# ---- block 1 ----
**src/rtl/if_stage.sv**
```systemverilog
// rtl/if_stage.sv - instruction fetch stage: PC owner, imem req/ack fetch, buffered issue to decode
module if_stage #(
    parameter logic [31:0] RESET_PC   = 32'h0000_0000,
    parameter int          FIFO_DEPTH = 2
) (
    input  logic        clock,
    input  logic        reset,
    output logic        imem_req,
    output logic [31:0] imem_addr,
    input  logic        imem_ack,
    input  logic [31:0] imem_rdata,
    input  logic        redirect_valid,
    input  logic [31:0] redirect_pc,
    input  logic        id_ready,
    output logic        inst_valid,
    output logic [31:0] inst,
    output logic [31:0] inst_pc,
    output logic [31:0] inst_pc4,
    output logic        misalign_err
);
    localparam int            AW      = $clog2(FIFO_DEPTH);
    localparam logic [AW:0]   C_DEPTH = (AW+1)'(FIFO_DEPTH);
    localparam logic [31:0]   C_NOP   = 32'h0000_0013;

    typedef enum logic [1:0] {S_IDLE, S_REQ, S_DRAIN} state_t;

    state_t          r_state;
    state_t          w_state_nx;
    logic            r_req;
    logic [31:0]     r_addr;
    logic [31:0]     r_fetch_pc;
    logic [31:0]     w_addr_nx;
    logic [31:0]     w_fetch_nx;
    logic [31:0]     r_data [FIFO_DEPTH];
    logic [31:0]     r_pcs  [FIFO_DEPTH];
    logic [AW-1:0]   r_wptr;
    logic [AW-1:0]   r_rptr;
    logic [AW:0]     r_count;
    logic [AW:0]     w_count_nx;
    logic            r_valid;
    logic            r_mis;
    logic            w_push;
    logic            w_pop;
    logic [31:0]     w_target;

    assign w_target   = {redirect_pc[31:2], 2'b00};
    // Redirect wins over both FIFO ports: the whole buffer is stale.
    assign w_push     = (r_state == S_REQ) && imem_ack && !redirect_valid;
    assign w_pop      = r_valid && id_ready && !redirect_valid;
    assign w_count_nx = redirect_valid ? '0
                      : r_count + {{AW{1'b0}}, w_push} - {{AW{1'b0}}, w_pop};

    always_comb begin
        w_state_nx = r_state;
        w_addr_nx  = r_addr;
        w_fetch_nx = r_fetch_pc;
        case (r_state)
            S_IDLE: begin
                if (redirect_valid) begin
                    w_state_nx = S_REQ;
                    w_addr_nx  = w_target;
                    w_fetch_nx = w_target;
                end else if (r_count < C_DEPTH) begin
                    w_state_nx = S_REQ;
                    w_addr_nx  = r_fetch_pc;
                end
            end
            S_REQ: begin
                if (redirect_valid) begin
                    w_fetch_nx = w_target;
                    if (imem_ack) begin
                        w_addr_nx = w_target;
                    end else begin
                        w_state_nx = S_DRAIN;
                    end
                end else if (imem_ack) begin
                    w_fetch_nx = r_addr + 32'd4;
                    // Keep requesting only while the next word has a reserved slot.
                    if (w_count_nx < C_DEPTH) begin
                        w_addr_nx = r_addr + 32'd4;
                    end else begin
                        w_state_nx = S_IDLE;
                    end
                end
            end
            S_DRAIN: begin
                if (redirect_valid) begin
                    w_fetch_nx = w_target;
                end
                if (imem_ack) begin
                    w_state_nx = S_REQ;
                    w_addr_nx  = redirect_valid ? w_target : r_fetch_pc;
                end
            end
            default: w_state_nx = S_IDLE;
        endcase
    end

    always_ff @(posedge clock) begin
        if (reset) begin
            r_state    <= S_IDLE;
            r_req      <= 1'b0;
            r_addr     <= RESET_PC;
            r_fetch_pc <= RESET_PC;
            r_wptr     <= '0;
            r_rptr     <= '0;
            r_count    <= '0;
            r_valid    <= 1'b0;
            r_mis      <= 1'b0;
        end else begin
            r_state    <= w_state_nx;
            r_req      <= (w_state_nx != S_IDLE);
            r_addr     <= w_addr_nx;
            r_fetch_pc <= w_fetch_nx;
            r_count    <= w_count_nx;
            r_valid    <= (w_count_nx != '0);
            if (redirect_valid && (redirect_pc[1:0] != 2'b00)) begin
                r_mis <= 1'b1;
            end
            if (redirect_valid) begin
                r_wptr <= '0;
                r_rptr <= '0;
            end else begin
                if (w_push) r_wptr <= r_wptr + 1'b1;
                if (w_pop)  r_rptr <= r_rptr + 1'b1;
            end
        end
    end

    always_ff @(posedge clock) begin
        if (w_push && !reset) begin
            r_data[r_wptr] <= imem_rdata;
            r_pcs[r_wptr]  <= r_addr;
        end
    end

    assign imem_req     = r_req;
    assign imem_addr    = r_addr;
    assign inst_valid   = r_valid;
    assign misalign_err = r_mis;
    assign inst         = r_valid ? r_data[r_rptr] : C_NOP;
    assign inst_pc      = r_valid ? r_pcs[r_rptr] : 32'h0000_0000;
    assign inst_pc4     = inst_pc + 32'd4;
endmodule

```
**config.mk**
```make
export PLATFORM = sky130hd
export DESIGN_NAME = if_stage
export DESIGN_NICKNAME = d
export VERILOG_FILES = /design/src/rtl/if_stage.sv
export SDC_FILE = /design/constraint.sdc
export NUM_CORES = 1
export LEC_CHECK = 0
export CAP_MARGIN = 20
export CELL_PAD_IN_SITES_DETAIL_PLACEMENT = 2
export CELL_PAD_IN_SITES_GLOBAL_PLACEMENT = 2
export CORE_ASPECT_RATIO = 0.9
export CORE_MARGIN = 2
export CORE_UTILIZATION = 38
export DETAILED_ROUTE_END_ITERATION = 8
export DONT_BUFFER_PORTS = 1
export HOLD_SLACK_MARGIN = 0.12
export MAX_ROUTING_LAYER = met4
export PLACE_DENSITY_LB_ADDON = 0.1
export SKIP_LAST_GASP = 1
export SLEW_MARGIN = 20
export SYNTH_ARGS = -nofsm -noshare
export SYNTH_HDL_FRONTEND = slang
export SYNTH_SLANG_ARGS = --single-unit
```
**constraint.sdc**
```tcl
create_clock -name clock -period 8.2 [get_ports clock]
set_input_delay 0.82 -clock clock [delete_from_list [all_inputs] [get_ports clock]]
set_output_delay 0.82 -clock clock [all_outputs]
set_load 0.02 [all_outputs]
```
==> run notes <==
flow finished, numbers: Layout Skew=23.1 ps, total of endpoints with negative setup slack in the final report=0, period utilization=56.9%, Largest area class, layout=registers, Post-Route M1 WL=15,300 um, met3 WL post-DR=2230 um, Total Nets Final=1,008, Synth Net Count=1,039, Peak Freq=214 MHz, Power per Cell Area=227 nW/um^2, run status=finished, final reports clean, cell-by-cell trace of the critical path=mux2i_1, nor2_1, ha_1, nand4b_1, nor4b_4, o2111ai_1, xnor2_1, CTS sink cnt=202, non-clock buffer count in the final layout=13, I/O pin total=200, FF-to-FF path depth=5
-- cells by family (layout without fill, tap and decap cells) --
family / after synthesis / in the layout
xor gates and xnor gates: 58 / 58
AOI/OAI and AO/OA: 207 / 207
muxes: 68 / 68
other: 0 / 1
buffers and inverters: 97 / 84
adders and majority gates: 4 / 4
DFF: 202 / 202
and+or+nand+nor: 330 / 330
-- cell usage in the layout, fill, tap and decap left out, types with 19 or more instances in the layout --
cell,instances
sky130_fd_sc_hd__nor2_1,94
sky130_fd_sc_hd__nor3_1,24
sky130_fd_sc_hd__xnor2_1,35
sky130_fd_sc_hd__a211oi_1,19
sky130_fd_sc_hd__dfxtp_1,73
sky130_fd_sc_hd__edfxtp_1,128
sky130_fd_sc_hd__inv_1,24
sky130_fd_sc_hd__nand3_1,33
sky130_fd_sc_hd__nand2_1,86
sky130_fd_sc_hd__a21oi_1,41
sky130_fd_sc_hd__xor2_1,23
sky130_fd_sc_hd__mux2i_1,54
sky130_fd_sc_hd__o21ai_0,23
sky130_fd_sc_hd__clkbuf_16,24
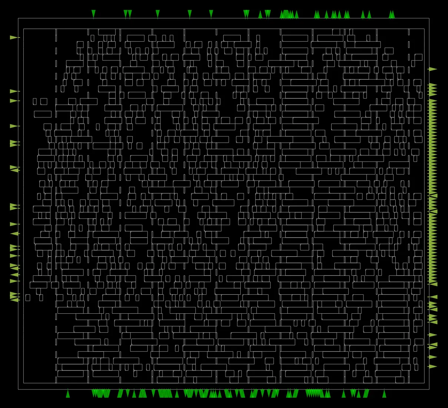
Block 1: cell outlines without signal wires
number of tap cells inserted: 348
Final Util: 43.2%
Placeable Area: 26,300 um^2
Cell Rows: 56
sequential portion of the cell area: 46.9%

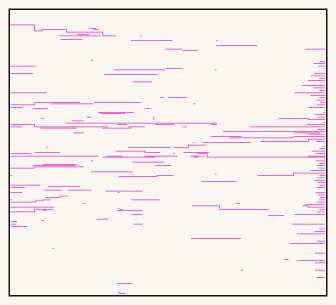
Block 1: the metal 3 layer
- longest straight run: 84.6 um
- wire length on this layer: 2,230 um
- share of all routed wire: 6.2%
grt met3 use: 4.97%
number of vias in the routed layout: 7,959
detailed-route wire length: 35,800 um


# ---- block 2 ----
<file path="config.mk">
export PLATFORM = sky130hd
export DESIGN_NAME = keypad_scanner
export DESIGN_NICKNAME = d
export VERILOG_FILES = /design/src/rtl/keypad_pkg.sv /design/src/rtl/keypad_sync.sv /design/src/rtl/keypad_scanner.sv
export SDC_FILE = /design/constraint.sdc
export NUM_CORES = 1
export LEC_CHECK = 0
export CAP_MARGIN = 15
export CORE_MARGIN = 3
export CORE_UTILIZATION = 60
export CTS_BUF_LIST = sky130_fd_sc_hd__clkbuf_16
export CTS_CLUSTER_SIZE = 28
export DETAILED_ROUTE_END_ITERATION = 8
export PLACE_DENSITY = 0.84
export SETUP_SLACK_MARGIN = 0.05
export SLEW_MARGIN = 25
export SYNTH_ARGS = -nofsm -noshare
export SYNTH_HDL_FRONTEND = slang
export SYNTH_SLANG_ARGS = --single-unit
export TNS_END_PERCENT = 30
</file>
<file path="constraint.sdc">
create_clock -name clk -period 3.9 [get_ports clk]
set_input_delay 0.78 -clock clk [delete_from_list [all_inputs] [get_ports clk]]
set_output_delay 0.78 -clock clk [all_outputs]
set_load 0.02 [all_outputs]
</file>
<file path="src/rtl/keypad_pkg.sv">
// keypad_pkg: shared sizes, the key-code type and one-hot helpers for the
// 4x4 keypad scanner.
package keypad_pkg;
  localparam int ROWS = 4;
  localparam int COLS = 4;

  typedef logic [3:0] key_code_t;

  // Index of the set bit in a 16-bit one-hot snapshot ({row, col} order).
  function automatic key_code_t onehot_to_code(input logic [15:0] oh);
    key_code_t c;
    c = '0;
    for (int i = 0; i < 16; i++) begin
      if (oh[i]) c = key_code_t'(i);
    end
    return c;
  endfunction

  // True when exactly one key is pressed in the snapshot.
  function automatic logic is_onehot(input logic [15:0] v);
    return (v != '0) && ((v & (v - 16'd1)) == '0);
  endfunction
endpackage

</file>
<file path="src/rtl/keypad_sync.sv">
// keypad_sync: 2-flop synchronizer for asynchronous inputs, with a
// configurable reset value so idle lines come out of reset inactive.
module keypad_sync #(
  parameter int             W       = 4,
  parameter logic [W-1:0]   RST_VAL = '1
) (
  input  logic         clk_i,
  input  logic         rst_i,
  input  logic [W-1:0] d_i,
  output logic [W-1:0] q_o
);
  logic [W-1:0] meta_q, sync_q;

  // Two back-to-back flops; only sync_q is used downstream.
  always_ff @(posedge clk_i) begin
    if (rst_i) begin
      meta_q <= RST_VAL;
      sync_q <= RST_VAL;
    end else begin
      meta_q <= d_i;
      sync_q <= meta_q;
    end
  end

  assign q_o = sync_q;
endmodule

</file>
<file path="src/rtl/keypad_scanner.sv">
// keypad_scanner: strobes a 4x4 matrix one row at a time, debounces whole
// 16-bit frame snapshots and emits a one-cycle key event with a 4-bit code.
// Optional auto-repeat is compiled in when KEYPAD_REPEAT_EN is defined.
module keypad_scanner
  import keypad_pkg::*;
#(
  parameter int CLK_HZ         = 100_000_000,
  parameter int SCAN_HZ        = 1000,
  parameter int DEBOUNCE_SCANS = 4,
  parameter int REPEAT_FRAMES  = 250
) (
  input  logic              clk,
  input  logic              rst,
  output logic [ROWS-1:0]   row,
  input  logic [COLS-1:0]   col,
  output key_code_t         key_code,
  output logic              key_valid,
  output logic              key_down
);
  localparam int              DIV    = CLK_HZ / SCAN_HZ;
  localparam int              CW     = $clog2(DIV);
  localparam logic [CW-1:0]   DIV_M1 = CW'(DIV - 1);
  localparam logic [3:0]      DEB_M1 = 4'(DEBOUNCE_SCANS - 1);

  logic [COLS-1:0] col_s;
  logic [CW-1:0]   dwell_q, dwell_d;
  logic [1:0]      row_idx_q, row_idx_d;
  logic [15:0]     snap_q, snap_d, prev_q, prev_d, deb_q, deb_d;
  logic [3:0]      stable_q, stable_d;
  key_code_t       code_q, code_d;
  logic            valid_q, valid_d;
  logic            frame_end, ev_fire, rep_fire;

  keypad_sync #(.W(COLS), .RST_VAL('1)) u_col_sync (
    .clk_i (clk),
    .rst_i (rst),
    .d_i   (col),
    .q_o   (col_s)
  );

  // Scan, sample, frame compare, acceptance and press-event detection.
  always_comb begin
    dwell_d   = dwell_q + 1'b1;
    row_idx_d = row_idx_q;
    snap_d    = snap_q;
    prev_d    = prev_q;
    stable_d  = stable_q;
    deb_d     = deb_q;
    code_d    = code_q;
    frame_end = 1'b0;
    ev_fire   = 1'b0;
    if (dwell_q == DIV_M1) begin
      dwell_d   = '0;
      row_idx_d = row_idx_q + 2'd1;
      snap_d[{row_idx_q, 2'b00} +: 4] = ~col_s;
      if (row_idx_q == 2'd3) begin
        // snap_d already holds the row-3 sample taken this cycle
        frame_end = 1'b1;
        prev_d    = snap_d;
        if (snap_d == prev_q) stable_d = (stable_q == 4'd15) ? 4'd15 : stable_q + 4'd1;
        else                  stable_d = '0;
        if (stable_d == DEB_M1) begin
          deb_d = snap_d;
          // only idle -> single key counts as a press
          if (deb_q == '0 && is_onehot(snap_d)) begin
            ev_fire = 1'b1;
            code_d  = onehot_to_code(snap_d);
          end
        end
      end
    end
    valid_d = ev_fire | rep_fire;
  end

`ifdef KEYPAD_REPEAT_EN
  localparam int            RW         = $clog2(2 * REPEAT_FRAMES + 1);
  localparam logic [RW-1:0] REP_LAST   = RW'(2 * REPEAT_FRAMES - 1);
  localparam logic [RW-1:0] REP_RELOAD = RW'(REPEAT_FRAMES);

  logic [RW-1:0] rep_cnt_q, rep_cnt_d;
  logic          rep_arm_q, rep_arm_d;

  // Frame counter for auto-repeat: first repeat after 2*REPEAT_FRAMES
  // frames, then every REPEAT_FRAMES, while the pressed key stays alone.
  always_comb begin
    rep_cnt_d = rep_cnt_q;
    rep_arm_d = rep_arm_q;
    rep_fire  = 1'b0;
    if (frame_end) begin
      if (deb_d != deb_q) begin
        rep_cnt_d = '0;
        rep_arm_d = ev_fire;
      end else if (rep_arm_q && deb_q == (16'd1 << code_q)) begin
        if (rep_cnt_q == REP_LAST) begin
          rep_fire  = 1'b1;
          rep_cnt_d = REP_RELOAD;
        end else begin
          rep_cnt_d = rep_cnt_q + 1'b1;
        end
      end
    end
  end

  // Repeat state register.
  always_ff @(posedge clk) begin
    if (rst) begin
      rep_cnt_q <= '0;
      rep_arm_q <= 1'b0;
    end else begin
      rep_cnt_q <= rep_cnt_d;
      rep_arm_q <= rep_arm_d;
    end
  end
`else
  logic unused_rep_cfg;
  assign unused_rep_cfg = (REPEAT_FRAMES != 0) & frame_end;
  assign rep_fire       = 1'b0;
`endif

  // Scanner state register.
  always_ff @(posedge clk) begin
    if (rst) begin
      dwell_q   <= '0;
      row_idx_q <= '0;
      snap_q    <= '0;
      prev_q    <= '0;
      deb_q     <= '0;
      stable_q  <= '0;
      code_q    <= '0;
      valid_q   <= 1'b0;
    end else begin
      dwell_q   <= dwell_d;
      row_idx_q <= row_idx_d;
      snap_q    <= snap_d;
      prev_q    <= prev_d;
      deb_q     <= deb_d;
      stable_q  <= stable_d;
      code_q    <= code_d;
      valid_q   <= valid_d;
    end
  end

  assign row       = ~(4'b0001 << row_idx_q);
  assign key_code  = code_q;
  assign key_valid = valid_q;
  assign key_down  = |deb_q;
endmodule

</file>
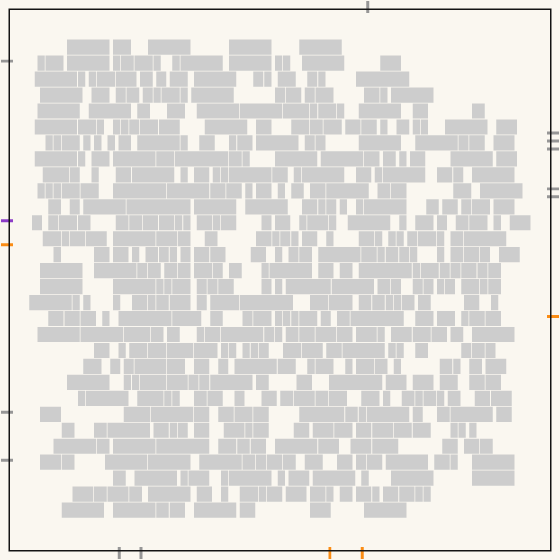
Block 2: I/O pins on the die edge
Pins as bars across the die edge, other pins in grey.
- orange: row (pins 4; direction output; edge 2 bottom, 1 right, 1 left)
- purple: rst (pins 1; direction input; edge left)
- all pins by edge: 6 right, 5 left, 4 bottom, 1 top
Die H: 92.0 um
horizontal extent of the die: 92.0 um
number of input and output port buffers inserted: 15

==> run notes <==
flow finished, numbers: Leakage Power=0.00165 uW, share of async-settable or async-resettable flops after synthesis=0%, area fraction in full adders, half adders and majority gates=1.97%, number of gates on the worst path with buffers counted=10, most frequent cell on the critical path=sky130_fd_sc_hd__or4b_4, average wire length per cell after detail routing=17.6 um, count of mapped cells out of synthesis=531, cell-by-cell trace of the critical path=inv_1, ha_2, or4b_4, and3_1, or4b_4, nor4_4, nand3_2, or3_1, o31a_1, a311oi_1, Worst Hold Slack=408 ps, total of endpoints with negative setup slack in the final report=0, slew of the pin with the lowest slew margin=1010 ps, first-pass GRT wire length=18,900 um, xor/xnor share=3.35%, Worst Slack Setup Final=326 ps, dominant synthesized flop cell=sky130_fd_sc_hd__dfxtp_1, largest fanout on the critical path=11, run status=finished, final reports clean, Logic Gate Count=399, sequential portion of the cell area=34.0%, FF-to-FF path depth=10, Mean Syn Cell Area=8.36 um^2, total power draw=1800 uW, Power per Cell Area=363 nW/um^2, non-clock buffer count in the final layout=26, Netlist cell types=68, I/O pin total=16, Worst IR Drop VDD=0.287 mV, Warnings, synthesis=0, Worst Setup Start Kind=register, max incr delay on CP=560 ps, initial antenna violation count=0, minimum setup slack after placement=243 ps, Top area cell types=sky130_fd_sc_hd__dfxtp_1 (38%), sky130_fd_sc_hd__a211oi_1 (8.5%), sky130_fd_sc_hd__nor2_1 (7.7%), Peak Freq=280 MHz
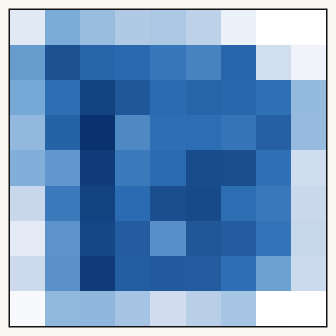
Block 2: placement density heat map
The die is cut into 9 by 9 equal tiles; white is low, dark blue is high, 0 to 100% covered.
- emptiest ninth of the die: top right
- tiles over 75% full: 37%
- mean over tiles: 57%
- fullest tile: 99%
- nearly empty tiles: 4.9%
Placeable Area: 6980 um^2
initial cell density of the core: 63.6%

cells by family after synthesis:
group | count (synthesis)
adder cells (fa/ha/maj) | 7
AND/OR/NAND/NOR | 232
XOR/XNOR | 17
flip-flops | 84
buffers and inverters | 48
AND-OR/OR-AND | 141
multiplexers | 2
power by group:
group	internal [uW]	switching (uW)
clock	500	361
combinational	25.1	38.4
sequential	864	7.92
worst min path at each step:
stage                          from                end  cells after the start
6_report       u_col_sync.meta_q[2]  u_col_sync.q_o[2]                      1
3_3_place_gp   u_col_sync.meta_q[1]  u_col_sync.q_o[1]                      1
3_5_place_dp   u_col_sync.meta_q[0]  u_col_sync.q_o[0]                      1
5_1_grt        u_col_sync.meta_q[2]  u_col_sync.q_o[2]                      1
4_1_cts        u_col_sync.meta_q[0]  u_col_sync.q_o[0]                      1
2_1_floorplan  u_col_sync.meta_q[0]  u_col_sync.q_o[0]                      1
routing by layer:
metal | vias up | wire length, um | track usage [%]
li1 | 1963 | - | -
met1 | 1879 | 4630 | 33.7
met2 | 169 | 5230 | 43.8
met3 | 39 | 911 | 8.53
met4 | 0 | 382 | 15.7
met5 | - | 0 | 0

# ---- block 3 ----
$ cat src/rtl/vga_pkg.sv
// ============================================================================
// vga_pkg : shared 800x600@60 Hz (40 MHz) raster timing constants
// Revision: 1.0
// ============================================================================
`default_nettype none

package vga_pkg;

  localparam int COUNT_W        = 11;

  localparam int HOR_PIXELS     = 800;
  localparam int HOR_TOTAL      = 1056;
  localparam int HOR_SYNC_START = 840;
  localparam int HOR_SYNC_TIME  = 128;

  localparam int VER_PIXELS     = 600;
  localparam int VER_TOTAL      = 628;
  localparam int VER_SYNC_START = 601;
  localparam int VER_SYNC_TIME  = 4;

endpackage

`default_nettype wire

$ cat src/rtl/vga_timing.sv
// ============================================================================
// vga_timing : raster counters with aligned, registered sync/blank strobes
// Revision: 1.0
// ============================================================================
`default_nettype none

module vga_timing
  import vga_pkg::COUNT_W;
#(
  parameter int HOR_PIXELS     = vga_pkg::HOR_PIXELS,
  parameter int HOR_TOTAL      = vga_pkg::HOR_TOTAL,
  parameter int HOR_SYNC_START = vga_pkg::HOR_SYNC_START,
  parameter int HOR_SYNC_TIME  = vga_pkg::HOR_SYNC_TIME,
  parameter int VER_PIXELS     = vga_pkg::VER_PIXELS,
  parameter int VER_TOTAL      = vga_pkg::VER_TOTAL,
  parameter int VER_SYNC_START = vga_pkg::VER_SYNC_START,
  parameter int VER_SYNC_TIME  = vga_pkg::VER_SYNC_TIME
) (
  input  logic               clk,
  input  logic               rst,
  input  logic               en,
  output logic [COUNT_W-1:0] hcount,
  output logic               hsync,
  output logic               hblnk,
  output logic [COUNT_W-1:0] vcount,
  output logic               vsync,
  output logic               vblnk,
  output logic               frame_start
);

  localparam logic [COUNT_W-1:0] C_H_LAST  = COUNT_W'(HOR_TOTAL - 1);
  localparam logic [COUNT_W-1:0] C_H_PIX   = COUNT_W'(HOR_PIXELS);
  localparam logic [COUNT_W-1:0] C_H_SS    = COUNT_W'(HOR_SYNC_START);
  localparam logic [COUNT_W-1:0] C_H_SE    = COUNT_W'(HOR_SYNC_START + HOR_SYNC_TIME - 1);
  localparam logic [COUNT_W-1:0] C_V_LAST  = COUNT_W'(VER_TOTAL - 1);
  localparam logic [COUNT_W-1:0] C_V_PIX   = COUNT_W'(VER_PIXELS);
  localparam logic [COUNT_W-1:0] C_V_SS    = COUNT_W'(VER_SYNC_START);
  localparam logic [COUNT_W-1:0] C_V_SE    = COUNT_W'(VER_SYNC_START + VER_SYNC_TIME - 1);

  if (HOR_TOTAL > 2047 || VER_TOTAL > 2047 ||
      HOR_SYNC_START + HOR_SYNC_TIME > HOR_TOTAL ||
      VER_SYNC_START + VER_SYNC_TIME > VER_TOTAL ||
      HOR_PIXELS > HOR_TOTAL || VER_PIXELS > VER_TOTAL) begin : g_param_check
    $error("vga_timing: timing parameters exceed 11-bit range or total");
  end

  logic [COUNT_W-1:0] w_h_nxt;
  logic [COUNT_W-1:0] w_v_nxt;
  logic               w_h_wrap;
  logic               w_v_wrap;
  logic               w_fs_nxt;

  always_comb begin
    w_h_wrap = (hcount == C_H_LAST);
    w_v_wrap = (vcount == C_V_LAST);
    w_h_nxt  = hcount;
    w_v_nxt  = vcount;
    w_fs_nxt = 1'b0;
    if (en) begin
      w_h_nxt = w_h_wrap ? '0 : hcount + 1'b1;
      if (w_h_wrap) begin
        w_v_nxt = w_v_wrap ? '0 : vcount + 1'b1;
      end
      w_fs_nxt = w_h_wrap && w_v_wrap;
    end
  end

  always_ff @(posedge clk or negedge rst) begin
    if (!rst) begin
      hcount <= '0;
    end else begin
      hcount <= w_h_nxt;
    end
  end

  always_ff @(posedge clk or negedge rst) begin
    if (!rst) begin
      vcount <= '0;
    end else begin
      vcount <= w_v_nxt;
    end
  end

  // Strobes decode the next counter values so they land with the counts.
  always_ff @(posedge clk or negedge rst) begin
    if (!rst) begin
      hsync       <= 1'b0;
      hblnk       <= 1'b0;
      vsync       <= 1'b0;
      vblnk       <= 1'b0;
      frame_start <= 1'b0;
    end else begin
      hblnk       <= (w_h_nxt >= C_H_PIX) && (w_h_nxt <= C_H_LAST);
      hsync       <= (w_h_nxt >= C_H_SS) && (w_h_nxt <= C_H_SE);
      vblnk       <= (w_v_nxt >= C_V_PIX) && (w_v_nxt <= C_V_LAST);
      vsync       <= (w_v_nxt >= C_V_SS) && (w_v_nxt <= C_V_SE);
      frame_start <= w_fs_nxt;
    end
  end

endmodule

`default_nettype wire

$ cat config.mk
export PLATFORM = sky130hd
export DESIGN_NAME = vga_timing
export DESIGN_NICKNAME = d
export VERILOG_FILES = /design/src/rtl/vga_pkg.sv /design/src/rtl/vga_timing.sv
export SDC_FILE = /design/constraint.sdc
export NUM_CORES = 1
export LEC_CHECK = 0
export CAP_MARGIN = 20
export CORE_ASPECT_RATIO = 1.1
export CORE_MARGIN = 3
export CORE_UTILIZATION = 32
export DETAILED_ROUTE_END_ITERATION = 10
export SETUP_SLACK_MARGIN = 0.4
export SLEW_MARGIN = 40
export SYNTH_ARGS = -nofsm -noshare
export SYNTH_HDL_FRONTEND = slang
export SYNTH_SLANG_ARGS = --single-unit
$ cat constraint.sdc
create_clock -name clk -period 4.4 [get_ports clk]
set_input_delay 0.88 -clock clk [delete_from_list [all_inputs] [get_ports clk]]
set_output_delay 0.88 -clock clk [all_outputs]
set_load 0.02 [all_outputs]
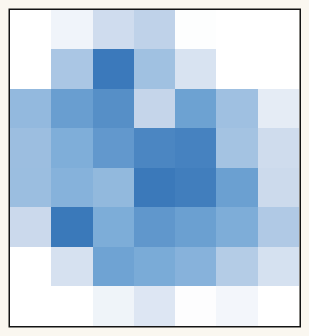
Block 3: placement density heat map
The die is cut into 7 by 8 equal tiles; white is low, dark blue is high, 0 to 100% covered.
- mean over tiles: 32%
- densest ninth of the die: middle
- emptiest ninth of the die: top right
initial cell density of the core: 33.8%
Placeable Area: 4750 um^2
Final Util: 40.6%

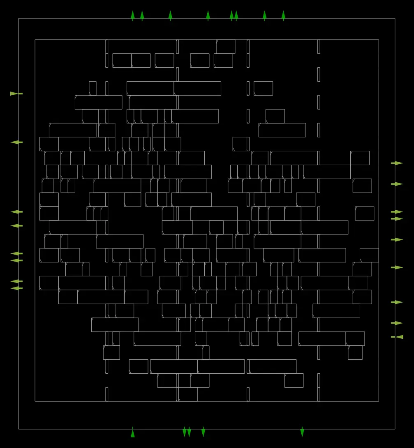
Block 3: cell outlines without signal wires
Fill cells: 493
final instance count without filler cells: 244
number of sequential cells: 27

==> run notes <==
flow finished, numbers: minimum setup slack after placement=1080 ps, Worst Hold Slack=552 ps, minimum setup slack among reg-to-reg paths=1900 ps, sequential fraction of design power=44.1%, CTS HTree Levels=1, count of TritonRoute iterations in the first routing pass=4, Clock net power=144 uW, FF-to-FF path depth=6, share of total power in combinational logic=38.3%, Arr. time, crit path=3200 ps, Power per Cell Area=425 nW/um^2, sequential share of the synthesized area=42.1%, number of buffers on the longest clock path=2, run status=finished, final reports clean, total tool warning count=26, largest fanout on the critical path=10, Finished Cell Area=1930 um^2, worst reg2reg path endpoint=vsync, area fraction in full adders, half adders and majority gates=1.56%, kind of capture point of the worst setup path=register, count of mapped cells out of synthesis=164, CTS sink cnt=27, first-pass GRT wire length=5950 um, highest-delay cell along the critical path=sky130_fd_sc_hd__or3_1, setup TNS after final layout=0 ps, average wire length per cell after detail routing=13.6 um, I/O pin total=30, internal portion of total power=509 uW, crit path kind=primary input to register, summed instance area of the synthesized netlist=1610 um^2, met2 wirelength from detailed routing=1610 um, overall global routing resource usage=12.5%, Layout Skew=6.33 ps, initial antenna violation count=0, Top area cell types=sky130_fd_sc_hd__dfrtp_1 (42%), sky130_fd_sc_hd__xnor2_1 (6.0%), sky130_fd_sc_hd__nand2_1 (3.5%), CTS root buf=sky130_fd_sc_hd__clkbuf_8, Top logic family=simple AND/OR/NAND/NOR gates, Largest type area fraction=42.1%, Cells on Worst Hold Path=1, Final Hold Vio Count=0, Peak Freq=332 MHz, origin of the worst setup path=en
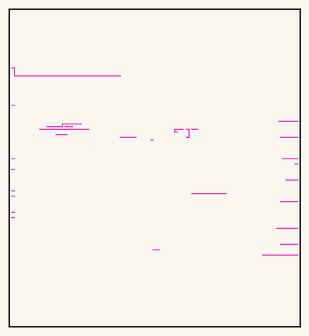
Block 3: the metal 3 layer
- nets with wire on the layer: 26
- wire length on this layer: 123 um
- longest straight run: 26.9 um
detailed-route wire length: 3320 um
grt met3 use: 2.00%
number of vias in the routed layout: 1,300

==> flip-flops by register name, indices dropped and copies added (netlist names) <==
| name | count |
|---|---|
| hsync | 1 |
| vcount | 11 |
| vsync | 1 |
| frame_start | 1 |
| vblnk | 1 |
| hcount | 11 |
| hblnk | 1 |
==> metal layers <==
layer  up-vias  track usage (%)
met5         -                0
met4         0             4.53
met3         4             2.00
met2        38             21.2
met1       628             15.9
li1        630                -
==> area by class of cell <==
type / count / share of cell area (%)
clock buffer: 4 / 2.34
tap: 56 / 3.63
multi-input combinational: 118 / 41.8
timing repair buffer: 30 / 15.4
inverter: 9 / 1.75
sequential: 27 / 35.0
==> placed cells by master (no fill, tap or decap), drive strengths merged, types with 2 or more instances in the layout <==
cell            n
clkdlybuf4s50  29
dfrtp          27
nand2          15
nor2           12
xnor2          11
inv             9
nand3           9
nand4           7
a21oi           7
nor3            6
nor4            5
and3            4
o21ai           4
xor2            4
clkbuf          4
or2             3
a31oi           3
nand4b          2
nor4b           2
or3             2
a41oi           2
mux2i           2
a211oi          2
ha              2
==> critical path, delay by kind of cell <==
kind / cells / cell delay, ps
buffers and inverters: 1 / 610
XOR/XNOR: 1 / 90
AND/OR/NAND/NOR: 5 / 1610

# ---- block 4 ----
`src/rtl/nios_pio_pkg.sv`:
```
// Shared definitions for the Nios input/output PIO register blocks:
// register word addresses, edge-select encodings and arming states.
package nios_pio_pkg;

    localparam logic [1:0] ADDR_DATA         = 2'd0;
    localparam logic [1:0] ADDR_RESERVED     = 2'd1;
    localparam logic [1:0] ADDR_IRQ_MASK     = 2'd2;
    localparam logic [1:0] ADDR_EDGE_CAPTURE = 2'd3;

    typedef enum logic [1:0] {
        EDGE_RISING  = 2'd0,
        EDGE_FALLING = 2'd1,
        EDGE_ANY     = 2'd2
    } edge_type_e;

    typedef enum logic {
        ARM_WAIT  = 1'b0,
        ARM_READY = 1'b1
    } arm_state_e;

endpackage

```
`src/rtl/nios_pio_sync.sv`:
```
// Multi-stage input synchroniser with a one-clock delayed sample and an
// arm flag that rises SYNC_STAGES+1 clocks after reset deasserts.
module nios_pio_sync
    import nios_pio_pkg::*;
#(
    parameter int DATA_WIDTH  = 12,
    parameter int SYNC_STAGES = 2
) (
    input  logic                  clk_i,
    input  logic                  rst_i,
    input  logic [DATA_WIDTH-1:0] data_i,
    output logic [DATA_WIDTH-1:0] sync_o,
    output logic [DATA_WIDTH-1:0] sync_d_o,
    output logic                  armed_o
);

    localparam int CW = $clog2(SYNC_STAGES + 1);
    localparam logic [CW-1:0] CNT_LAST = CW'(SYNC_STAGES);

    logic [DATA_WIDTH-1:0] stage_q [SYNC_STAGES];
    logic [DATA_WIDTH-1:0] sync_d_q;
    arm_state_e            state_q, state_d;
    logic [CW-1:0]         cnt_q, cnt_d;

    always_ff @(posedge clk_i or posedge rst_i) begin
        if (rst_i) begin
            for (int unsigned i = 0; i < SYNC_STAGES; i++) begin
                stage_q[i] <= '0;
            end
            sync_d_q <= '0;
        end else begin
            stage_q[0] <= data_i;
            for (int unsigned i = 1; i < SYNC_STAGES; i++) begin
                stage_q[i] <= stage_q[i-1];
            end
            sync_d_q <= stage_q[SYNC_STAGES-1];
        end
    end

    always_ff @(posedge clk_i or posedge rst_i) begin
        if (rst_i) begin
            state_q <= ARM_WAIT;
            cnt_q   <= '0;
        end else begin
            state_q <= state_d;
            cnt_q   <= cnt_d;
        end
    end

    // Holding off until the chain has flushed hides the 0->bus transition
    // that appears when reset releases with the bus already driven.
    always_comb begin
        state_d = state_q;
        cnt_d   = cnt_q;
        case (state_q)
            ARM_WAIT: begin
                if (cnt_q == CNT_LAST) begin
                    state_d = ARM_READY;
                end else begin
                    cnt_d = cnt_q + CW'(1);
                end
            end
            ARM_READY: begin
                state_d = ARM_READY;
            end
            default: begin
                state_d = ARM_WAIT;
                cnt_d   = '0;
            end
        endcase
    end

    assign sync_o   = stage_q[SYNC_STAGES-1];
    assign sync_d_o = sync_d_q;
    assign armed_o  = (state_q == ARM_READY);

endmodule

```
`src/rtl/nios_pio_capture_in.sv`:
```
// Avalon-MM input PIO: synchronised data, irq mask and write-1-to-clear
// edge capture register with a level interrupt.
module nios_pio_capture_in
    import nios_pio_pkg::*;
#(
    parameter int DATA_WIDTH  = 12,
    parameter int SYNC_STAGES = 2,
    parameter int EDGE_TYPE   = 0
) (
    input  logic                  clk,
    input  logic                  reset,
    input  logic [1:0]            address,
    input  logic                  chipselect,
    input  logic                  read_n,
    input  logic                  write_n,
    input  logic [31:0]           writedata,
    input  logic [DATA_WIDTH-1:0] in_port,
    output logic [31:0]           readdata,
    output logic                  irq
);

    localparam edge_type_e EDGE_SEL = edge_type_e'(EDGE_TYPE[1:0]);

    logic [DATA_WIDTH-1:0] sync_out;
    logic [DATA_WIDTH-1:0] sync_d;
    logic                  armed;

    logic [DATA_WIDTH-1:0] rise, fall, edge_det;
    logic [DATA_WIDTH-1:0] clear;
    logic                  wr_en, rd_en;

    logic [DATA_WIDTH-1:0] mask_q, mask_d;
    logic [DATA_WIDTH-1:0] cap_q, cap_d;
    logic [31:0]           rdata_q, rdata_d;

    logic                  unused_wdata;

    nios_pio_sync #(
        .DATA_WIDTH  (DATA_WIDTH),
        .SYNC_STAGES (SYNC_STAGES)
    ) u_sync (
        .clk_i    (clk),
        .rst_i    (reset),
        .data_i   (in_port),
        .sync_o   (sync_out),
        .sync_d_o (sync_d),
        .armed_o  (armed)
    );

    assign rise = sync_out & ~sync_d;
    assign fall = ~sync_out & sync_d;

    always_comb begin
        edge_det = '0;
        case (EDGE_SEL)
            EDGE_RISING:  edge_det = rise;
            EDGE_FALLING: edge_det = fall;
            default:      edge_det = rise | fall;
        endcase
    end

    assign wr_en = chipselect & ~write_n;
    assign rd_en = chipselect & ~read_n;

    always_comb begin
        clear   = '0;
        mask_d  = mask_q;
        rdata_d = rdata_q;
        if (wr_en && address == ADDR_IRQ_MASK) begin
            mask_d = writedata[DATA_WIDTH-1:0];
        end
        if (wr_en && address == ADDR_EDGE_CAPTURE) begin
            clear = writedata[DATA_WIDTH-1:0];
        end
        // Edge set is OR'd after the clear so a same-cycle edge survives.
        cap_d = (cap_q & ~clear) | (armed ? edge_det : '0);
        if (rd_en) begin
            case (address)
                ADDR_DATA:         rdata_d = 32'(sync_out);
                ADDR_IRQ_MASK:     rdata_d = 32'(mask_q);
                ADDR_EDGE_CAPTURE: rdata_d = 32'(cap_q);
                default:           rdata_d = '0;
            endcase
        end
    end

    always_ff @(posedge clk or posedge reset) begin
        if (reset) begin
            mask_q  <= '0;
            cap_q   <= '0;
            rdata_q <= '0;
        end else begin
            mask_q  <= mask_d;
            cap_q   <= cap_d;
            rdata_q <= rdata_d;
        end
    end

    assign readdata     = rdata_q;
    assign irq          = |(cap_q & mask_q);
    assign unused_wdata = ^writedata;

endmodule

```
`config.mk`:
```
export PLATFORM = sky130hd
export DESIGN_NAME = nios_pio_capture_in
export DESIGN_NICKNAME = d
export VERILOG_FILES = /design/src/rtl/nios_pio_pkg.sv /design/src/rtl/nios_pio_sync.sv /design/src/rtl/nios_pio_capture_in.sv
export SDC_FILE = /design/constraint.sdc
export NUM_CORES = 1
export LEC_CHECK = 0
export CORE_MARGIN = 2
export CORE_UTILIZATION = 35
export CTS_CLUSTER_DIAMETER = 60
export DETAILED_ROUTE_END_ITERATION = 10
export PLACE_DENSITY = 0.65
export SLEW_MARGIN = 20
export SYNTH_ARGS = -nofsm -noshare
export SYNTH_HDL_FRONTEND = slang
export SYNTH_HIERARCHICAL = 1
export SYNTH_SLANG_ARGS = --single-unit
```
`constraint.sdc`:
```
create_clock -name clk -period 1 [get_ports clk]
set_input_delay 0.2 -clock clk [delete_from_list [all_inputs] [get_ports clk]]
set_output_delay 0.2 -clock clk [all_outputs]
set_load 0.005 [all_outputs]
```
==> run notes <==
flow finished, numbers: run status=finished, violations left, violations in the final reports=negative setup slack, crit path kind=register to primary output, CTS root buf=sky130_fd_sc_hd__clkbuf_8, area of the die=9400 um^2, MUX area fraction=10.2%, Worst Slack Setup Final=-680 ps, most instantiated logic cell after routing=sky130_fd_sc_hd__dfrtp_1, Worst IR Drop VDD=0.862 mV, Worst Setup Start Kind=register, GRT overflow=0, Peak Freq=595 MHz, # resized after CTS=100, period utilization=168%, RePlAce Congestion=0.800, cts-stage hold buffer count=0, CTS sink cnt=75, total of endpoints with negative setup slack in the final report=29, origin of the worst setup path=cap_q[6]
final cells by class:
class,instances,area (um^2),area share [%]
multi-input combinational,131,1050,24.8
sequential,75,1880,44.5
clock buffer,10,128,3.02
tap,105,131,3.11
timing repair buffer,102,927,22.0
clock inverter,6,90.1,2.13
inverter,4,22.5,0.533
metal layers:
layer	share of wire [%]	GRT usage, %
met1	46	19.6
met4	1.7	7.15
met3	3.7	3.11
met2	48	23.5
met5	0	0
power breakdown:
group | total [uW] | switching [uW] | internal [uW]
logic | 1410 | 501 | 910
clock network | 2530 | 1120 | 1410
registers | 3510 | 193 | 3320
cell usage after synthesis, drive strengths merged:
| master | count |
|---|---|
| and4b | 1 |
| a22oi | 12 |
| dfrtp | 75 |
| a32o | 1 |
| ha | 1 |
| conb | 1 |
| nand3 | 1 |
| xnor2 | 1 |
| o21ai | 2 |
| or2 | 1 |
| and4bb | 1 |
| a221oi | 3 |
| a21oi | 12 |
| nor2 | 13 |
| inv | 4 |
| nand2 | 23 |
| buf | 38 |
| a22o | 3 |
| nor2b | 1 |
| o2bb2ai | 11 |
| mux2 | 24 |
| clkbuf | 3 |
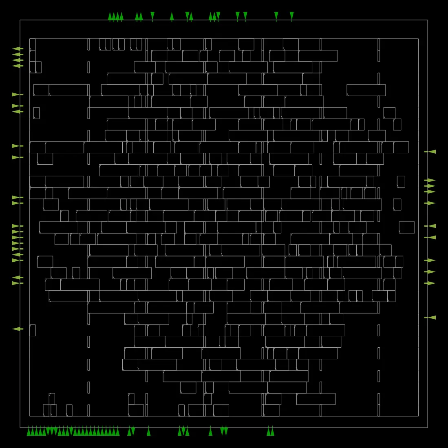
Block 4: cell outlines without signal wires
sequential portion of the cell area: 44.5%
final instance count without filler cells: 433
number of tap cells inserted: 105
number of sequential cells: 75


# ---- block 5 ----
Block 5, I/O pins on the die edge:
Pins as bars across the die edge, other pins in grey.
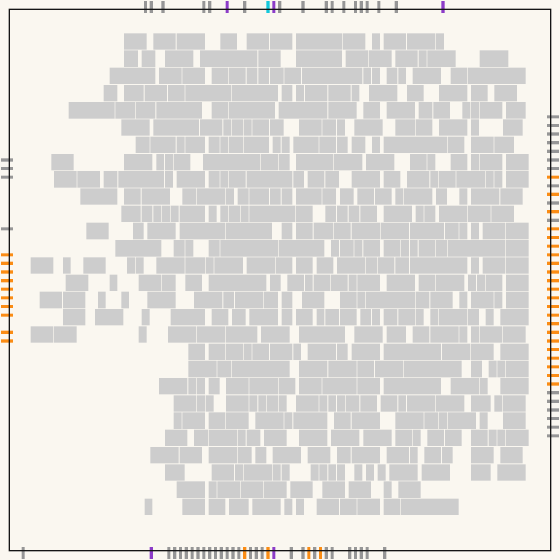
Block 5, the metal 3 layer:
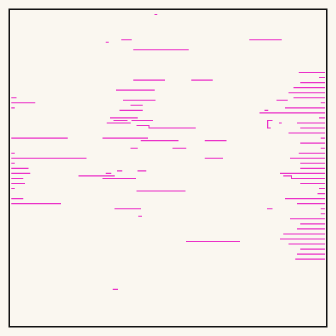
==> src/rtl/adc_threshold_event_gen.sv <==
// adc_threshold_event_gen
//   Turns the raw modular-ADC sample stream into per-channel threshold-crossing
//   events with high/low hysteresis and a consecutive-sample debounce.
//
// Build option:
//   THRESH_EVT_FIFO_EN - when defined, events are queued in a FIFO_DEPTH-entry
//   FIFO and handed out with a valid/ready handshake; when undefined, each event
//   is a registered one-cycle pulse and threshold_ready is ignored.
//
// Ports:
//   clk, reset_n        clock, synchronous active-low reset
//   enable              detection enable; 0 clears all debounce counters
//   sample_valid/_channel/_data   incoming ADC sample
//   thr_high, thr_low   packed per-channel thresholds, channel k at [k*DATA_W +: DATA_W]
//   threshold_ready     consumer accept (FIFO build only)
//   threshold_valid/_channel/_data  outgoing event {channel, new state}
//   channel_state       debounced state per channel (1 = above)
//   overflow            sticky: an event was dropped on a full FIFO
module adc_threshold_event_gen #(
  parameter int unsigned NUM_CH     = 3,
  parameter int unsigned DATA_W     = 12,
  parameter int unsigned DEBOUNCE   = 4,
  parameter int unsigned FIFO_DEPTH = 4   // power of two, >= 2
) (
  input  logic                     clk,
  input  logic                     reset_n,
  input  logic                     enable,
  input  logic                     sample_valid,
  input  logic [4:0]               sample_channel,
  input  logic [DATA_W-1:0]        sample_data,
  input  logic [NUM_CH*DATA_W-1:0] thr_high,
  input  logic [NUM_CH*DATA_W-1:0] thr_low,
  input  logic                     threshold_ready,
  output logic                     threshold_valid,
  output logic [4:0]               threshold_channel,
  output logic                     threshold_data,
  output logic [NUM_CH-1:0]        channel_state,
  output logic                     overflow
);

  localparam int unsigned CntW = $clog2(DEBOUNCE + 1);
  localparam logic [CntW-1:0] CntLast = CntW'(DEBOUNCE - 1);

  logic [NUM_CH-1:0] state_q, state_d;
  logic [CntW-1:0]   cnt_q [NUM_CH];
  logic [CntW-1:0]   cnt_d [NUM_CH];
  logic              accept;
  logic              qualify;
  logic              evt_valid;
  logic [4:0]        evt_ch;
  logic              evt_data;

  // Out-of-range channel IDs are ignored entirely.
  assign accept = sample_valid && enable && ({1'b0, sample_channel} < 6'(NUM_CH));

  always_comb begin
    state_d   = state_q;
    qualify   = 1'b0;
    evt_valid = 1'b0;
    evt_ch    = '0;
    evt_data  = 1'b0;
    for (int k = 0; k < NUM_CH; k++) begin
      cnt_d[k] = enable ? cnt_q[k] : '0;
      if (accept && (sample_channel == 5'(k))) begin
        // Below looks for an upward crossing of thr_high, above for a
        // downward crossing of thr_low; both comparisons are strict.
        qualify = state_q[k] ? (sample_data < thr_low[k*DATA_W +: DATA_W])
                             : (sample_data > thr_high[k*DATA_W +: DATA_W]);
        if (qualify) begin
          if (cnt_q[k] == CntLast) begin
            state_d[k] = ~state_q[k];
            cnt_d[k]   = '0;
            evt_valid  = 1'b1;
            evt_ch     = 5'(k);
            evt_data   = ~state_q[k];
          end else begin
            cnt_d[k] = cnt_q[k] + CntW'(1);
          end
        end else begin
          cnt_d[k] = '0;
        end
      end
    end
  end

  always_ff @(posedge clk) begin
    if (!reset_n) begin
      state_q <= '0;
      for (int k = 0; k < NUM_CH; k++) cnt_q[k] <= '0;
    end else begin
      state_q <= state_d;
      for (int k = 0; k < NUM_CH; k++) cnt_q[k] <= cnt_d[k];
    end
  end

  assign channel_state = state_q;

`ifdef THRESH_EVT_FIFO_EN
  localparam int unsigned PtrW  = $clog2(FIFO_DEPTH);
  localparam int unsigned FcntW = $clog2(FIFO_DEPTH + 1);

  logic [5:0]       mem_q [FIFO_DEPTH];   // {channel, data}
  logic [PtrW-1:0]  wr_ptr_q, rd_ptr_q;
  logic [FcntW-1:0] fcnt_q, fcnt_d;
  logic             ovf_q;
  logic             full, pop, do_push, drop;

  assign full    = (fcnt_q == FcntW'(FIFO_DEPTH));
  assign pop     = (fcnt_q != '0) && threshold_ready;
  // A pop in the same cycle frees the slot, so a full queue still accepts.
  assign do_push = evt_valid && (!full || pop);
  assign drop    = evt_valid && full && !pop;

  always_comb begin
    fcnt_d = fcnt_q;
    unique case ({do_push, pop})
      2'b10:   fcnt_d = fcnt_q + FcntW'(1);
      2'b01:   fcnt_d = fcnt_q - FcntW'(1);
      default: fcnt_d = fcnt_q;
    endcase
  end

  always_ff @(posedge clk) begin
    if (!reset_n) begin
      wr_ptr_q <= '0;
      rd_ptr_q <= '0;
      fcnt_q   <= '0;
      ovf_q    <= 1'b0;
    end else begin
      fcnt_q <= fcnt_d;
      if (do_push) wr_ptr_q <= wr_ptr_q + PtrW'(1);
      if (pop)     rd_ptr_q <= rd_ptr_q + PtrW'(1);
      if (drop)    ovf_q    <= 1'b1;
    end
  end

  // Storage needs no reset: outputs are gated by the occupancy count.
  always_ff @(posedge clk) begin
    if (do_push) mem_q[wr_ptr_q] <= {evt_ch, evt_data};
  end

  assign threshold_valid   = (fcnt_q != '0);
  assign threshold_channel = threshold_valid ? mem_q[rd_ptr_q][5:1] : 5'd0;
  assign threshold_data    = threshold_valid ? mem_q[rd_ptr_q][0]   : 1'b0;
  assign overflow          = ovf_q;
`else
  logic       valid_q;
  logic [4:0] ch_q;
  logic       data_q;
  logic       unused_ready;

  assign unused_ready = threshold_ready;

  always_ff @(posedge clk) begin
    if (!reset_n) begin
      valid_q <= 1'b0;
      ch_q    <= '0;
      data_q  <= 1'b0;
    end else begin
      valid_q <= evt_valid;
      if (evt_valid) begin
        ch_q   <= evt_ch;
        data_q <= evt_data;
      end
    end
  end

  assign threshold_valid   = valid_q;
  assign threshold_channel = ch_q;
  assign threshold_data    = data_q;
  assign overflow          = 1'b0;
`endif

endmodule

==> config.mk <==
export PLATFORM = sky130hd
export DESIGN_NAME = adc_threshold_event_gen
export DESIGN_NICKNAME = d
export VERILOG_FILES = /design/src/rtl/adc_threshold_event_gen.sv
export SDC_FILE = /design/constraint.sdc
export NUM_CORES = 1
export LEC_CHECK = 0
export CORE_MARGIN = 3
export CORE_UTILIZATION = 40
export CTS_BUF_LIST = sky130_fd_sc_hd__clkbuf_16
export CTS_CLUSTER_DIAMETER = 150
export DETAILED_ROUTE_END_ITERATION = 6
export PLACE_DENSITY = 0.87
export REMOVE_ABC_BUFFERS = 1
export SLEW_MARGIN = 5
export SYNTH_ARGS = -nofsm -noshare
export SYNTH_HDL_FRONTEND = slang
export SYNTH_SLANG_ARGS = --single-unit
==> constraint.sdc <==
create_clock -name clk -period 2.4 [get_ports clk]
set_input_delay 0.36 -clock clk [delete_from_list [all_inputs] [get_ports clk]]
set_output_delay 0.36 -clock clk [all_outputs]
set_load 0.05 [all_outputs]
==> run notes <==
flow finished, numbers: run status=finished, final reports clean, Worst IR Drop VDD=0.219 mV, Yosys top cell by instances=sky130_fd_sc_hd__inv_1, Maximum Capacitance Violations=0, Clock transition at path regs=50 ps, total tool warning count=26, flip-flop and latch power=267 uW, top layer in use=met4, initial antenna violation count=0, dominant synthesized flop cell=sky130_fd_sc_hd__dfxtp_1, global-route track usage on met2=42.4%, Warnings, synthesis=0, Seq cells post-synth=16, Mean Syn Cell Area=7.65 um^2, cts-stage hold buffer count=0, switching share of power=31.1%, most frequent cells in the layout=sky130_fd_sc_hd__clkdlybuf4s50_1 (83), sky130_fd_sc_hd__inv_1 (72), sky130_fd_sc_hd__ha_1 (63), Final Hold Vio Count=0, Area growth, synth to finish=70.2%, via count of the first global-routing pass=3,133, CTS sink cnt=16, chip area in the Yosys report=2510 um^2, setup TNS after final layout=0 ps, placed wire-length estimate after detailed placement=6600 um, worst reg2reg path endpoint=threshold_channel[1], met2 wirelength from detailed routing=4430 um, number of gates on the worst path with buffers counted=10, count of TritonRoute iterations in the first routing pass=4, CTS tree=done, Post-Route M1 WL=3560 um, crit path kind=primary input to register, Initial DRC Count=153, relative slew slack=66.1%, Slew Limit Fails=0, max incr delay on CP=520 ps, summed instance area of the synthesized netlist=2510 um^2, CTS HTree Levels=1, met3 WL post-DR=546 um
## Picture notes: 'I/O pins on the die edge' of block 5
- purple: threshold_channel (pins 5; direction output; edge 3 top, 2 bottom)
- orange: thr_high (pins 36; direction input; edge 22 right, 10 left, 4 bottom)
- cyan: clk (pins 1; direction input; edge top)
Die H: 85.2 um
number of input and output port buffers inserted: 99
horizontal extent of the die: 85.2 um

## Picture notes: 'the metal 3 layer' of block 5
- share of all routed wire: 6.2%
- longest straight run: 20.0 um
- nets with wire on the layer: 77
- main direction: horizontal
detailed-route wire length: 8790 um
number of vias in the routed layout: 2,946
grt met3 use: 2.62%

area by class of cell:
type	instances	area (um^2)
Clock buffer	3	75.1
Clock inverter	1	3.75
Fill cell	405	1720
Inverter	76	285
Multi-Input combinational cell	235	2170
Sequential cell	16	320
Tap cell	75	93.8
Timing Repair Buffer	140	1320
metrics by stage:
step | cells | hold slack [ps] | utilization (%)
after CTS | 545 | 466 | 67.6
after floorplan | 327 | 423 | -
after global placement | 539 | 437 | 64.4
after global routing | 546 | 494 | 71.3
final | 546 | 457 | 71.3
after detailed placement | 539 | 438 | 64.4
flip-flops by register name, summed over array words and instances (netlist names):
name	cells
threshold_data	1
channel_state	3
cnt_q	9
threshold_valid	1
threshold_channel	2
timing repair:
item / in CTS / in global routing
pin swaps: 12 / 15
gates resized: 23 / 41
setup buffers: 2 / 2
setup endpoints to repair: 10 / 15
cells by family after synthesis:
logic type	synth area share (%)
flip-flops	12.8
other	0.149
AND/OR/NAND/NOR	17.2
AND-OR/OR-AND	21.4
adder cells (fa/ha/maj)	35.9
buffers and inverters	12.6
worst reg2reg max path, delay by kind of cell, from the launching register on:
kind	cells	cell delay, ps
simple gates	3	410
fa+ha+maj	1	190
compound gates	3	300
buf+inv	2	380
flops	1	360

# ---- block 6 ----
Block 6, placement density heat map:
The die is cut into 18 by 21 equal tiles; white is low, dark blue is high, 0 to 100% covered.
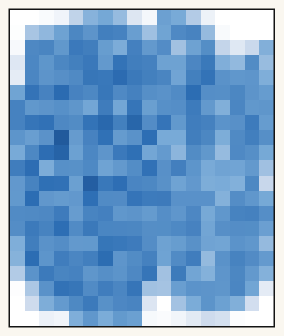
Block 6, cell outlines without signal wires:
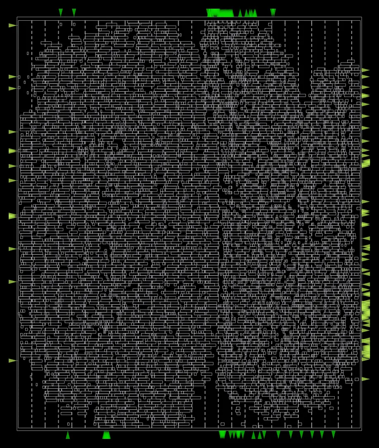
`src/rtl/window_mac_unit.sv`:
```
// window_mac_unit: NUM_UNITS-lane windowed multiply-accumulate over a shared kernel-weight RAM.
// Build option: define MAC_RELU_EN to clamp negative lane results to zero at the output register.
module window_mac_unit #(
  parameter int DATA_WIDTH = 16,
  parameter int NUM_UNITS  = 2,
  parameter int MAX_KERNEL = 8,
  localparam int TAPS      = MAX_KERNEL * MAX_KERNEL,
  localparam int ADDR_W    = $clog2(TAPS),
  localparam int ACC_WIDTH = 2 * DATA_WIDTH + $clog2(TAPS),
  localparam int KDIM_W    = $clog2(MAX_KERNEL) + 1
) (
  input  logic                            clk,
  input  logic                            reset,
  input  logic                            start,
  input  logic [KDIM_W-1:0]               kernel_dim,
  input  logic                            w_we,
  input  logic [ADDR_W-1:0]               w_addr,
  input  logic signed [DATA_WIDTH-1:0]    w_data,
  input  logic [NUM_UNITS*DATA_WIDTH-1:0] in_data,
  input  logic                            in_valid,
  output logic                            in_ready,
  output logic [NUM_UNITS*ACC_WIDTH-1:0]  out_data,
  output logic                            out_valid,
  input  logic                            out_ready,
  output logic                            busy
);
  localparam int TAP_W  = ADDR_W + 1;
  localparam int PROD_W = 2 * DATA_WIDTH;

  typedef enum logic [1:0] {IDLE, ACCUM, DONE} state_t;
  state_t state, state_nxt;

  logic signed [DATA_WIDTH-1:0]   weights [TAPS];
  logic signed [ACC_WIDTH-1:0]    acc_p0  [NUM_UNITS];
  logic signed [ACC_WIDTH-1:0]    acc_nxt [NUM_UNITS];
  logic [TAP_W-1:0]               tap_p0, kd_sq_p0, kd_sq_in;
  logic [KDIM_W-1:0]              kd_in;
  logic [NUM_UNITS*ACC_WIDTH-1:0] out_data_p1, out_load;
  logic signed [DATA_WIDTH-1:0]   tap_weight;
  logic                           start_go, accept, last_tap;

  function automatic logic signed [ACC_WIDTH-1:0] mac_step(
    input logic signed [ACC_WIDTH-1:0]  acc,
    input logic signed [DATA_WIDTH-1:0] sample,
    input logic signed [DATA_WIDTH-1:0] weight
  );
    logic signed [PROD_W-1:0] prod;
    prod = PROD_W'(sample) * PROD_W'(weight);
    return acc + signed'({{(ACC_WIDTH-PROD_W){prod[PROD_W-1]}}, prod});
  endfunction

  function automatic logic signed [ACC_WIDTH-1:0] relu(input logic signed [ACC_WIDTH-1:0] acc);
`ifdef MAC_RELU_EN
    return acc[ACC_WIDTH-1] ? '0 : acc;
`else
    return acc;
`endif
  endfunction

  // Oversized kernels are clamped so the tap count never exceeds the weight RAM.
  assign kd_in    = (kernel_dim > KDIM_W'(MAX_KERNEL)) ? KDIM_W'(MAX_KERNEL) : kernel_dim;
  assign kd_sq_in = TAP_W'(kd_in) * TAP_W'(kd_in);

  assign start_go   = start && ((state == IDLE) || ((state == DONE) && out_ready));
  assign accept     = (state == ACCUM) && in_valid;
  assign last_tap   = (tap_p0 == kd_sq_p0 - TAP_W'(1));
  assign tap_weight = weights[tap_p0[ADDR_W-1:0]];

  always_comb begin
    out_load = '0;
    for (int i = 0; i < NUM_UNITS; i++) begin
      acc_nxt[i] = mac_step(acc_p0[i], in_data[i*DATA_WIDTH +: DATA_WIDTH], tap_weight);
      out_load[i*ACC_WIDTH +: ACC_WIDTH] = relu(acc_nxt[i]);
    end
  end

  always_ff @(posedge clk) begin
    if (reset) state <= IDLE;
    else       state <= state_nxt;
  end

  always_comb begin
    state_nxt = state;
    case (state)
      IDLE:    if (start) state_nxt = (kd_in == '0) ? DONE : ACCUM;
      ACCUM:   if (accept && last_tap) state_nxt = DONE;
      DONE: begin
        if (out_ready) begin
          if (start) state_nxt = (kd_in == '0) ? DONE : ACCUM;
          else       state_nxt = IDLE;
        end
      end
      default: state_nxt = IDLE;
    endcase
  end

  always_comb begin
    in_ready  = (state == ACCUM);
    out_valid = (state == DONE);
    busy      = (state != IDLE);
  end

  // Stage p0: weight RAM, tap counter and per-lane accumulators; stage p1: held output register.
  always_ff @(posedge clk) begin
    if (reset) begin
      for (int t = 0; t < TAPS; t++) weights[t] <= '0;
      for (int i = 0; i < NUM_UNITS; i++) acc_p0[i] <= '0;
      tap_p0      <= '0;
      kd_sq_p0    <= '0;
      out_data_p1 <= '0;
    end else begin
      // The kernel is frozen during accumulation; a write alongside start lands before tap 0 reads it.
      if (w_we && (state != ACCUM)) weights[w_addr] <= w_data;
      if (start_go) begin
        for (int i = 0; i < NUM_UNITS; i++) acc_p0[i] <= '0;
        tap_p0   <= '0;
        kd_sq_p0 <= kd_sq_in;
        if (kd_in == '0) out_data_p1 <= '0;
      end else if (accept) begin
        for (int i = 0; i < NUM_UNITS; i++) acc_p0[i] <= acc_nxt[i];
        tap_p0 <= tap_p0 + TAP_W'(1);
        if (last_tap) out_data_p1 <= out_load;
      end
    end
  end

  assign out_data = out_data_p1;

endmodule

```
`config.mk`:
```
export PLATFORM = sky130hd
export DESIGN_NAME = window_mac_unit
export DESIGN_NICKNAME = d
export VERILOG_FILES = /design/src/rtl/window_mac_unit.sv
export SDC_FILE = /design/constraint.sdc
export NUM_CORES = 2
export LEC_CHECK = 0
export CAP_MARGIN = 20
export CORE_ASPECT_RATIO = 1.2
export CORE_UTILIZATION = 51
export DETAILED_ROUTE_END_ITERATION = 8
export GPL_TIMING_DRIVEN = 0
export HOLD_SLACK_MARGIN = 0.02
export PLACE_DENSITY_LB_ADDON = 0.15
export SYNTH_ARGS = -nofsm -noshare
export SYNTH_HDL_FRONTEND = slang
export SYNTH_SLANG_ARGS = --single-unit
```
`constraint.sdc`:
```
create_clock -name clk -period 17.2 [get_ports clk]
set_input_delay 1.72 -clock clk [delete_from_list [all_inputs] [get_ports clk]]
set_output_delay 1.72 -clock clk [all_outputs]
set_load 0.01 [all_outputs]
```
==> run notes <==
flow finished, numbers: minimum setup slack after placement=6480 ps, run status=finished, final reports clean, Power per Cell Area=185 nW/um^2, simple-gate share of the synthesized area=15.1%, part of the total power dissipated in the clock network=16.6%, most frequent cells in the layout=sky130_fd_sc_hd__and2_1 (1,352), sky130_fd_sc_hd__edfxtp_1 (1,100), sky130_fd_sc_hd__inv_1 (728), area of the die=153,000 um^2, time the final worst path needs with I/O delays and setup=10,890 ps, flip-flops with a built-in enable=1,100, via count of the first global-routing pass=51,600, share of async-settable or async-resettable flops after synthesis=0%, sequential fraction of design power=21.5%, biggest power consumer among the groups=combinational logic, share of total power in combinational logic=61.9%, CTS root buf=sky130_fd_sc_hd__clkbuf_16, MUX area fraction=9.80%, GRT overflow=0, Initial DRC Count=4,236, sequential share of the synthesized area=45.3%
About 'placement density heat map' of block 6:
- tiles over 75% full: 3.7%
- fullest tile: 83%
- mean over tiles: 54%
- nearly empty tiles: 5.0%
initial cell density of the core: 51.6%
Final Util: 57.1%
Placeable Area: 149,000 um^2

About 'cell outlines without signal wires' of block 6:
number of sequential cells: 1,197
Cell Rows: 155
final instance count without filler cells: 8,335
number of tap cells inserted: 1,962

==> metrics by stage <==
step | hold WS, ps | utilization [%]
2_1_floorplan | 458 | -
5_1_grt | 488 | 57.1
6_report | 454 | 57.1
3_3_place_gp | 438 | 54.1
3_5_place_dp | 445 | 54.5
4_1_cts | 456 | 57.1
==> final cells by class <==
class	count	area (um^2)
antenna	9	22.5
buffer	391	1630
clock buffer	153	3200
clock inverter	71	641
fill	12400	64000
inverter	728	2730
multi-input combinational	3666	37800
sequential	1197	35000
tap	1962	2450
timing repair buffer	158	1810
==> registers in the layout (all words and copies together), names as in the netlist, named ones only <==
signal    cells
weights    1024
acc_p0       76
out_data     76
tap_p0        7
kd_sq_p0      6
state         2
==> metal layers <==
layer  global-route usage, %  up-vias
met3                    5.39      653
met1                    37.6    25000
met2                    55.7     2015
li1                        -    20600
met5                       0        -
met4                    21.4        4
==> worst paths after layout <==
path,start,endpoint,slack (ps)
worst max-delay path,register,acc_p0[0][37],6310
worst min-delay path,out_data[75],out_data[75],450
worst max register to register,register,acc_p0[0][37],6310
worst min register to register,out_data[75],out_data[75],450

# ---- block 7 ----
### src/rtl/sync_fifo_flex.sv
// sync_fifo_flex: single-clock FIFO with optional first-word-fall-through
// read, programmable almost-full/almost-empty thresholds, an occupancy
// count and sticky overflow/underflow flags.
//
// FIFO state is {count, wr_ptr, rd_ptr}. Flags decode from the registered
// count, so write acceptance never depends on a read in the same cycle
// (and vice versa).
module sync_fifo_flex #(
  parameter int WIDTH    = 8,
  parameter int DEPTH    = 16,
  parameter int AF_LEVEL = DEPTH - 2,
  parameter int AE_LEVEL = 2,
  parameter int FWFT     = 0
) (
  input  logic                     clk,
  input  logic                     rst,
  input  logic                     wr_en,
  input  logic [WIDTH-1:0]         wr_data,
  input  logic                     rd_en,
  output logic [WIDTH-1:0]         rd_data,
  output logic                     empty,
  output logic                     full,
  output logic                     almost_full,
  output logic                     almost_empty,
  output logic [$clog2(DEPTH):0]   count,
  output logic                     overflow,
  output logic                     underflow,
  input  logic                     err_clr
);

  localparam int AW = $clog2(DEPTH);
  localparam int CW = AW + 1;

  logic [WIDTH-1:0] mem_q [DEPTH];
  logic [AW-1:0]    wr_ptr_q, wr_ptr_d;
  logic [AW-1:0]    rd_ptr_q, rd_ptr_d;
  logic [CW-1:0]    count_q, count_d;
  logic             ovf_q, ovf_d;
  logic             unf_q, unf_d;
  logic             wr_acc, rd_acc;

  assign empty        = (count_q == '0);
  assign full         = (count_q == CW'(DEPTH));
  assign almost_full  = (count_q >= CW'(AF_LEVEL));
  assign almost_empty = (count_q <= CW'(AE_LEVEL));
  assign count        = count_q;
  assign overflow     = ovf_q;
  assign underflow    = unf_q;

  assign wr_acc = wr_en & ~full;
  assign rd_acc = rd_en & ~empty;

  // Next-state for pointers, occupancy and sticky error flags.
  always_comb begin
    wr_ptr_d = wr_ptr_q;
    rd_ptr_d = rd_ptr_q;
    count_d  = count_q;
    ovf_d    = ovf_q;
    unf_d    = unf_q;
    if (wr_acc) wr_ptr_d = wr_ptr_q + AW'(1);
    if (rd_acc) rd_ptr_d = rd_ptr_q + AW'(1);
    case ({wr_acc, rd_acc})
      2'b10:   count_d = count_q + CW'(1);
      2'b01:   count_d = count_q - CW'(1);
      default: count_d = count_q;
    endcase
    // A new offending request wins over a clear in the same cycle.
    if (wr_en & full)  ovf_d = 1'b1;
    else if (err_clr)  ovf_d = 1'b0;
    if (rd_en & empty) unf_d = 1'b1;
    else if (err_clr)  unf_d = 1'b0;
  end

  // State register with synchronous reset.
  always_ff @(posedge clk) begin
    if (rst) begin
      wr_ptr_q <= '0;
      rd_ptr_q <= '0;
      count_q  <= '0;
      ovf_q    <= 1'b0;
      unf_q    <= 1'b0;
    end else begin
      wr_ptr_q <= wr_ptr_d;
      rd_ptr_q <= rd_ptr_d;
      count_q  <= count_d;
      ovf_q    <= ovf_d;
      unf_q    <= unf_d;
    end
  end

  // Storage array; deliberately not reset, contents are tracked by count.
  always_ff @(posedge clk) begin
    if (!rst && wr_acc) mem_q[wr_ptr_q] <= wr_data;
  end

  generate
    if (FWFT != 0) begin : g_fwft
      assign rd_data = empty ? '0 : mem_q[rd_ptr_q];
    end else begin : g_std
      logic [WIDTH-1:0] rd_data_q;
      // Registered read: load the head word on each accepted pop.
      always_ff @(posedge clk) begin
        if (rst)         rd_data_q <= '0;
        else if (rd_acc) rd_data_q <= mem_q[rd_ptr_q];
      end
      assign rd_data = rd_data_q;
    end
  endgenerate

endmodule

### config.mk
export PLATFORM = sky130hd
export DESIGN_NAME = sync_fifo_flex
export DESIGN_NICKNAME = d
export VERILOG_FILES = /design/src/rtl/sync_fifo_flex.sv
export SDC_FILE = /design/constraint.sdc
export NUM_CORES = 1
export LEC_CHECK = 0
export ABC_AREA = 1
export CAP_MARGIN = 20
export CORE_ASPECT_RATIO = 0.9
export CORE_UTILIZATION = 40
export DETAILED_ROUTE_END_ITERATION = 7
export GPL_ROUTABILITY_DRIVEN = 0
export PLACE_DENSITY_LB_ADDON = 0.3
export RECOVER_POWER = 25
export SLEW_MARGIN = 20
export SYNTH_ARGS = -nofsm -noshare
export SYNTH_HDL_FRONTEND = slang
export SYNTH_SLANG_ARGS = --single-unit
### constraint.sdc
create_clock -name clk -period 2.35 [get_ports clk]
set_input_delay 0.47 -clock clk [delete_from_list [all_inputs] [get_ports clk]]
set_output_delay 0.47 -clock clk [all_outputs]
set_load 0.02 [all_outputs]
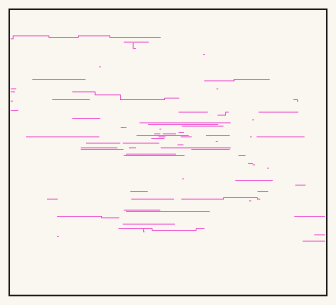
Block 7: the metal 3 layer
- share of all routed wire: 5.9%
- wire length on this layer: 889 um
- nets with wire on the layer: 45
- main direction: horizontal
detailed-route wire length: 15,100 um
number of vias in the routed layout: 4,679

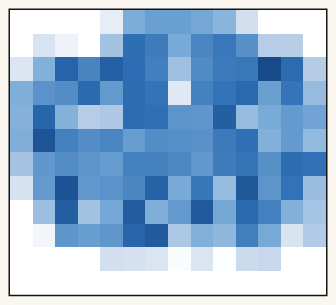
Block 7: placement density heat map
The die is cut into 14 by 12 equal tiles; white is low, dark blue is high, 0 to 100% covered.
- nearly empty tiles: 20%
- mean over tiles: 44%
- emptiest ninth of the die: bottom left
- tiles over 75% full: 13%
- fullest tile: 90%
initial cell density of the core: 41.1%
Final Util: 48.2%
Placeable Area: 16,200 um^2

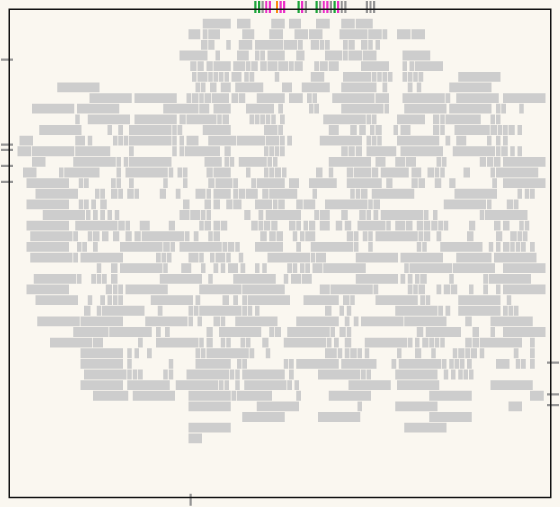
Block 7: I/O pins on the die edge
Pins as bars across the die edge, other pins in grey.
- orange: rst (pins 1; direction input; edge top)
- green: count (pins 5; direction output; edge top)
- magenta: rd_data (pins 8; direction output; edge top)
- all pins by edge: 23 top, 5 left, 3 right, 1 bottom
Die H: 125 um
horizontal extent of the die: 138 um

==> run notes <==
flow finished, numbers: GRT overflow=0, run status=finished, final reports clean, CTS Buf Count=17, part of the total power dissipated in the clock network=31.0%, Arr. time, crit path=2460 ps, Initial DRC Count=337, average wire length per cell after detail routing=16.0 um, met1 track utilization from global routing=25.5%, Slew Limit Fails=0, Compound-Gate Fraction of Synth Area=2.19%, MUX area fraction=0%, met3 WL post-DR=888 um, cts-stage hold buffer count=0, largest register by flop count=mem_q, Synth Net Count=701, commonest cells in the netlist=sky130_fd_sc_hd__nand2_1 (221), sky130_fd_sc_hd__edfxtp_1 (128), sky130_fd_sc_hd__nand3_1 (97), placed wire-length estimate after detailed placement=9720 um
path summary, 6_finish.rpt:
path	startpoint	to	slack, ps	depth (start not counted)
min	overflow	overflow	470	2
max	count[1]	count[4]	250	14
min reg2reg	overflow	overflow	470	2
max reg2reg	count[1]	count[4]	250	14
layout by cell type, fill, tap and decap left out, types with 3 or more instances in the layout:
cell and instances:
sky130_fd_sc_hd__inv_2 3, sky130_fd_sc_hd__nand2_2 3, sky130_fd_sc_hd__nand2_1 221, sky130_fd_sc_hd__clkinv_1 3
sky130_fd_sc_hd__nor2_1 34, sky130_fd_sc_hd__a21oi_1 15, sky130_fd_sc_hd__dlygate4sd3_1 5, sky130_fd_sc_hd__o21ai_0 8
sky130_fd_sc_hd__edfxtp_1 128, sky130_fd_sc_hd__clkbuf_16 17, sky130_fd_sc_hd__clkinvlp_4 4, sky130_fd_sc_hd__clkdlybuf4s50_1 22
sky130_fd_sc_hd__nand3_1 97, sky130_fd_sc_hd__dfxtp_1 21, sky130_fd_sc_hd__buf_4 28, sky130_fd_sc_hd__xor2_1 4
sky130_fd_sc_hd__ha_1 9, sky130_fd_sc_hd__inv_1 92, sky130_fd_sc_hd__clkinv_2 6

# ---- block 8 ----
Block 8, placement density heat map:
The die is cut into 8 by 8 equal tiles; white is low, dark blue is high, 0 to 100% covered.
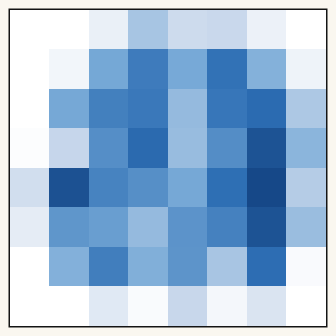
Block 8, I/O pins on the die edge:
Pins as bars across the die edge, other pins in grey.
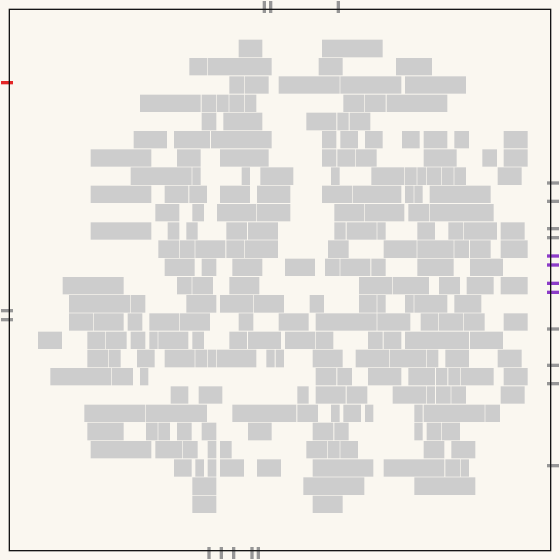
Block 8, clock network drawn from the DEF:
Bar = 20 um.
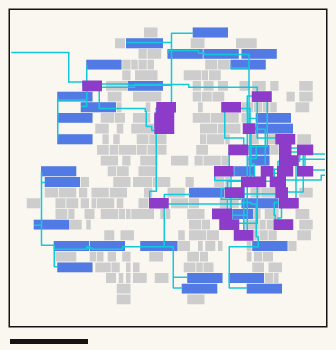
**config.mk**
```make
export PLATFORM = sky130hd
export DESIGN_NAME = cg_auto_ctrl_flat
export DESIGN_NICKNAME = d
export VERILOG_FILES = /design/src/rtl/cg_auto_ctrl_if.sv /design/src/rtl/cg_auto_ctrl.sv /design/src/flat_wrapper.sv
export SDC_FILE = /design/constraint.sdc
export NUM_CORES = 1
export LEC_CHECK = 0
export CORE_MARGIN = 3
export CORE_UTILIZATION = 36
export DETAILED_ROUTE_END_ITERATION = 7
export PLACE_DENSITY_LB_ADDON = 0.15
export SKIP_LAST_GASP = 1
export SYNTH_ARGS = -nofsm -noshare
export SYNTH_HDL_FRONTEND = slang
export SYNTH_SLANG_ARGS = --single-unit
```
**constraint.sdc**
```tcl
create_clock -name clk_gt -period 2.7 [get_ports clk_gt]
set_clock_uncertainty 0.05 [all_clocks]
set_input_delay 0.54 -clock clk_gt [delete_from_list [all_inputs] [get_ports clk_gt]]
set_output_delay 0.54 -clock clk_gt [all_outputs]
set_load 0.02 [all_outputs]
```
**src/rtl/cg_auto_ctrl_if.sv**
```systemverilog
// Request/status bundle between the clock-gating controller and the blocks it gates.
// The gated-cycle counter signals exist only when CG_GATED_CNT_EN is defined.
interface cg_auto_ctrl_if #(
  parameter int unsigned NCH   = 4,
  parameter int unsigned THR_W = 4
`ifdef CG_GATED_CNT_EN
  ,
  parameter int unsigned CNT_W = 16
`endif
);

  logic [NCH-1:0]   req;
  logic             force_on;
  logic [THR_W-1:0] idle_thr;
  logic [NCH-1:0]   gclk;
  logic [NCH-1:0]   ch_en;
  logic [NCH-1:0]   ch_gated;

`ifdef CG_GATED_CNT_EN
  logic                 cnt_clr;
  logic [NCH*CNT_W-1:0] gated_cnt;

  modport master (
    output req, force_on, idle_thr, cnt_clr,
    input  gclk, ch_en, ch_gated, gated_cnt
  );
  modport slave (
    input  req, force_on, idle_thr, cnt_clr,
    output gclk, ch_en, ch_gated, gated_cnt
  );
`else
  modport master (
    output req, force_on, idle_thr,
    input  gclk, ch_en, ch_gated
  );
  modport slave (
    input  req, force_on, idle_thr,
    output gclk, ch_en, ch_gated
  );
`endif

endinterface

```
**src/rtl/cg_auto_ctrl.sv**
```systemverilog
// Multi-channel automatic clock gating: per-channel idle-hysteresis FSM driving a latch ICG.
// Define CG_GATED_CNT_EN to add saturating per-channel gated-cycle counters.
module cg_auto_ctrl #(
  parameter int unsigned NCH   = 4,
  parameter int unsigned THR_W = 4
`ifdef CG_GATED_CNT_EN
  ,
  parameter int unsigned CNT_W = 16
`endif
) (
  input  logic          clk_gt,
  input  logic          rst_n,
  cg_auto_ctrl_if.slave bus
);

  typedef enum logic [1:0] {StOn = 2'd0, StDrain = 2'd1, StOff = 2'd2} st_e;

  st_e              state_q [NCH];
  st_e              state_d [NCH];
  logic [THR_W-1:0] idle_q  [NCH];
  logic [THR_W-1:0] idle_d  [NCH];
  logic [THR_W:0]   idle_inc[NCH];
  logic [NCH-1:0]   en_q, en_d, en_lat, act;
  logic [THR_W:0]   eff_thr;

  // A zero threshold behaves as one; the extra MSB keeps idle_cnt + 1 from wrapping.
  assign eff_thr = {1'b0, bus.idle_thr} | {{THR_W{1'b0}}, ~|bus.idle_thr};
  assign act     = bus.req | {NCH{bus.force_on}};

  always_comb begin
    for (int i = 0; i < NCH; i++) begin
      idle_inc[i] = {1'b0, idle_q[i]} + {{THR_W{1'b0}}, 1'b1};
    end
  end

  always_comb begin
    for (int i = 0; i < NCH; i++) begin
      state_d[i] = state_q[i];
      idle_d[i]  = idle_q[i];
      en_d[i]    = en_q[i];
      unique case (state_q[i])
        StOn: begin
          if (act[i]) begin
            idle_d[i] = '0;
          end else if (eff_thr == {{THR_W{1'b0}}, 1'b1}) begin
            state_d[i] = StOff;
            en_d[i]    = 1'b0;
          end else begin
            state_d[i] = StDrain;
            idle_d[i]  = {{(THR_W-1){1'b0}}, 1'b1};
          end
        end
        StDrain: begin
          if (act[i]) begin
            state_d[i] = StOn;
            idle_d[i]  = '0;
          end else if (idle_inc[i] >= eff_thr) begin
            state_d[i] = StOff;
            en_d[i]    = 1'b0;
          end else begin
            idle_d[i] = idle_inc[i][THR_W-1:0];
          end
        end
        StOff: begin
          if (act[i]) begin
            state_d[i] = StOn;
            en_d[i]    = 1'b1;
            idle_d[i]  = '0;
          end
        end
        default: begin
          state_d[i] = StOn;
          en_d[i]    = 1'b1;
          idle_d[i]  = '0;
        end
      endcase
    end
  end

  always_ff @(posedge clk_gt or negedge rst_n) begin
    if (!rst_n) begin
      for (int i = 0; i < NCH; i++) begin
        state_q[i] <= StOn;
        idle_q[i]  <= '0;
      end
      en_q <= '1;
    end else begin
      for (int i = 0; i < NCH; i++) begin
        state_q[i] <= state_d[i];
        idle_q[i]  <= idle_d[i];
      end
      en_q <= en_d;
    end
  end

  // Latch is closed while clk_gt is high, so gclk only ever sees whole high phases.
  always_latch begin
    if (!rst_n) begin
      en_lat = '1;
    end else if (!clk_gt) begin
      en_lat = en_q;
    end
  end

  assign bus.gclk  = {NCH{clk_gt}} & en_lat;
  assign bus.ch_en = en_q;

  always_comb begin
    for (int i = 0; i < NCH; i++) begin
      bus.ch_gated[i] = (state_q[i] == StOff);
    end
  end

`ifdef CG_GATED_CNT_EN
  logic [CNT_W-1:0] cnt_q [NCH];

  always_ff @(posedge clk_gt or negedge rst_n) begin
    if (!rst_n) begin
      for (int i = 0; i < NCH; i++) cnt_q[i] <= '0;
    end else begin
      for (int i = 0; i < NCH; i++) begin
        if (bus.cnt_clr) begin
          cnt_q[i] <= '0;
        end else if (state_q[i] == StOff && cnt_q[i] != '1) begin
          cnt_q[i] <= cnt_q[i] + CNT_W'(1);
        end
      end
    end
  end

  for (genvar g = 0; g < NCH; g++) begin : g_cnt_out
    assign bus.gated_cnt[g*CNT_W +: CNT_W] = cnt_q[g];
  end
`endif

endmodule

```
**src/flat_wrapper.sv**
```systemverilog
// flat-port wrapper written by rule: the top's interface ports become plain ports
module cg_auto_ctrl_flat 
#(
  parameter int unsigned NCH   = 4,
  parameter int unsigned THR_W = 4

)
  (clk_gt, rst_n, bus_req, bus_force_on, bus_idle_thr, bus_gclk, bus_ch_en, bus_ch_gated);
  cg_auto_ctrl_if #(.NCH(NCH), .THR_W(THR_W)) bus_i ();
  input  logic clk_gt;
  input  logic rst_n;
  input wire logic [$bits(bus_i.req)-1:0] bus_req;
  input wire logic [$bits(bus_i.force_on)-1:0] bus_force_on;
  input wire logic [$bits(bus_i.idle_thr)-1:0] bus_idle_thr;
  output wire logic [$bits(bus_i.gclk)-1:0] bus_gclk;
  output wire logic [$bits(bus_i.ch_en)-1:0] bus_ch_en;
  output wire logic [$bits(bus_i.ch_gated)-1:0] bus_ch_gated;
  assign bus_i.req = bus_req;
  assign bus_i.force_on = bus_force_on;
  assign bus_i.idle_thr = bus_idle_thr;
  assign bus_gclk = bus_i.gclk;
  assign bus_ch_en = bus_i.ch_en;
  assign bus_ch_gated = bus_i.ch_gated;
  cg_auto_ctrl #(.NCH(NCH), .THR_W(THR_W)) u_core (.clk_gt(clk_gt), .rst_n(rst_n), .bus(bus_i));
endmodule
```
==> run notes <==
flow finished, numbers: initial antenna violation count=0, Area growth, synth to finish=31.6%, Largest type area fraction=30.0%, type of the tightest min-delay check=register to latch, number of cells in Yosys stat=186, count of TritonRoute iterations in the first routing pass=4, area leader, netlist=sky130_fd_sc_hd__dfrtp_1, total of endpoints with negative setup slack in the final report=8, count of mapped cells out of synthesis=186, Arr. time, crit path=2510 ps, max incr delay on CP=340 ps, Worst Hold Slack=424 ps, met1 track utilization from global routing=18.7%, Fill cells=466, launch instance of the worst min-delay path=u_core.bus.ch_en[1], largest net degree at the start of global routing=15, detailed-route wire length=4630 um, slew of the pin with the lowest slew margin=346 ps, area of the die=6490 um^2, Worst Slack Setup Final=-401 ps, Total Nets Final=266, worst-case hold path end point=u_core.en_lat[1], violations in the final reports=negative setup slack, minimum setup slack after placement=-297 ps, largest delay contributor family on the critical path=latches, termination of the worst setup path=bus_gclk[3], area occupied by registers=766 um^2, run status=finished, violations left, overall global routing resource usage=17.8%, Leakage Power=0.00124 uW
## Picture notes: 'placement density heat map' of block 8
- mean over tiles: 39%
- tiles over 75% full: 11%
- nearly empty tiles: 16%
initial cell density of the core: 38.2%
Placeable Area: 5240 um^2
Final Util: 50.3%

## Picture notes: 'I/O pins on the die edge' of block 8
- purple: bus_gclk (pins 4; direction output; edge right)
- red: clk_gt (pins 1; direction input; edge left)
- all pins by edge: 12 right, 5 bottom, 3 top, 3 left
number of input and output port buffers inserted: 22
horizontal extent of the die: 80.6 um
Die H: 80.6 um

## Picture notes: 'clock network drawn from the DEF' of block 8
- purple: clock drivers (count 27)
- blue: flip-flops and latches (count 32)
- cyan: clock wires (length 836 um)
- flops lie: widely spread
part of the total power dissipated in the clock network: 56.9%
Clock net power: 1030 uW
insertion delay to the later sink of the worst-skew pair: 490 ps

## routing by layer
layer	vias up	share of wire, %
li1	783	-
met4	0	1.7
met1	771	44
met3	12	5.2
met5	-	0
met2	53	49
## final cells by class
cell class	instances	area share (%)
clock buffers	23	11.3
flip-flops and latches	32	29.1
well taps	70	3.33
repair buffers	27	9.60
inverters	6	0.856
multi-input cells	146	45.9
## cells by family after synthesis
group / Yosys count / synth area share, %
flops: 28 / 35.3
xor+xnor: 4 / 1.75
latches: 4 / 3.00
simple gates: 61 / 18.9
buf+inv: 8 / 1.88
fa+ha+maj: 20 / 12.5
compound gates: 57 / 23.9
mux: 4 / 2.75
## report_power, final
part / internal, uW / switching (uW)
Combinational: 125 / 124
Clock: 675 / 357
Sequential: 493 / 38.6
## stage by stage
step           cells  instance area (um^2)  power (uW)  TNS [ps]
4_1_cts          304                  2630        1840     -1510
6_report         304                  2630        1810     -1440
2_1_floorplan    186                  2000         780         0
5_1_grt          304                  2630        1930     -1750
3_5_place_dp     283                  2350         963     -5200
3_3_place_gp     283                  2350         956     -4370
## what timing repair did
action,4_1_cts,5_1_grt
hold endpoints to repair,1,0
setup endpoints to repair,8,8
gates resized,28,0
pin swaps,3,0
hold buffers,2,0

# ---- block 9 ----
<file path="config.mk">
export PLATFORM = sky130hd
export DESIGN_NAME = cic_decimator_flat
export DESIGN_NICKNAME = d
export VERILOG_FILES = /design/src/rtl/cic_decimator_if.sv /design/src/rtl/cic_decimator.sv /design/src/flat_wrapper.sv
export SDC_FILE = /design/constraint.sdc
export NUM_CORES = 1
export LEC_CHECK = 0
export ABC_AREA = 1
export CAP_MARGIN = 20
export CELL_PAD_IN_SITES_DETAIL_PLACEMENT = 2
export CELL_PAD_IN_SITES_GLOBAL_PLACEMENT = 2
export CORE_MARGIN = 5
export CORE_UTILIZATION = 34
export DETAILED_ROUTE_END_ITERATION = 16
export PLACE_DENSITY_LB_ADDON = 0.1
export SYNTH_ARGS = -nofsm -noshare
export SYNTH_HDL_FRONTEND = slang
export SYNTH_SLANG_ARGS = --single-unit
</file>
<file path="constraint.sdc">
create_clock -name clk -period 4.9 [get_ports clk]
set_input_delay 0.49 -clock clk [delete_from_list [all_inputs] [get_ports clk]]
set_output_delay 0.49 -clock clk [all_outputs]
set_load 0.005 [all_outputs]
</file>
<file path="src/rtl/cic_decimator_if.sv">
// Sample/strobe bundle of the CIC decimator: the driver side supplies samples,
// strobe, sync and ratio; the filter side returns decimated samples and status.
interface cic_decimator_if #(
    parameter int CHANNELS  = 2,
    parameter int IN_WIDTH  = 2,
    parameter int OUT_WIDTH = 16,
    parameter int R_MAX     = 64
);
    localparam int RW = $clog2(R_MAX + 1);

    logic                          en_in;
    logic                          sync;
    logic [RW-1:0]                 ratio;
    logic [CHANNELS*IN_WIDTH-1:0]  in;
    logic [CHANNELS*OUT_WIDTH-1:0] out;
    logic                          out_valid;
    logic                          ratio_err;

    modport master (
        output en_in, sync, ratio, in,
        input  out, out_valid, ratio_err
    );

    modport slave (
        input  en_in, sync, ratio, in,
        output out, out_valid, ratio_err
    );
endinterface

</file>
<file path="src/rtl/cic_decimator.sv">
// Multi-channel CIC decimator: ORDER pipelined integrators per channel, one shared
// run-time-ratio phase counter, ORDER comb stages and a round/saturate output stage.
module cic_decimator #(
    parameter int CHANNELS  = 2,
    parameter int IN_WIDTH  = 2,
    parameter int ORDER     = 3,
    parameter int R_MAX     = 64,
    parameter int OUT_WIDTH = 16
) (
    input  logic           clk,
    input  logic           reset,
    cic_decimator_if.slave bus
);
    localparam int W  = IN_WIDTH + ORDER * $clog2(R_MAX);
    localparam int RW = $clog2(R_MAX + 1);
    localparam int CW = $clog2(R_MAX);
    localparam int SH = W - OUT_WIDTH;
    localparam logic signed [W:0] RND_C = (W+1)'(1) << (SH - 1);
    localparam logic signed [W:0] MAX_C = ((W+1)'(1) << (OUT_WIDTH - 1)) - (W+1)'(1);

    typedef logic [W-1:0] acc_t;

    acc_t                          integ_q [CHANNELS][ORDER];
    acc_t                          integ_d [CHANNELS][ORDER];
    acc_t                          dly_q   [CHANNELS][ORDER];
    acc_t                          dly_d   [CHANNELS][ORDER];
    logic [CW-1:0]                 cnt_q, cnt_d;
    logic [RW-1:0]                 ratio_q, ratio_d, ratio_clamp_s;
    logic                          ratio_hit_s;
    logic                          ratio_err_q, ratio_err_d;
    logic                          dec_s;
    logic [CHANNELS*OUT_WIDTH-1:0] out_q, out_d;
    logic                          out_valid_q, out_valid_d;

    // One extra bit of headroom so the rounding add never wraps before the clip.
    function automatic logic [OUT_WIDTH-1:0] round_sat(input acc_t v);
        logic signed [W:0] ext;
        logic signed [W:0] shifted;
        ext     = $signed({v[W-1], v}) + RND_C;
        shifted = ext >>> SH;
        if (shifted > MAX_C) begin
            round_sat = MAX_C[OUT_WIDTH-1:0];
        end else begin
            round_sat = shifted[OUT_WIDTH-1:0];
        end
    endfunction

    function automatic acc_t sext_in(input logic [IN_WIDTH-1:0] s);
        sext_in = {{(W-IN_WIDTH){s[IN_WIDTH-1]}}, s};
    endfunction

    // Clamp the requested ratio into the supported 2..R_MAX range.
    always_comb begin
        if (bus.ratio < RW'(2)) begin
            ratio_clamp_s = RW'(2);
            ratio_hit_s   = 1'b1;
        end else if (bus.ratio > RW'(R_MAX)) begin
            ratio_clamp_s = RW'(R_MAX);
            ratio_hit_s   = 1'b1;
        end else begin
            ratio_clamp_s = bus.ratio;
            ratio_hit_s   = 1'b0;
        end
    end

    assign dec_s = bus.en_in && (RW'(cnt_q) == (ratio_q - RW'(1)));

    // Next-state for integrators, phase counter, ratio latch, combs and output stage.
    always_comb begin
        acc_t stage_v;
        integ_d     = integ_q;
        dly_d       = dly_q;
        cnt_d       = cnt_q;
        ratio_d     = ratio_q;
        ratio_err_d = ratio_err_q;
        out_d       = out_q;
        out_valid_d = 1'b0;
        stage_v     = '0;
        if (bus.sync) begin
            for (int ch = 0; ch < CHANNELS; ch++) begin
                for (int k = 0; k < ORDER; k++) begin
                    integ_d[ch][k] = '0;
                    dly_d[ch][k]   = '0;
                end
            end
            cnt_d   = CW'(0);
            ratio_d = RW'(R_MAX);
            out_d   = '0;
        end else if (bus.en_in) begin
            // Each stage adds the registered value of the stage before it.
            for (int ch = 0; ch < CHANNELS; ch++) begin
                integ_d[ch][0] = integ_q[ch][0] + sext_in(bus.in[ch*IN_WIDTH +: IN_WIDTH]);
                for (int k = 1; k < ORDER; k++) begin
                    integ_d[ch][k] = integ_q[ch][k] + integ_q[ch][k-1];
                end
            end
            if (cnt_q == CW'(0)) begin
                ratio_d     = ratio_clamp_s;
                ratio_err_d = ratio_hit_s;
            end else begin
                ratio_d     = ratio_q;
                ratio_err_d = ratio_err_q;
            end
            if (dec_s) begin
                cnt_d       = CW'(0);
                out_valid_d = 1'b1;
                for (int ch = 0; ch < CHANNELS; ch++) begin
                    stage_v = integ_q[ch][ORDER-1];
                    for (int k = 0; k < ORDER; k++) begin
                        dly_d[ch][k] = stage_v;
                        stage_v      = stage_v - dly_q[ch][k];
                    end
                    out_d[ch*OUT_WIDTH +: OUT_WIDTH] = round_sat(stage_v);
                end
            end else begin
                cnt_d = cnt_q + CW'(1);
            end
        end else begin
            cnt_d = cnt_q;
        end
    end

    // State registers with asynchronous active-low reset.
    always_ff @(posedge clk or negedge reset) begin
        if (!reset) begin
            integ_q     <= '{default: '0};
            dly_q       <= '{default: '0};
            cnt_q       <= CW'(0);
            ratio_q     <= RW'(R_MAX);
            ratio_err_q <= 1'b0;
            out_q       <= '0;
            out_valid_q <= 1'b0;
        end else begin
            integ_q     <= integ_d;
            dly_q       <= dly_d;
            cnt_q       <= cnt_d;
            ratio_q     <= ratio_d;
            ratio_err_q <= ratio_err_d;
            out_q       <= out_d;
            out_valid_q <= out_valid_d;
        end
    end

    assign bus.out       = out_q;
    assign bus.out_valid = out_valid_q;
    assign bus.ratio_err = ratio_err_q;

endmodule

</file>
<file path="src/flat_wrapper.sv">
// flat-port wrapper written by rule: the top's interface ports become plain ports
module cic_decimator_flat 
#(
    parameter int CHANNELS  = 2,
    parameter int IN_WIDTH  = 2,
    parameter int ORDER     = 3,
    parameter int R_MAX     = 64,
    parameter int OUT_WIDTH = 16
)
  (clk, reset, bus_en_in, bus_sync, bus_ratio, bus_in, bus_out, bus_out_valid, bus_ratio_err);
  cic_decimator_if #(.CHANNELS(CHANNELS), .IN_WIDTH(IN_WIDTH), .OUT_WIDTH(OUT_WIDTH), .R_MAX(R_MAX)) bus_i ();
  input  logic clk;
  input  logic reset;
  input wire logic [$bits(bus_i.en_in)-1:0] bus_en_in;
  input wire logic [$bits(bus_i.sync)-1:0] bus_sync;
  input wire logic [$bits(bus_i.ratio)-1:0] bus_ratio;
  input wire logic [$bits(bus_i.in)-1:0] bus_in;
  output wire logic [$bits(bus_i.out)-1:0] bus_out;
  output wire logic [$bits(bus_i.out_valid)-1:0] bus_out_valid;
  output wire logic [$bits(bus_i.ratio_err)-1:0] bus_ratio_err;
  assign bus_i.en_in = bus_en_in;
  assign bus_i.sync = bus_sync;
  assign bus_i.ratio = bus_ratio;
  assign bus_i.in = bus_in;
  assign bus_out = bus_i.out;
  assign bus_out_valid = bus_i.out_valid;
  assign bus_ratio_err = bus_i.ratio_err;
  cic_decimator #(.CHANNELS(CHANNELS), .IN_WIDTH(IN_WIDTH), .ORDER(ORDER), .R_MAX(R_MAX), .OUT_WIDTH(OUT_WIDTH)) u_core (.clk(clk), .reset(reset), .bus(bus_i));
endmodule
</file>
==> run notes <==
flow finished, numbers: run status=finished, violations left, violations in the final reports=negative setup slack, initial cell density of the core=34.3%, Worst IR Drop VDD=0.657 mV, RePlAce Congestion=0.847, largest net degree at the start of global routing=129, count of mapped cells out of synthesis=3,226, highest-delay cell along the critical path=sky130_fd_sc_hd__dfrtp_1, area leader, netlist=sky130_fd_sc_hd__dfrtp_1, simple-gate share of the synthesized area=24.6%, switching share of power=51.1%, total instance count after detailed placement=4,411, placed wire-length estimate after detailed placement=61,600 um, detailed-route wire length=103,000 um, Layout Skew=18.4 ps, area of the die=73,300 um^2, CTS root buf=sky130_fd_sc_hd__clkbuf_16, flip-flop and latch power=2630 uW, CTS sink cnt=287, Yosys top cell by instances=sky130_fd_sc_hd__nand2_1, Power per Cell Area=879 nW/um^2, MUX area fraction=0%, summed instance area of the synthesized netlist=23,100 um^2, Synth Net Count=3,482, Worst Slack Setup Final=-1140 ps, I/O pin total=49, type of the tightest min-delay check=register to register, total of endpoints with negative setup slack in the final report=32, Top logic family=simple AND/OR/NAND/NOR gates, required time reported for the critical path endpoint=5410 ps, max incr delay on CP=390 ps, commonest cells in the netlist=sky130_fd_sc_hd__nand2_1 (828), sky130_fd_sc_hd__inv_1 (456), sky130_fd_sc_hd__dfrtp_1 (286), Leakage Power=0.0150 uW, Initial DRC Count=1,007, xor/xnor share=4.92%, Largest type area fraction=31.0%, Peak Freq=166 MHz, Arr. time, crit path=6540 ps
-- final timing paths --
path / endpoint / startpoint / cells past startpoint / slack, ps
max: u_core.bus.out[27] / u_core.integ_q[0] / 38 / -1140
min: u_core.bus.out[12] / u_core.bus.out[12] / 2 / 480
max reg2reg: u_core.bus.out[27] / u_core.integ_q[0] / 38 / -1140
min reg2reg: u_core.bus.out[12] / u_core.bus.out[12] / 2 / 480
max in group asynchronous: u_core.integ_q[36] / reset / 3 / 3110
min in group asynchronous: u_core.bus.out[2] / reset / 2 / 510
-- per-layer routing --
metal | up-vias | GRT usage [%] | routed length [um] | share of wire, %
met1 | 12600 | 27.9 | 41900 | 41
li1 | 11500 | - | - | -
met3 | 216 | 2.63 | 2540 | 2.5
met2 | 360 | 45.7 | 54500 | 53
met5 | - | 0 | 0 | 0
met4 | 0 | 5.43 | 3550 | 3.5
-- area by class of cell --
type / instances / area [um^2]
Tap cell: 873 / 1090
Sequential cell: 287 / 7180
Timing Repair Buffer: 430 / 3470
Clock buffer: 57 / 1170
Inverter: 461 / 1740
Clock inverter: 13 / 85.1
Multi-Input combinational cell: 2418 / 15300
Fill cell: 7725 / 37200
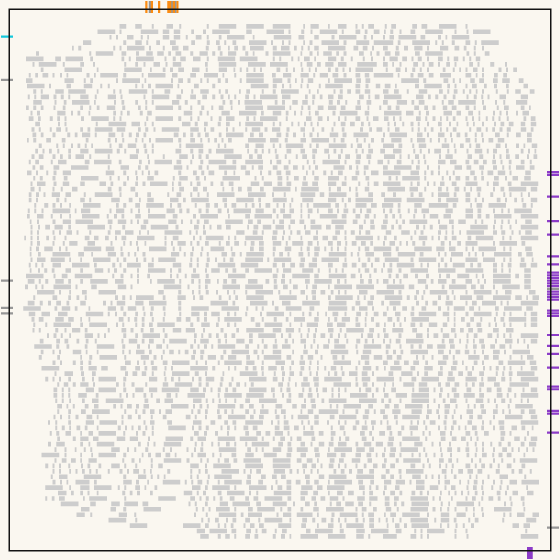
Block 9: I/O pins on the die edge
Pins as bars across the die edge, other pins in grey.
- cyan: clk (pins 1; direction input; edge left)
- purple: bus_out (pins 32; direction output; edge 29 right, 3 bottom)
- orange: bus_ratio (pins 7; direction input; edge top)
Die H: 271 um
number of input and output port buffers inserted: 48
horizontal extent of the die: 271 um

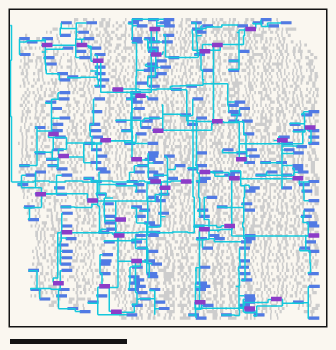
Block 9: clock network drawn from the DEF
Bar = 100 um.
- blue: flip-flops (count 287)
- purple: clock drivers (count 40)
- cyan: clock wires (length 5,830 um)
- routed clock nets: 41
- flops lie: widely spread
insertion delay to the later sink of the worst-skew pair: 580 ps
Clock net power: 2910 uW


# ---- block 10 ----
Block 10, placement density heat map:
The die is cut into 10 by 11 equal tiles; white is low, dark blue is high, 0 to 100% covered.
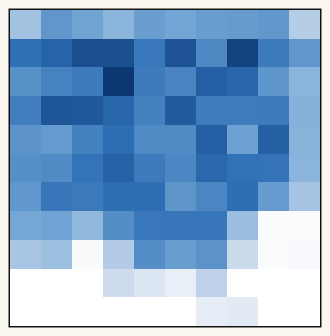
## src/rtl/fpu_lifecycle_if.sv

```systemverilog
// fpu_lifecycle_if: lifecycle bus between the process manager (master) and one FPU agent (slave).
interface fpu_lifecycle_if #(
    parameter int FPU_ID_WIDTH = 4,
    parameter int MAX_FORK     = 4
);
    logic [FPU_ID_WIDTH-1:0]          init_fpu_id;
    logic [3:0]                       init_process_type;
    logic [31:0]                      init_process_data;
    logic                             init_valid;
    logic                             init_ready;
    logic [FPU_ID_WIDTH-1:0]          schedule_fpu_id;
    logic                             schedule_valid;
    logic                             schedule_ready;
    logic [FPU_ID_WIDTH-1:0]          fork_request_from;
    logic [3:0]                       fork_request_count;
    logic                             fork_request_valid;
    logic                             fork_grant;
    logic [MAX_FORK*FPU_ID_WIDTH-1:0] new_process_ids;
    logic [FPU_ID_WIDTH-1:0]          terminate_process_id;
    logic                             terminate_valid;

    modport master (
        output init_fpu_id, init_process_type, init_process_data, init_valid,
        output schedule_fpu_id, schedule_valid, fork_grant, new_process_ids,
        input  init_ready, schedule_ready, fork_request_from, fork_request_count,
        input  fork_request_valid, terminate_process_id, terminate_valid
    );

    modport slave (
        input  init_fpu_id, init_process_type, init_process_data, init_valid,
        input  schedule_fpu_id, schedule_valid, fork_grant, new_process_ids,
        output init_ready, schedule_ready, fork_request_from, fork_request_count,
        output fork_request_valid, terminate_process_id, terminate_valid
    );
endinterface

```

## src/rtl/fpu_lifecycle_agent.sv

```systemverilog
// fpu_lifecycle_agent: per-FPU lifecycle endpoint (init, schedule, fork, terminate, run gating).
// Optional LIFECYCLE_STATS_EN adds saturating fork/run statistics counters.
module fpu_lifecycle_agent #(
    parameter int FPU_ID_WIDTH = 4,
    parameter int MAX_FORK     = 4,
    parameter int FORK_TIMEOUT = 64
) (
    input  logic                             clk,
    input  logic                             reset,
    input  logic [FPU_ID_WIDTH-1:0]          my_id,
    fpu_lifecycle_if.slave                   bus,
    output logic                             core_run,
    output logic [3:0]                       core_proc_type,
    output logic [31:0]                      core_proc_data,
    input  logic                             core_fork_req,
    input  logic [3:0]                       core_fork_count,
    input  logic                             core_terminate,
    output logic                             core_fork_done,
    output logic                             core_fork_fail,
    output logic [MAX_FORK*FPU_ID_WIDTH-1:0] core_child_ids
`ifdef LIFECYCLE_STATS_EN
    ,
    output logic [15:0]                      stat_forks_ok,
    output logic [15:0]                      stat_forks_fail,
    output logic [15:0]                      stat_runs
`endif
);
    typedef enum logic [2:0] {IDLE, LOADED, RUNNING, FORK_WAIT, TERM} state_t;

    state_t                           state_q, state_d;
    logic [3:0]                       type_q, type_d, fcnt_q, fcnt_d;
    logic [31:0]                      data_q, data_d;
    logic [MAX_FORK*FPU_ID_WIDTH-1:0] child_q, child_d;
    logic [15:0]                      timer_q, timer_d;
    logic                             pend_q, pend_d, done_q, done_d, fail_q, fail_d;
    logic                             run_q, fvalid_q, tvalid_q;
    logic [FPU_ID_WIDTH-1:0]          tid_q;
    logic                             init_hit, sched_hit;

    assign init_hit  = bus.init_valid && bus.init_fpu_id == my_id;
    assign sched_hit = bus.schedule_valid && bus.schedule_fpu_id == my_id;

    always_comb begin
        state_d = state_q;
        type_d  = type_q;
        data_d  = data_q;
        fcnt_d  = fcnt_q;
        child_d = child_q;
        timer_d = timer_q;
        pend_d  = pend_q;
        done_d  = 1'b0;
        fail_d  = 1'b0;
        case (state_q)
            IDLE: if (init_hit) begin
                state_d = LOADED;
                type_d  = bus.init_process_type;
                data_d  = bus.init_process_data;
            end
            LOADED: if (sched_hit) state_d = RUNNING;
            RUNNING: if (core_terminate || pend_q) begin
                state_d = TERM;
                pend_d  = 1'b0;
            end else if (core_fork_req) begin
                if (core_fork_count == 4'd0 || int'(core_fork_count) > MAX_FORK) fail_d = 1'b1;
                else begin
                    state_d = FORK_WAIT;
                    fcnt_d  = core_fork_count;
                    timer_d = 16'd0;
                end
            end
            FORK_WAIT: begin
                if (core_terminate) pend_d = 1'b1;
                // grant is checked first so it wins over a same-cycle timeout
                if (bus.fork_grant) begin
                    state_d = RUNNING;
                    done_d  = 1'b1;
                    for (int k = 0; k < MAX_FORK; k++)
                        child_d[k*FPU_ID_WIDTH +: FPU_ID_WIDTH] = (k < int'(fcnt_q)) ?
                            bus.new_process_ids[k*FPU_ID_WIDTH +: FPU_ID_WIDTH] : '1;
                end else if (FORK_TIMEOUT != 0 && timer_q + 16'd1 == 16'(FORK_TIMEOUT)) begin
                    state_d = RUNNING;
                    fail_d  = 1'b1;
                end else timer_d = timer_q + 16'd1;
            end
            TERM: state_d = IDLE;
            default: state_d = IDLE;
        endcase
    end

    always_ff @(posedge clk or posedge reset) begin
        if (reset) begin
            state_q  <= IDLE;
            type_q   <= '0;
            data_q   <= '0;
            fcnt_q   <= '0;
            child_q  <= '1;
            timer_q  <= '0;
            pend_q   <= 1'b0;
            done_q   <= 1'b0;
            fail_q   <= 1'b0;
            run_q    <= 1'b0;
            fvalid_q <= 1'b0;
            tvalid_q <= 1'b0;
            tid_q    <= '0;
        end else begin
            state_q  <= state_d;
            type_q   <= type_d;
            data_q   <= data_d;
            fcnt_q   <= fcnt_d;
            child_q  <= child_d;
            timer_q  <= timer_d;
            pend_q   <= pend_d;
            done_q   <= done_d;
            fail_q   <= fail_d;
            run_q    <= state_d == RUNNING && !pend_d;
            fvalid_q <= state_d == FORK_WAIT;
            tvalid_q <= state_d == TERM;
            tid_q    <= state_d == TERM ? my_id : '0;
        end
    end

    assign bus.init_ready           = state_q == IDLE;
    assign bus.schedule_ready       = state_q == LOADED || state_q == RUNNING;
    assign bus.fork_request_from    = my_id;
    assign bus.fork_request_count   = fcnt_q;
    assign bus.fork_request_valid   = fvalid_q;
    assign bus.terminate_process_id = tid_q;
    assign bus.terminate_valid      = tvalid_q;
    assign core_run                 = run_q;
    assign core_proc_type           = type_q;
    assign core_proc_data           = data_q;
    assign core_fork_done           = done_q;
    assign core_fork_fail           = fail_q;
    assign core_child_ids           = child_q;

`ifdef LIFECYCLE_STATS_EN
    logic [15:0] ok_q, ok_d, bad_q, bad_d, runs_q, runs_d;

    always_comb begin
        ok_d   = ok_q + 16'(done_d && ok_q != 16'hFFFF);
        bad_d  = bad_q + 16'(fail_d && bad_q != 16'hFFFF);
        runs_d = runs_q + 16'(state_q == LOADED && state_d == RUNNING && runs_q != 16'hFFFF);
    end

    always_ff @(posedge clk or posedge reset) begin
        if (reset) begin
            ok_q   <= '0;
            bad_q  <= '0;
            runs_q <= '0;
        end else begin
            ok_q   <= ok_d;
            bad_q  <= bad_d;
            runs_q <= runs_d;
        end
    end

    assign stat_forks_ok   = ok_q;
    assign stat_forks_fail = bad_q;
    assign stat_runs       = runs_q;
`endif
endmodule
```

## src/flat_wrapper.sv

```systemverilog
// flat-port wrapper written by rule: the top's interface ports become plain ports
module fpu_lifecycle_agent_flat 
#(
    parameter int FPU_ID_WIDTH = 4,
    parameter int MAX_FORK     = 4,
    parameter int FORK_TIMEOUT = 64
)
  (clk, reset, my_id, core_run, core_proc_type, core_proc_data, core_fork_req, core_fork_count, core_terminate, core_fork_done, core_fork_fail, core_child_ids, bus_init_fpu_id, bus_init_process_type, bus_init_process_data, bus_init_valid, bus_schedule_fpu_id, bus_schedule_valid, bus_fork_grant, bus_new_process_ids, bus_init_ready, bus_schedule_ready, bus_fork_request_from, bus_fork_request_count, bus_fork_request_valid, bus_terminate_process_id, bus_terminate_valid);
  fpu_lifecycle_if #(.FPU_ID_WIDTH(FPU_ID_WIDTH), .MAX_FORK(MAX_FORK)) bus_i ();
  input  logic clk;
  input  logic reset;
  input  logic [FPU_ID_WIDTH-1:0] my_id;
  output logic core_run;
  output logic [3:0] core_proc_type;
  output logic [31:0] core_proc_data;
  input  logic core_fork_req;
  input  logic [3:0] core_fork_count;
  input  logic core_terminate;
  output logic core_fork_done;
  output logic core_fork_fail;
  output logic [MAX_FORK*FPU_ID_WIDTH-1:0] core_child_ids;
  input wire logic [$bits(bus_i.init_fpu_id)-1:0] bus_init_fpu_id;
  input wire logic [$bits(bus_i.init_process_type)-1:0] bus_init_process_type;
  input wire logic [$bits(bus_i.init_process_data)-1:0] bus_init_process_data;
  input wire logic [$bits(bus_i.init_valid)-1:0] bus_init_valid;
  input wire logic [$bits(bus_i.schedule_fpu_id)-1:0] bus_schedule_fpu_id;
  input wire logic [$bits(bus_i.schedule_valid)-1:0] bus_schedule_valid;
  input wire logic [$bits(bus_i.fork_grant)-1:0] bus_fork_grant;
  input wire logic [$bits(bus_i.new_process_ids)-1:0] bus_new_process_ids;
  output wire logic [$bits(bus_i.init_ready)-1:0] bus_init_ready;
  output wire logic [$bits(bus_i.schedule_ready)-1:0] bus_schedule_ready;
  output wire logic [$bits(bus_i.fork_request_from)-1:0] bus_fork_request_from;
  output wire logic [$bits(bus_i.fork_request_count)-1:0] bus_fork_request_count;
  output wire logic [$bits(bus_i.fork_request_valid)-1:0] bus_fork_request_valid;
  output wire logic [$bits(bus_i.terminate_process_id)-1:0] bus_terminate_process_id;
  output wire logic [$bits(bus_i.terminate_valid)-1:0] bus_terminate_valid;
  assign bus_i.init_fpu_id = bus_init_fpu_id;
  assign bus_i.init_process_type = bus_init_process_type;
  assign bus_i.init_process_data = bus_init_process_data;
  assign bus_i.init_valid = bus_init_valid;
  assign bus_i.schedule_fpu_id = bus_schedule_fpu_id;
  assign bus_i.schedule_valid = bus_schedule_valid;
  assign bus_i.fork_grant = bus_fork_grant;
  assign bus_i.new_process_ids = bus_new_process_ids;
  assign bus_init_ready = bus_i.init_ready;
  assign bus_schedule_ready = bus_i.schedule_ready;
  assign bus_fork_request_from = bus_i.fork_request_from;
  assign bus_fork_request_count = bus_i.fork_request_count;
  assign bus_fork_request_valid = bus_i.fork_request_valid;
  assign bus_terminate_process_id = bus_i.terminate_process_id;
  assign bus_terminate_valid = bus_i.terminate_valid;
  fpu_lifecycle_agent #(.FPU_ID_WIDTH(FPU_ID_WIDTH), .MAX_FORK(MAX_FORK), .FORK_TIMEOUT(FORK_TIMEOUT)) u_core (.clk(clk), .reset(reset), .my_id(my_id), .bus(bus_i), .core_run(core_run), .core_proc_type(core_proc_type), .core_proc_data(core_proc_data), .core_fork_req(core_fork_req), .core_fork_count(core_fork_count), .core_terminate(core_terminate), .core_fork_done(core_fork_done), .core_fork_fail(core_fork_fail), .core_child_ids(core_child_ids));
endmodule
```

## config.mk

```make
export PLATFORM = sky130hd
export DESIGN_NAME = fpu_lifecycle_agent_flat
export DESIGN_NICKNAME = d
export VERILOG_FILES = /design/src/rtl/fpu_lifecycle_if.sv /design/src/rtl/fpu_lifecycle_agent.sv /design/src/flat_wrapper.sv
export SDC_FILE = /design/constraint.sdc
export NUM_CORES = 1
export LEC_CHECK = 0
export ABC_CLOCK_PERIOD_IN_PS = 2900
export CAP_MARGIN = 20
export CORE_AREA = 2 2 102 104
export DETAILED_ROUTE_END_ITERATION = 7
export DIE_AREA = 0 0 104 106
export PLACE_DENSITY = 0.74
export SYNTH_ARGS = -nofsm -noshare
export SYNTH_HDL_FRONTEND = slang
export SYNTH_SLANG_ARGS = --single-unit
```

## constraint.sdc

```tcl
create_clock -name clk -period 2.9 [get_ports clk]
set_clock_uncertainty 0.05 [all_clocks]
set_input_delay 0.58 -clock clk [delete_from_list [all_inputs] [get_ports clk]]
set_output_delay 0.58 -clock clk [all_outputs]
set_load 0.005 [all_outputs]
```

==> run notes <==
flow finished, numbers: run status=finished, final reports clean, Area growth, synth to finish=46.8%, Fill cells=901, met1 track utilization from global routing=23.7%, sequential fraction of design power=46.1%, number of cells in Yosys stat=345, most instantiated logic cell after routing=sky130_fd_sc_hd__clkdlybuf4s50_1, number of input and output port buffers inserted=145, total tool warning count=26, global-route layer with the greatest usage=met2, total of endpoints with negative setup slack in the final report=0, share of total power in combinational logic=33.6%, average wire length per cell after detail routing=16.0 um, summed instance area of the synthesized netlist=3890 um^2, max incr delay on CP=600 ps, overall global routing resource usage=19.1%, Final Hold Vio Count=0, remaining antenna violation count after routing=0, number of post-CTS setup repair buffers=0, Initial DRC Count=170, # resized after CTS=0, Maximum Capacitance Violations=0, met3 WL post-DR=661 um, CTS Buf Count=9, insertion delay to the later sink of the worst-skew pair=370 ps, area used by multi-input combinational logic=1580 um^2, horizontal extent of the die=104 um, largest fanout on the critical path=10, count of mapped cells out of synthesis=345, largest delay contributor family on the critical path=simple AND/OR/NAND/NOR gates, required time reported for the critical path endpoint=3120 ps, highest-delay cell along the critical path=sky130_fd_sc_hd__or4_1, Bufs and invs on worst path=1, Post-Route M1 WL=4360 um, Clock transition at path regs=80 ps, Seq cells post-synth=85
About 'placement density heat map' of block 10:
- fullest tile: 97%
- emptiest ninth of the die: bottom right
- tiles over 75% full: 16%
- nearly empty tiles: 14%
- mean over tiles: 50%
Final Util: 57.1%
initial cell density of the core: 38.9%
Placeable Area: 10000 um^2

[metrics by stage]
stage	std cells	utilization, %	worst slack [ps]	total power, uW
3_3_place_gp	624	55.1	223	3210
3_5_place_dp	624	55.1	201	3250
5_1_grt	640	57.1	30.0	4290
6_report	640	57.1	275	4050
4_1_cts	640	57.1	297	4080
2_1_floorplan	345	-	103	2370
[cell type report]
class | count | area share, %
inverter | 7 | 0.482
multi-input combinational | 236 | 27.7
clock buffer | 10 | 2.41
sequential | 85 | 37.6
timing repair buffer | 160 | 27.9
tap | 136 | 2.98
clock inverter | 6 | 0.943
[registers in the layout, summed over array words and instances, names as in the netlist, 3 cells and up]
register	cells
u_core.bus.fork_request_count	4
u_core.bus.terminate_process_id	4
u_core.core_child_ids	16
u_core.state_q	3
u_core.timer_q	16
u_core.core_proc_data	32
u_core.core_proc_type	4
[tightest hold or removal path, delay by kind of cell (launching register included)]
kind | cells | cell delay (ps)
flip-flops | 1 | 370
AND/OR/NAND/NOR | 2 | 80
[cell families after synthesis]
family / synth area share, %
AND-OR/OR-AND: 10.7
AND/OR/NAND/NOR: 14.9
adder cells (fa/ha/maj): 0.322
XOR/XNOR: 2.93
flip-flops: 55.2
multiplexers: 11.8
buffers and inverters: 4.12

# ---- block 11 ----
Block 11, clock network drawn from the DEF:
Bar = 50 um.
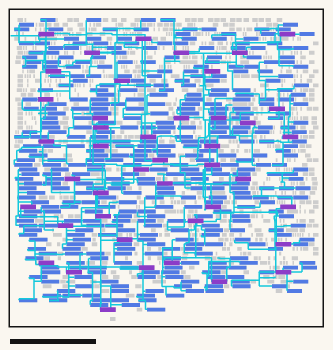
Block 11, the metal 3 layer:
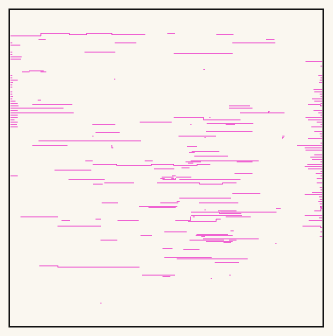
$ cat config.mk
export PLATFORM = sky130hd
export DESIGN_NAME = win_gen_3x3
export DESIGN_NICKNAME = d
export VERILOG_FILES = /design/src/rtl/win_gen_3x3.sv
export SDC_FILE = /design/constraint.sdc
export NUM_CORES = 1
export LEC_CHECK = 0
export CORE_AREA = 2 2 180 182
export DETAILED_ROUTE_END_ITERATION = 8
export DIE_AREA = 0 0 182 184
export HOLD_SLACK_MARGIN = 0.08
export MAX_ROUTING_LAYER = met4
export PLACE_DENSITY_LB_ADDON = 0.12
export SLEW_MARGIN = 20
export SYNTH_ARGS = -nofsm -noshare
export SYNTH_HDL_FRONTEND = slang
export SYNTH_SLANG_ARGS = --single-unit
$ cat constraint.sdc
create_clock -name clk -period 4.9 [get_ports clk]
set_input_delay 0.735 -clock clk [delete_from_list [all_inputs] [get_ports clk]]
set_output_delay 0.735 -clock clk [all_outputs]
set_load 0.1 [all_outputs]
$ cat src/rtl/win_gen_3x3.sv
// win_gen_3x3: streaming 3x3 sliding-window generator feeding the 3x3 conv stage.
// Accepts one 16-bit pixel per handshake in raster order, keeps the two previous
// rows in line buffers and presents each stride-1 unpadded window as a packed
// 144-bit word, held until the convolution stage reports completion.
//
// Ports:
//   clk        - clock, all state updates on the rising edge
//   rst        - asynchronous active-high reset
//   pix_in     - incoming pixel (raster order)
//   pix_valid  - pix_in is valid
//   pix_ready  - block accepts a pixel this cycle
//   im         - packed window, element k = 3r+c at bits [16k+15:16k], r=0 top row, c=0 left
//   conv_ready - one-cycle pulse, im holds a new window
//   conv_done  - consumer finished the current window (sampled only in WAIT)
//   frame_done - one-cycle pulse after the last window of a frame is released
module win_gen_3x3 #(
    parameter int unsigned IMG_W = 8,
    parameter int unsigned IMG_H = 8
) (
    input  logic         clk,
    input  logic         rst,
    input  logic [15:0]  pix_in,
    input  logic         pix_valid,
    output logic         pix_ready,
    output logic [143:0] im,
    output logic         conv_ready,
    input  logic         conv_done,
    output logic         frame_done
);

    localparam int unsigned PIX_W = 16;
    localparam int unsigned COL_W = $clog2(IMG_W);
    localparam int unsigned ROW_W = $clog2(IMG_H);

    typedef enum logic [1:0] {
        LOAD  = 2'd0,
        ISSUE = 2'd1,
        WAIT  = 2'd2
    } state_t;

    state_t state;
    state_t state_next;

    logic [COL_W-1:0] col;
    logic [COL_W-1:0] col_next;
    logic [ROW_W-1:0] row;
    logic [ROW_W-1:0] row_next;

    // Line buffers: lb0 holds row-1, lb1 holds row-2 (not reset)
    logic [PIX_W-1:0] lb0 [IMG_W];
    logic [PIX_W-1:0] lb1 [IMG_W];

    // Window shift rows: w0 top, w1 middle, w2 bottom; index 2 is the newest column
    logic [PIX_W-1:0] w0 [3];
    logic [PIX_W-1:0] w1 [3];
    logic [PIX_W-1:0] w2 [3];

    logic accept;
    logic last_col;
    logic last_row;
    logic win_done;
    logic win_release;
    logic frame_last;

    // Next-state, counter advance and handshake decode
    always_comb begin
        state_next  = state;
        col_next    = col;
        row_next    = row;
        win_release = 1'b0;

        accept   = (state == LOAD) && pix_valid;
        last_col = (col == COL_W'(IMG_W - 1));
        last_row = (row == ROW_W'(IMG_H - 1));
        win_done = accept && (row >= ROW_W'(2)) && (col >= COL_W'(2));
        // In WAIT the counters sit at (0,0) only after the frame's final pixel
        // wrapped them; every other window leaves row or col nonzero.
        frame_last = (row == '0) && (col == '0);

        if (accept) begin
            if (last_col) begin
                col_next = '0;
                row_next = last_row ? '0 : row + ROW_W'(1);
            end else begin
                col_next = col + COL_W'(1);
            end
        end

        case (state)
            LOAD: begin
                if (win_done) begin
                    state_next = ISSUE;
                end
            end
            ISSUE: begin
                state_next = WAIT;
            end
            WAIT: begin
                if (conv_done) begin
                    state_next  = LOAD;
                    win_release = 1'b1;
                end
            end
            default: begin
                state_next = LOAD;
            end
        endcase
    end

    // State, counters, window registers and registered outputs
    always_ff @(posedge clk or posedge rst) begin
        if (rst) begin
            state      <= LOAD;
            col        <= '0;
            row        <= '0;
            w0         <= '{default: '0};
            w1         <= '{default: '0};
            w2         <= '{default: '0};
            pix_ready  <= 1'b1;
            conv_ready <= 1'b0;
            frame_done <= 1'b0;
        end else begin
            state      <= state_next;
            col        <= col_next;
            row        <= row_next;
            pix_ready  <= (state_next == LOAD);
            conv_ready <= (state_next == ISSUE);
            frame_done <= win_release && frame_last;
            if (accept) begin
                w2[0] <= w2[1];
                w2[1] <= w2[2];
                w2[2] <= pix_in;
                w1[0] <= w1[1];
                w1[1] <= w1[2];
                w1[2] <= lb0[col];
                w0[0] <= w0[1];
                w0[1] <= w0[2];
                w0[2] <= lb1[col];
            end
        end
    end

    // Line-buffer update; contents are never reset since windows are gated by row/col
    always_ff @(posedge clk) begin
        if (accept) begin
            lb1[col] <= lb0[col];
            lb0[col] <= pix_in;
        end
    end

    assign im = {w2[2], w2[1], w2[0], w1[2], w1[1], w1[0], w0[2], w0[1], w0[0]};

endmodule

==> run notes <==
flow finished, numbers: run status=finished, final reports clean, number of remaining DRC errors=0, I/O pin total=167, Worst Setup Start Kind=register, highest-delay cell along the critical path=sky130_fd_sc_hd__dfrtp_4, count of TritonRoute iterations in the first routing pass=5, Seq cells post-synth=411, number of input and output port buffers inserted=166, worst reg2reg path endpoint=im[93], dominant synthesized flop cell=sky130_fd_sc_hd__edfxtp_1, sequential share of the synthesized area=73.0%, cts-stage hold buffer count=0, via count of the first global-routing pass=9,371, ant diodes=0, count of mapped cells out of synthesis=1,131, beginning of the worst register-to-register path=col[0], Largest type area fraction=48.5%, required time reported for the critical path endpoint=5310 ps, RePlAce Congestion=0.764, Final Hold Vio Count=0, overall global routing resource usage=22.3%, Finished Cell Area=19,300 um^2, commonest cells in the netlist=sky130_fd_sc_hd__nand2_1 (355), sky130_fd_sc_hd__edfxtp_1 (256), sky130_fd_sc_hd__dfrtp_1 (154), Die H=184 um, Placeable Area=31,400 um^2, average wire length per cell after detail routing=20.5 um, Warnings, synthesis=0, largest delay contributor family on the critical path=flip-flops, Final Util=61.6%, Netlist cell types=50, number of post-CTS setup repair buffers=0, largest fanout on the critical path=45, FF-to-FF path depth=4, most instantiated logic cell after routing=sky130_fd_sc_hd__nand2_1, crit path kind=register to register
## Picture notes: 'clock network drawn from the DEF' of block 11
- purple: clock drivers (count 43)
- blue: flip-flops (count 411)
- cyan: clock wires (length 4,540 um)
- routed clock nets: 44
insertion delay to the later sink of the worst-skew pair: 530 ps
Layout Skew: 8.97 ps

## Picture notes: 'the metal 3 layer' of block 11
- share of all routed wire: 5.6%
- longest straight run: 59.3 um
- main direction: horizontal
grt met3 use: 3.17%
detailed-route wire length: 35,600 um

-- worst min-delay path: cells and delay by family (launching register included) --
family	cells	cell delay (ps)
DFF	1	340
and+or+nand+nor	2	100
-- logic make-up after synthesis --
kind of cell,count (synthesis),synth area share (%)
flops,411,73.0
mux,121,8.66
fa+ha+maj,8,0.632
compound gates,113,5.31
simple gates,409,10.2
buf+inv,69,2.21
-- flip-flops by register name, summed over array words and instances (netlist names) --
signal / cells
state: 2
im: 144
frame_done: 1
pix_ready: 1
conv_ready: 1
lb0: 128
col: 3
lb1: 128
row: 3
-- routing by layer --
metal  up-vias  track usage, %  part of all wire [%]
li1       4371               -                     -
met1      4725            29.8                    44
met2       291            36.5                    49
met3        49            3.17                   5.5
met4         0            5.35                   1.5
met5         -               -                     0
-- worst min path at each step --
stage	to	depth (start not counted)
global route	im[14]	2
CTS	im[100]	2
detailed placement	im[6]	2
finish	im[58]	2
global placement	im[7]	2
floorplan	row[0]	1
-- area by class of cell --
class | count | area (um^2)
Fill cell | 2385 | 12100
Sequential cell | 411 | 11600
Multi-Input combinational cell | 651 | 3970
Timing Repair Buffer | 187 | 1860
Clock buffer | 64 | 1300
Tap cell | 402 | 503
Clock inverter | 13 | 108
Inverter | 6 | 26.3

# ---- block 12 ----
Block 12, placement density heat map:
The die is cut into 6 by 12 equal tiles; white is low, dark blue is high, 0 to 100% covered.
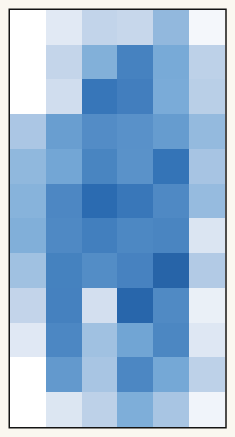
Block 12, I/O pins on the die edge:
Pins as bars across the die edge, other pins in grey.
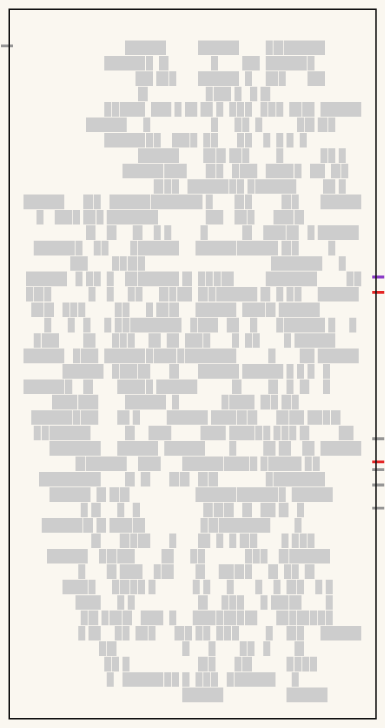
Block 12, clock network drawn from the DEF:
Bar = 20 um.
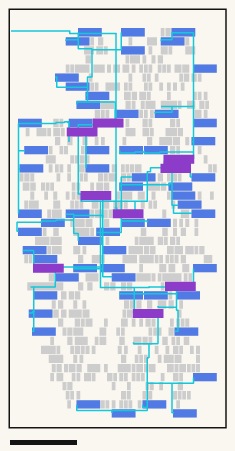
## src/rtl/vdfsm_pkg.sv

```systemverilog
// Definitions shared between the button conditioner and the speed-select FSM:
// LR command codes and the arbiter state encoding.
package vdfsm_pkg;

  localparam logic [1:0] LR_NONE  = 2'b00;
  localparam logic [1:0] LR_LEFT  = 2'b10;
  localparam logic [1:0] LR_RIGHT = 2'b01;

  typedef enum logic [1:0] {
    IDLE   = 2'd0,
    HOLD_L = 2'd1,
    HOLD_R = 2'd2,
    BLOCK  = 2'd3
  } arb_state_t;

endpackage

```

## src/rtl/btn_debounce.sv

```systemverilog
// Two-flop synchroniser followed by a counting debouncer: the output level
// toggles only after DEBOUNCE_CYCLES consecutive cycles of disagreement.
module btn_debounce #(
  parameter int unsigned DEBOUNCE_CYCLES = 16,
  parameter int unsigned CNT_W           = 16
) (
  input  logic i_clk,
  input  logic i_rst_n,
  input  logic i_btn,
  output logic o_db
);

  logic             r_sync1;
  logic             r_sync2;
  logic             r_db;
  logic [CNT_W-1:0] r_cnt;

  always_ff @(posedge i_clk) begin
    if (!i_rst_n) begin
      r_sync1 <= 1'b0;
      r_sync2 <= 1'b0;
      r_db    <= 1'b0;
      r_cnt   <= '0;
    end else begin
      r_sync1 <= i_btn;
      r_sync2 <= r_sync1;
      if (r_sync2 == r_db) begin
        r_cnt <= '0;
      end else if (r_cnt == CNT_W'(DEBOUNCE_CYCLES - 1)) begin
        // this increment would reach DEBOUNCE_CYCLES: accept the new level
        r_db  <= ~r_db;
        r_cnt <= '0;
      end else begin
        r_cnt <= r_cnt + CNT_W'(1);
      end
    end
  end

  assign o_db = r_db;

endmodule

```

## src/rtl/lr_button_conditioner.sv

```systemverilog
// Debounces the left/right push-buttons and arbitrates them into single-cycle
// LR command pulses with hold-to-auto-repeat; simultaneous presses are blocked.
module lr_button_conditioner
  import vdfsm_pkg::*;
#(
  parameter int unsigned DEBOUNCE_CYCLES = 16,
  parameter int unsigned HOLD_CYCLES     = 1000,
  parameter int unsigned REPEAT_CYCLES   = 250,
  parameter int unsigned CNT_W           = 16
) (
  input  logic       clk,
  input  logic       reset,
  input  logic       btn_l,
  input  logic       btn_r,
  output logic [1:0] LR,
  output logic       l_db,
  output logic       r_db
);

  logic             w_l_db;
  logic             w_r_db;
  arb_state_t       r_state;
  logic [CNT_W-1:0] r_cnt;
  logic [1:0]       r_lr;

  btn_debounce #(
    .DEBOUNCE_CYCLES(DEBOUNCE_CYCLES),
    .CNT_W          (CNT_W)
  ) u_db_l (
    .i_clk  (clk),
    .i_rst_n(reset),
    .i_btn  (btn_l),
    .o_db   (w_l_db)
  );

  btn_debounce #(
    .DEBOUNCE_CYCLES(DEBOUNCE_CYCLES),
    .CNT_W          (CNT_W)
  ) u_db_r (
    .i_clk  (clk),
    .i_rst_n(reset),
    .i_btn  (btn_r),
    .o_db   (w_r_db)
  );

  always_ff @(posedge clk) begin
    if (!reset) begin
      r_state <= IDLE;
      r_cnt   <= '0;
      r_lr    <= LR_NONE;
    end else begin
      r_lr <= LR_NONE;
      unique case (r_state)
        IDLE: begin
          if (w_l_db && w_r_db) begin
            r_state <= BLOCK;
          end else if (w_l_db) begin
            r_state <= HOLD_L;
            r_lr    <= LR_LEFT;
            r_cnt   <= CNT_W'(HOLD_CYCLES);
          end else if (w_r_db) begin
            r_state <= HOLD_R;
            r_lr    <= LR_RIGHT;
            r_cnt   <= CNT_W'(HOLD_CYCLES);
          end
        end
        HOLD_L: begin
          // cross-press and release are checked before any repeat can fire
          if (w_r_db) begin
            r_state <= BLOCK;
          end else if (!w_l_db) begin
            r_state <= IDLE;
          end else if (r_cnt == CNT_W'(1)) begin
            if (REPEAT_CYCLES != 0) begin
              r_lr  <= LR_LEFT;
              r_cnt <= CNT_W'(REPEAT_CYCLES);
            end
          end else if (r_cnt != '0) begin
            r_cnt <= r_cnt - CNT_W'(1);
          end
        end
        HOLD_R: begin
          if (w_l_db) begin
            r_state <= BLOCK;
          end else if (!w_r_db) begin
            r_state <= IDLE;
          end else if (r_cnt == CNT_W'(1)) begin
            if (REPEAT_CYCLES != 0) begin
              r_lr  <= LR_RIGHT;
              r_cnt <= CNT_W'(REPEAT_CYCLES);
            end
          end else if (r_cnt != '0) begin
            r_cnt <= r_cnt - CNT_W'(1);
          end
        end
        BLOCK: begin
          if (!w_l_db && !w_r_db) begin
            r_state <= IDLE;
          end
        end
        default: r_state <= IDLE;
      endcase
    end
  end

  assign LR   = r_lr;
  assign l_db = w_l_db;
  assign r_db = w_r_db;

endmodule

```

## config.mk

```make
export PLATFORM = sky130hd
export DESIGN_NAME = lr_button_conditioner
export DESIGN_NICKNAME = d
export VERILOG_FILES = /design/src/rtl/vdfsm_pkg.sv /design/src/rtl/btn_debounce.sv /design/src/rtl/lr_button_conditioner.sv
export SDC_FILE = /design/constraint.sdc
export NUM_CORES = 1
export LEC_CHECK = 0
export ABC_AREA = 1
export CAP_MARGIN = 20
export CORE_ASPECT_RATIO = 2
export CORE_MARGIN = 2
export CORE_UTILIZATION = 44
export CTS_CLUSTER_SIZE = 16
export DETAILED_ROUTE_END_ITERATION = 8
export DONT_BUFFER_PORTS = 1
export PLACE_DENSITY = 0.6
export SLEW_MARGIN = 20
export SYNTH_ARGS = -nofsm -noshare
export SYNTH_HDL_FRONTEND = slang
export SYNTH_HIERARCHICAL = 1
export SYNTH_SLANG_ARGS = --single-unit
export TNS_END_PERCENT = 1
```

## constraint.sdc

```tcl
create_clock -name clk -period 2.18 [get_ports clk]
set_input_delay 0.327 -clock clk [delete_from_list [all_inputs] [get_ports clk]]
set_output_delay 0.327 -clock clk [all_outputs]
set_load 0.03 [all_outputs]
```

==> run notes <==
flow finished, numbers: run status=finished, final reports clean, flip-flop and latch power=1070 uW, minimum setup slack among reg-to-reg paths=370 ps, crit path kind=register to register, CTS tree=done, number of tap cells inserted=92, most frequent cells in the layout=sky130_fd_sc_hd__nand2_1 (112), sky130_fd_sc_hd__nor2_1 (78), sky130_fd_sc_hd__dfxtp_1 (58), Slew Limit Fails=0, Mean Syn Cell Area=6.85 um^2, slew of the pin with the lowest slew margin=423 ps, Cells on Worst Hold Path=2, sequential portion of the cell area=32.2%, clock buf count=12, CTS Buf Count=9, number of remaining DRC errors=0, number of sequential cells=58, first-pass GRT wire length=11,400 um, post-detailed-placement cell area=3300 um^2, ant diodes=0, worst-case hold path end point=u_db_l/r_sync1, Final Hold Vio Count=0, biggest power consumer among the groups=clock, via count of the first global-routing pass=2,585, Area growth, synth to finish=12.0%, Fill cells=747, average wire length per cell after detail routing=10.7 um, # resized after CTS=0
About 'placement density heat map' of block 12:
- mean over tiles: 43%
- fullest tile: 79%
- emptiest ninth of the die: top left
- densest ninth of the die: middle
- nearly empty tiles: 6.9%
- tiles over 75% full: 4.2%
initial cell density of the core: 45.0%
Final Util: 50.4%

About 'I/O pins on the die edge' of block 12:
- red: LR (pins 2; direction output; edge right)
- purple: btn_r (pins 1; direction input; edge right)
- all pins by edge: 7 right, 1 left
number of input and output port buffers inserted: 0
horizontal extent of the die: 64.5 um

About 'clock network drawn from the DEF' of block 12:
- blue: flip-flops (count 58)
- purple: clock drivers (count 9)
- cyan: clock wires (length 797 um)
- routed clock nets: 10
Layout Skew: 9.05 ps
Clock net power: 1410 uW
part of the total power dissipated in the clock network: 56.5%
insertion delay to the later sink of the worst-skew pair: 320 ps

-- routing by layer --
metal,wire length (um),global-route usage [%],share of wire (%)
met5,0,0,0
met4,85,6.88,1.4
met3,138,4.14,2.2
met2,2760,26.3,45
met1,3180,24.2,52
-- metrics by stage --
stage / setup WS (ps) / total power [uW] / util (%) / hold slack (ps) / cells
2_1_floorplan: 487 / 1110 / - / 390 / 470
5_1_grt: 194 / 2590 / 50.4 / 110 / 575
3_5_place_dp: 371 / 1110 / 46.1 / 407 / 559
4_1_cts: 357 / 2540 / 50.4 / 95.0 / 575
6_report: 367 / 2500 / 50.4 / 107 / 575
3_3_place_gp: 395 / 1110 / 46.1 / 408 / 559
-- worst max path at each step --
stage                            from        end  slack, ps  depth (start not counted)
after floorplan           u_db_l/o_db   r_cnt[9]        490                         10
after global placement     r_state[0]   r_cnt[9]        390                         10
after detailed placement   r_state[0]   r_cnt[8]        370                         10
after CTS                  r_state[0]   r_cnt[9]        360                         10
after global routing       r_state[0]  r_cnt[15]        190                          9
final                      r_state[0]   r_cnt[9]        370                         10
-- kinds of logic after synthesis --
family          after synthesis
flops                        58
fa+ha+maj                     9
buf+inv                      60
compound gates               40
simple gates                287
xor+xnor                     16

# ---- block 13 ----
Block 13, clock network drawn from the DEF:
Bar = 20 um.
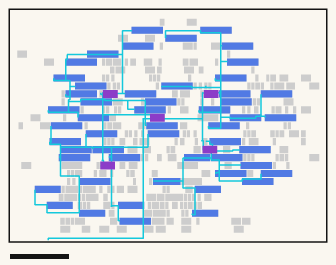
Block 13, I/O pins on the die edge:
Pins as bars across the die edge, other pins in grey.
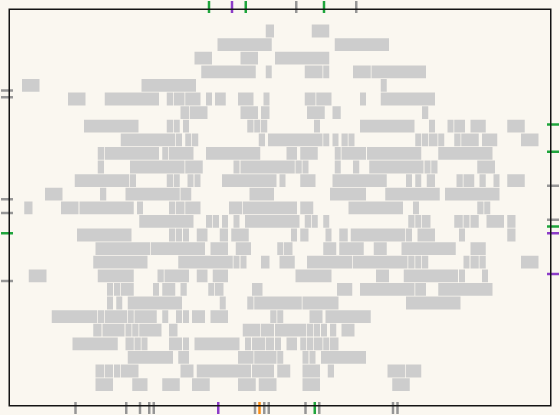
**config.mk**
```make
export PLATFORM = sky130hd
export DESIGN_NAME = alu_result_stage
export DESIGN_NICKNAME = d
export VERILOG_FILES = /design/src/rtl/alu_result_stage.sv
export SDC_FILE = /design/constraint.sdc
export NUM_CORES = 1
export LEC_CHECK = 0
export ABC_AREA = 1
export CAP_MARGIN = 10
export CORE_AREA = 2 2 106 77
export CTS_BUF_LIST = sky130_fd_sc_hd__clkbuf_8
export DETAILED_ROUTE_END_ITERATION = 12
export DIE_AREA = 0 0 108 79
export PLACE_DENSITY = 0.58
export SYNTH_ARGS = -nofsm -noshare
export SYNTH_HDL_FRONTEND = slang
export SYNTH_SLANG_ARGS = --single-unit
```
**constraint.sdc**
```tcl
create_clock -name clk -period 2.1 [get_ports clk]
set_clock_uncertainty 0.05 [all_clocks]
set_input_delay 0.42 -clock clk [delete_from_list [all_inputs] [get_ports clk]]
set_output_delay 0.42 -clock clk [all_outputs]
set_load 0.02 [all_outputs]
```
**src/rtl/alu_result_stage.sv**
```systemverilog
// Result/flag buffer behind the adder: computes {N,Z,C,V} at push and queues results in a small FIFO.
// Optional saturation on signed overflow is enabled with `define ALU_RESULT_SAT_EN.
module alu_result_stage #(
  parameter int DEPTH = 4
) (
  input  logic                   clk,
  input  logic                   rst,
  input  logic                   in_valid,
  output logic                   in_ready,
  input  logic [7:0]             sum,
  input  logic                   cout,
  input  logic                   overflow,
  input  logic                   sub,
  output logic                   out_valid,
  input  logic                   out_ready,
  output logic [7:0]             out_result,
  output logic [3:0]             out_flags,
  output logic [$clog2(DEPTH):0] level,
  output logic                   ovf_sticky,
  input  logic                   ovf_clr
);
  localparam int AW = $clog2(DEPTH);
  localparam int LW = AW + 1;

  // Handshake: a transfer happens on a rising edge where valid && ready; valid never
  // waits on ready, and ready depends only on registered occupancy.
  logic [AW-1:0] wr_ptr_q, wr_ptr_d;
  logic [AW-1:0] rd_ptr_q, rd_ptr_d;
  logic [LW-1:0] level_q, level_d;
  logic          ovf_q, ovf_d;
  logic [11:0]   mem_q [DEPTH];

  logic          push, pop;
  logic [7:0]    res_d;
  logic [3:0]    flags_d;

  assign in_ready  = (level_q != LW'(DEPTH));
  assign out_valid = (level_q != '0);
  assign push      = in_valid && in_ready;
  assign pop       = out_valid && out_ready;

  always_comb begin
    res_d = sum;
`ifdef ALU_RESULT_SAT_EN
    // A negative-looking raw sum on overflow means the true result was too large.
    if (overflow) res_d = sum[7] ? 8'h7F : 8'h80;
`endif
    flags_d[3] = res_d[7];
    flags_d[2] = (res_d == 8'h00);
    flags_d[1] = sub ? ~cout : cout;
    flags_d[0] = overflow;
  end

  always_comb begin
    wr_ptr_d = wr_ptr_q;
    rd_ptr_d = rd_ptr_q;
    level_d  = level_q;
    if (push) wr_ptr_d = wr_ptr_q + AW'(1);
    if (pop)  rd_ptr_d = rd_ptr_q + AW'(1);
    case ({push, pop})
      2'b10:   level_d = level_q + LW'(1);
      2'b01:   level_d = level_q - LW'(1);
      default: level_d = level_q;
    endcase
    ovf_d = ovf_q;
    if (ovf_clr) ovf_d = 1'b0;
    if (push && overflow) ovf_d = 1'b1;
  end

  always_ff @(posedge clk or posedge rst) begin
    if (rst) begin
      wr_ptr_q <= '0;
      rd_ptr_q <= '0;
      level_q  <= '0;
      ovf_q    <= 1'b0;
    end else begin
      wr_ptr_q <= wr_ptr_d;
      rd_ptr_q <= rd_ptr_d;
      level_q  <= level_d;
      ovf_q    <= ovf_d;
    end
  end

  // Storage needs no reset: outputs are masked whenever the buffer is empty.
  always_ff @(posedge clk) begin
    if (push && !rst) mem_q[wr_ptr_q] <= {res_d, flags_d};
  end

  assign out_result = out_valid ? mem_q[rd_ptr_q][11:4] : 8'h00;
  assign out_flags  = out_valid ? mem_q[rd_ptr_q][3:0]  : 4'h0;
  assign level      = level_q;
  assign ovf_sticky = ovf_q;
endmodule

```
==> run notes <==
flow finished, numbers: Final Hold Vio Count=0, Slew Limit Fails=0, number of cells in Yosys stat=246, dominant synthesized flop cell=sky130_fd_sc_hd__edfxtp_1, crit path kind=register to primary output, share of total power in combinational logic=52.8%, Finished Cell Area=3180 um^2, run status=finished, final reports clean, number of sequential cells=52, initial antenna violation count=0, period utilization=95.6%, Yosys top cell by instances=sky130_fd_sc_hd__inv_1, Final Util=41.8%, kind of capture point of the worst setup path=primary output, biggest power consumer among the groups=combinational logic, time the final worst path needs with I/O delays and setup=2010 ps, chip area in the Yosys report=2560 um^2, largest delay contributor family on the critical path=buffers and inverters, cell-by-cell trace of the critical path=buf_4, nand2_1, nand3_1, a21oi_2, clkdlybuf4s15_1, Arr. time, crit path=1540 ps, Largest area class, layout=registers, Initial DRC Count=52, most instantiated logic cell after routing=sky130_fd_sc_hd__inv_1, flip-flops with a built-in enable=44, CTS tree=done, Worst IR Drop VDD=0.427 mV, origin of the worst setup path=rd_ptr_q[0], type of the tightest min-delay check=primary input to asynchronous set/reset pin, remaining antenna violation count after routing=0, I/O pin total=34, average wire length per cell after detail routing=12.6 um, ant diodes=0, slew of the pin with the lowest slew margin=288 ps, Signal inverters=62, first-pass GRT wire length=8470 um, CTS sink cnt=52, Worst Setup Start Kind=register
About 'clock network drawn from the DEF' of block 13:
- blue: flip-flops (count 52)
- cyan: clock wires (length 649 um)
- purple: clock drivers (count 5)
- routed clock nets: 6
part of the total power dissipated in the clock network: 13.4%
Clock net power: 546 uW
insertion delay to the later sink of the worst-skew pair: 300 ps

About 'I/O pins on the die edge' of block 13:
- purple: out_flags (pins 4; direction output; edge 2 right, 1 bottom, 1 top)
- green: out_result (pins 8; direction output; edge 3 top, 3 right, 1 left, 1 bottom)
- orange: rst (pins 1; direction input; edge bottom)
horizontal extent of the die: 108 um
number of input and output port buffers inserted: 33
Die H: 79 um

## layer usage
layer  GRT usage (%)  vias to the layer above  part of all wire, %
li1                -                      866                    -
met2            20.1                       30                   46
met5               0                        -                    0
met3            2.63                        8                  3.2
met1            18.5                      770                   49
met4            5.00                        0                  1.6
## final timing paths
check                                     end  slack [ps]  cells past startpoint
worst max register to register       level[2]         160                     11
worst min-delay path              wr_ptr_q[0]         370                      3
min in group clk                     level[0]         450                      1
worst max-delay path            out_result[6]          90                      5
max in group asynchronous         rd_ptr_q[0]        1480                      3
worst min register to register       level[0]         450                      1
## repair_timing
item / 4_1_cts / 5_1_grt
gates cloned: 0 / 0
endpoints found under the setup margin: 13 / 14
buffers inserted: 0 / 0
gates resized: 15 / 21
## kinds of logic (layout without fill, tap and decap cells)
logic type | Yosys count | in the layout | share of synthesized area (%)
compound gates | 14 | 14 | 4.20
xor+xnor | 3 | 3 | 1.03
fa+ha+maj | 6 | 6 | 3.23
buf+inv | 71 | 121 | 12.5
flops | 52 | 52 | 59.5
simple gates | 100 | 100 | 19.6
## sequential cells by signal (all words and copies together) (netlist names)
register    count
mem_q          44
rd_ptr_q        2
wr_ptr_q        2
level           3
ovf_sticky      1

# ---- block 14 ----
===== config.mk =====
export PLATFORM = sky130hd
export DESIGN_NAME = uart_rx
export DESIGN_NICKNAME = d
export VERILOG_FILES = /design/src/rtl/uart_rx_pkg.sv /design/src/rtl/uart_rx_clk_div.sv /design/src/rtl/uart_rx.sv
export SDC_FILE = /design/constraint.sdc
export NUM_CORES = 1
export LEC_CHECK = 0
export CAP_MARGIN = 20
export CORE_ASPECT_RATIO = 0.5
export CORE_MARGIN = 1
export CORE_UTILIZATION = 58
export CTS_BUF_LIST = sky130_fd_sc_hd__clkbuf_4 sky130_fd_sc_hd__clkbuf_8
export CTS_CLUSTER_DIAMETER = 80
export DETAILED_ROUTE_END_ITERATION = 8
export GPL_ROUTABILITY_DRIVEN = 0
export MAX_ROUTING_LAYER = met4
export PLACE_DENSITY = 0.83
export SYNTH_ARGS = -nofsm -noshare
export SYNTH_HDL_FRONTEND = slang
export SYNTH_SLANG_ARGS = --single-unit

===== constraint.sdc =====
create_clock -name i_clk -period 2.7 [get_ports i_clk]
set_input_delay 0.675 -clock i_clk [delete_from_list [all_inputs] [get_ports i_clk]]
set_output_delay 0.675 -clock i_clk [all_outputs]
set_load 0.02 [all_outputs]

===== src/rtl/uart_rx_pkg.sv =====
// Shared UART definitions: baud selection, divider counts for the 1.8432 MHz
// system clock, and the receiver state encoding.
// The receiver's optional even-parity support is enabled with UART_RX_PARITY_EN.
package uart_rx_pkg;

  // Baud select; encodings above uart_115200 are out of range.
  typedef enum logic [2:0] {
    uart_9600   = 3'd0,
    uart_19200  = 3'd1,
    uart_38400  = 3'd2,
    uart_57600  = 3'd3,
    uart_115200 = 3'd4
  } uart_freq;

  localparam int UART_CNT_SIZE = 8;

  // Clock cycles per bit at 1.8432 MHz.
  localparam logic [UART_CNT_SIZE-1:0] UART_9600_CNT   = 8'd192;
  localparam logic [UART_CNT_SIZE-1:0] UART_19200_CNT  = 8'd96;
  localparam logic [UART_CNT_SIZE-1:0] UART_38400_CNT  = 8'd48;
  localparam logic [UART_CNT_SIZE-1:0] UART_57600_CNT  = 8'd32;
  localparam logic [UART_CNT_SIZE-1:0] UART_115200_CNT = 8'd16;

  localparam int UART_DATA_BITS = 8;

  typedef enum logic [2:0] {
    IDLE   = 3'd0,
    START  = 3'd1,
    DATA   = 3'd2,
    PARITY = 3'd3,
    STOP   = 3'd4
  } uart_rx_state;

  // Bit period for a baud select; zero marks an unsupported selection.
  function automatic logic [UART_CNT_SIZE-1:0] freq_to_cnt(input uart_freq f);
    logic [UART_CNT_SIZE-1:0] cnt;
    case (f)
      uart_9600:   cnt = UART_9600_CNT;
      uart_19200:  cnt = UART_19200_CNT;
      uart_38400:  cnt = UART_38400_CNT;
      uart_57600:  cnt = UART_57600_CNT;
      uart_115200: cnt = UART_115200_CNT;
      default:     cnt = '0;
    endcase
    return cnt;
  endfunction

  function automatic logic freq_valid(input uart_freq f);
    return freq_to_cnt(f) != '0;
  endfunction

endpackage


===== src/rtl/uart_rx_clk_div.sv =====
// Bit-tick generator: a down-counter that pulses o_clk for one cycle at
// terminal count and reloads to i_cnt-1, giving one tick every i_cnt cycles.
// With RESET_TO_HALF the reset value is i_cnt/2, so the first tick after
// release lands half a bit period later (mid bit when released on an edge).
module uart_clk_div
  import uart_rx_pkg::*;
#(
  parameter int CNT_SIZE      = UART_CNT_SIZE,
  parameter bit RESET_TO_HALF = 1'b1
) (
  input  logic                i_clk,
  input  logic                i_rst,
  input  logic [CNT_SIZE-1:0] i_cnt,
  output logic                o_clk
);

  logic [CNT_SIZE-1:0] cnt_q;
  logic [CNT_SIZE-1:0] cnt_d;

  // Next count: preset while held in reset, reload at terminal count.
  always_comb begin
    if (i_rst) begin
      cnt_d = RESET_TO_HALF ? (i_cnt >> 1) : (i_cnt - CNT_SIZE'(1));
    end else if (cnt_q == '0) begin
      cnt_d = i_cnt - CNT_SIZE'(1);
    end else begin
      cnt_d = cnt_q - CNT_SIZE'(1);
    end
  end

  // Counter register.
  always_ff @(posedge i_clk) begin
    cnt_q <= cnt_d;
  end

  assign o_clk = ~i_rst & (cnt_q == '0);

endmodule


===== src/rtl/uart_rx.sv =====
// UART receiver, 8 data bits LSB first, 1 stop bit, mid-bit sampling.
// Define UART_RX_PARITY_EN to add an even-parity bit after the data and the
// o_parity_err output.
//
// state  | meaning
// IDLE   | waiting for a falling edge on the synchronized line; baud latched
// START  | waiting for mid start bit to confirm (high again = glitch)
// DATA   | shifting in data bits at each mid-bit tick
// PARITY | sampling the even-parity bit (parity builds only)
// STOP   | sampling the stop bit; publish byte or flag framing error
module uart_rx
  import uart_rx_pkg::*;
(
  input  logic       i_clk,
  input  logic       i_rst,
  input  uart_freq   i_freq,
  input  logic       i_rx,
  output logic [7:0] o_data,
  output logic       o_valid,
  output logic       o_frame_err,
  output logic       o_busy
`ifdef UART_RX_PARITY_EN
  ,
  output logic       o_parity_err
`endif
);

  localparam int BIT_CNT_W = $clog2(UART_DATA_BITS);
  localparam logic [BIT_CNT_W-1:0] BIT_LAST = BIT_CNT_W'(UART_DATA_BITS - 1);

  // Synchronizer and edge detector.
  logic       sync1_q, sync1_d;
  logic       rx_s_q, rx_s_d;
  logic       rx_prev_q, rx_prev_d;
  logic [1:0] warm_q, warm_d;
  logic       fall_edge;

  // Frame state.
  uart_rx_state                state_q, state_d;
  uart_freq                    freq_q, freq_d;
  logic [UART_DATA_BITS-1:0]   shift_q, shift_d;
  logic [BIT_CNT_W-1:0]        bit_cnt_q, bit_cnt_d;
  logic [7:0]                  data_q, data_d;
  logic                        valid_q, valid_d;
  logic                        ferr_q, ferr_d;
`ifdef UART_RX_PARITY_EN
  logic                        perr_pend_q, perr_pend_d;
  logic                        perr_q, perr_d;
`endif

  logic                     tick;
  logic                     div_rst;
  logic [UART_CNT_SIZE-1:0] div_cnt;

  // Synchronizer next values. The sync flops reset high, which is not a real
  // line sample; warm_q tracks when the pipeline holds genuine samples so a
  // line that is already low when reset releases is not seen as a new edge.
  always_comb begin
    sync1_d   = i_rx;
    rx_s_d    = sync1_q;
    warm_d    = {warm_q[0], 1'b1};
    rx_prev_d = warm_q[1] ? rx_s_q : 1'b0;
  end

  // Synchronizer registers.
  always_ff @(posedge i_clk) begin
    if (i_rst) begin
      sync1_q   <= 1'b1;
      rx_s_q    <= 1'b1;
      warm_q    <= 2'b00;
      rx_prev_q <= 1'b0;
    end else begin
      sync1_q   <= sync1_d;
      rx_s_q    <= rx_s_d;
      warm_q    <= warm_d;
      rx_prev_q <= rx_prev_d;
    end
  end

  assign fall_edge = warm_q[1] & rx_prev_q & ~rx_s_q;

  // While idle the divider tracks the live baud select so its preset matches
  // the rate latched on the same edge that enters START.
  assign div_rst = i_rst | (state_q == IDLE);
  assign div_cnt = (state_q == IDLE) ? freq_to_cnt(i_freq) : freq_to_cnt(freq_q);

  uart_clk_div #(
    .CNT_SIZE      (UART_CNT_SIZE),
    .RESET_TO_HALF (1'b1)
  ) u_clk_div (
    .i_clk (i_clk),
    .i_rst (div_rst),
    .i_cnt (div_cnt),
    .o_clk (tick)
  );

  // Next-state and output logic for the frame FSM.
  always_comb begin
    state_d   = state_q;
    freq_d    = freq_q;
    shift_d   = shift_q;
    bit_cnt_d = bit_cnt_q;
    data_d    = data_q;
    valid_d   = 1'b0;
    ferr_d    = 1'b0;
`ifdef UART_RX_PARITY_EN
    perr_pend_d = perr_pend_q;
    perr_d      = 1'b0;
`endif

    case (state_q)
      IDLE: begin
        freq_d    = i_freq;
        bit_cnt_d = '0;
        if (fall_edge && freq_valid(i_freq)) begin
          state_d = START;
        end
      end

      START: begin
        if (tick) begin
          if (!rx_s_q) begin
            state_d   = DATA;
            bit_cnt_d = '0;
          end else begin
            state_d = IDLE;
          end
        end
      end

      DATA: begin
        if (tick) begin
          shift_d = {rx_s_q, shift_q[UART_DATA_BITS-1:1]};
          if (bit_cnt_q == BIT_LAST) begin
`ifdef UART_RX_PARITY_EN
            state_d = PARITY;
`else
            state_d = STOP;
`endif
          end else begin
            bit_cnt_d = bit_cnt_q + BIT_CNT_W'(1);
          end
        end
      end

`ifdef UART_RX_PARITY_EN
      PARITY: begin
        if (tick) begin
          perr_pend_d = (^shift_q) ^ rx_s_q;
          state_d     = STOP;
        end
      end
`endif

      STOP: begin
        if (tick) begin
          if (rx_s_q) begin
            data_d  = shift_q;
            valid_d = 1'b1;
`ifdef UART_RX_PARITY_EN
            perr_d  = perr_pend_q;
`endif
          end else begin
            ferr_d = 1'b1;
          end
          state_d = IDLE;
        end
      end

      default: begin
        state_d = IDLE;
      end
    endcase
  end

  // Frame state and registered outputs.
  always_ff @(posedge i_clk) begin
    if (i_rst) begin
      state_q   <= IDLE;
      freq_q    <= uart_115200;
      shift_q   <= '0;
      bit_cnt_q <= '0;
      data_q    <= 8'h00;
      valid_q   <= 1'b0;
      ferr_q    <= 1'b0;
`ifdef UART_RX_PARITY_EN
      perr_pend_q <= 1'b0;
      perr_q      <= 1'b0;
`endif
    end else begin
      state_q   <= state_d;
      freq_q    <= freq_d;
      shift_q   <= shift_d;
      bit_cnt_q <= bit_cnt_d;
      data_q    <= data_d;
      valid_q   <= valid_d;
      ferr_q    <= ferr_d;
`ifdef UART_RX_PARITY_EN
      perr_pend_q <= perr_pend_d;
      perr_q      <= perr_d;
`endif
    end
  end

  assign o_data      = data_q;
  assign o_valid     = valid_q;
  assign o_frame_err = ferr_q;
  assign o_busy      = (state_q != IDLE);
`ifdef UART_RX_PARITY_EN
  assign o_parity_err = perr_q;
`endif

endmodule


==> run notes <==
flow finished, numbers: Total Nets Final=231, Finished Cell Area=2140 um^2, commonest cells in the netlist=sky130_fd_sc_hd__dfxtp_1 (40), sky130_fd_sc_hd__nand2_1 (26), sky130_fd_sc_hd__nor2_1 (19), slew of the pin with the lowest slew margin=507 ps, Arr. time, crit path=1840 ps, Worst Setup Start Kind=register, Mean Syn Cell Area=9.04 um^2, multi-input logic portion of the cell area=43.5%, FF-to-FF path depth=7, setup TNS after final layout=0 ps, total tool warning count=27, largest net degree at the start of global routing=19, highest-delay cell along the critical path=sky130_fd_sc_hd__clkdlybuf4s50_1, Layout Skew=11.6 ps, area used by multi-input combinational logic=932 um^2, post-detailed-placement cell area=2010 um^2, total of endpoints with negative setup slack in the final report=0, Post-Route M1 WL=1720 um, type of the tightest min-delay check=register to register, minimum setup slack among reg-to-reg paths=310 ps, Top logic family=simple AND/OR/NAND/NOR gates, area of the die=3340 um^2, required time reported for the critical path endpoint=2030 ps, share of async-settable or async-resettable flops after synthesis=0%, area fraction in full adders, half adders and majority gates=2.78%, Maximum Capacitance Violations=0, Cell Rows=13, via count of the first global-routing pass=1,332, number of cells in Yosys stat=199, Logic Gate Count=142, launch instance of the worst min-delay path=rx_s_d, most frequent cells in the layout=sky130_fd_sc_hd__dfxtp_1 (40), sky130_fd_sc_hd__nand2_1 (26), sky130_fd_sc_hd__nor2_1 (19), met3 WL post-DR=161 um, count of mapped cells out of synthesis=199, CTS root buf=sky130_fd_sc_hd__clkbuf_8, time the final worst path needs with I/O delays and setup=2510 ps, Largest area class, layout=multi-input combinational cells, run status=finished, final reports clean
power by group:
group	internal [uW]	switching, uW
Combinational	34.1	40.2
Sequential	599	9.61
Clock	278	223
Total	912	273
what timing repair did:
action / CTS / global route
setup endpoints to repair: 0 / 1
setup buffers: 0 / 2
resized: 0 / 1
hold buffers: 0 / 0
worst max-delay path by stage:
| stage | start | endpoint | depth (start not counted) |
|---|---|---|---|
| after floorplan | u_clk_div.cnt_q[0] | bit_cnt_q[0] | 7 |
| after global placement | i_freq[1] | u_clk_div.cnt_q[6] | 6 |
| after detailed placement | i_freq[1] | u_clk_div.cnt_q[6] | 6 |
| after CTS | state_q[2] | o_busy | 3 |
| after global routing | state_q[2] | o_busy | 3 |
| final | state_q[2] | o_busy | 3 |
stage by stage:
step                power [uW]  hold WS, ps  util, %  setup slack, ps
finish                    1180          414     77.6              190
global route              1230          443     77.6              131
CTS                       1190          415     76.9             19.7
detailed placement         696          394     72.7              101
global placement           693          394     72.7              209
floorplan                  668          389        -              509
per-layer routing:
metal | vias up | GRT usage, %
met3 | 6 | 10.2
met4 | 0 | 8.04
li1 | 739 | -
met2 | 33 | 44.9
met1 | 685 | 26.9
met5 | - | -
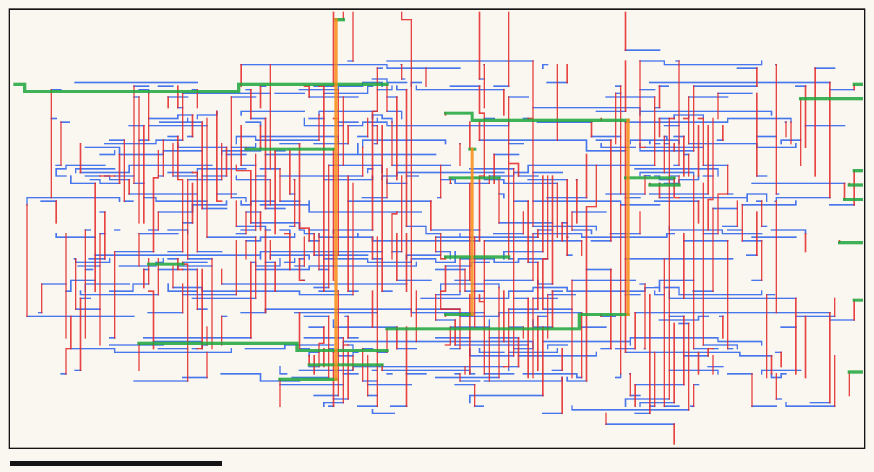
Block 14: metal layers overlaid
Bar = 20 um.
- green: metal 3 (wire length 162 um)
- blue: metal 1 (wire length 1,720 um)
- red: metal 2 (wire length 1,610 um)
- orange: metal 4 (wire length 68.0 um)
detailed-route wire length: 3560 um
average wire length per cell after detail routing: 13.7 um


# ---- block 15 ----
Block 15, I/O pins on the die edge:
Pins as bars across the die edge, other pins in grey.
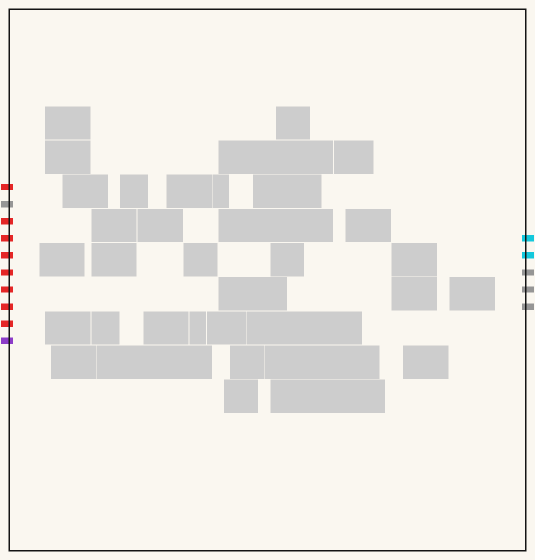
File: config.mk
export PLATFORM = sky130hd
export DESIGN_NAME = gate_array_filtered
export DESIGN_NICKNAME = d
export VERILOG_FILES = /design/src/rtl/gate_array_filtered.sv
export SDC_FILE = /design/constraint.sdc
export NUM_CORES = 1
export LEC_CHECK = 0
export CORE_AREA = 2 2 39 41
export DETAILED_ROUTE_END_ITERATION = 10
export DIE_AREA = 0 0 41 43
export PLACE_DENSITY = 0.54
export SLEW_MARGIN = 20
export SYNTH_ARGS = -nofsm -noshare
export SYNTH_HDL_FRONTEND = slang
export SYNTH_SLANG_ARGS = --single-unit
File: constraint.sdc
create_clock -name clk -period 2.4 [get_ports clk]
set_clock_uncertainty 0.1 [all_clocks]
set_input_delay 0.36 -clock clk [delete_from_list [all_inputs] [get_ports clk]]
set_output_delay 0.36 -clock clk [all_outputs]
set_load 0.01 [all_outputs]
File: src/rtl/gate_array_filtered.sv
// gate_array_filtered: CHANNELS independent INPUTS-wide gates with an
// elaboration-time function, a sample register, and a per-channel stability
// filter that moves y only after FILTER_CYCLES consecutive differing samples.
module gate_array_filtered #(
  parameter int unsigned CHANNELS      = 2,
  parameter int unsigned INPUTS        = 4,
  parameter int unsigned MODE          = 0,
  parameter int unsigned FILTER_CYCLES = 1
) (
  input  logic                         clk,
  input  logic                         rst_n,
  input  logic                         en,
  input  logic [CHANNELS*INPUTS-1:0]   din,
  output logic [CHANNELS-1:0]          y,
  output logic [CHANNELS-1:0]          y_change
);

  localparam int unsigned    CW       = $clog2(FILTER_CYCLES + 1);
  // Gate value with all inputs low; r and y both reset here so release is quiet.
  localparam logic           REST     = (MODE == 1) || (MODE == 3);
  localparam logic [CW-1:0]  CNT_LAST = CW'(FILTER_CYCLES - 1);

  if (MODE > 4) begin : g_bad_mode
    $error("gate_array_filtered: MODE must be 0..4");
  end

  logic [CHANNELS-1:0] g;
  logic [CHANNELS-1:0] r_q, r_d;
  logic [CHANNELS-1:0] y_q, y_d;
  logic [CHANNELS-1:0] chg_q, chg_d;
  logic [CW-1:0]       cnt_q [CHANNELS];
  logic [CW-1:0]       cnt_d [CHANNELS];

  // Combinational gate function per channel.
  always_comb begin
    g = '0;
    for (int unsigned c = 0; c < CHANNELS; c++) begin
      case (MODE)
        0:       g[c] =  (&din[c*INPUTS +: INPUTS]);
        1:       g[c] = ~(&din[c*INPUTS +: INPUTS]);
        2:       g[c] =  (|din[c*INPUTS +: INPUTS]);
        3:       g[c] = ~(|din[c*INPUTS +: INPUTS]);
        4:       g[c] =  (^din[c*INPUTS +: INPUTS]);
        default: g[c] = 1'b0;
      endcase
    end
  end

  // Next-state: sample register and stability filter; en=0 freezes all but the pulse.
  always_comb begin
    r_d   = r_q;
    y_d   = y_q;
    cnt_d = cnt_q;
    chg_d = '0;
    if (en) begin
      r_d = g;
      for (int unsigned c = 0; c < CHANNELS; c++) begin
        if (r_q[c] == y_q[c]) begin
          cnt_d[c] = '0;
        end else if (cnt_q[c] == CNT_LAST) begin
          y_d[c]   = r_q[c];
          cnt_d[c] = '0;
          chg_d[c] = 1'b1;
        end else begin
          cnt_d[c] = cnt_q[c] + CW'(1);
        end
      end
    end
  end

  // State registers with asynchronous active-low reset to REST.
  always_ff @(posedge clk or negedge rst_n) begin
    if (!rst_n) begin
      r_q   <= {CHANNELS{REST}};
      y_q   <= {CHANNELS{REST}};
      chg_q <= '0;
      cnt_q <= '{default: '0};
    end else begin
      r_q   <= r_d;
      y_q   <= y_d;
      chg_q <= chg_d;
      cnt_q <= cnt_d;
    end
  end

  assign y        = y_q;
  assign y_change = chg_q;

endmodule

==> run notes <==
flow finished, numbers: highest-delay cell along the critical path=sky130_fd_sc_hd__clkdlybuf4s50_1, CTS root buf=sky130_fd_sc_hd__clkbuf_4, Worst Slack Setup Final=763 ps, top layer in use=met3, initial cell density of the core=19.1%, total power draw=237 uW, power of the combinational group=37.1 uW, total tool warning count=26, required time reported for the critical path endpoint=1940 ps, share of total power in combinational logic=15.6%, via count of the first global-routing pass=197, sequential share of the synthesized area=56.9%, # resized after CTS=0, GRT overflow=0, xor/xnor share=6.64%, Final clock-cell share=5.17%, post-detailed-placement cell area=413 um^2, Maximum Capacitance Violations=0, Worst Setup Start Kind=register, Largest area class, layout=registers, sequential fraction of design power=46.2%, insertion delay to the later sink of the worst-skew pair=240 ps, MUX area fraction=19.0%, Initial DRC Count=0, Placeable Area=1380 um^2, CTS Buf Count=3, part of the total power dissipated in the clock network=38.2%, switching share of power=20.2%, relative slew slack=80.7%, run status=finished, final reports clean, Total Nets Final=48, global-route track usage on met2=7.50%, simple-gate share of the synthesized area=10.4%, crit path kind=register to primary output, slew of the pin with the lowest slew margin=289 ps, non-clock buffer count in the final layout=14, total of endpoints with negative setup slack in the final report=0
Notes on 'I/O pins on the die edge' of block 15 above:
- red: din (pins 8; direction input; edge left)
- purple: clk (pins 1; direction input; edge left)
- cyan: y (pins 2; direction output; edge right)
- all pins by edge: 10 left, 5 right
number of input and output port buffers inserted: 14
Die H: 43 um
horizontal extent of the die: 41 um

## worst register-to-register path, delay by kind of cell, from the launching register on
kind / cells / cell delay, ps
XOR/XNOR: 1 / 170
AND/OR/NAND/NOR: 1 / 190
flip-flops: 1 / 390
## worst paths after layout
kind / to / startpoint / slack [ps] / cells past startpoint
max: y[1] / y[1] / 760 / 1
min: y[1] / rst_n / 260 / 1
max reg2reg: y_change[0] / y[0] / 1440 / 2
min reg2reg: y[1] / r_q[1] / 450 / 1
max in group asynchronous: y_change[0] / rst_n / 1720 / 1
min in group clk: y[1] / r_q[1] / 450 / 1
## sequential cells by signal, summed over array words and instances, names as in the netlist
register  cells
y             2
y_change      2
r_q           2
## synth_stat cells
cell | number | share of area [%]
sky130_fd_sc_hd__dfrtp_1 | 6 | 57
sky130_fd_sc_hd__and2_2 | 2 | 5.7
sky130_fd_sc_hd__inv_1 | 2 | 2.8
sky130_fd_sc_hd__mux2_4 | 2 | 11
sky130_fd_sc_hd__mux2i_1 | 2 | 7.6
sky130_fd_sc_hd__nand4_1 | 2 | 4.7
sky130_fd_sc_hd__xor2_1 | 2 | 6.6
sky130_fd_sc_hd__buf_6 | 1 | 4.3

# ---- block 16 ----
==> src/rtl/lane_mux4to1.sv <==
// Serializes a 4-lane byte group into one byte per cycle, skipping disabled lanes.
// Latency: first byte is registered and appears 1 cycle after the group is accepted.
// Backpressure: out_ready=0 freezes the output; in_ready opens only on the final byte's transfer.
module lane_mux4to1 (
  input  logic       clkf,
  input  logic       reset,
  input  logic [7:0] in0,
  input  logic [7:0] in1,
  input  logic [7:0] in2,
  input  logic [7:0] in3,
  input  logic       in_valid,
  input  logic [3:0] lane_en,
  output logic       in_ready,
  input  logic       out_ready,
  output logic [7:0] data_out,
  output logic       valid_out,
  output logic [1:0] lane_out,
  output logic       last_out
);

  typedef enum logic {
    ST_IDLE = 1'b0,
    ST_SEND = 1'b1
  } state_t;

  state_t     r_state;
  state_t     w_state_nxt;

  // Holding buffer: the group's bytes and its lane mask, captured at acceptance.
  logic [7:0] r_buf [4];
  logic [3:0] r_mask;

  // Registered output byte and its sideband.
  logic [7:0] r_data;
  logic       r_valid;
  logic [1:0] r_lane;
  logic       r_last;

  // Handshake and datapath control.
  logic       w_in_ready;
  logic       w_accept;
  logic       w_load;
  logic       w_step;
  logic       w_drain;

  // Lane selection helpers.
  logic [7:0] w_in [4];
  logic [1:0] w_first;
  logic       w_first_last;
  logic [3:0] w_rem;
  logic [1:0] w_next;
  logic       w_next_last;

  // Index of the lowest set bit; 0 for an empty mask (callers never use that case).
  function automatic logic [1:0] f_lowest(input logic [3:0] m);
    logic [1:0] idx;
    idx = 2'd0;
    for (int k = 3; k >= 0; k--) begin
      if (m[k]) idx = 2'(k);
    end
    return idx;
  endfunction

  // Index of the highest set bit; 0 for an empty mask.
  function automatic logic [1:0] f_highest(input logic [3:0] m);
    logic [1:0] idx;
    idx = 2'd0;
    for (int k = 0; k < 4; k++) begin
      if (m[k]) idx = 2'(k);
    end
    return idx;
  endfunction

  assign w_in[0] = in0;
  assign w_in[1] = in1;
  assign w_in[2] = in2;
  assign w_in[3] = in3;

  // First byte of a new group comes straight from the input lanes, so it
  // can be registered on the acceptance edge with no extra cycle.
  assign w_first      = f_lowest(lane_en);
  assign w_first_last = (w_first == f_highest(lane_en));

  // Next byte of the held group: lowest enabled lane strictly above the
  // current one. Shifting a 4-bit constant drops lanes at or below r_lane.
  assign w_rem        = r_mask & (4'b1110 << r_lane);
  assign w_next       = f_lowest(w_rem);
  assign w_next_last  = (w_next == f_highest(r_mask));

  // State register.
  always_ff @(posedge clkf or negedge reset) begin
    if (!reset) begin
      r_state <= ST_IDLE;
    end else begin
      r_state <= w_state_nxt;
    end
  end

  // Next-state: enter SEND on a non-empty group, leave only after the last byte
  // transfers without a replacement group arriving on the same edge.
  always_comb begin
    w_state_nxt = r_state;
    case (r_state)
      ST_IDLE: begin
        if (w_load) w_state_nxt = ST_SEND;
      end
      ST_SEND: begin
        if (r_valid && out_ready && r_last) begin
          w_state_nxt = w_load ? ST_SEND : ST_IDLE;
        end
      end
      default: w_state_nxt = ST_IDLE;
    endcase
  end

  // Outputs of the FSM: ready towards upstream and datapath controls.
  always_comb begin
    w_in_ready = 1'b0;
    w_accept   = 1'b0;
    w_load     = 1'b0;
    w_step     = 1'b0;
    w_drain    = 1'b0;
    case (r_state)
      ST_IDLE: w_in_ready = reset;
      ST_SEND: w_in_ready = reset & r_valid & r_last & out_ready;
      default: w_in_ready = 1'b0;
    endcase
    w_accept = in_valid & w_in_ready;
    // An empty-mask group is accepted but never loads the output.
    w_load   = w_accept & (lane_en != 4'd0);
    w_step   = r_valid & out_ready & ~r_last;
    w_drain  = r_valid & out_ready & r_last & ~w_load;
  end

  // Capture the whole group on acceptance; later bytes are read from here.
  always_ff @(posedge clkf or negedge reset) begin
    if (!reset) begin
      for (int k = 0; k < 4; k++) begin
        r_buf[k] <= 8'h00;
      end
      r_mask <= 4'd0;
    end else if (w_accept) begin
      for (int k = 0; k < 4; k++) begin
        r_buf[k] <= w_in[k];
      end
      r_mask <= lane_en;
    end
  end

  // Output register: load first byte, step to next lane, or drop valid after the last byte.
  always_ff @(posedge clkf or negedge reset) begin
    if (!reset) begin
      r_data  <= 8'h00;
      r_valid <= 1'b0;
      r_lane  <= 2'd0;
      r_last  <= 1'b0;
    end else if (w_load) begin
      r_data  <= w_in[w_first];
      r_valid <= 1'b1;
      r_lane  <= w_first;
      r_last  <= w_first_last;
    end else if (w_step) begin
      r_data  <= r_buf[w_next];
      r_lane  <= w_next;
      r_last  <= w_next_last;
    end else if (w_drain) begin
      // data and lane keep their last values while idle
      r_valid <= 1'b0;
      r_last  <= 1'b0;
    end
  end

  assign in_ready  = w_in_ready;
  assign data_out  = r_data;
  assign valid_out = r_valid;
  assign lane_out  = r_lane;
  assign last_out  = r_last;

endmodule

==> config.mk <==
export PLATFORM = sky130hd
export DESIGN_NAME = lane_mux4to1
export DESIGN_NICKNAME = d
export VERILOG_FILES = /design/src/rtl/lane_mux4to1.sv
export SDC_FILE = /design/constraint.sdc
export NUM_CORES = 1
export LEC_CHECK = 0
export CORE_MARGIN = 2
export CORE_UTILIZATION = 46
export CTS_CLUSTER_DIAMETER = 150
export DETAILED_ROUTE_END_ITERATION = 7
export PLACE_DENSITY = 0.76
export RECOVER_POWER = 25
export SETUP_SLACK_MARGIN = 0.5
export SYNTH_ARGS = -nofsm -noshare
export SYNTH_HDL_FRONTEND = slang
export SYNTH_SLANG_ARGS = --single-unit
==> constraint.sdc <==
create_clock -name clkf -period 1.49 [get_ports clkf]
set_input_delay 0.149 -clock clkf [delete_from_list [all_inputs] [get_ports clkf]]
set_output_delay 0.149 -clock clkf [all_outputs]
set_load 0.05 [all_outputs]
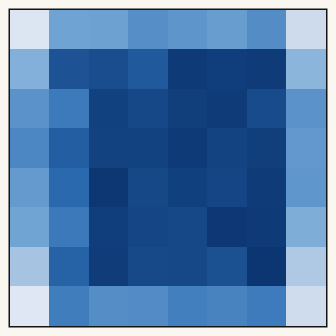
Block 16: placement density heat map
The die is cut into 8 by 8 equal tiles; white is low, dark blue is high, 0 to 100% covered.
- densest ninth of the die: middle
- tiles over 75% full: 53%
- mean over tiles: 73%
- fullest tile: 98%
initial cell density of the core: 47.6%
Final Util: 85.6%
Placeable Area: 5470 um^2

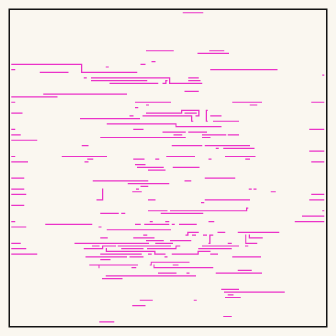
Block 16: the metal 3 layer
- longest straight run: 22.3 um
- nets with wire on the layer: 115
- share of all routed wire: 8.4%
detailed-route wire length: 11,000 um
grt met3 use: 6.14%
number of vias in the routed layout: 3,133

kinds of logic after synthesis:
family | Yosys count | share of synthesized area, %
buffers and inverters | 22 | 3.80
adder cells (fa/ha/maj) | 2 | 0.769
AND-OR/OR-AND | 72 | 20.5
multiplexers | 6 | 3.27
AND/OR/NAND/NOR | 157 | 25.5
flip-flops | 48 | 46.1
routing by layer:
metal | GRT usage (%) | vias up | share of wire, %
met4 | 17.8 | 0 | 6.8
met2 | 55.4 | 248 | 48
met1 | 40.7 | 1490 | 36
met3 | 6.14 | 81 | 8.4
li1 | - | 1314 | -
met5 | 0 | - | 0
registers in the layout, summed over array words and instances, names as in the netlist:
signal and flops:
lane_out 2, r_state 1, last_out 1, valid_out 1, r_buf 32, r_mask 3, data_out 8
per-stage QoR:
step | TNS [ps] | power (uW)
floorplan | -1690 | 5140
global placement | -9900 | 6790
detailed placement | -11210 | 6900
CTS | -1740 | 8680
global route | -2860 | 10400
finish | -2320 | 9970
power breakdown:
group	switching, uW	total (uW)	internal (uW)
Sequential	555	2510	1950
Combinational	3330	6630	3300
Clock	463	834	371
==> run notes <==
flow finished, numbers: placed wire-length estimate after detailed placement=5700 um, dominant synthesized flop cell=sky130_fd_sc_hd__dfrtp_1, Worst Slack Setup Final=-303 ps, Warnings, synthesis=0, number of buffers on the longest clock path=2, total instance count after detailed placement=464, Largest area class, layout=multi-input combinational cells, Finished Cell Area=4680 um^2, minimum setup slack after placement=-558 ps, commonest cells in the netlist=sky130_fd_sc_hd__nand2_1 (123), sky130_fd_sc_hd__dfrtp_1 (48), sky130_fd_sc_hd__clkbuf_1 (12), Initial DRC Count=279, Cell Rows=27, beginning of the worst register-to-register path=lane_out[1], FF-to-FF path depth=8, number of tap cells inserted=72, Slew Limit Fails=0, final instance count without filler cells=501, cts-stage hold buffer count=0, Power per Cell Area=2130 nW/um^2, RePlAce Congestion=0.848, time the final worst path needs with I/O delays and setup=1790 ps, most frequent cell on the critical path=sky130_fd_sc_hd__buf_12, non-clock buffering overhead in the final layout=31.7%, number of gates on the worst path with buffers counted=8, total of endpoints with negative setup slack in the final report=12, share of async-settable or async-resettable flops after synthesis=100%, Synth Net Count=347, number of post-CTS setup repair buffers=14, Clock transition at path regs=100 ps, Total Nets Final=468, relative slew slack=58.6%, Worst Hold Slack=90.1 ps, run status=finished, violations left, Leakage Power=0.00231 uW, violations in the final reports=negative setup slack

# ---- block 17 ----
### src/rtl/branch_ctrl.sv
// branch_ctrl
//   Branch/jump resolution for the instruction in decode. Decodes br_op against
//   a registered {Z,N} flag pair, a writable jump-target LUT and a circular
//   return-address stack, drives the PC's absolute-jump request, and marks the
//   single wrong-path instruction that follows every taken jump.
//
// Ports
//   clk            rising-edge clock
//   reset          synchronous, active-low; clears all state
//   prog_ctr       PC of the instruction in decode
//   br_op          000 none, 001 JMP, 010 BEQ, 011 BNE, 100 BLT, 101 CALL,
//                  110 RET, 111 reserved (treated as none)
//   lut_idx        LUT entry giving the target for JMP/Bxx/CALL
//   flag_we        load Z/N from alu_zero/alu_neg
//   alu_zero       ALU zero flag
//   alu_neg        ALU negative flag
//   lut_we         LUT write strobe
//   lut_waddr      LUT write address
//   lut_wdata      LUT write data
//   absjump_en     PC loads target at the next edge
//   target         jump destination (0 when absjump_en is 0)
//   squash         instruction in decode is wrong-path
//   ras_overflow   sticky: CALL pushed onto a full stack
//   ras_underflow  sticky: RET with an empty stack
module branch_ctrl #(
    parameter int D         = 12,
    parameter int LUT_W     = 5,
    parameter int RAS_DEPTH = 4
) (
    input  logic             clk,
    input  logic             reset,
    input  logic [D-1:0]     prog_ctr,
    input  logic [2:0]       br_op,
    input  logic [LUT_W-1:0] lut_idx,
    input  logic             flag_we,
    input  logic             alu_zero,
    input  logic             alu_neg,
    input  logic             lut_we,
    input  logic [LUT_W-1:0] lut_waddr,
    input  logic [D-1:0]     lut_wdata,
    output logic             absjump_en,
    output logic [D-1:0]     target,
    output logic             squash,
    output logic             ras_overflow,
    output logic             ras_underflow
);

    localparam int LUT_N = 1 << LUT_W;
    localparam int PW    = (RAS_DEPTH > 1) ? $clog2(RAS_DEPTH) : 1;
    localparam int CW    = $clog2(RAS_DEPTH + 1);

    localparam logic [2:0] OP_JMP  = 3'b001;
    localparam logic [2:0] OP_BEQ  = 3'b010;
    localparam logic [2:0] OP_BNE  = 3'b011;
    localparam logic [2:0] OP_BLT  = 3'b100;
    localparam logic [2:0] OP_CALL = 3'b101;
    localparam logic [2:0] OP_RET  = 3'b110;

    logic          flag_z;
    logic          flag_n;
    logic          squash_q;
    logic          ovf_q;
    logic          unf_q;
    logic [D-1:0]  lut     [LUT_N];
    logic [D-1:0]  ras     [RAS_DEPTH];
    logic [PW-1:0] wr_ptr;      // next free slot; wr_ptr-1 is the top
    logic [CW-1:0] ras_count;

    logic          taken;
    logic          do_push;
    logic          do_pop;
    logic          ret_empty;
    logic [PW-1:0] top_ptr;
    logic [PW-1:0] next_ptr;
    logic          ras_full;

    assign top_ptr  = (wr_ptr == '0) ? PW'(RAS_DEPTH - 1) : wr_ptr - PW'(1);
    assign next_ptr = (wr_ptr == PW'(RAS_DEPTH - 1)) ? '0 : wr_ptr + PW'(1);
    assign ras_full = (ras_count == CW'(RAS_DEPTH));

    always_comb begin
        taken = 1'b0;
        case (br_op)
            OP_JMP:  taken = 1'b1;
            OP_BEQ:  taken = flag_z;
            OP_BNE:  taken = !flag_z;
            OP_BLT:  taken = flag_n;
            OP_CALL: taken = 1'b1;
            OP_RET:  taken = (ras_count != '0);
            default: taken = 1'b0;
        endcase
        // A squashed instruction is wrong-path and must not redirect the PC.
        if (squash_q) begin
            taken = 1'b0;
        end
    end

    assign do_push   = taken && (br_op == OP_CALL);
    assign do_pop    = taken && (br_op == OP_RET);
    assign ret_empty = !squash_q && (br_op == OP_RET) && (ras_count == '0);

    always_comb begin
        target = '0;
        if (taken) begin
            target = (br_op == OP_RET) ? ras[top_ptr] : lut[lut_idx];
        end
    end

    assign absjump_en    = taken;
    assign squash        = squash_q;
    assign ras_overflow  = ovf_q;
    assign ras_underflow = unf_q;

    always_ff @(posedge clk) begin
        if (!reset) begin
            flag_z    <= 1'b0;
            flag_n    <= 1'b0;
            squash_q  <= 1'b0;
            ovf_q     <= 1'b0;
            unf_q     <= 1'b0;
            wr_ptr    <= '0;
            ras_count <= '0;
            for (int i = 0; i < LUT_N; i++) begin
                lut[i] <= '0;
            end
            for (int i = 0; i < RAS_DEPTH; i++) begin
                ras[i] <= '0;
            end
        end else begin
            // LUT writes are independent of the pipeline and land even in a
            // squashed cycle; the combinational read above sees the old value.
            if (lut_we) begin
                lut[lut_waddr] <= lut_wdata;
            end

            squash_q <= taken;

            if (!squash_q && flag_we) begin
                flag_z <= alu_zero;
                flag_n <= alu_neg;
            end

            if (do_push) begin
                // When full, wr_ptr already points at the oldest entry, so the
                // write overwrites it and the count saturates.
                ras[wr_ptr] <= prog_ctr + D'(1);
                wr_ptr      <= next_ptr;
                if (ras_full) begin
                    ovf_q <= 1'b1;
                end else begin
                    ras_count <= ras_count + CW'(1);
                end
            end else if (do_pop) begin
                wr_ptr    <= top_ptr;
                ras_count <= ras_count - CW'(1);
            end

            if (ret_empty) begin
                unf_q <= 1'b1;
            end
        end
    end

endmodule
### config.mk
export PLATFORM = sky130hd
export DESIGN_NAME = branch_ctrl
export DESIGN_NICKNAME = d
export VERILOG_FILES = /design/src/rtl/branch_ctrl.sv
export SDC_FILE = /design/constraint.sdc
export NUM_CORES = 1
export LEC_CHECK = 0
export CAP_MARGIN = 20
export CORE_UTILIZATION = 44
export CTS_CLUSTER_SIZE = 24
export DETAILED_ROUTE_END_ITERATION = 8
export DONT_BUFFER_PORTS = 1
export GPL_TIMING_DRIVEN = 0
export PLACE_DENSITY = 0.6
export SETUP_SLACK_MARGIN = 0.5
export SYNTH_ARGS = -nofsm -noshare
export SYNTH_HDL_FRONTEND = slang
export SYNTH_SLANG_ARGS = --single-unit
### constraint.sdc
create_clock -name clk -period 2.4 [get_ports clk]
set_input_delay 0.48 -clock clk [delete_from_list [all_inputs] [get_ports clk]]
set_output_delay 0.48 -clock clk [all_outputs]
set_load 0.1 [all_outputs]
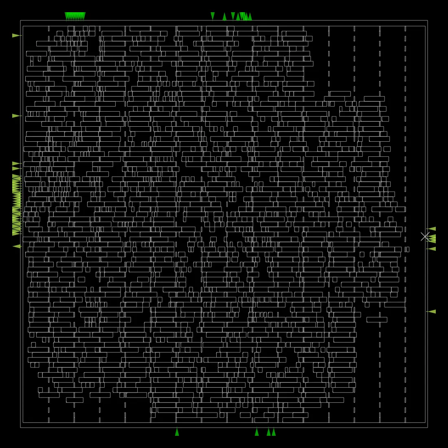
Block 17: cell outlines without signal wires
number of sequential cells: 442
Fill cells: 3,983
Cell Rows: 79

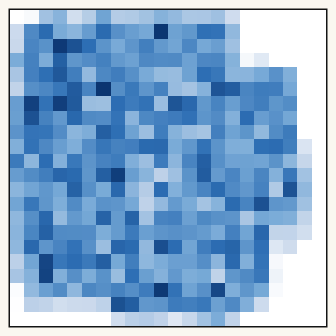
Block 17: placement density heat map
The die is cut into 22 by 22 equal tiles; white is low, dark blue is high, 0 to 100% covered.
- mean over tiles: 49%
- tiles over 75% full: 12%
- fullest tile: 98%
- nearly empty tiles: 14%
- emptiest ninth of the die: top right
Final Util: 52.1%
initial cell density of the core: 44.9%

==> run notes <==
flow finished, numbers: cts-stage hold buffer count=0, total of endpoints with negative setup slack in the final report=13, Die H=221 um, worst reg2reg path endpoint=ras_count[2], chip area in the Yosys report=21,000 um^2, violations in the final reports=design-rule violations, negative setup slack, non-clock buffer count in the final layout=158, count of mapped cells out of synthesis=1,536, CTS HTree Levels=2, Warnings, synthesis=0, beginning of the worst register-to-register path=squash, Worst Slack Setup Final=-886 ps, number of remaining DRC errors=2, simple-gate share of the synthesized area=15.6%, average via count per standard cell=5.62, xor/xnor share=0.458%, area fraction in full adders, half adders and majority gates=0.238%, placed wire-length estimate after detailed placement=40,100 um, area leader, netlist=sky130_fd_sc_hd__edfxtp_1, run status=finished, violations left, switching share of power=24.4%, Worst IR Drop VDD=0.490 mV
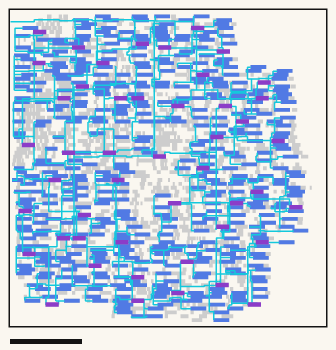
Block 17: clock network drawn from the DEF
Bar = 50 um.
- blue: flip-flops (count 442)
- cyan: clock wires (length 5,600 um)
- purple: clock drivers (count 47)
- routed clock nets: 48
Layout Skew: 2.95 ps
Clock net power: 6990 uW
insertion delay to the later sink of the worst-skew pair: 580 ps

metrics by stage:
step                power [uW]  util, %  worst slack [ps]
global route             18300     52.1              -942
global placement         10900     47.7              -954
CTS                      17900     51.7              -883
floorplan                10400        -              -290
detailed placement       10900     47.7              -957
finish                   17900     52.1              -886
routing by layer:
layer,vias to the layer above,share of wire (%),global-route usage [%]
met3,104,7.4,4.78
met4,0,3.1,8.49
met5,-,0,0
met2,420,48,40.1
li1,5760,-,-
met1,6340,42,32.5
registers in the layout (all words and copies together), names as in the netlist:
register       flops
lut              384
ras               48
ras_count          3
wr_ptr             2
flag_n             1
flag_z             1
ras_overflow       1
ras_underflow      1
squash             1
what timing repair did:
item                                    4_1_cts  5_1_grt
gates cloned                                  1        2
buffers inserted                             16        1
endpoints found under the setup margin      441      170
pin swaps                                    10        4
gates resized                                72       22
critical path: cells and delay by family:
| family | cells | cell delay [ps] |
|---|---|---|
| AOI/OAI and AO/OA | 2 | 1120 |
| buffers and inverters | 4 | 660 |
| and+or+nand+nor | 2 | 550 |

# ---- block 18 ----
===== src/rtl/l2_home_stub_if.sv =====
// L2 <-> home-node channel bundle: request-out, response-in and forward-in.
// master = L2 cache side, slave = home node.
interface l2_home_stub_if #(
    parameter int unsigned LINE_ADDR_W = 28,
    parameter int unsigned LINE_W      = 128,
    parameter int unsigned INVACK_W    = 4,
    parameter int unsigned CACHE_ID_W  = 4
);
    logic                   l2_req_out_valid;
    logic                   l2_req_out_ready;
    logic [1:0]             l2_req_out_coh_msg;
    logic [1:0]             l2_req_out_hprot;
    logic [LINE_ADDR_W-1:0] l2_req_out_addr;
    logic [LINE_W-1:0]      l2_req_out_line;

    logic                   l2_rsp_in_valid;
    logic                   l2_rsp_in_ready;
    logic [1:0]             l2_rsp_in_coh_msg;
    logic [LINE_ADDR_W-1:0] l2_rsp_in_addr;
    logic [LINE_W-1:0]      l2_rsp_in_line;
    logic [INVACK_W-1:0]    l2_rsp_in_invack_cnt;

    logic                   l2_fwd_in_valid;
    logic                   l2_fwd_in_ready;
    logic [2:0]             l2_fwd_in_coh_msg;
    logic [LINE_ADDR_W-1:0] l2_fwd_in_addr;
    logic [CACHE_ID_W-1:0]  l2_fwd_in_req_id;

    modport master (
        output l2_req_out_valid, l2_req_out_coh_msg, l2_req_out_hprot, l2_req_out_addr,
               l2_req_out_line, l2_rsp_in_ready, l2_fwd_in_ready,
        input  l2_req_out_ready, l2_rsp_in_valid, l2_rsp_in_coh_msg, l2_rsp_in_addr,
               l2_rsp_in_line, l2_rsp_in_invack_cnt, l2_fwd_in_valid, l2_fwd_in_coh_msg,
               l2_fwd_in_addr, l2_fwd_in_req_id
    );

    modport slave (
        input  l2_req_out_valid, l2_req_out_coh_msg, l2_req_out_hprot, l2_req_out_addr,
               l2_req_out_line, l2_rsp_in_ready, l2_fwd_in_ready,
        output l2_req_out_ready, l2_rsp_in_valid, l2_rsp_in_coh_msg, l2_rsp_in_addr,
               l2_rsp_in_line, l2_rsp_in_invack_cnt, l2_fwd_in_valid, l2_fwd_in_coh_msg,
               l2_fwd_in_addr, l2_fwd_in_req_id
    );
endinterface


===== src/rtl/l2_home_stub.sv =====
// Single-requestor home-node stub: directly indexed line store with I/S/E/M state,
// one transaction at a time, response after a fixed latency.
module l2_home_stub #(
    parameter int unsigned LINE_ADDR_W = 28,
    parameter int unsigned LINE_W      = 128,
    parameter int unsigned INVACK_W    = 4,
    parameter int unsigned CACHE_ID_W  = 4,
    parameter int unsigned DEPTH       = 16,
    parameter int unsigned LATENCY     = 3,
    parameter int unsigned STUB_ID     = 0
) (
    input logic          clk,
    input logic          rst,
    l2_home_stub_if.slave bus
);

    localparam int unsigned IdxW = (DEPTH > 1) ? $clog2(DEPTH) : 1;
    localparam int unsigned CntW = (LATENCY > 1) ? $clog2(LATENCY) : 1;

    localparam logic [1:0] MsgGets = 2'd0;
    localparam logic [1:0] MsgGetm = 2'd1;
    localparam logic [1:0] MsgPutm = 2'd3;

    localparam logic [1:0] RspData  = 2'd0;
    localparam logic [1:0] RspEdata = 2'd1;
    localparam logic [2:0] FwdPutAck = 3'd3;

    localparam logic [1:0] CohI = 2'd0;
    localparam logic [1:0] CohS = 2'd1;
    localparam logic [1:0] CohE = 2'd2;
    localparam logic [1:0] CohM = 2'd3;

    typedef enum logic [1:0] {StIdle, StWait, StSendRsp, StSendFwd} state_e;

    state_e                 state_q, state_d;
    logic [CntW-1:0]        cnt_q, cnt_d;
    logic [1:0]             msg_q, msg_d;
    logic [1:0]             hprot_q, hprot_d;
    logic [LINE_ADDR_W-1:0] addr_q, addr_d;
    logic [LINE_W-1:0]      line_q, line_d;

    logic                   ready_q, ready_d;
    logic                   rsp_valid_q, rsp_valid_d;
    logic [1:0]             rsp_coh_q, rsp_coh_d;
    logic [LINE_ADDR_W-1:0] rsp_addr_q, rsp_addr_d;
    logic [LINE_W-1:0]      rsp_line_q, rsp_line_d;
    logic                   fwd_valid_q, fwd_valid_d;
    logic [2:0]             fwd_coh_q, fwd_coh_d;
    logic [LINE_ADDR_W-1:0] fwd_addr_q, fwd_addr_d;
    logic [CACHE_ID_W-1:0]  fwd_id_q, fwd_id_d;

    logic [LINE_W-1:0] line_mem [DEPTH];
    logic [1:0]        coh_mem  [DEPTH];
    logic [IdxW-1:0]   idx;
    logic [1:0]        cur_coh;
    logic              coh_we, line_we;
    logic [1:0]        coh_wdata;

    // No tag check: aliasing addresses deliberately share an entry.
    assign idx     = addr_q[IdxW-1:0];
    assign cur_coh = coh_mem[idx];

    always_comb begin
        state_d     = state_q;
        cnt_d       = cnt_q;
        msg_d       = msg_q;
        hprot_d     = hprot_q;
        addr_d      = addr_q;
        line_d      = line_q;
        ready_d     = ready_q;
        rsp_valid_d = rsp_valid_q;
        rsp_coh_d   = rsp_coh_q;
        rsp_addr_d  = rsp_addr_q;
        rsp_line_d  = rsp_line_q;
        fwd_valid_d = fwd_valid_q;
        fwd_coh_d   = fwd_coh_q;
        fwd_addr_d  = fwd_addr_q;
        fwd_id_d    = fwd_id_q;
        coh_we      = 1'b0;
        line_we     = 1'b0;
        coh_wdata   = CohI;

        unique case (state_q)
            StIdle: begin
                ready_d = 1'b1;
                if (bus.l2_req_out_valid && ready_q) begin
                    msg_d   = bus.l2_req_out_coh_msg;
                    hprot_d = bus.l2_req_out_hprot;
                    addr_d  = bus.l2_req_out_addr;
                    line_d  = bus.l2_req_out_line;
                    cnt_d   = CntW'(LATENCY - 1);
                    ready_d = 1'b0;
                    state_d = StWait;
                end
            end
            StWait: begin
                if (cnt_q == '0) begin
                    if (!msg_q[1]) begin
                        rsp_valid_d = 1'b1;
                        rsp_addr_d  = addr_q;
                        rsp_line_d  = line_mem[idx];
                        rsp_coh_d   = (msg_q == MsgGets && cur_coh == CohI) ? RspEdata : RspData;
                        state_d     = StSendRsp;
                    end else begin
                        fwd_valid_d = 1'b1;
                        fwd_coh_d   = FwdPutAck;
                        fwd_addr_d  = addr_q;
                        fwd_id_d    = CACHE_ID_W'(STUB_ID);
                        state_d     = StSendFwd;
                    end
                end else begin
                    cnt_d = cnt_q - 1'b1;
                end
            end
            StSendRsp: begin
                if (bus.l2_rsp_in_ready) begin
                    coh_we = 1'b1;
                    if (msg_q == MsgGetm) begin
                        coh_wdata = CohM;
                    end else begin
                        coh_wdata = (cur_coh == CohI) ? CohE : CohS;
                    end
                    rsp_valid_d = 1'b0;
                    rsp_coh_d   = '0;
                    rsp_addr_d  = '0;
                    rsp_line_d  = '0;
                    ready_d     = 1'b1;
                    state_d     = StIdle;
                end
            end
            StSendFwd: begin
                if (bus.l2_fwd_in_ready) begin
                    coh_we      = 1'b1;
                    coh_wdata   = CohI;
                    line_we     = (msg_q == MsgPutm);
                    fwd_valid_d = 1'b0;
                    fwd_coh_d   = '0;
                    fwd_addr_d  = '0;
                    fwd_id_d    = '0;
                    ready_d     = 1'b1;
                    state_d     = StIdle;
                end
            end
            default: state_d = StIdle;
        endcase
    end

    always_ff @(posedge clk or negedge rst) begin
        if (!rst) begin
            state_q     <= StIdle;
            cnt_q       <= '0;
            msg_q       <= '0;
            hprot_q     <= '0;
            addr_q      <= '0;
            line_q      <= '0;
            ready_q     <= 1'b0;
            rsp_valid_q <= 1'b0;
            rsp_coh_q   <= '0;
            rsp_addr_q  <= '0;
            rsp_line_q  <= '0;
            fwd_valid_q <= 1'b0;
            fwd_coh_q   <= '0;
            fwd_addr_q  <= '0;
            fwd_id_q    <= '0;
        end else begin
            state_q     <= state_d;
            cnt_q       <= cnt_d;
            msg_q       <= msg_d;
            hprot_q     <= hprot_d;
            addr_q      <= addr_d;
            line_q      <= line_d;
            ready_q     <= ready_d;
            rsp_valid_q <= rsp_valid_d;
            rsp_coh_q   <= rsp_coh_d;
            rsp_addr_q  <= rsp_addr_d;
            rsp_line_q  <= rsp_line_d;
            fwd_valid_q <= fwd_valid_d;
            fwd_coh_q   <= fwd_coh_d;
            fwd_addr_q  <= fwd_addr_d;
            fwd_id_q    <= fwd_id_d;
        end
    end

    // Store commits only on the response/forward handshake edge.
    always_ff @(posedge clk or negedge rst) begin
        if (!rst) begin
            for (int i = 0; i < int'(DEPTH); i++) begin
                line_mem[i] <= '0;
                coh_mem[i]  <= CohI;
            end
        end else begin
            if (coh_we) begin
                coh_mem[idx] <= coh_wdata;
            end
            if (line_we) begin
                line_mem[idx] <= line_q;
            end
        end
    end

    assign bus.l2_req_out_ready     = ready_q;
    assign bus.l2_rsp_in_valid      = rsp_valid_q;
    assign bus.l2_rsp_in_coh_msg    = rsp_coh_q;
    assign bus.l2_rsp_in_addr       = rsp_addr_q;
    assign bus.l2_rsp_in_line       = rsp_line_q;
    assign bus.l2_rsp_in_invack_cnt = '0;
    assign bus.l2_fwd_in_valid      = fwd_valid_q;
    assign bus.l2_fwd_in_coh_msg    = fwd_coh_q;
    assign bus.l2_fwd_in_addr       = fwd_addr_q;
    assign bus.l2_fwd_in_req_id     = fwd_id_q;

endmodule

===== src/flat_wrapper.sv =====
// flat-port wrapper written by rule: the top's interface ports become plain ports
module l2_home_stub_flat 
#(
    parameter int unsigned LINE_ADDR_W = 28,
    parameter int unsigned LINE_W      = 128,
    parameter int unsigned INVACK_W    = 4,
    parameter int unsigned CACHE_ID_W  = 4,
    parameter int unsigned DEPTH       = 16,
    parameter int unsigned LATENCY     = 3,
    parameter int unsigned STUB_ID     = 0
)
  (clk, rst, bus_l2_req_out_valid, bus_l2_req_out_coh_msg, bus_l2_req_out_hprot, bus_l2_req_out_addr, bus_l2_req_out_line, bus_l2_rsp_in_ready, bus_l2_fwd_in_ready, bus_l2_req_out_ready, bus_l2_rsp_in_valid, bus_l2_rsp_in_coh_msg, bus_l2_rsp_in_addr, bus_l2_rsp_in_line, bus_l2_rsp_in_invack_cnt, bus_l2_fwd_in_valid, bus_l2_fwd_in_coh_msg, bus_l2_fwd_in_addr, bus_l2_fwd_in_req_id);
  l2_home_stub_if #(.LINE_ADDR_W(LINE_ADDR_W), .LINE_W(LINE_W), .INVACK_W(INVACK_W), .CACHE_ID_W(CACHE_ID_W)) bus_i ();
  input logic clk;
  input logic rst;
  input wire logic [$bits(bus_i.l2_req_out_valid)-1:0] bus_l2_req_out_valid;
  input wire logic [$bits(bus_i.l2_req_out_coh_msg)-1:0] bus_l2_req_out_coh_msg;
  input wire logic [$bits(bus_i.l2_req_out_hprot)-1:0] bus_l2_req_out_hprot;
  input wire logic [$bits(bus_i.l2_req_out_addr)-1:0] bus_l2_req_out_addr;
  input wire logic [$bits(bus_i.l2_req_out_line)-1:0] bus_l2_req_out_line;
  input wire logic [$bits(bus_i.l2_rsp_in_ready)-1:0] bus_l2_rsp_in_ready;
  input wire logic [$bits(bus_i.l2_fwd_in_ready)-1:0] bus_l2_fwd_in_ready;
  output wire logic [$bits(bus_i.l2_req_out_ready)-1:0] bus_l2_req_out_ready;
  output wire logic [$bits(bus_i.l2_rsp_in_valid)-1:0] bus_l2_rsp_in_valid;
  output wire logic [$bits(bus_i.l2_rsp_in_coh_msg)-1:0] bus_l2_rsp_in_coh_msg;
  output wire logic [$bits(bus_i.l2_rsp_in_addr)-1:0] bus_l2_rsp_in_addr;
  output wire logic [$bits(bus_i.l2_rsp_in_line)-1:0] bus_l2_rsp_in_line;
  output wire logic [$bits(bus_i.l2_rsp_in_invack_cnt)-1:0] bus_l2_rsp_in_invack_cnt;
  output wire logic [$bits(bus_i.l2_fwd_in_valid)-1:0] bus_l2_fwd_in_valid;
  output wire logic [$bits(bus_i.l2_fwd_in_coh_msg)-1:0] bus_l2_fwd_in_coh_msg;
  output wire logic [$bits(bus_i.l2_fwd_in_addr)-1:0] bus_l2_fwd_in_addr;
  output wire logic [$bits(bus_i.l2_fwd_in_req_id)-1:0] bus_l2_fwd_in_req_id;
  assign bus_i.l2_req_out_valid = bus_l2_req_out_valid;
  assign bus_i.l2_req_out_coh_msg = bus_l2_req_out_coh_msg;
  assign bus_i.l2_req_out_hprot = bus_l2_req_out_hprot;
  assign bus_i.l2_req_out_addr = bus_l2_req_out_addr;
  assign bus_i.l2_req_out_line = bus_l2_req_out_line;
  assign bus_i.l2_rsp_in_ready = bus_l2_rsp_in_ready;
  assign bus_i.l2_fwd_in_ready = bus_l2_fwd_in_ready;
  assign bus_l2_req_out_ready = bus_i.l2_req_out_ready;
  assign bus_l2_rsp_in_valid = bus_i.l2_rsp_in_valid;
  assign bus_l2_rsp_in_coh_msg = bus_i.l2_rsp_in_coh_msg;
  assign bus_l2_rsp_in_addr = bus_i.l2_rsp_in_addr;
  assign bus_l2_rsp_in_line = bus_i.l2_rsp_in_line;
  assign bus_l2_rsp_in_invack_cnt = bus_i.l2_rsp_in_invack_cnt;
  assign bus_l2_fwd_in_valid = bus_i.l2_fwd_in_valid;
  assign bus_l2_fwd_in_coh_msg = bus_i.l2_fwd_in_coh_msg;
  assign bus_l2_fwd_in_addr = bus_i.l2_fwd_in_addr;
  assign bus_l2_fwd_in_req_id = bus_i.l2_fwd_in_req_id;
  l2_home_stub #(.LINE_ADDR_W(LINE_ADDR_W), .LINE_W(LINE_W), .INVACK_W(INVACK_W), .CACHE_ID_W(CACHE_ID_W), .DEPTH(DEPTH), .LATENCY(LATENCY), .STUB_ID(STUB_ID)) u_core (.clk(clk), .rst(rst), .bus(bus_i));
endmodule

===== config.mk =====
export PLATFORM = sky130hd
export DESIGN_NAME = l2_home_stub_flat
export DESIGN_NICKNAME = d
export VERILOG_FILES = /design/src/rtl/l2_home_stub_if.sv /design/src/rtl/l2_home_stub.sv /design/src/flat_wrapper.sv
export SDC_FILE = /design/constraint.sdc
export NUM_CORES = 2
export LEC_CHECK = 0
export CORE_ASPECT_RATIO = 1.5
export CORE_MARGIN = 2
export CORE_UTILIZATION = 47
export CTS_CLUSTER_SIZE = 28
export DETAILED_ROUTE_END_ITERATION = 10
export MAX_ROUTING_LAYER = met4
export PLACE_DENSITY = 0.63
export SETUP_SLACK_MARGIN = 0.4
export SLEW_MARGIN = 20
export SYNTH_ARGS = -nofsm -noshare
export SYNTH_HDL_FRONTEND = slang
export SYNTH_SLANG_ARGS = --single-unit

===== constraint.sdc =====
create_clock -name clk -period 5.2 [get_ports clk]
set_clock_uncertainty 0.15 [all_clocks]
set_input_delay 1.04 -clock clk [delete_from_list [all_inputs] [get_ports clk]]
set_output_delay 1.04 -clock clk [all_outputs]
set_load 0.03 [all_outputs]

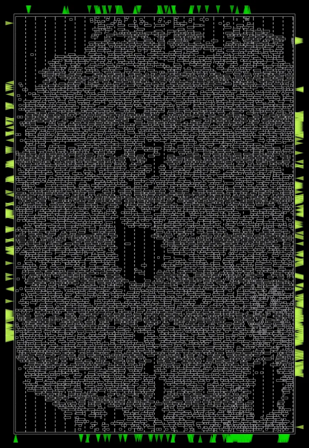
Block 18: cell outlines without signal wires
Cell Rows: 213
number of tap cells inserted: 3,010
number of sequential cells: 2,430
sequential portion of the cell area: 50.4%
Placeable Area: 224,000 um^2

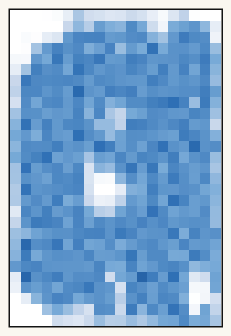
Block 18: placement density heat map
The die is cut into 20 by 29 equal tiles; white is low, dark blue is high, 0 to 100% covered.
- emptiest ninth of the die: top left
- fullest tile: 79%
- tiles over 75% full: 0.90%
initial cell density of the core: 47.3%
Final Util: 53.8%

[where the power goes]
part	internal (uW)	switching, uW	total, uW
clock	9750	7390	17100
combinational	7720	6720	14400
sequential	22900	4400	27300
total	40400	18500	58900
[metal layers]
layer	share of wire [%]	vias to the layer above	wire length (um)
li1	-	23900	-
met1	46	32100	121000
met2	49	1107	130000
met3	3.8	313	10200
met4	1.7	0	4450
met5	0	-	0
[logic make-up (layout without fill, tap and decap cells)]
logic type,Yosys count,after routing,synth area share [%]
adders and majority gates,1,1,0.0118
DFF,2430,2430,57.3
and+or+nand+nor,193,193,0.790
AOI/OAI and AO/OA,219,219,1.64
other,1,16,0.00354
muxes,2871,2871,37.3
buffers and inverters,589,952,2.88
[flip-flops by register name (all words and copies together), names as in the netlist]
signal,flops
u_core.bus.l2_req_out_ready,1
u_core.coh_mem,32
u_core.bus.l2_fwd_in_addr,28
u_core.line_mem,2048
u_core.addr_q,28
u_core.bus.l2_rsp_in_line,128
u_core.cnt_q,2
u_core.bus.l2_rsp_in_coh_msg,1
u_core.line_q,128
u_core.bus.l2_rsp_in_valid,1
u_core.bus.l2_fwd_in_coh_msg,1
u_core.bus.l2_rsp_in_addr,28
u_core.msg_q,2
u_core.state_q,2
==> run notes <==
flow finished, numbers: run status=finished, final reports clean, first-pass GRT wire length=410,000 um, termination of the worst setup path=u_core.bus.l2_rsp_in_coh_msg[0], CTS root buf=sky130_fd_sc_hd__clkbuf_16, Final Hold Vio Count=0, Worst Slack Setup Final=1430 ps, Arr. time, crit path=4370 ps, clock buf count=351, Area growth, synth to finish=13.8%, # resized after CTS=0, average wire length per cell after detail routing=27.5 um, CTS sink cnt=2,430, number of post-CTS setup repair buffers=0, CTS HTree Levels=4, relative slew slack=25.4%, count of mapped cells out of synthesis=6,304, number of gates on the worst path with buffers counted=6, I/O pin total=365, Fill cells=18,100, highest-delay cell along the critical path=sky130_fd_sc_hd__dfrtp_4, Leakage Power=0.0565 uW, grt met3 use=2.77%, CTS Buf Count=236, number of vias in the routed layout=57,400, non-clock buffering overhead in the final layout=4.97%, Worst IR Drop VDD=0.488 mV, area used by multi-input combinational logic=42,400 um^2, total tool warning count=56, most instantiated logic cell after routing=sky130_fd_sc_hd__dfrtp_1, post-detailed-placement cell area=113,000 um^2

# ---- block 19 ----
Block 19, metal layers overlaid:
Bar = 10 um.
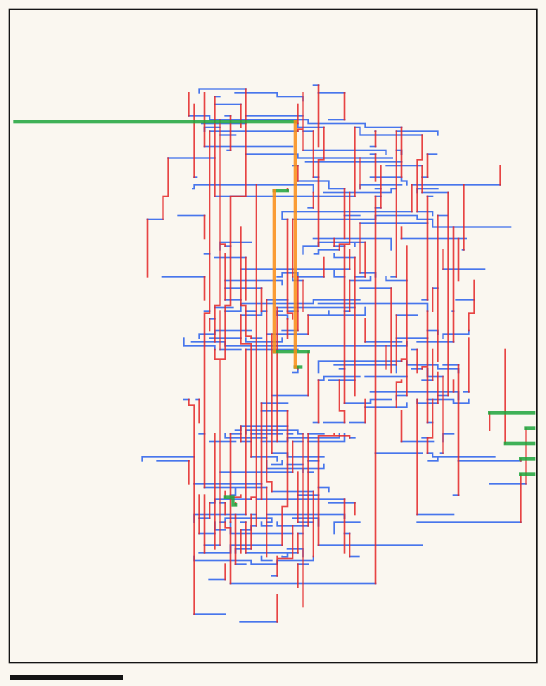
===== config.mk =====
export PLATFORM = sky130hd
export DESIGN_NAME = period_chk_ivl
export DESIGN_NICKNAME = d
export VERILOG_FILES = /design/src/rtl/period_chk_pkg.sv /design/src/rtl/period_chk_ivl.sv
export SDC_FILE = /design/constraint.sdc
export NUM_CORES = 1
export LEC_CHECK = 0
export ABC_CLOCK_PERIOD_IN_PS = 3700
export CORE_ASPECT_RATIO = 1.25
export CORE_UTILIZATION = 30
export DETAILED_ROUTE_END_ITERATION = 8
export HOLD_SLACK_MARGIN = 0.12
export SLEW_MARGIN = 20
export SYNTH_ARGS = -nofsm -noshare
export SYNTH_HDL_FRONTEND = slang
export SYNTH_SLANG_ARGS = --single-unit

===== constraint.sdc =====
create_clock -name clk -period 3.7 [get_ports clk]
set_input_delay 0.74 -clock clk [delete_from_list [all_inputs] [get_ports clk]]
set_output_delay 0.74 -clock clk [all_outputs]
set_load 0.005 [all_outputs]

===== src/rtl/period_chk_pkg.sv =====
// Shared types and default constants for the tick period checker.
package period_chk_pkg;

  // Default configuration of the checker.
  localparam int unsigned DEF_NOM_PERIOD = 2501;
  localparam int unsigned DEF_TOL        = 4;
  localparam int unsigned DEF_LOCK_CNT   = 3;
  localparam int unsigned DEF_IW         = 12;

  // Width of the free-running tick counter output.
  localparam int unsigned TICK_CNT_W = 16;

  // Checker state.
  typedef enum logic [1:0] {
    ST_IDLE  = 2'd0,
    ST_ACQ   = 2'd1,
    ST_LOCK  = 2'd2,
    ST_FAULT = 2'd3
  } state_e;

  // Bits needed to hold 0..max_val, never less than one.
  function automatic int unsigned cnt_width(input int unsigned max_val);
    int unsigned w;
    w = (max_val < 2) ? 1 : unsigned'($clog2(max_val + 1));
    return w;
  endfunction

endpackage


===== src/rtl/period_chk_ivl.sv =====
// Interval counter for the period checker: counts cycles since the last tick,
// saturating at the upper window edge, and classifies each tick against the
// acceptance window. The classification outputs are combinational.
module period_chk_ivl
  import period_chk_pkg::*;
#(
  parameter int unsigned NOM_PERIOD = DEF_NOM_PERIOD,
  parameter int unsigned TOL        = DEF_TOL,
  parameter int unsigned IW         = DEF_IW
) (
  input  logic clk,
  input  logic rst,
  input  logic tick_i,
  output logic good_c_o,
  output logic early_c_o,
  output logic timeout_c_o
);

  localparam logic [IW-1:0] IC_LO = IW'(NOM_PERIOD - TOL);
  localparam logic [IW-1:0] IC_HI = IW'(NOM_PERIOD + TOL);

  logic [IW-1:0] ic_q;
  logic [IW-1:0] ic_d;

  // Reload on a tick so the value seen at the next tick equals the gap.
  always_comb begin
    ic_d = ic_q;
    if (tick_i) begin
      ic_d = IW'(1);
    end else if (ic_q < IC_HI) begin
      ic_d = ic_q + IW'(1);
    end
  end

  // Interval counter register.
  always_ff @(posedge clk) begin
    if (rst) begin
      ic_q <= '0;
    end else begin
      ic_q <= ic_d;
    end
  end

  // Window classification of the current cycle.
  always_comb begin
    good_c_o    = tick_i && (ic_q >= IC_LO) && (ic_q <= IC_HI);
    early_c_o   = tick_i && (ic_q < IC_LO);
    timeout_c_o = !tick_i && (ic_q == IC_HI);
  end

endmodule


==> run notes <==
flow finished, numbers: run status=finished, final reports clean, Largest type area fraction=32.1%, setup TNS after final layout=0 ps, Largest area class, layout=multi-input combinational cells, Seq cells post-synth=12, insertion delay to the later sink of the worst-skew pair=270 ps, max incr delay on CP=520 ps, unrepaired setup endpoints after global routing=no, Worst IR Drop VDD=0.108 mV, Area growth, synth to finish=12.5%, xor/xnor share=0%, termination of the worst setup path=good_c_o, Maximum Capacitance Violations=0, non-clock buffering overhead in the final layout=5.94%, Final clock-cell share=4.31%, CTS root buf=sky130_fd_sc_hd__clkbuf_4
Notes on 'metal layers overlaid' of block 19 above:
- green: metal 3 (wire length 40.2 um)
- blue: metal 1 (wire length 745 um)
- red: metal 2 (wire length 823 um)
- orange: metal 4 (wire length 36.0 um)
number of vias in the routed layout: 713
overall global routing resource usage: 14.2%

==> per-layer routing <==
metal / wire [um] / up-vias / global-route usage [%]
li1: - / 366 / -
met1: 744 / 333 / 16.6
met2: 823 / 10 / 23.6
met3: 40 / 4 / 2.80
met4: 36 / 0 / 7.35
met5: 0 / - / 0
==> synthesized netlist by cell type, drive strengths merged <==
library cell,number
o41ai,1
a21oi,8
o311ai,1
and2,1
or4,4
inv,4
and4,3
nand3,7
o21ai,7
nand4,5
nand2,4
ha,3
nand2b,1
nor4b,1
buf,4
a41o,2
nor2,7
dfxtp,12
and3,3
o31ai,4
or3,2
a31oi,3
nor3,1
a211o,1
o21a,2
or2,1
==> power by group <==
| part | switching, uW | total [uW] | leakage, uW | internal, uW |
|---|---|---|---|---|
| logic | 10.2 | 19.4 | 0.000172 | 9.15 |
| registers | 2.55 | 133 | 0.0000971 | 131 |
| clock network | 47.0 | 107 | 0.0000210 | 59.8 |
| total | 59.8 | 259 | 0.000290 | 199 |
==> critical path, delay by kind of cell (launching register included) <==
kind            cells  cell delay, ps
buf+inv             1             520
simple gates        3             640
flops               1             440
compound gates      1             160

# ---- block 20 ----
Block 20, cell outlines without signal wires:
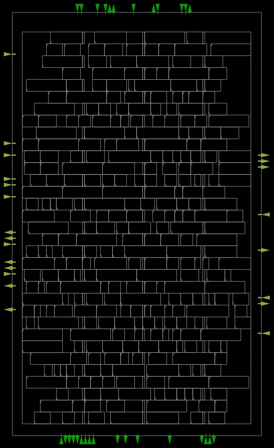
Block 20, placement density heat map:
The die is cut into 6 by 10 equal tiles; white is low, dark blue is high, 0 to 100% covered.
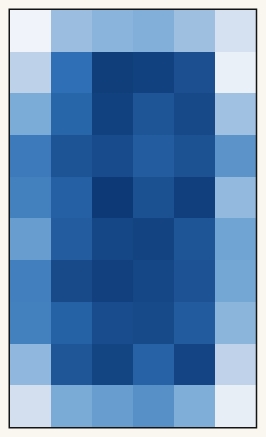
File: src/rtl/alu6_seq_ctrl.sv
// alu6_seq_ctrl
// Sequencing front-end for the ALU's external 6-bit ripple adder.
// A request (op, a, b) is accepted over in_valid/in_ready. The block then
// drives the adder's x/y/c_in and captures sum, carry and overflow into a
// result register with Z/N/C/V flags. The result is presented downstream
// over out_valid/out_ready. MUL is an iterative shift-add through the same
// adder, one partial product per cycle, so no separate multiplier is needed.
//
// Ports:
//   clk, rst_n            clock (rising edge), async active-low reset
//   in_valid/in_ready     request handshake
//   in_op                 00 ADD, 01 SUB, 10 MUL, 11 CMP
//   in_a, in_b            operands
//   add_x/add_y/add_cin   adder operand drive
//   add_sum/add_cout/add_ovf  adder results (combinational from the drive)
//   out_valid/out_ready   result handshake
//   out_result, out_flags result and {Z,N,C,V}
module alu6_seq_ctrl #(
    parameter int WIDTH = 6
) (
    input  logic             clk,
    input  logic             rst_n,
    input  logic             in_valid,
    output logic             in_ready,
    input  logic [1:0]       in_op,
    input  logic [WIDTH-1:0] in_a,
    input  logic [WIDTH-1:0] in_b,
    output logic [WIDTH-1:0] add_x,
    output logic [WIDTH-1:0] add_y,
    output logic             add_cin,
    input  logic [WIDTH-1:0] add_sum,
    input  logic             add_cout,
    input  logic             add_ovf,
    output logic             out_valid,
    input  logic             out_ready,
    output logic [WIDTH-1:0] out_result,
    output logic [3:0]       out_flags
);

    localparam logic [1:0] ST_IDLE = 2'd0;
    localparam logic [1:0] ST_EXEC = 2'd1;
    localparam logic [1:0] ST_MUL  = 2'd2;
    localparam logic [1:0] ST_DONE = 2'd3;

    localparam logic [1:0] OP_ADD = 2'b00;
    localparam logic [1:0] OP_SUB = 2'b01;
    localparam logic [1:0] OP_MUL = 2'b10;
    localparam logic [1:0] OP_CMP = 2'b11;

    // Index of the final shift-add step (one step per multiplier bit).
    localparam logic [2:0] LAST_ITER = 3'd5;

    logic [1:0]       state_r;
    logic [1:0]       op_r;
    logic [WIDTH-1:0] a_r;
    logic [WIDTH-1:0] b_r;
    logic [WIDTH-1:0] acc_r;
    logic [2:0]       cnt_r;
    logic             out_valid_r;
    logic [WIDTH-1:0] out_result_r;
    logic [3:0]       out_flags_r;

    logic [WIDTH-1:0] add_x_s;
    logic [WIDTH-1:0] add_y_s;
    logic             add_cin_s;

    // Packs {Z,N,C,V}; Z/N are taken from the value passed in, which is the
    // adder sum even for CMP (whose result register keeps operand a).
    function automatic logic [3:0] calc_flags(
        input logic [WIDTH-1:0] value,
        input logic             carry,
        input logic             ovf
    );
        calc_flags = {(value == {WIDTH{1'b0}}), value[WIDTH-1], carry, ovf};
    endfunction

    // Adder operand drive: active only in EXEC and MUL, zero otherwise.
    always_comb begin
        add_x_s   = {WIDTH{1'b0}};
        add_y_s   = {WIDTH{1'b0}};
        add_cin_s = 1'b0;
        case (state_r)
            ST_EXEC: begin
                add_x_s = a_r;
                if (op_r == OP_ADD) begin
                    add_y_s   = b_r;
                    add_cin_s = 1'b0;
                end else begin
                    // a - b as a + ~b + 1; carry out then means "no borrow".
                    add_y_s   = ~b_r;
                    add_cin_s = 1'b1;
                end
            end
            ST_MUL: begin
                add_x_s = acc_r;
                if (b_r[cnt_r]) begin
                    add_y_s = a_r << cnt_r;
                end else begin
                    add_y_s = {WIDTH{1'b0}};
                end
            end
            default: begin
                add_x_s   = {WIDTH{1'b0}};
                add_y_s   = {WIDTH{1'b0}};
                add_cin_s = 1'b0;
            end
        endcase
    end

    // Control FSM plus operand, accumulator and result registers.
    always_ff @(posedge clk or negedge rst_n) begin
        if (!rst_n) begin
            state_r      <= ST_IDLE;
            op_r         <= 2'b00;
            a_r          <= {WIDTH{1'b0}};
            b_r          <= {WIDTH{1'b0}};
            acc_r        <= {WIDTH{1'b0}};
            cnt_r        <= 3'd0;
            out_valid_r  <= 1'b0;
            out_result_r <= {WIDTH{1'b0}};
            out_flags_r  <= 4'd0;
        end else begin
            case (state_r)
                ST_IDLE: begin
                    if (in_valid) begin
                        op_r  <= in_op;
                        a_r   <= in_a;
                        b_r   <= in_b;
                        acc_r <= {WIDTH{1'b0}};
                        cnt_r <= 3'd0;
                        if (in_op == OP_MUL) begin
                            state_r <= ST_MUL;
                        end else begin
                            state_r <= ST_EXEC;
                        end
                    end
                end
                ST_EXEC: begin
                    if (op_r == OP_CMP) begin
                        out_result_r <= a_r;
                    end else begin
                        out_result_r <= add_sum;
                    end
                    out_flags_r <= calc_flags(add_sum, add_cout, add_ovf);
                    out_valid_r <= 1'b1;
                    state_r     <= ST_DONE;
                end
                ST_MUL: begin
                    acc_r <= add_sum;
                    if (cnt_r == LAST_ITER) begin
                        // Product is taken straight from the final sum
                        // rather than waiting a cycle for acc_r.
                        out_result_r <= add_sum;
                        out_flags_r  <= calc_flags(add_sum, 1'b0, 1'b0);
                        out_valid_r  <= 1'b1;
                        state_r      <= ST_DONE;
                    end else begin
                        cnt_r <= cnt_r + 3'd1;
                    end
                end
                ST_DONE: begin
                    if (out_ready) begin
                        out_valid_r <= 1'b0;
                        state_r     <= ST_IDLE;
                    end
                end
                default: begin
                    out_valid_r <= 1'b0;
                    state_r     <= ST_IDLE;
                end
            endcase
        end
    end

    assign in_ready   = (state_r == ST_IDLE);
    assign add_x      = add_x_s;
    assign add_y      = add_y_s;
    assign add_cin    = add_cin_s;
    assign out_valid  = out_valid_r;
    assign out_result = out_result_r;
    assign out_flags  = out_flags_r;

endmodule
File: config.mk
export PLATFORM = sky130hd
export DESIGN_NAME = alu6_seq_ctrl
export DESIGN_NICKNAME = d
export VERILOG_FILES = /design/src/rtl/alu6_seq_ctrl.sv
export SDC_FILE = /design/constraint.sdc
export NUM_CORES = 1
export LEC_CHECK = 0
export CAP_MARGIN = 20
export CORE_ASPECT_RATIO = 1.75
export CORE_MARGIN = 2
export CORE_UTILIZATION = 45
export DETAILED_ROUTE_END_ITERATION = 7
export PLACE_DENSITY = 0.76
export SLEW_MARGIN = 15
export SYNTH_ARGS = -nofsm -noshare
export SYNTH_HDL_FRONTEND = slang
export SYNTH_SLANG_ARGS = --single-unit
File: constraint.sdc
create_clock -name clk -period 1.8 [get_ports clk]
set_input_delay 0.45 -clock clk [delete_from_list [all_inputs] [get_ports clk]]
set_output_delay 0.45 -clock clk [all_outputs]
set_load 0.05 [all_outputs]
==> run notes <==
flow finished, numbers: via count of the first global-routing pass=2,290, total of endpoints with negative setup slack in the final report=13, Mean Syn Cell Area=10.2 um^2, largest net degree at the start of global routing=37, Cells on Worst Hold Path=2, Seq cells post-synth=36, CTS sink cnt=36, Cell Rows=33, count of TritonRoute iterations in the first routing pass=4, average wire length per cell after detail routing=18.7 um, GRT overflow=0, Finished Cell Area=3760 um^2, Arr. time, crit path=1840 ps, Final Hold Vio Count=0, share of layout cells above drive strength 1=47.8%, Fill cells=277, met3 WL post-DR=222 um, launch instance of the worst min-delay path=out_flags[3], time the final worst path needs with I/O delays and setup=2290 ps, slew of the pin with the lowest slew margin=316 ps, unrepaired setup endpoints after global routing=yes, total instance count after detailed placement=353, largest delay contributor family on the critical path=multiplexers, Maximum Capacitance Violations=0, CTS HTree Levels=2, Peak Freq=436 MHz, remaining antenna violation count after routing=0, area occupied by registers=905 um^2, run status=finished, violations left, Worst Setup Start Kind=register, Worst Hold Slack=488 ps, number of buffers on the longest clock path=2, Worst Slack Setup Final=-494 ps, relative slew slack=78.9%, horizontal extent of the die=57.1 um, insertion delay to the later sink of the worst-skew pair=290 ps, Slew Limit Fails=0, violations in the final reports=negative setup slack
## Picture notes: 'cell outlines without signal wires' of block 20
number of sequential cells: 36
Placeable Area: 4710 um^2

## Picture notes: 'placement density heat map' of block 20
- tiles over 75% full: 52%
- fullest tile: 96%
- mean over tiles: 67%
initial cell density of the core: 47.2%
Final Util: 80.0%

-- repair_timing --
item | CTS | global route
hold endpoints to repair | 0 | 0
gates resized | 31 | 18
pin swaps | 14 | 2
setup endpoints to repair | 16 | 20
buffers inserted | 4 | 6
-- how the worst max path moves through the flow --
stage | startpoint | endpoint | slack [ps]
after floorplan | state_r[1] | add_y[0] | -290
after global placement | cnt_r[0] | add_y[5] | -260
after detailed placement | cnt_r[0] | add_y[5] | -270
after CTS | cnt_r[0] | add_y[3] | -490
after global routing | cnt_r[0] | add_y[3] | -530
final | cnt_r[0] | add_y[3] | -490
-- final cells by class --
type | instances | area share [%]
clock buffers | 7 | 2.29
clock inverters | 1 | 0.199
inverters | 7 | 0.897
multi-input cells | 160 | 39.8
flip-flops and latches | 36 | 24.0
well taps | 52 | 1.73
repair buffers | 107 | 31.0
-- kinds of logic (layout without fill, tap and decap cells) --
kind of cell,count (synthesis),after routing,synth area share [%]
fa+ha+maj,7,7,3.94
xor+xnor,5,5,1.97
simple gates,53,53,12.2
mux,36,36,19.1
flops,36,36,40.5
compound gates,59,59,17.8
buf+inv,22,122,4.50

# ---- block 21 ----
Block 21, cell outlines without signal wires:
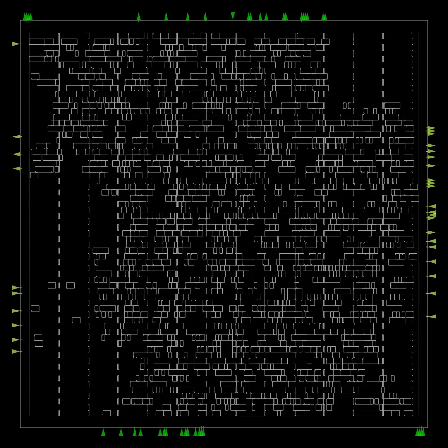
Block 21, clock network drawn from the DEF:
Bar = 50 um.
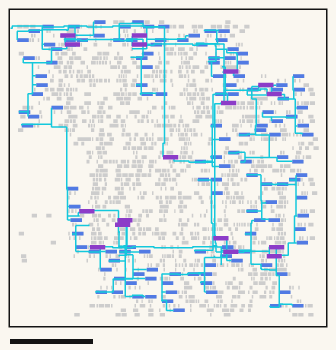
## src/rtl/csd_mul_pkg.sv

```systemverilog
// ---------------------------------------------------------------------------
// csd_mul_pkg
// Shared definitions for the CSD (canonical-signed-digit) multiplier family.
//   state_t         : controller states IDLE -> RECODE -> ACCUM -> DONE
//   DIG_ZERO/POS/NEG: two-bit encoding of one recoded digit {0,+1,-1}
//   csd_max_digits  : worst-case count of nonzero digits for a W-bit
//                     multiplier, (W+2)/2
// ---------------------------------------------------------------------------
package csd_mul_pkg;

    typedef enum logic [1:0] {
        IDLE   = 2'd0,
        RECODE = 2'd1,
        ACCUM  = 2'd2,
        DONE   = 2'd3
    } state_t;

    localparam logic [1:0] DIG_ZERO = 2'b00;
    localparam logic [1:0] DIG_POS  = 2'b01;
    localparam logic [1:0] DIG_NEG  = 2'b11;

    function automatic int csd_max_digits(input int w);
        return (w + 2) / 2;
    endfunction

endpackage

```

## src/rtl/csd_recoder.sv

```systemverilog
// ---------------------------------------------------------------------------
// csd_recoder
// Combinational non-adjacent-form (CSD) recoder for a W-bit operand.
// Parameters:
//   W       operand width
//   SIGNED  1: b is two's complement, 0: b is unsigned
// Ports:
//   b         in  [W-1:0]  operand to recode
//   pos_mask  out [W:0]    digit i is +1 where bit i is set
//   neg_mask  out [W:0]    digit i is -1 where bit i is set
// The two masks are never set at the same index, and no two adjacent
// digits are nonzero.
// ---------------------------------------------------------------------------
module csd_recoder
    import csd_mul_pkg::*;
#(
    parameter int W      = 16,
    parameter int SIGNED = 0
) (
    input  logic [W-1:0] b,
    output logic [W:0]   pos_mask,
    output logic [W:0]   neg_mask
);

    logic [W:0] x_ext;
    logic [W:0] x_half;
    logic [W:0] three_half;
    logic [W:0] diff;

    // NAF via the 3x trick: with h = 3x, the digits are
    // +1 where (h ^ x) & h and -1 where (h ^ x) & x, taken at bit i+1.
    // Only the bits above bit 0 are needed, so work with floor(h/2),
    // which equals x + floor(x/2) and keeps every signal fully used.
    // Arithmetic shift keeps this valid for negative two's complement b.
    always_comb begin
        x_ext      = (SIGNED != 0) ? {b[W-1], b} : {1'b0, b};
        x_half     = {x_ext[W], x_ext[W:1]};
        three_half = x_ext + x_half;
        diff       = three_half ^ x_half;
        pos_mask   = diff & three_half;
        neg_mask   = diff & x_half;
    end

endmodule

```

## src/rtl/csd_mul_param.sv

```systemverilog
// ---------------------------------------------------------------------------
// csd_mul_param
// Operand-latched W x W multiplier that recodes the multiplier b into
// canonical-signed-digit form and performs one shifted add or subtract per
// nonzero digit, so latency depends on the data.
// Parameters:
//   W       operand width (even, >= 4)
//   SIGNED  1: a, b, product are two's complement, 0: unsigned
// Ports:
//   clk      in   rising-edge clock
//   rst      in   synchronous active-high reset
//   start    in   request, accepted only while ready=1 (level sensitive)
//   a        in   [W-1:0]  multiplicand, sampled at the accept edge
//   b        in   [W-1:0]  multiplier, sampled at the accept edge
//   ready    out  high in IDLE only
//   busy     out  high in RECODE and ACCUM
//   done     out  one-cycle pulse when product is updated
//   product  out  [2W-1:0] result, held until next done or reset
// Build option:
//   CSD_MUL_FIXED_LAT_EN  when defined, ACCUM always spends (W+2)/2 digit
//                         slots before finishing, so done always follows
//                         edge (W+2)/2+2 regardless of b.
// ---------------------------------------------------------------------------
module csd_mul_param
    import csd_mul_pkg::*;
#(
    parameter int W      = 16,
    parameter int SIGNED = 0
) (
    input  logic           clk,
    input  logic           rst,
    input  logic           start,
    input  logic [W-1:0]   a,
    input  logic [W-1:0]   b,
    output logic           ready,
    output logic           busy,
    output logic           done,
    output logic [2*W-1:0] product
);

    localparam int AW = 2 * W + 1;
    localparam int D  = csd_max_digits(W);
    localparam int KW = $clog2(W + 1);

    state_t        state;
    logic [AW-1:0] a_ext;
    logic [AW-1:0] a_in;
    logic [AW-1:0] acc;
    logic [AW-1:0] addend;
    logic [AW-1:0] acc_step;
    logic [W-1:0]  b_lat;
    logic [W:0]    pos_mask;
    logic [W:0]    neg_mask;
    logic [W:0]    rec_pos;
    logic [W:0]    rec_neg;
    logic [W:0]    live;
    logic [W:0]    low;
    logic [KW-1:0] k;
    logic [1:0]    dig;
    logic          any_live;

`ifdef CSD_MUL_FIXED_LAT_EN
    localparam int SW = $clog2(D + 1);
    logic [SW-1:0] slot_cnt;
`endif

    csd_recoder #(
        .W      (W),
        .SIGNED (SIGNED)
    ) u_recoder (
        .b        (b_lat),
        .pos_mask (rec_pos),
        .neg_mask (rec_neg)
    );

    // Operand a is widened once at accept so the accumulator path never
    // has to know about signedness again.
    assign a_in = (SIGNED != 0) ? {{(W + 1){a[W-1]}}, a} : {{(W + 1){1'b0}}, a};

    assign ready = (state == IDLE);
    assign busy  = (state == RECODE) || (state == ACCUM);

    // Digit selection and accumulator step: isolate the lowest remaining
    // nonzero digit, find its index k for the shift, and add or subtract
    // the shifted multiplicand depending on the digit sign.
    always_comb begin
        live     = pos_mask | neg_mask;
        any_live = |live;
        low      = live & (~live + (W + 1)'(1));
        k        = '0;
        for (int i = W; i >= 0; i--) begin
            if (live[i]) begin
                k = KW'(i);
            end
        end
        dig = DIG_ZERO;
        if (|(pos_mask & low)) begin
            dig = DIG_POS;
        end else if (|(neg_mask & low)) begin
            dig = DIG_NEG;
        end
        addend = a_ext << k;
        case (dig)
            DIG_POS: acc_step = acc + addend;
            DIG_NEG: acc_step = acc - addend;
            default: acc_step = acc;
        endcase
    end

    // Controller: latch operands, register the recoded digit masks, then
    // retire one digit per edge until none remain and publish the product.
    // Reset aborts any operation without a done pulse.
    always_ff @(posedge clk) begin
        if (rst) begin
            state    <= IDLE;
            done     <= 1'b0;
            product  <= '0;
            acc      <= '0;
            pos_mask <= '0;
            neg_mask <= '0;
            a_ext    <= '0;
            b_lat    <= '0;
`ifdef CSD_MUL_FIXED_LAT_EN
            slot_cnt <= '0;
`endif
        end else begin
            case (state)
                IDLE: begin
                    if (start) begin
                        a_ext <= a_in;
                        b_lat <= b;
                        state <= RECODE;
                    end
                end
                RECODE: begin
                    pos_mask <= rec_pos;
                    neg_mask <= rec_neg;
                    acc      <= '0;
`ifdef CSD_MUL_FIXED_LAT_EN
                    slot_cnt <= '0;
`endif
                    state    <= ACCUM;
                end
                ACCUM: begin
`ifdef CSD_MUL_FIXED_LAT_EN
                    // Every slot is spent even when no digits remain, so
                    // the finish edge lands at the same place for all b.
                    if (slot_cnt < SW'(D)) begin
                        slot_cnt <= slot_cnt + SW'(1);
                        if (any_live) begin
                            acc      <= acc_step;
                            pos_mask <= pos_mask & ~low;
                            neg_mask <= neg_mask & ~low;
                        end
                    end else begin
                        product <= acc[2*W-1:0];
                        done    <= 1'b1;
                        state   <= DONE;
                    end
`else
                    if (any_live) begin
                        acc      <= acc_step;
                        pos_mask <= pos_mask & ~low;
                        neg_mask <= neg_mask & ~low;
                    end else begin
                        product <= acc[2*W-1:0];
                        done    <= 1'b1;
                        state   <= DONE;
                    end
`endif
                end
                DONE: begin
                    done  <= 1'b0;
                    state <= IDLE;
                end
                default: begin
                    done  <= 1'b0;
                    state <= IDLE;
                end
            endcase
        end
    end

endmodule

```

## config.mk

```make
export PLATFORM = sky130hd
export DESIGN_NAME = csd_mul_param
export DESIGN_NICKNAME = d
export VERILOG_FILES = /design/src/rtl/csd_mul_pkg.sv /design/src/rtl/csd_recoder.sv /design/src/rtl/csd_mul_param.sv
export SDC_FILE = /design/constraint.sdc
export NUM_CORES = 1
export LEC_CHECK = 0
export CAP_MARGIN = 5
export CORE_MARGIN = 4
export CORE_UTILIZATION = 30
export DETAILED_ROUTE_END_ITERATION = 8
export PLACE_DENSITY = 0.46
export SYNTH_ARGS = -nofsm -noshare
export SYNTH_HDL_FRONTEND = slang
export SYNTH_HIERARCHICAL = 1
export SYNTH_SLANG_ARGS = --single-unit
```

## constraint.sdc

```tcl
create_clock -name clk -period 17.8 [get_ports clk]
set_clock_uncertainty 0.05 [all_clocks]
set_input_delay 4.45 -clock clk [delete_from_list [all_inputs] [get_ports clk]]
set_output_delay 4.45 -clock clk [all_outputs]
set_load 0.005 [all_outputs]
```

==> run notes <==
flow finished, numbers: Worst Slack Setup Final=10,930 ps, area of the die=36,400 um^2, MUX area fraction=4.74%, Initial DRC Count=690, simple-gate share of the synthesized area=24.6%, Peak Freq=146 MHz, remaining antenna violation count after routing=0, required time reported for the critical path endpoint=18,080 ps, most frequent cell on the critical path=sky130_fd_sc_hd__nand2_1, largest net degree at the start of global routing=87, time the final worst path needs with I/O delays and setup=6870 ps, clock buf count=19, Worst Setup Start Kind=register, Die H=191 um, placed wire-length estimate after detailed placement=23,700 um, Compound-Gate Fraction of Synth Area=27.1%, first-pass GRT wire length=52,400 um, count of mapped cells out of synthesis=1,354, overall global routing resource usage=17.7%, CTS Buf Count=17, number of post-CTS setup repair buffers=0, run status=finished, final reports clean, type of the tightest min-delay check=register to register, Cell Rows=66, initial antenna violation count=0, crit path kind=register to register, most frequent cells in the layout=sky130_fd_sc_hd__nand2_1 (236), sky130_fd_sc_hd__nor2_1 (141), sky130_fd_sc_hd__a21oi_1 (140), met1 track utilization from global routing=25.1%, Bufs and invs on worst path=0, number of cells in Yosys stat=1,354, Seq cells post-synth=133, Total Nets Final=1,469, relative slew slack=28.0%, Yosys top cell by instances=sky130_fd_sc_hd__nand2_1, count of TritonRoute iterations in the first routing pass=5
## Picture notes: 'cell outlines without signal wires' of block 21
number of sequential cells: 133
number of tap cells inserted: 442
final instance count without filler cells: 1,834
sequential portion of the cell area: 22.8%
Placeable Area: 32,800 um^2

## Picture notes: 'clock network drawn from the DEF' of block 21
- cyan: clock wires (length 2,250 um)
- purple: clock drivers (count 17)
- blue: flip-flops (count 133)
- routed clock nets: 18
- flops lie: widely spread
insertion delay to the later sink of the worst-skew pair: 440 ps

state kept, by name (all words and copies together), names as in the netlist:
name	cells
acc	32
product	32
neg_mask	17
pos_mask	17
a_ext	16
b_lat	16
state	2
done	1
path summary, 6_finish.rpt:
path	cells after the start	from	end	slack, ps
min reg2reg	2	product[1]	product[1]	400
min	2	product[1]	product[1]	400
max	27	pos_mask[3]	acc[28]	10930
max reg2reg	27	pos_mask[3]	acc[28]	10930
routing by layer:
layer	wire (um)	vias to the layer above
met3	1180	29
li1	-	4928
met2	14300	170
met1	16000	4659
met4	452	0
met5	0	-
stage by stage:
stage | hold WS, ps | util (%)
after floorplan | 395 | -
after global placement | 395 | 33.8
after detailed placement | 399 | 33.8
after CTS | 408 | 35.6
after global routing | 430 | 35.6
final | 402 | 35.6

# ---- block 22 ----
File: config.mk
export PLATFORM = sky130hd
export DESIGN_NAME = alu_cmd_sequencer
export DESIGN_NICKNAME = d
export VERILOG_FILES = /design/src/rtl/alu_cmd_sequencer.sv
export SDC_FILE = /design/constraint.sdc
export NUM_CORES = 1
export LEC_CHECK = 0
export CAP_MARGIN = 10
export CORE_MARGIN = 3
export CORE_UTILIZATION = 53
export DETAILED_ROUTE_END_ITERATION = 10
export GPL_ROUTABILITY_DRIVEN = 0
export GPL_TIMING_DRIVEN = 0
export HOLD_SLACK_MARGIN = 0.08
export PLACE_DENSITY = 0.84
export SYNTH_ARGS = -nofsm -noshare
export SYNTH_HDL_FRONTEND = slang
export SYNTH_SLANG_ARGS = --single-unit
File: constraint.sdc
create_clock -name i_clk -period 3.9 [get_ports i_clk]
set_clock_uncertainty 0.05 [all_clocks]
set_input_delay 0.78 -clock i_clk [delete_from_list [all_inputs] [get_ports i_clk]]
set_output_delay 0.78 -clock i_clk [all_outputs]
set_load 0.02 [all_outputs]
File: src/rtl/alu_cmd_sequencer.sv
`default_nettype none
// ============================================================================
//  Module      : alu_cmd_sequencer
//  Description : Collects a three-byte command (operand A, operand B, opcode)
//                from a serial receive stream, replays each byte onto the ALU
//                data bus with a one-cycle load strobe, waits a settle window,
//                then hands the ALU result to the transmitter and waits for
//                it to finish (bounded by a timeout).
//  Ports       : i_clk, i_rst         clock / async active-high reset
//                i_rx_data/i_rx_valid received byte and its one-cycle strobe
//                i_result             ALU result (signed, passed through)
//                i_tx_done            transmitter finished a byte
//                o_data_bus           data bus to the ALU
//                o_load_A/B/op        one-cycle ALU load strobes
//                o_tx_data/o_tx_start result byte and transmit request
//                o_busy               high in every state except WAIT_A
//                o_overrun            sticky: a received byte was dropped
//                o_timeout            one-cycle pulse on abandoned transmit
//  Revision    : 1.0 - initial release
// ============================================================================
module alu_cmd_sequencer #(
    parameter int DATA_WIDTH    = 8,
    parameter int MODE_WIDTH    = 6,
    parameter int SETTLE_CYCLES = 2,
    parameter int TX_TIMEOUT    = 1024
) (
    input  logic                  i_clk,
    input  logic                  i_rst,
    input  logic [DATA_WIDTH-1:0] i_rx_data,
    input  logic                  i_rx_valid,
    input  logic [DATA_WIDTH-1:0] i_result,
    input  logic                  i_tx_done,
    output logic [DATA_WIDTH-1:0] o_data_bus,
    output logic                  o_load_A,
    output logic                  o_load_B,
    output logic                  o_load_op,
    output logic [DATA_WIDTH-1:0] o_tx_data,
    output logic                  o_tx_start,
    output logic                  o_busy,
    output logic                  o_overrun,
    output logic                  o_timeout
);

    typedef enum logic [3:0] {
        S_WAIT_A  = 4'd0,
        S_LOAD_A  = 4'd1,
        S_WAIT_B  = 4'd2,
        S_LOAD_B  = 4'd3,
        S_WAIT_OP = 4'd4,
        S_LOAD_OP = 4'd5,
        S_SETTLE  = 4'd6,
        S_SEND    = 4'd7,
        S_WAIT_TX = 4'd8
    } state_t;

    localparam int c_to_w = $clog2(TX_TIMEOUT);

    // The timeout counter starts at 0 on the first WAIT_TX cycle; expiry is
    // taken on the cycle where it would step to TX_TIMEOUT-1.
    localparam logic [c_to_w-1:0]     c_to_last     = c_to_w'(TX_TIMEOUT - 2);
    localparam logic [3:0]            c_settle_last = 4'(SETTLE_CYCLES - 1);
    // Opcode keeps only its low MODE_WIDTH bits; the rest are forced to 0.
    localparam logic [DATA_WIDTH-1:0] c_op_mask     =
        DATA_WIDTH'((64'd1 << MODE_WIDTH) - 64'd1);

    state_t                r_state_q,      w_state_d;
    logic [DATA_WIDTH-1:0] r_data_bus_q,   w_data_bus_d;
    logic                  r_load_a_q,     w_load_a_d;
    logic                  r_load_b_q,     w_load_b_d;
    logic                  r_load_op_q,    w_load_op_d;
    logic [DATA_WIDTH-1:0] r_tx_data_q,    w_tx_data_d;
    logic                  r_tx_start_q,   w_tx_start_d;
    logic                  r_busy_q,       w_busy_d;
    logic                  r_overrun_q,    w_overrun_d;
    logic                  r_timeout_q,    w_timeout_d;
    logic [3:0]            r_settle_cnt_q, w_settle_cnt_d;
    logic [c_to_w-1:0]     r_to_cnt_q,     w_to_cnt_d;
    logic                  w_drop;

    always_comb begin
        w_state_d      = r_state_q;
        w_data_bus_d   = r_data_bus_q;
        w_load_a_d     = 1'b0;
        w_load_b_d     = 1'b0;
        w_load_op_d    = 1'b0;
        w_tx_data_d    = r_tx_data_q;
        w_tx_start_d   = 1'b0;
        w_timeout_d    = 1'b0;
        w_settle_cnt_d = r_settle_cnt_q;
        w_to_cnt_d     = r_to_cnt_q;
        w_drop         = 1'b0;

        case (r_state_q)
            S_WAIT_A: begin
                if (i_rx_valid) begin
                    w_data_bus_d = i_rx_data;
                    w_load_a_d   = 1'b1;
                    w_state_d    = S_LOAD_A;
                end
            end
            S_LOAD_A: begin
                w_drop    = i_rx_valid;
                w_state_d = S_WAIT_B;
            end
            S_WAIT_B: begin
                if (i_rx_valid) begin
                    w_data_bus_d = i_rx_data;
                    w_load_b_d   = 1'b1;
                    w_state_d    = S_LOAD_B;
                end
            end
            S_LOAD_B: begin
                w_drop    = i_rx_valid;
                w_state_d = S_WAIT_OP;
            end
            S_WAIT_OP: begin
                if (i_rx_valid) begin
                    w_data_bus_d = i_rx_data & c_op_mask;
                    w_load_op_d  = 1'b1;
                    w_state_d    = S_LOAD_OP;
                end
            end
            S_LOAD_OP: begin
                w_drop         = i_rx_valid;
                w_settle_cnt_d = 4'd0;
                w_state_d      = S_SETTLE;
            end
            S_SETTLE: begin
                w_drop = i_rx_valid;
                if (r_settle_cnt_q == c_settle_last) begin
                    // Result is sampled on the same edge that raises tx_start.
                    w_tx_data_d    = i_result;
                    w_tx_start_d   = 1'b1;
                    w_settle_cnt_d = 4'd0;
                    w_state_d      = S_SEND;
                end else begin
                    w_settle_cnt_d = r_settle_cnt_q + 4'd1;
                end
            end
            S_SEND: begin
                w_drop     = i_rx_valid;
                w_to_cnt_d = '0;
                w_state_d  = S_WAIT_TX;
            end
            S_WAIT_TX: begin
                if (i_tx_done) begin
                    // Done wins over timeout; a byte arriving with done is
                    // already the next command's operand A.
                    if (i_rx_valid) begin
                        w_data_bus_d = i_rx_data;
                        w_load_a_d   = 1'b1;
                        w_state_d    = S_LOAD_A;
                    end else begin
                        w_state_d    = S_WAIT_A;
                    end
                end else begin
                    w_drop = i_rx_valid;
                    if (r_to_cnt_q == c_to_last) begin
                        w_timeout_d = 1'b1;
                        w_state_d   = S_WAIT_A;
                    end else begin
                        w_to_cnt_d  = r_to_cnt_q + c_to_w'(1);
                    end
                end
            end
            default: begin
                w_state_d = S_WAIT_A;
            end
        endcase

        w_overrun_d = r_overrun_q | w_drop;
        w_busy_d    = (w_state_d != S_WAIT_A);
    end

    always_ff @(posedge i_clk or posedge i_rst) begin
        if (i_rst) begin
            r_state_q      <= S_WAIT_A;
            r_data_bus_q   <= '0;
            r_load_a_q     <= 1'b0;
            r_load_b_q     <= 1'b0;
            r_load_op_q    <= 1'b0;
            r_tx_data_q    <= '0;
            r_tx_start_q   <= 1'b0;
            r_busy_q       <= 1'b0;
            r_overrun_q    <= 1'b0;
            r_timeout_q    <= 1'b0;
            r_settle_cnt_q <= 4'd0;
            r_to_cnt_q     <= '0;
        end else begin
            r_state_q      <= w_state_d;
            r_data_bus_q   <= w_data_bus_d;
            r_load_a_q     <= w_load_a_d;
            r_load_b_q     <= w_load_b_d;
            r_load_op_q    <= w_load_op_d;
            r_tx_data_q    <= w_tx_data_d;
            r_tx_start_q   <= w_tx_start_d;
            r_busy_q       <= w_busy_d;
            r_overrun_q    <= w_overrun_d;
            r_timeout_q    <= w_timeout_d;
            r_settle_cnt_q <= w_settle_cnt_d;
            r_to_cnt_q     <= w_to_cnt_d;
        end
    end

    assign o_data_bus = r_data_bus_q;
    assign o_load_A   = r_load_a_q;
    assign o_load_B   = r_load_b_q;
    assign o_load_op  = r_load_op_q;
    assign o_tx_data  = r_tx_data_q;
    assign o_tx_start = r_tx_start_q;
    assign o_busy     = r_busy_q;
    assign o_overrun  = r_overrun_q;
    assign o_timeout  = r_timeout_q;

endmodule
`default_nettype wire

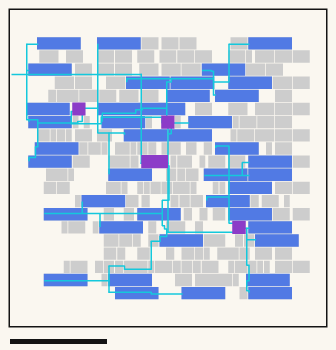
Block 22: clock network drawn from the DEF
Bar = 20 um.
- cyan: clock wires (length 430 um)
- blue: flip-flops (count 41)
- purple: clock drivers (count 5)
- routed clock nets: 6
- flops lie: widely spread
Clock net power: 208 uW
insertion delay to the later sink of the worst-skew pair: 340 ps
part of the total power dissipated in the clock network: 12.6%

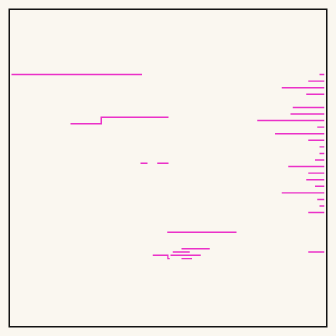
Block 22: the metal 3 layer
- main direction: horizontal
- longest straight run: 26.7 um
number of vias in the routed layout: 1,374
detailed-route wire length: 3760 um
grt met3 use: 4.96%

==> run notes <==
flow finished, numbers: beginning of the worst register-to-register path=r_to_cnt_q[0], unrepaired setup endpoints after global routing=no, Worst IR Drop VDD=0.400 mV, area leader, netlist=sky130_fd_sc_hd__dfrtp_1, number of post-CTS setup repair buffers=0, flip-flops with a built-in enable=0, remaining antenna violation count after routing=0, initial antenna violation count=0, I/O pin total=43, area occupied by registers=1030 um^2, Maximum Capacitance Violations=0, origin of the worst setup path=o_tx_data[0], Final Util=74.9%, Synth Net Count=186, first-pass GRT wire length=6180 um, total of endpoints with negative setup slack in the final report=0, via count of the first global-routing pass=1,351, commonest cells in the netlist=sky130_fd_sc_hd__dfrtp_1 (41), sky130_fd_sc_hd__nand2_1 (16), sky130_fd_sc_hd__mux2_2 (14), Warnings, synthesis=0, most frequent cells in the layout=sky130_fd_sc_hd__clkdlybuf4s50_1 (42), sky130_fd_sc_hd__dfrtp_1 (41), sky130_fd_sc_hd__nand2_1 (16), Finished Cell Area=2400 um^2, run status=finished, final reports clean
-- logic make-up (layout without fill, tap and decap cells) --
| kind of cell | count (synthesis) | in the layout | share of synthesized area, % |
|---|---|---|---|
| simple gates | 57 | 57 | 17.3 |
| flops | 41 | 41 | 54.9 |
| compound gates | 26 | 26 | 9.44 |
| mux | 20 | 20 | 11.7 |
| buf+inv | 12 | 61 | 3.01 |
| fa+ha+maj | 4 | 4 | 2.68 |
| xor+xnor | 2 | 2 | 0.938 |
-- power by group --
part           internal (uW)  switching, uW  leakage (uW)
Clock                   85.2            123     0.0000314
Sequential               577           99.5      0.000516
Combinational            377            389      0.000519
Total                   1040            611       0.00107
-- layer usage --
| metal | GRT usage [%] | routed length, um | vias to the layer above |
|---|---|---|---|
| li1 | - | - | 672 |
| met1 | 23.1 | 1670 | 660 |
| met2 | 32.7 | 1880 | 37 |
| met3 | 4.96 | 176 | 5 |
| met4 | 5.44 | 42 | 0 |
| met5 | 0 | 0 | - |
-- flip-flops by register name, indices dropped and copies added (netlist names), 4 cells and up --
name / cells
o_tx_data: 8
r_to_cnt_q: 10
r_state_q: 4
r_settle_cnt_q: 4
o_data_bus: 8

# ---- block 23 ----
--- src/rtl/wavetable_voice_reader.sv ---
// wavetable_voice_reader: on each audio tick, fetches one sample per active voice from a shared
// fixed-latency BRAM and presents their unsigned sum with a one-cycle valid strobe.
module wavetable_voice_reader #(
    parameter  int ADDR_WIDTH   = 8,
    parameter  int SAMPLE_WIDTH = 8,
    parameter  int MAX_VOICES   = 2,
    parameter  int BRAM_LATENCY = 2,
    localparam int NW           = $clog2(MAX_VOICES + 1),
    localparam int OW           = SAMPLE_WIDTH + $clog2(MAX_VOICES)
) (
    input  logic                                   clk_in,
    input  logic                                   rst_in,
    input  logic                                   sample_tick_in,
    input  logic [MAX_VOICES-1:0][ADDR_WIDTH-1:0]  addr_in,
    input  logic [NW-1:0]                          num_voices_in,
    output logic [ADDR_WIDTH-1:0]                  bram_addr_out,
    input  logic [SAMPLE_WIDTH-1:0]                bram_data_in,
    output logic [OW-1:0]                          sample_out,
    output logic                                   sample_valid_out,
    output logic                                   busy_out,
    output logic [7:0]                             overrun_count_out
);
    typedef enum logic [1:0] {IDLE, ISSUE, DRAIN, DONE} state_t;

    localparam logic [NW-1:0]           MAXV = NW'(MAX_VOICES);
    localparam logic [BRAM_LATENCY-1:0] REST = {BRAM_LATENCY{1'b1}} >> 1;

    state_t                                state_q, state_d;
    logic [MAX_VOICES-1:0][ADDR_WIDTH-1:0] addr_q, addr_d;
    logic [NW-1:0]                         left_q, left_d, n;
    logic [BRAM_LATENCY-1:0]               tag_q, tag_d;
    logic [OW-1:0]                         acc_q, acc_d, sample_q, sample_d;
    logic [ADDR_WIDTH-1:0]                 bram_addr_q, bram_addr_d;
    logic [7:0]                            ovr_q, ovr_d;
    logic                                  accept, busy, emerge;

    assign busy   = state_q == ISSUE || state_q == DRAIN;
    assign accept = sample_tick_in && !busy;
    assign emerge = tag_q[BRAM_LATENCY-1];
    assign n      = num_voices_in > MAXV ? MAXV : num_voices_in;

    always_comb begin
        state_d     = state_q;
        addr_d      = addr_q;
        left_d      = left_q;
        bram_addr_d = bram_addr_q;
        tag_d       = (tag_q << 1) | BRAM_LATENCY'(state_q == ISSUE);
        acc_d       = acc_q + (emerge ? OW'(bram_data_in) : '0);
        ovr_d       = (sample_tick_in && busy && ovr_q != 8'hff) ? ovr_q + 8'd1 : ovr_q;
        // addr_q is a shift queue: entry 0 is always the next address to present
        if (accept) begin
            acc_d   = '0;
            addr_d  = addr_in >> ADDR_WIDTH;
            left_d  = n;
            state_d = n == '0 ? DONE : ISSUE;
            bram_addr_d = n == '0 ? bram_addr_q : addr_in[0];
        end else if (state_q == DONE) begin
            state_d = IDLE;
        end else if (state_q == ISSUE) begin
            if (left_q == NW'(1)) begin
                state_d = DRAIN;
            end else begin
                bram_addr_d = addr_q[0];
                addr_d      = addr_q >> ADDR_WIDTH;
                left_d      = left_q - NW'(1);
            end
        end else if (state_q == DRAIN && emerge && (tag_q & REST) == '0) begin
            state_d = DONE;
        end
        sample_d = state_d == DONE ? acc_d : sample_q;
    end

    always_ff @(posedge clk_in or negedge rst_in) begin
        if (!rst_in) begin
            state_q     <= IDLE;
            addr_q      <= '0;
            left_q      <= '0;
            tag_q       <= '0;
            acc_q       <= '0;
            sample_q    <= '0;
            bram_addr_q <= '0;
            ovr_q       <= '0;
        end else begin
            state_q     <= state_d;
            addr_q      <= addr_d;
            left_q      <= left_d;
            tag_q       <= tag_d;
            acc_q       <= acc_d;
            sample_q    <= sample_d;
            bram_addr_q <= bram_addr_d;
            ovr_q       <= ovr_d;
        end
    end

    assign bram_addr_out     = bram_addr_q;
    assign sample_out        = sample_q;
    assign sample_valid_out  = state_q == DONE;
    assign busy_out          = busy;
    assign overrun_count_out = ovr_q;
endmodule
--- config.mk ---
export PLATFORM = sky130hd
export DESIGN_NAME = wavetable_voice_reader
export DESIGN_NICKNAME = d
export VERILOG_FILES = /design/src/rtl/wavetable_voice_reader.sv
export SDC_FILE = /design/constraint.sdc
export NUM_CORES = 1
export LEC_CHECK = 0
export CORE_MARGIN = 1.5
export CORE_UTILIZATION = 47
export CTS_BUF_LIST = sky130_fd_sc_hd__clkbuf_8
export DETAILED_ROUTE_END_ITERATION = 7
export GPL_ROUTABILITY_DRIVEN = 0
export HOLD_SLACK_MARGIN = 0.06
export PLACE_DENSITY = 0.87
export SLEW_MARGIN = 20
export SYNTH_ARGS = -nofsm -noshare
export SYNTH_HDL_FRONTEND = slang
export SYNTH_SLANG_ARGS = --single-unit
--- constraint.sdc ---
create_clock -name clk_in -period 3.2 [get_ports clk_in]
set_clock_uncertainty 0.1 [all_clocks]
set_input_delay 0.48 -clock clk_in [delete_from_list [all_inputs] [get_ports clk_in]]
set_output_delay 0.48 -clock clk_in [all_outputs]
set_load 0.01 [all_outputs]
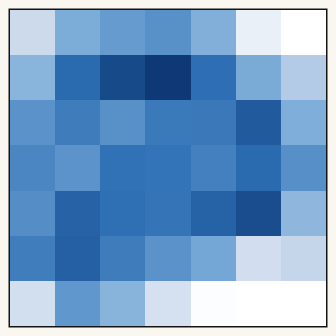
Block 23: placement density heat map
The die is cut into 7 by 7 equal tiles; white is low, dark blue is high, 0 to 100% covered.
- emptiest ninth of the die: bottom right
- fullest tile: 96%
- nearly empty tiles: 8.2%
Placeable Area: 4820 um^2
Final Util: 64.4%
initial cell density of the core: 49.8%

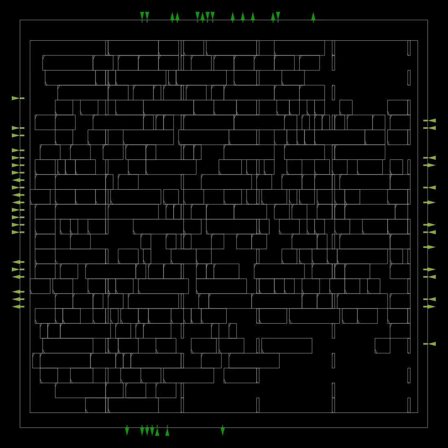
Block 23: cell outlines without signal wires
final instance count without filler cells: 339
number of sequential cells: 48
sequential portion of the cell area: 38.7%
Fill cells: 401
Cell Rows: 25

==> run notes <==
flow finished, numbers: count of mapped cells out of synthesis=213, met1 track utilization from global routing=26.8%, beginning of the worst register-to-register path=tag_q[1], Final Hold Vio Count=0, Slew Limit Fails=0, minimum setup slack among reg-to-reg paths=940 ps, crit path kind=register to primary output, CTS root buf=sky130_fd_sc_hd__clkbuf_8, Arr. time, crit path=1820 ps, Post-Route M1 WL=2260 um, insertion delay to the later sink of the worst-skew pair=300 ps, grt met3 use=5.01%, # resized after CTS=0, Synth Net Count=256, max incr delay on CP=540 ps, run status=finished, final reports clean, highest-delay cell along the critical path=sky130_fd_sc_hd__clkdlybuf4s50_1, Bufs and invs on worst path=3, non-clock buffering overhead in the final layout=18.1%, most frequent cell on the critical path=sky130_fd_sc_hd__inv_1, Worst IR Drop VDD=0.496 mV, average via count per standard cell=5.52, placed wire-length estimate after detailed placement=3680 um, most frequent cells in the layout=sky130_fd_sc_hd__clkdlybuf4s50_1 (54), sky130_fd_sc_hd__dfrtp_1 (48), sky130_fd_sc_hd__nand2_1 (16), first-pass GRT wire length=8250 um, Switch Pwr=1150 uW, flip-flops with a built-in enable=0, GRT overflow=0, Logic Gate Count=152
-- Yosys cell counts, types with 6 or more instances --
master and number:
sky130_fd_sc_hd__and2_1 8, sky130_fd_sc_hd__o211ai_1 7, sky130_fd_sc_hd__inv_1 8, sky130_fd_sc_hd__nor3_1 11, sky130_fd_sc_hd__o21a_1 6, sky130_fd_sc_hd__dfrtp_1 48, sky130_fd_sc_hd__a21oi_1 6, sky130_fd_sc_hd__ha_1 13
sky130_fd_sc_hd__mux2i_1 8, sky130_fd_sc_hd__a22o_1 8, sky130_fd_sc_hd__o21ai_0 13, sky130_fd_sc_hd__nand2_1 16, sky130_fd_sc_hd__nor2_1 7
-- logic make-up after synthesis --
group           synth area share [%]
buf+inv                         2.34
compound gates                  17.3
simple gates                    14.1
mux                             5.68
fa+ha+maj                       7.61
flops                           50.0
xor+xnor                        2.92
-- power by group through the flow --
| stage | clock, uW | combinational [uW] | sequential (uW) |
|---|---|---|---|
| global route | 381 | 1680 | 1090 |
| floorplan | 0 | 940 | 1080 |
| detailed placement | 0 | 1520 | 1060 |
| global placement | 0 | 1470 | 1060 |
| finish | 344 | 1520 | 1060 |
| CTS | 352 | 1530 | 1060 |

# ---- block 24 ----
Block 24, clock network drawn from the DEF:
Bar = 50 um.
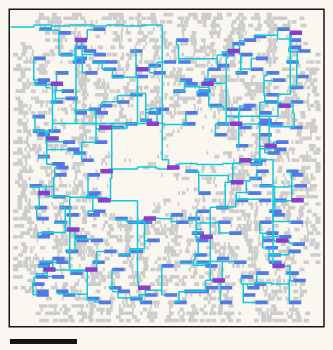
Block 24, I/O pins on the die edge:
Pins as bars across the die edge, other pins in grey.
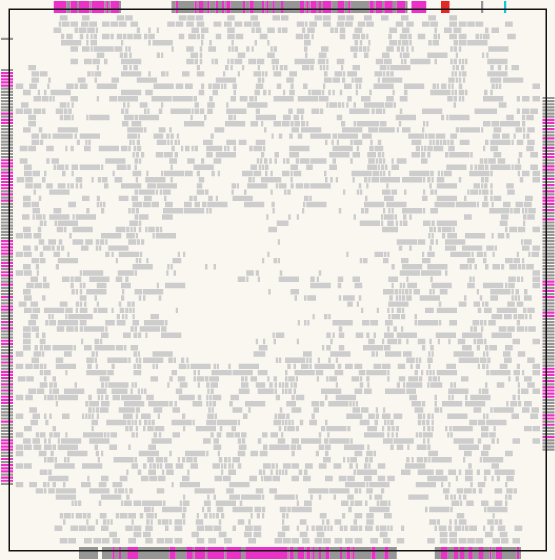
--- src/rtl/adder_arbiter.sv ---
// Round-robin arbiter sharing one 64-bit carry-lookahead adder among NUM_REQ requesters.
// Grant is combinational in IDLE; the registered result is valid two cycles later and held until i_rsp_ready.
module carry_lookahead_adder_64bit (
  input  logic [63:0] i_a,
  input  logic [63:0] i_b,
  input  logic        i_cin,
  output logic [63:0] o_s,
  output logic        o_cout
);
  logic [63:0] w_g, w_p, w_c;
  logic [15:0] w_gg, w_gp;
  logic [16:0] w_gc;

  assign w_g = i_a & i_b;
  assign w_p = i_a ^ i_b;

  // 4-bit lookahead groups; group carries chain on group generate/propagate
  always_comb begin
    w_gg = '0;
    w_gp = '0;
    w_gc = '0;
    w_c  = '0;
    w_gc[0] = i_cin;
    for (int k = 0; k < 16; k++) begin
      w_gg[k] = w_g[4*k+3] | (w_p[4*k+3] & w_g[4*k+2])
              | (w_p[4*k+3] & w_p[4*k+2] & w_g[4*k+1])
              | (w_p[4*k+3] & w_p[4*k+2] & w_p[4*k+1] & w_g[4*k]);
      w_gp[k] = &w_p[4*k +: 4];
      w_c[4*k]   = w_gc[k];
      w_c[4*k+1] = w_g[4*k] | (w_p[4*k] & w_gc[k]);
      w_c[4*k+2] = w_g[4*k+1] | (w_p[4*k+1] & w_g[4*k])
                 | (w_p[4*k+1] & w_p[4*k] & w_gc[k]);
      w_c[4*k+3] = w_g[4*k+2] | (w_p[4*k+2] & w_g[4*k+1])
                 | (w_p[4*k+2] & w_p[4*k+1] & w_g[4*k])
                 | (w_p[4*k+2] & w_p[4*k+1] & w_p[4*k] & w_gc[k]);
      w_gc[k+1]  = w_gg[k] | (w_gp[k] & w_gc[k]);
    end
  end

  assign o_s    = w_p ^ w_c;
  assign o_cout = w_gc[16];
endmodule

module adder_arbiter #(
  parameter int NUM_REQ = 4,
  parameter int ID_W    = $clog2(NUM_REQ)
) (
  input  logic                  i_clk,
  input  logic                  i_rst,
  input  logic [NUM_REQ-1:0]    i_req,
  input  logic [NUM_REQ*64-1:0] i_a_flat,
  input  logic [NUM_REQ*64-1:0] i_b_flat,
  input  logic [NUM_REQ-1:0]    i_cin,
  output logic [NUM_REQ-1:0]    o_grant,
  output logic                  o_busy,
  output logic                  o_rsp_valid,
  input  logic                  i_rsp_ready,
  output logic [ID_W-1:0]       o_rsp_id,
  output logic [63:0]           o_rsp_sum,
  output logic                  o_rsp_cout
);
  typedef enum logic [1:0] {S_IDLE, S_ADD, S_RESP} state_t;

  state_t          r_state;
  logic [ID_W-1:0] r_rr_ptr, r_id, r_rsp_id;
  logic [63:0]     r_a, r_b, r_rsp_sum;
  logic            r_cin, r_rsp_valid, r_rsp_cout;
  logic [ID_W-1:0] w_winner, w_next_ptr;
  logic [ID_W:0]   w_idx;
  logic            w_found, w_cout;
  logic [63:0]     w_sum;

  // First set request at or after r_rr_ptr, wrapping at NUM_REQ
  always_comb begin
    w_found  = 1'b0;
    w_winner = '0;
    w_idx    = '0;
    for (int k = 0; k < NUM_REQ; k++) begin
      w_idx = {1'b0, r_rr_ptr} + (ID_W+1)'(k);
      if (w_idx >= (ID_W+1)'(NUM_REQ))
        w_idx = w_idx - (ID_W+1)'(NUM_REQ);
      if (!w_found && i_req[w_idx[ID_W-1:0]]) begin
        w_found  = 1'b1;
        w_winner = w_idx[ID_W-1:0];
      end
    end
  end

  assign w_next_ptr = (w_winner == ID_W'(NUM_REQ-1)) ? '0 : w_winner + ID_W'(1);

  always_comb begin
    o_grant = '0;
    if (r_state == S_IDLE && w_found && !i_rst)
      o_grant[w_winner] = 1'b1;
  end

  carry_lookahead_adder_64bit u_cla (
    .i_a    (r_a),
    .i_b    (r_b),
    .i_cin  (r_cin),
    .o_s    (w_sum),
    .o_cout (w_cout)
  );

  always_ff @(posedge i_clk or posedge i_rst) begin
    if (i_rst) begin
      r_state     <= S_IDLE;
      r_rr_ptr    <= '0;
      r_id        <= '0;
      r_a         <= '0;
      r_b         <= '0;
      r_cin       <= 1'b0;
      r_rsp_valid <= 1'b0;
      r_rsp_id    <= '0;
      r_rsp_sum   <= '0;
      r_rsp_cout  <= 1'b0;
    end else begin
      case (r_state)
        S_IDLE: begin
          if (w_found) begin
            r_a      <= i_a_flat[64*w_winner +: 64];
            r_b      <= i_b_flat[64*w_winner +: 64];
            r_cin    <= i_cin[w_winner];
            r_id     <= w_winner;
            r_rr_ptr <= w_next_ptr;
            r_state  <= S_ADD;
          end
        end
        S_ADD: begin
          r_rsp_sum   <= w_sum;
          r_rsp_cout  <= w_cout;
          r_rsp_id    <= r_id;
          r_rsp_valid <= 1'b1;
          r_state     <= S_RESP;
        end
        S_RESP: begin
          if (i_rsp_ready) begin
            r_rsp_valid <= 1'b0;
            r_state     <= S_IDLE;
          end
        end
        default: r_state <= S_IDLE;
      endcase
    end
  end

  assign o_busy      = (r_state != S_IDLE);
  assign o_rsp_valid = r_rsp_valid;
  assign o_rsp_id    = r_rsp_id;
  assign o_rsp_sum   = r_rsp_sum;
  assign o_rsp_cout  = r_rsp_cout;
endmodule
--- config.mk ---
export PLATFORM = sky130hd
export DESIGN_NAME = adder_arbiter
export DESIGN_NICKNAME = d
export VERILOG_FILES = /design/src/rtl/adder_arbiter.sv
export SDC_FILE = /design/constraint.sdc
export NUM_CORES = 1
export LEC_CHECK = 0
export ABC_AREA = 1
export CAP_MARGIN = 40
export CORE_AREA = 2 2 232 234
export CTS_CLUSTER_SIZE = 40
export DETAILED_ROUTE_END_ITERATION = 12
export DIE_AREA = 0 0 234 236
export GPL_TIMING_DRIVEN = 0
export HOLD_SLACK_MARGIN = 0.12
export PLACE_DENSITY_LB_ADDON = 0.08
export SLEW_MARGIN = 20
export SYNTH_ARGS = -nofsm -noshare
export SYNTH_HDL_FRONTEND = slang
export SYNTH_SLANG_ARGS = --single-unit
export TNS_END_PERCENT = 50
--- constraint.sdc ---
create_clock -name i_clk -period 25.6 [get_ports i_clk]
set_input_delay 6.4 -clock i_clk [delete_from_list [all_inputs] [get_ports i_clk]]
set_output_delay 6.4 -clock i_clk [all_outputs]
set_load 0.01 [all_outputs]
==> run notes <==
flow finished, numbers: run status=finished, final reports clean, CTS sink cnt=203, number of buffers on the longest clock path=3, Fill cells=5,441, horizontal extent of the die=234 um, period utilization=65.5%, clock buf count=47, internal portion of total power=1680 uW, number of cells in Yosys stat=1,739, Leakage Power=0.00890 uW, CTS HTree Levels=1, share of layout cells above drive strength 1=5.06%, Power per Cell Area=174 nW/um^2, area occupied by registers=5080 um^2, GRT overflow=0, Cells on Worst Hold Path=2, RePlAce Congestion=0.855, max incr delay on CP=580 ps, initial cell density of the core=25.2%, count of TritonRoute iterations in the first routing pass=5, Yosys top cell by instances=sky130_fd_sc_hd__nor2_1, Worst Hold Slack=472 ps, minimum setup slack after placement=8810 ps, detailed-route wire length=77,100 um, Final Hold Vio Count=0, worst reg2reg path endpoint=r_b[32], Cell Rows=85, Synth Net Count=2,346, dominant synthesized flop cell=sky130_fd_sc_hd__dfrtp_1, most frequent cells in the layout=sky130_fd_sc_hd__clkdlybuf4s50_1 (595), sky130_fd_sc_hd__nor2_1 (334), sky130_fd_sc_hd__o21ai_0 (309), most instantiated logic cell after routing=sky130_fd_sc_hd__clkdlybuf4s50_1, non-clock buffering overhead in the final layout=31.4%
About 'clock network drawn from the DEF' of block 24:
- blue: flip-flops (count 203)
- purple: clock drivers (count 28)
- cyan: clock wires (length 3,850 um)
- routed clock nets: 29
- flops lie: widely spread
insertion delay to the later sink of the worst-skew pair: 570 ps
part of the total power dissipated in the clock network: 10.8%
Layout Skew: 13.0 ps
Clock net power: 403 uW

About 'I/O pins on the die edge' of block 24:
- red: i_req (pins 4; direction input; edge top)
- magenta: i_b_flat (pins 256; direction input; edge 88 bottom, 76 top, 57 left, 35 right)
- cyan: i_rst (pins 1; direction input; edge top)
- all pins by edge: 190 bottom, 157 top, 135 left, 114 right
number of input and output port buffers inserted: 595
Die H: 236 um

==> metal layers <==
layer | share of wire [%] | wire length [um] | GRT usage [%]
met1 | 41 | 31500 | 33.5
met2 | 49 | 38000 | 47.5
met3 | 7.0 | 5420 | 5.38
met4 | 2.7 | 2100 | 8.07
met5 | 0.14 | 110 | 0
==> kinds of logic after synthesis <==
logic type,count (synthesis),synth area share (%)
and+or+nand+nor,713,22.1
DFF,203,38.0
AOI/OAI and AO/OA,527,23.6
buffers and inverters,179,5.32
adders and majority gates,84,8.77
muxes,3,0.225
xor gates and xnor gates,30,1.97
==> stage by stage <==
stage / instances / utilization [%]
2_1_floorplan: 1739 / -
4_1_cts: 3102 / 40.3
3_3_place_gp: 3030 / 38.0
3_5_place_dp: 3050 / 38.5
6_report: 3118 / 40.4
5_1_grt: 3111 / 40.4
==> power by group through the flow <==
stage               sequential, uW  combinational, uW  clock [uW]
floorplan                      618               1500           0
global placement               651               2590           0
detailed placement             654               2670           0
CTS                            651               2680         412
global route                   668               2940         424
finish                         648               2680         403


==> layout pictures side by side <==
The metal 3 layer.
picture 1
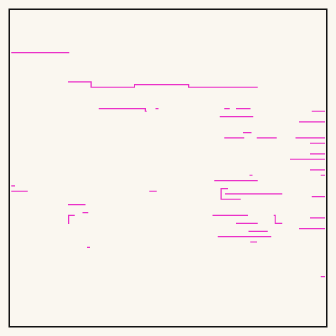
picture 2
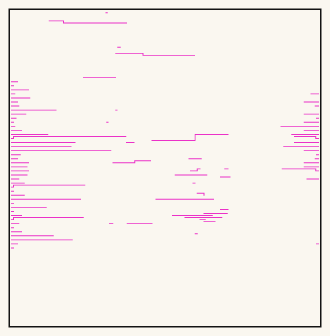
picture 3
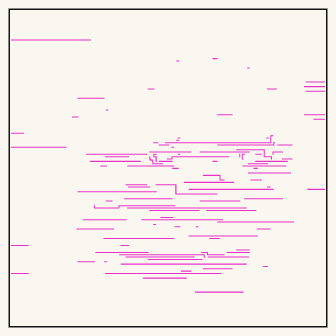
picture 4
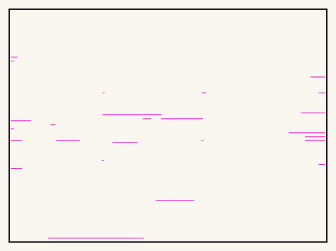
picture 5
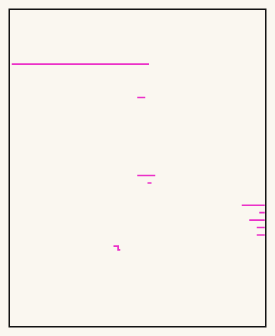
picture 6
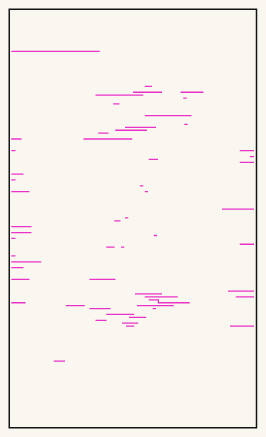
Picture 1 is block 8.
Picture 3 is block 2.
Picture 5 is block 19.
Picture 6 is block 20.
Picture 2 is block 10.
Picture 4 is block 13.

Key to picture 2:
- share of all routed wire: 6.5%
- longest straight run: 37.7 um
- main direction: horizontal


==> screenshots <==
Placement density heat map.
(a)
The die is cut into 18 by 18 equal tiles; white is low, dark blue is high, 0 to 100% covered.
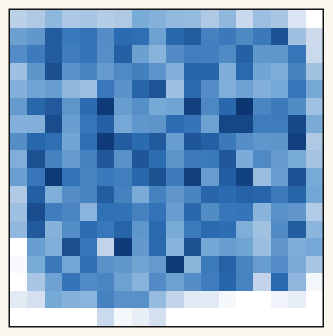
(b)
The die is cut into 7 by 7 equal tiles; white is low, dark blue is high, 0 to 100% covered.
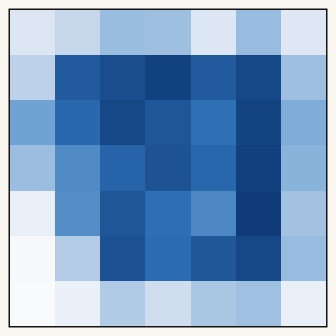
(c)
The die is cut into 9 by 9 equal tiles; white is low, dark blue is high, 0 to 100% covered.
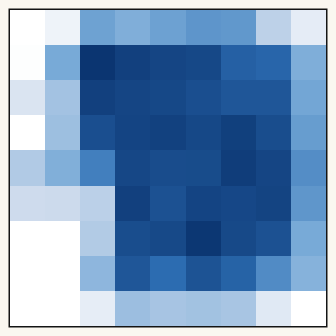
(d)
The die is cut into 19 by 19 equal tiles; white is low, dark blue is high, 0 to 100% covered.
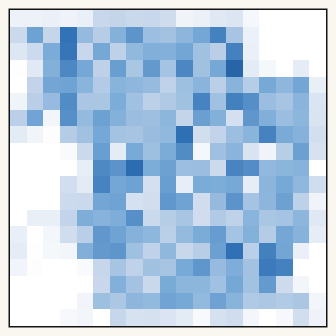
(e)
The die is cut into 23 by 24 equal tiles; white is low, dark blue is high, 0 to 100% covered.
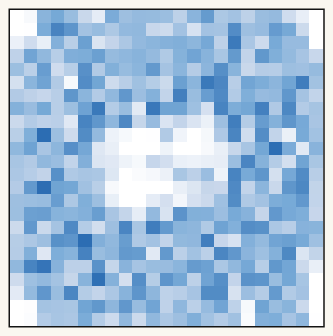
(f)
The die is cut into 18 by 16 equal tiles; white is low, dark blue is high, 0 to 100% covered.
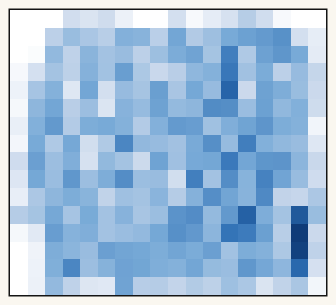
block 5: (c)
block 1: (f)
block 21: (d)
block 11: (a)
block 24: (e)
block 22: (b)

No activity file was given, so power comes from the tool's default toggle rates.
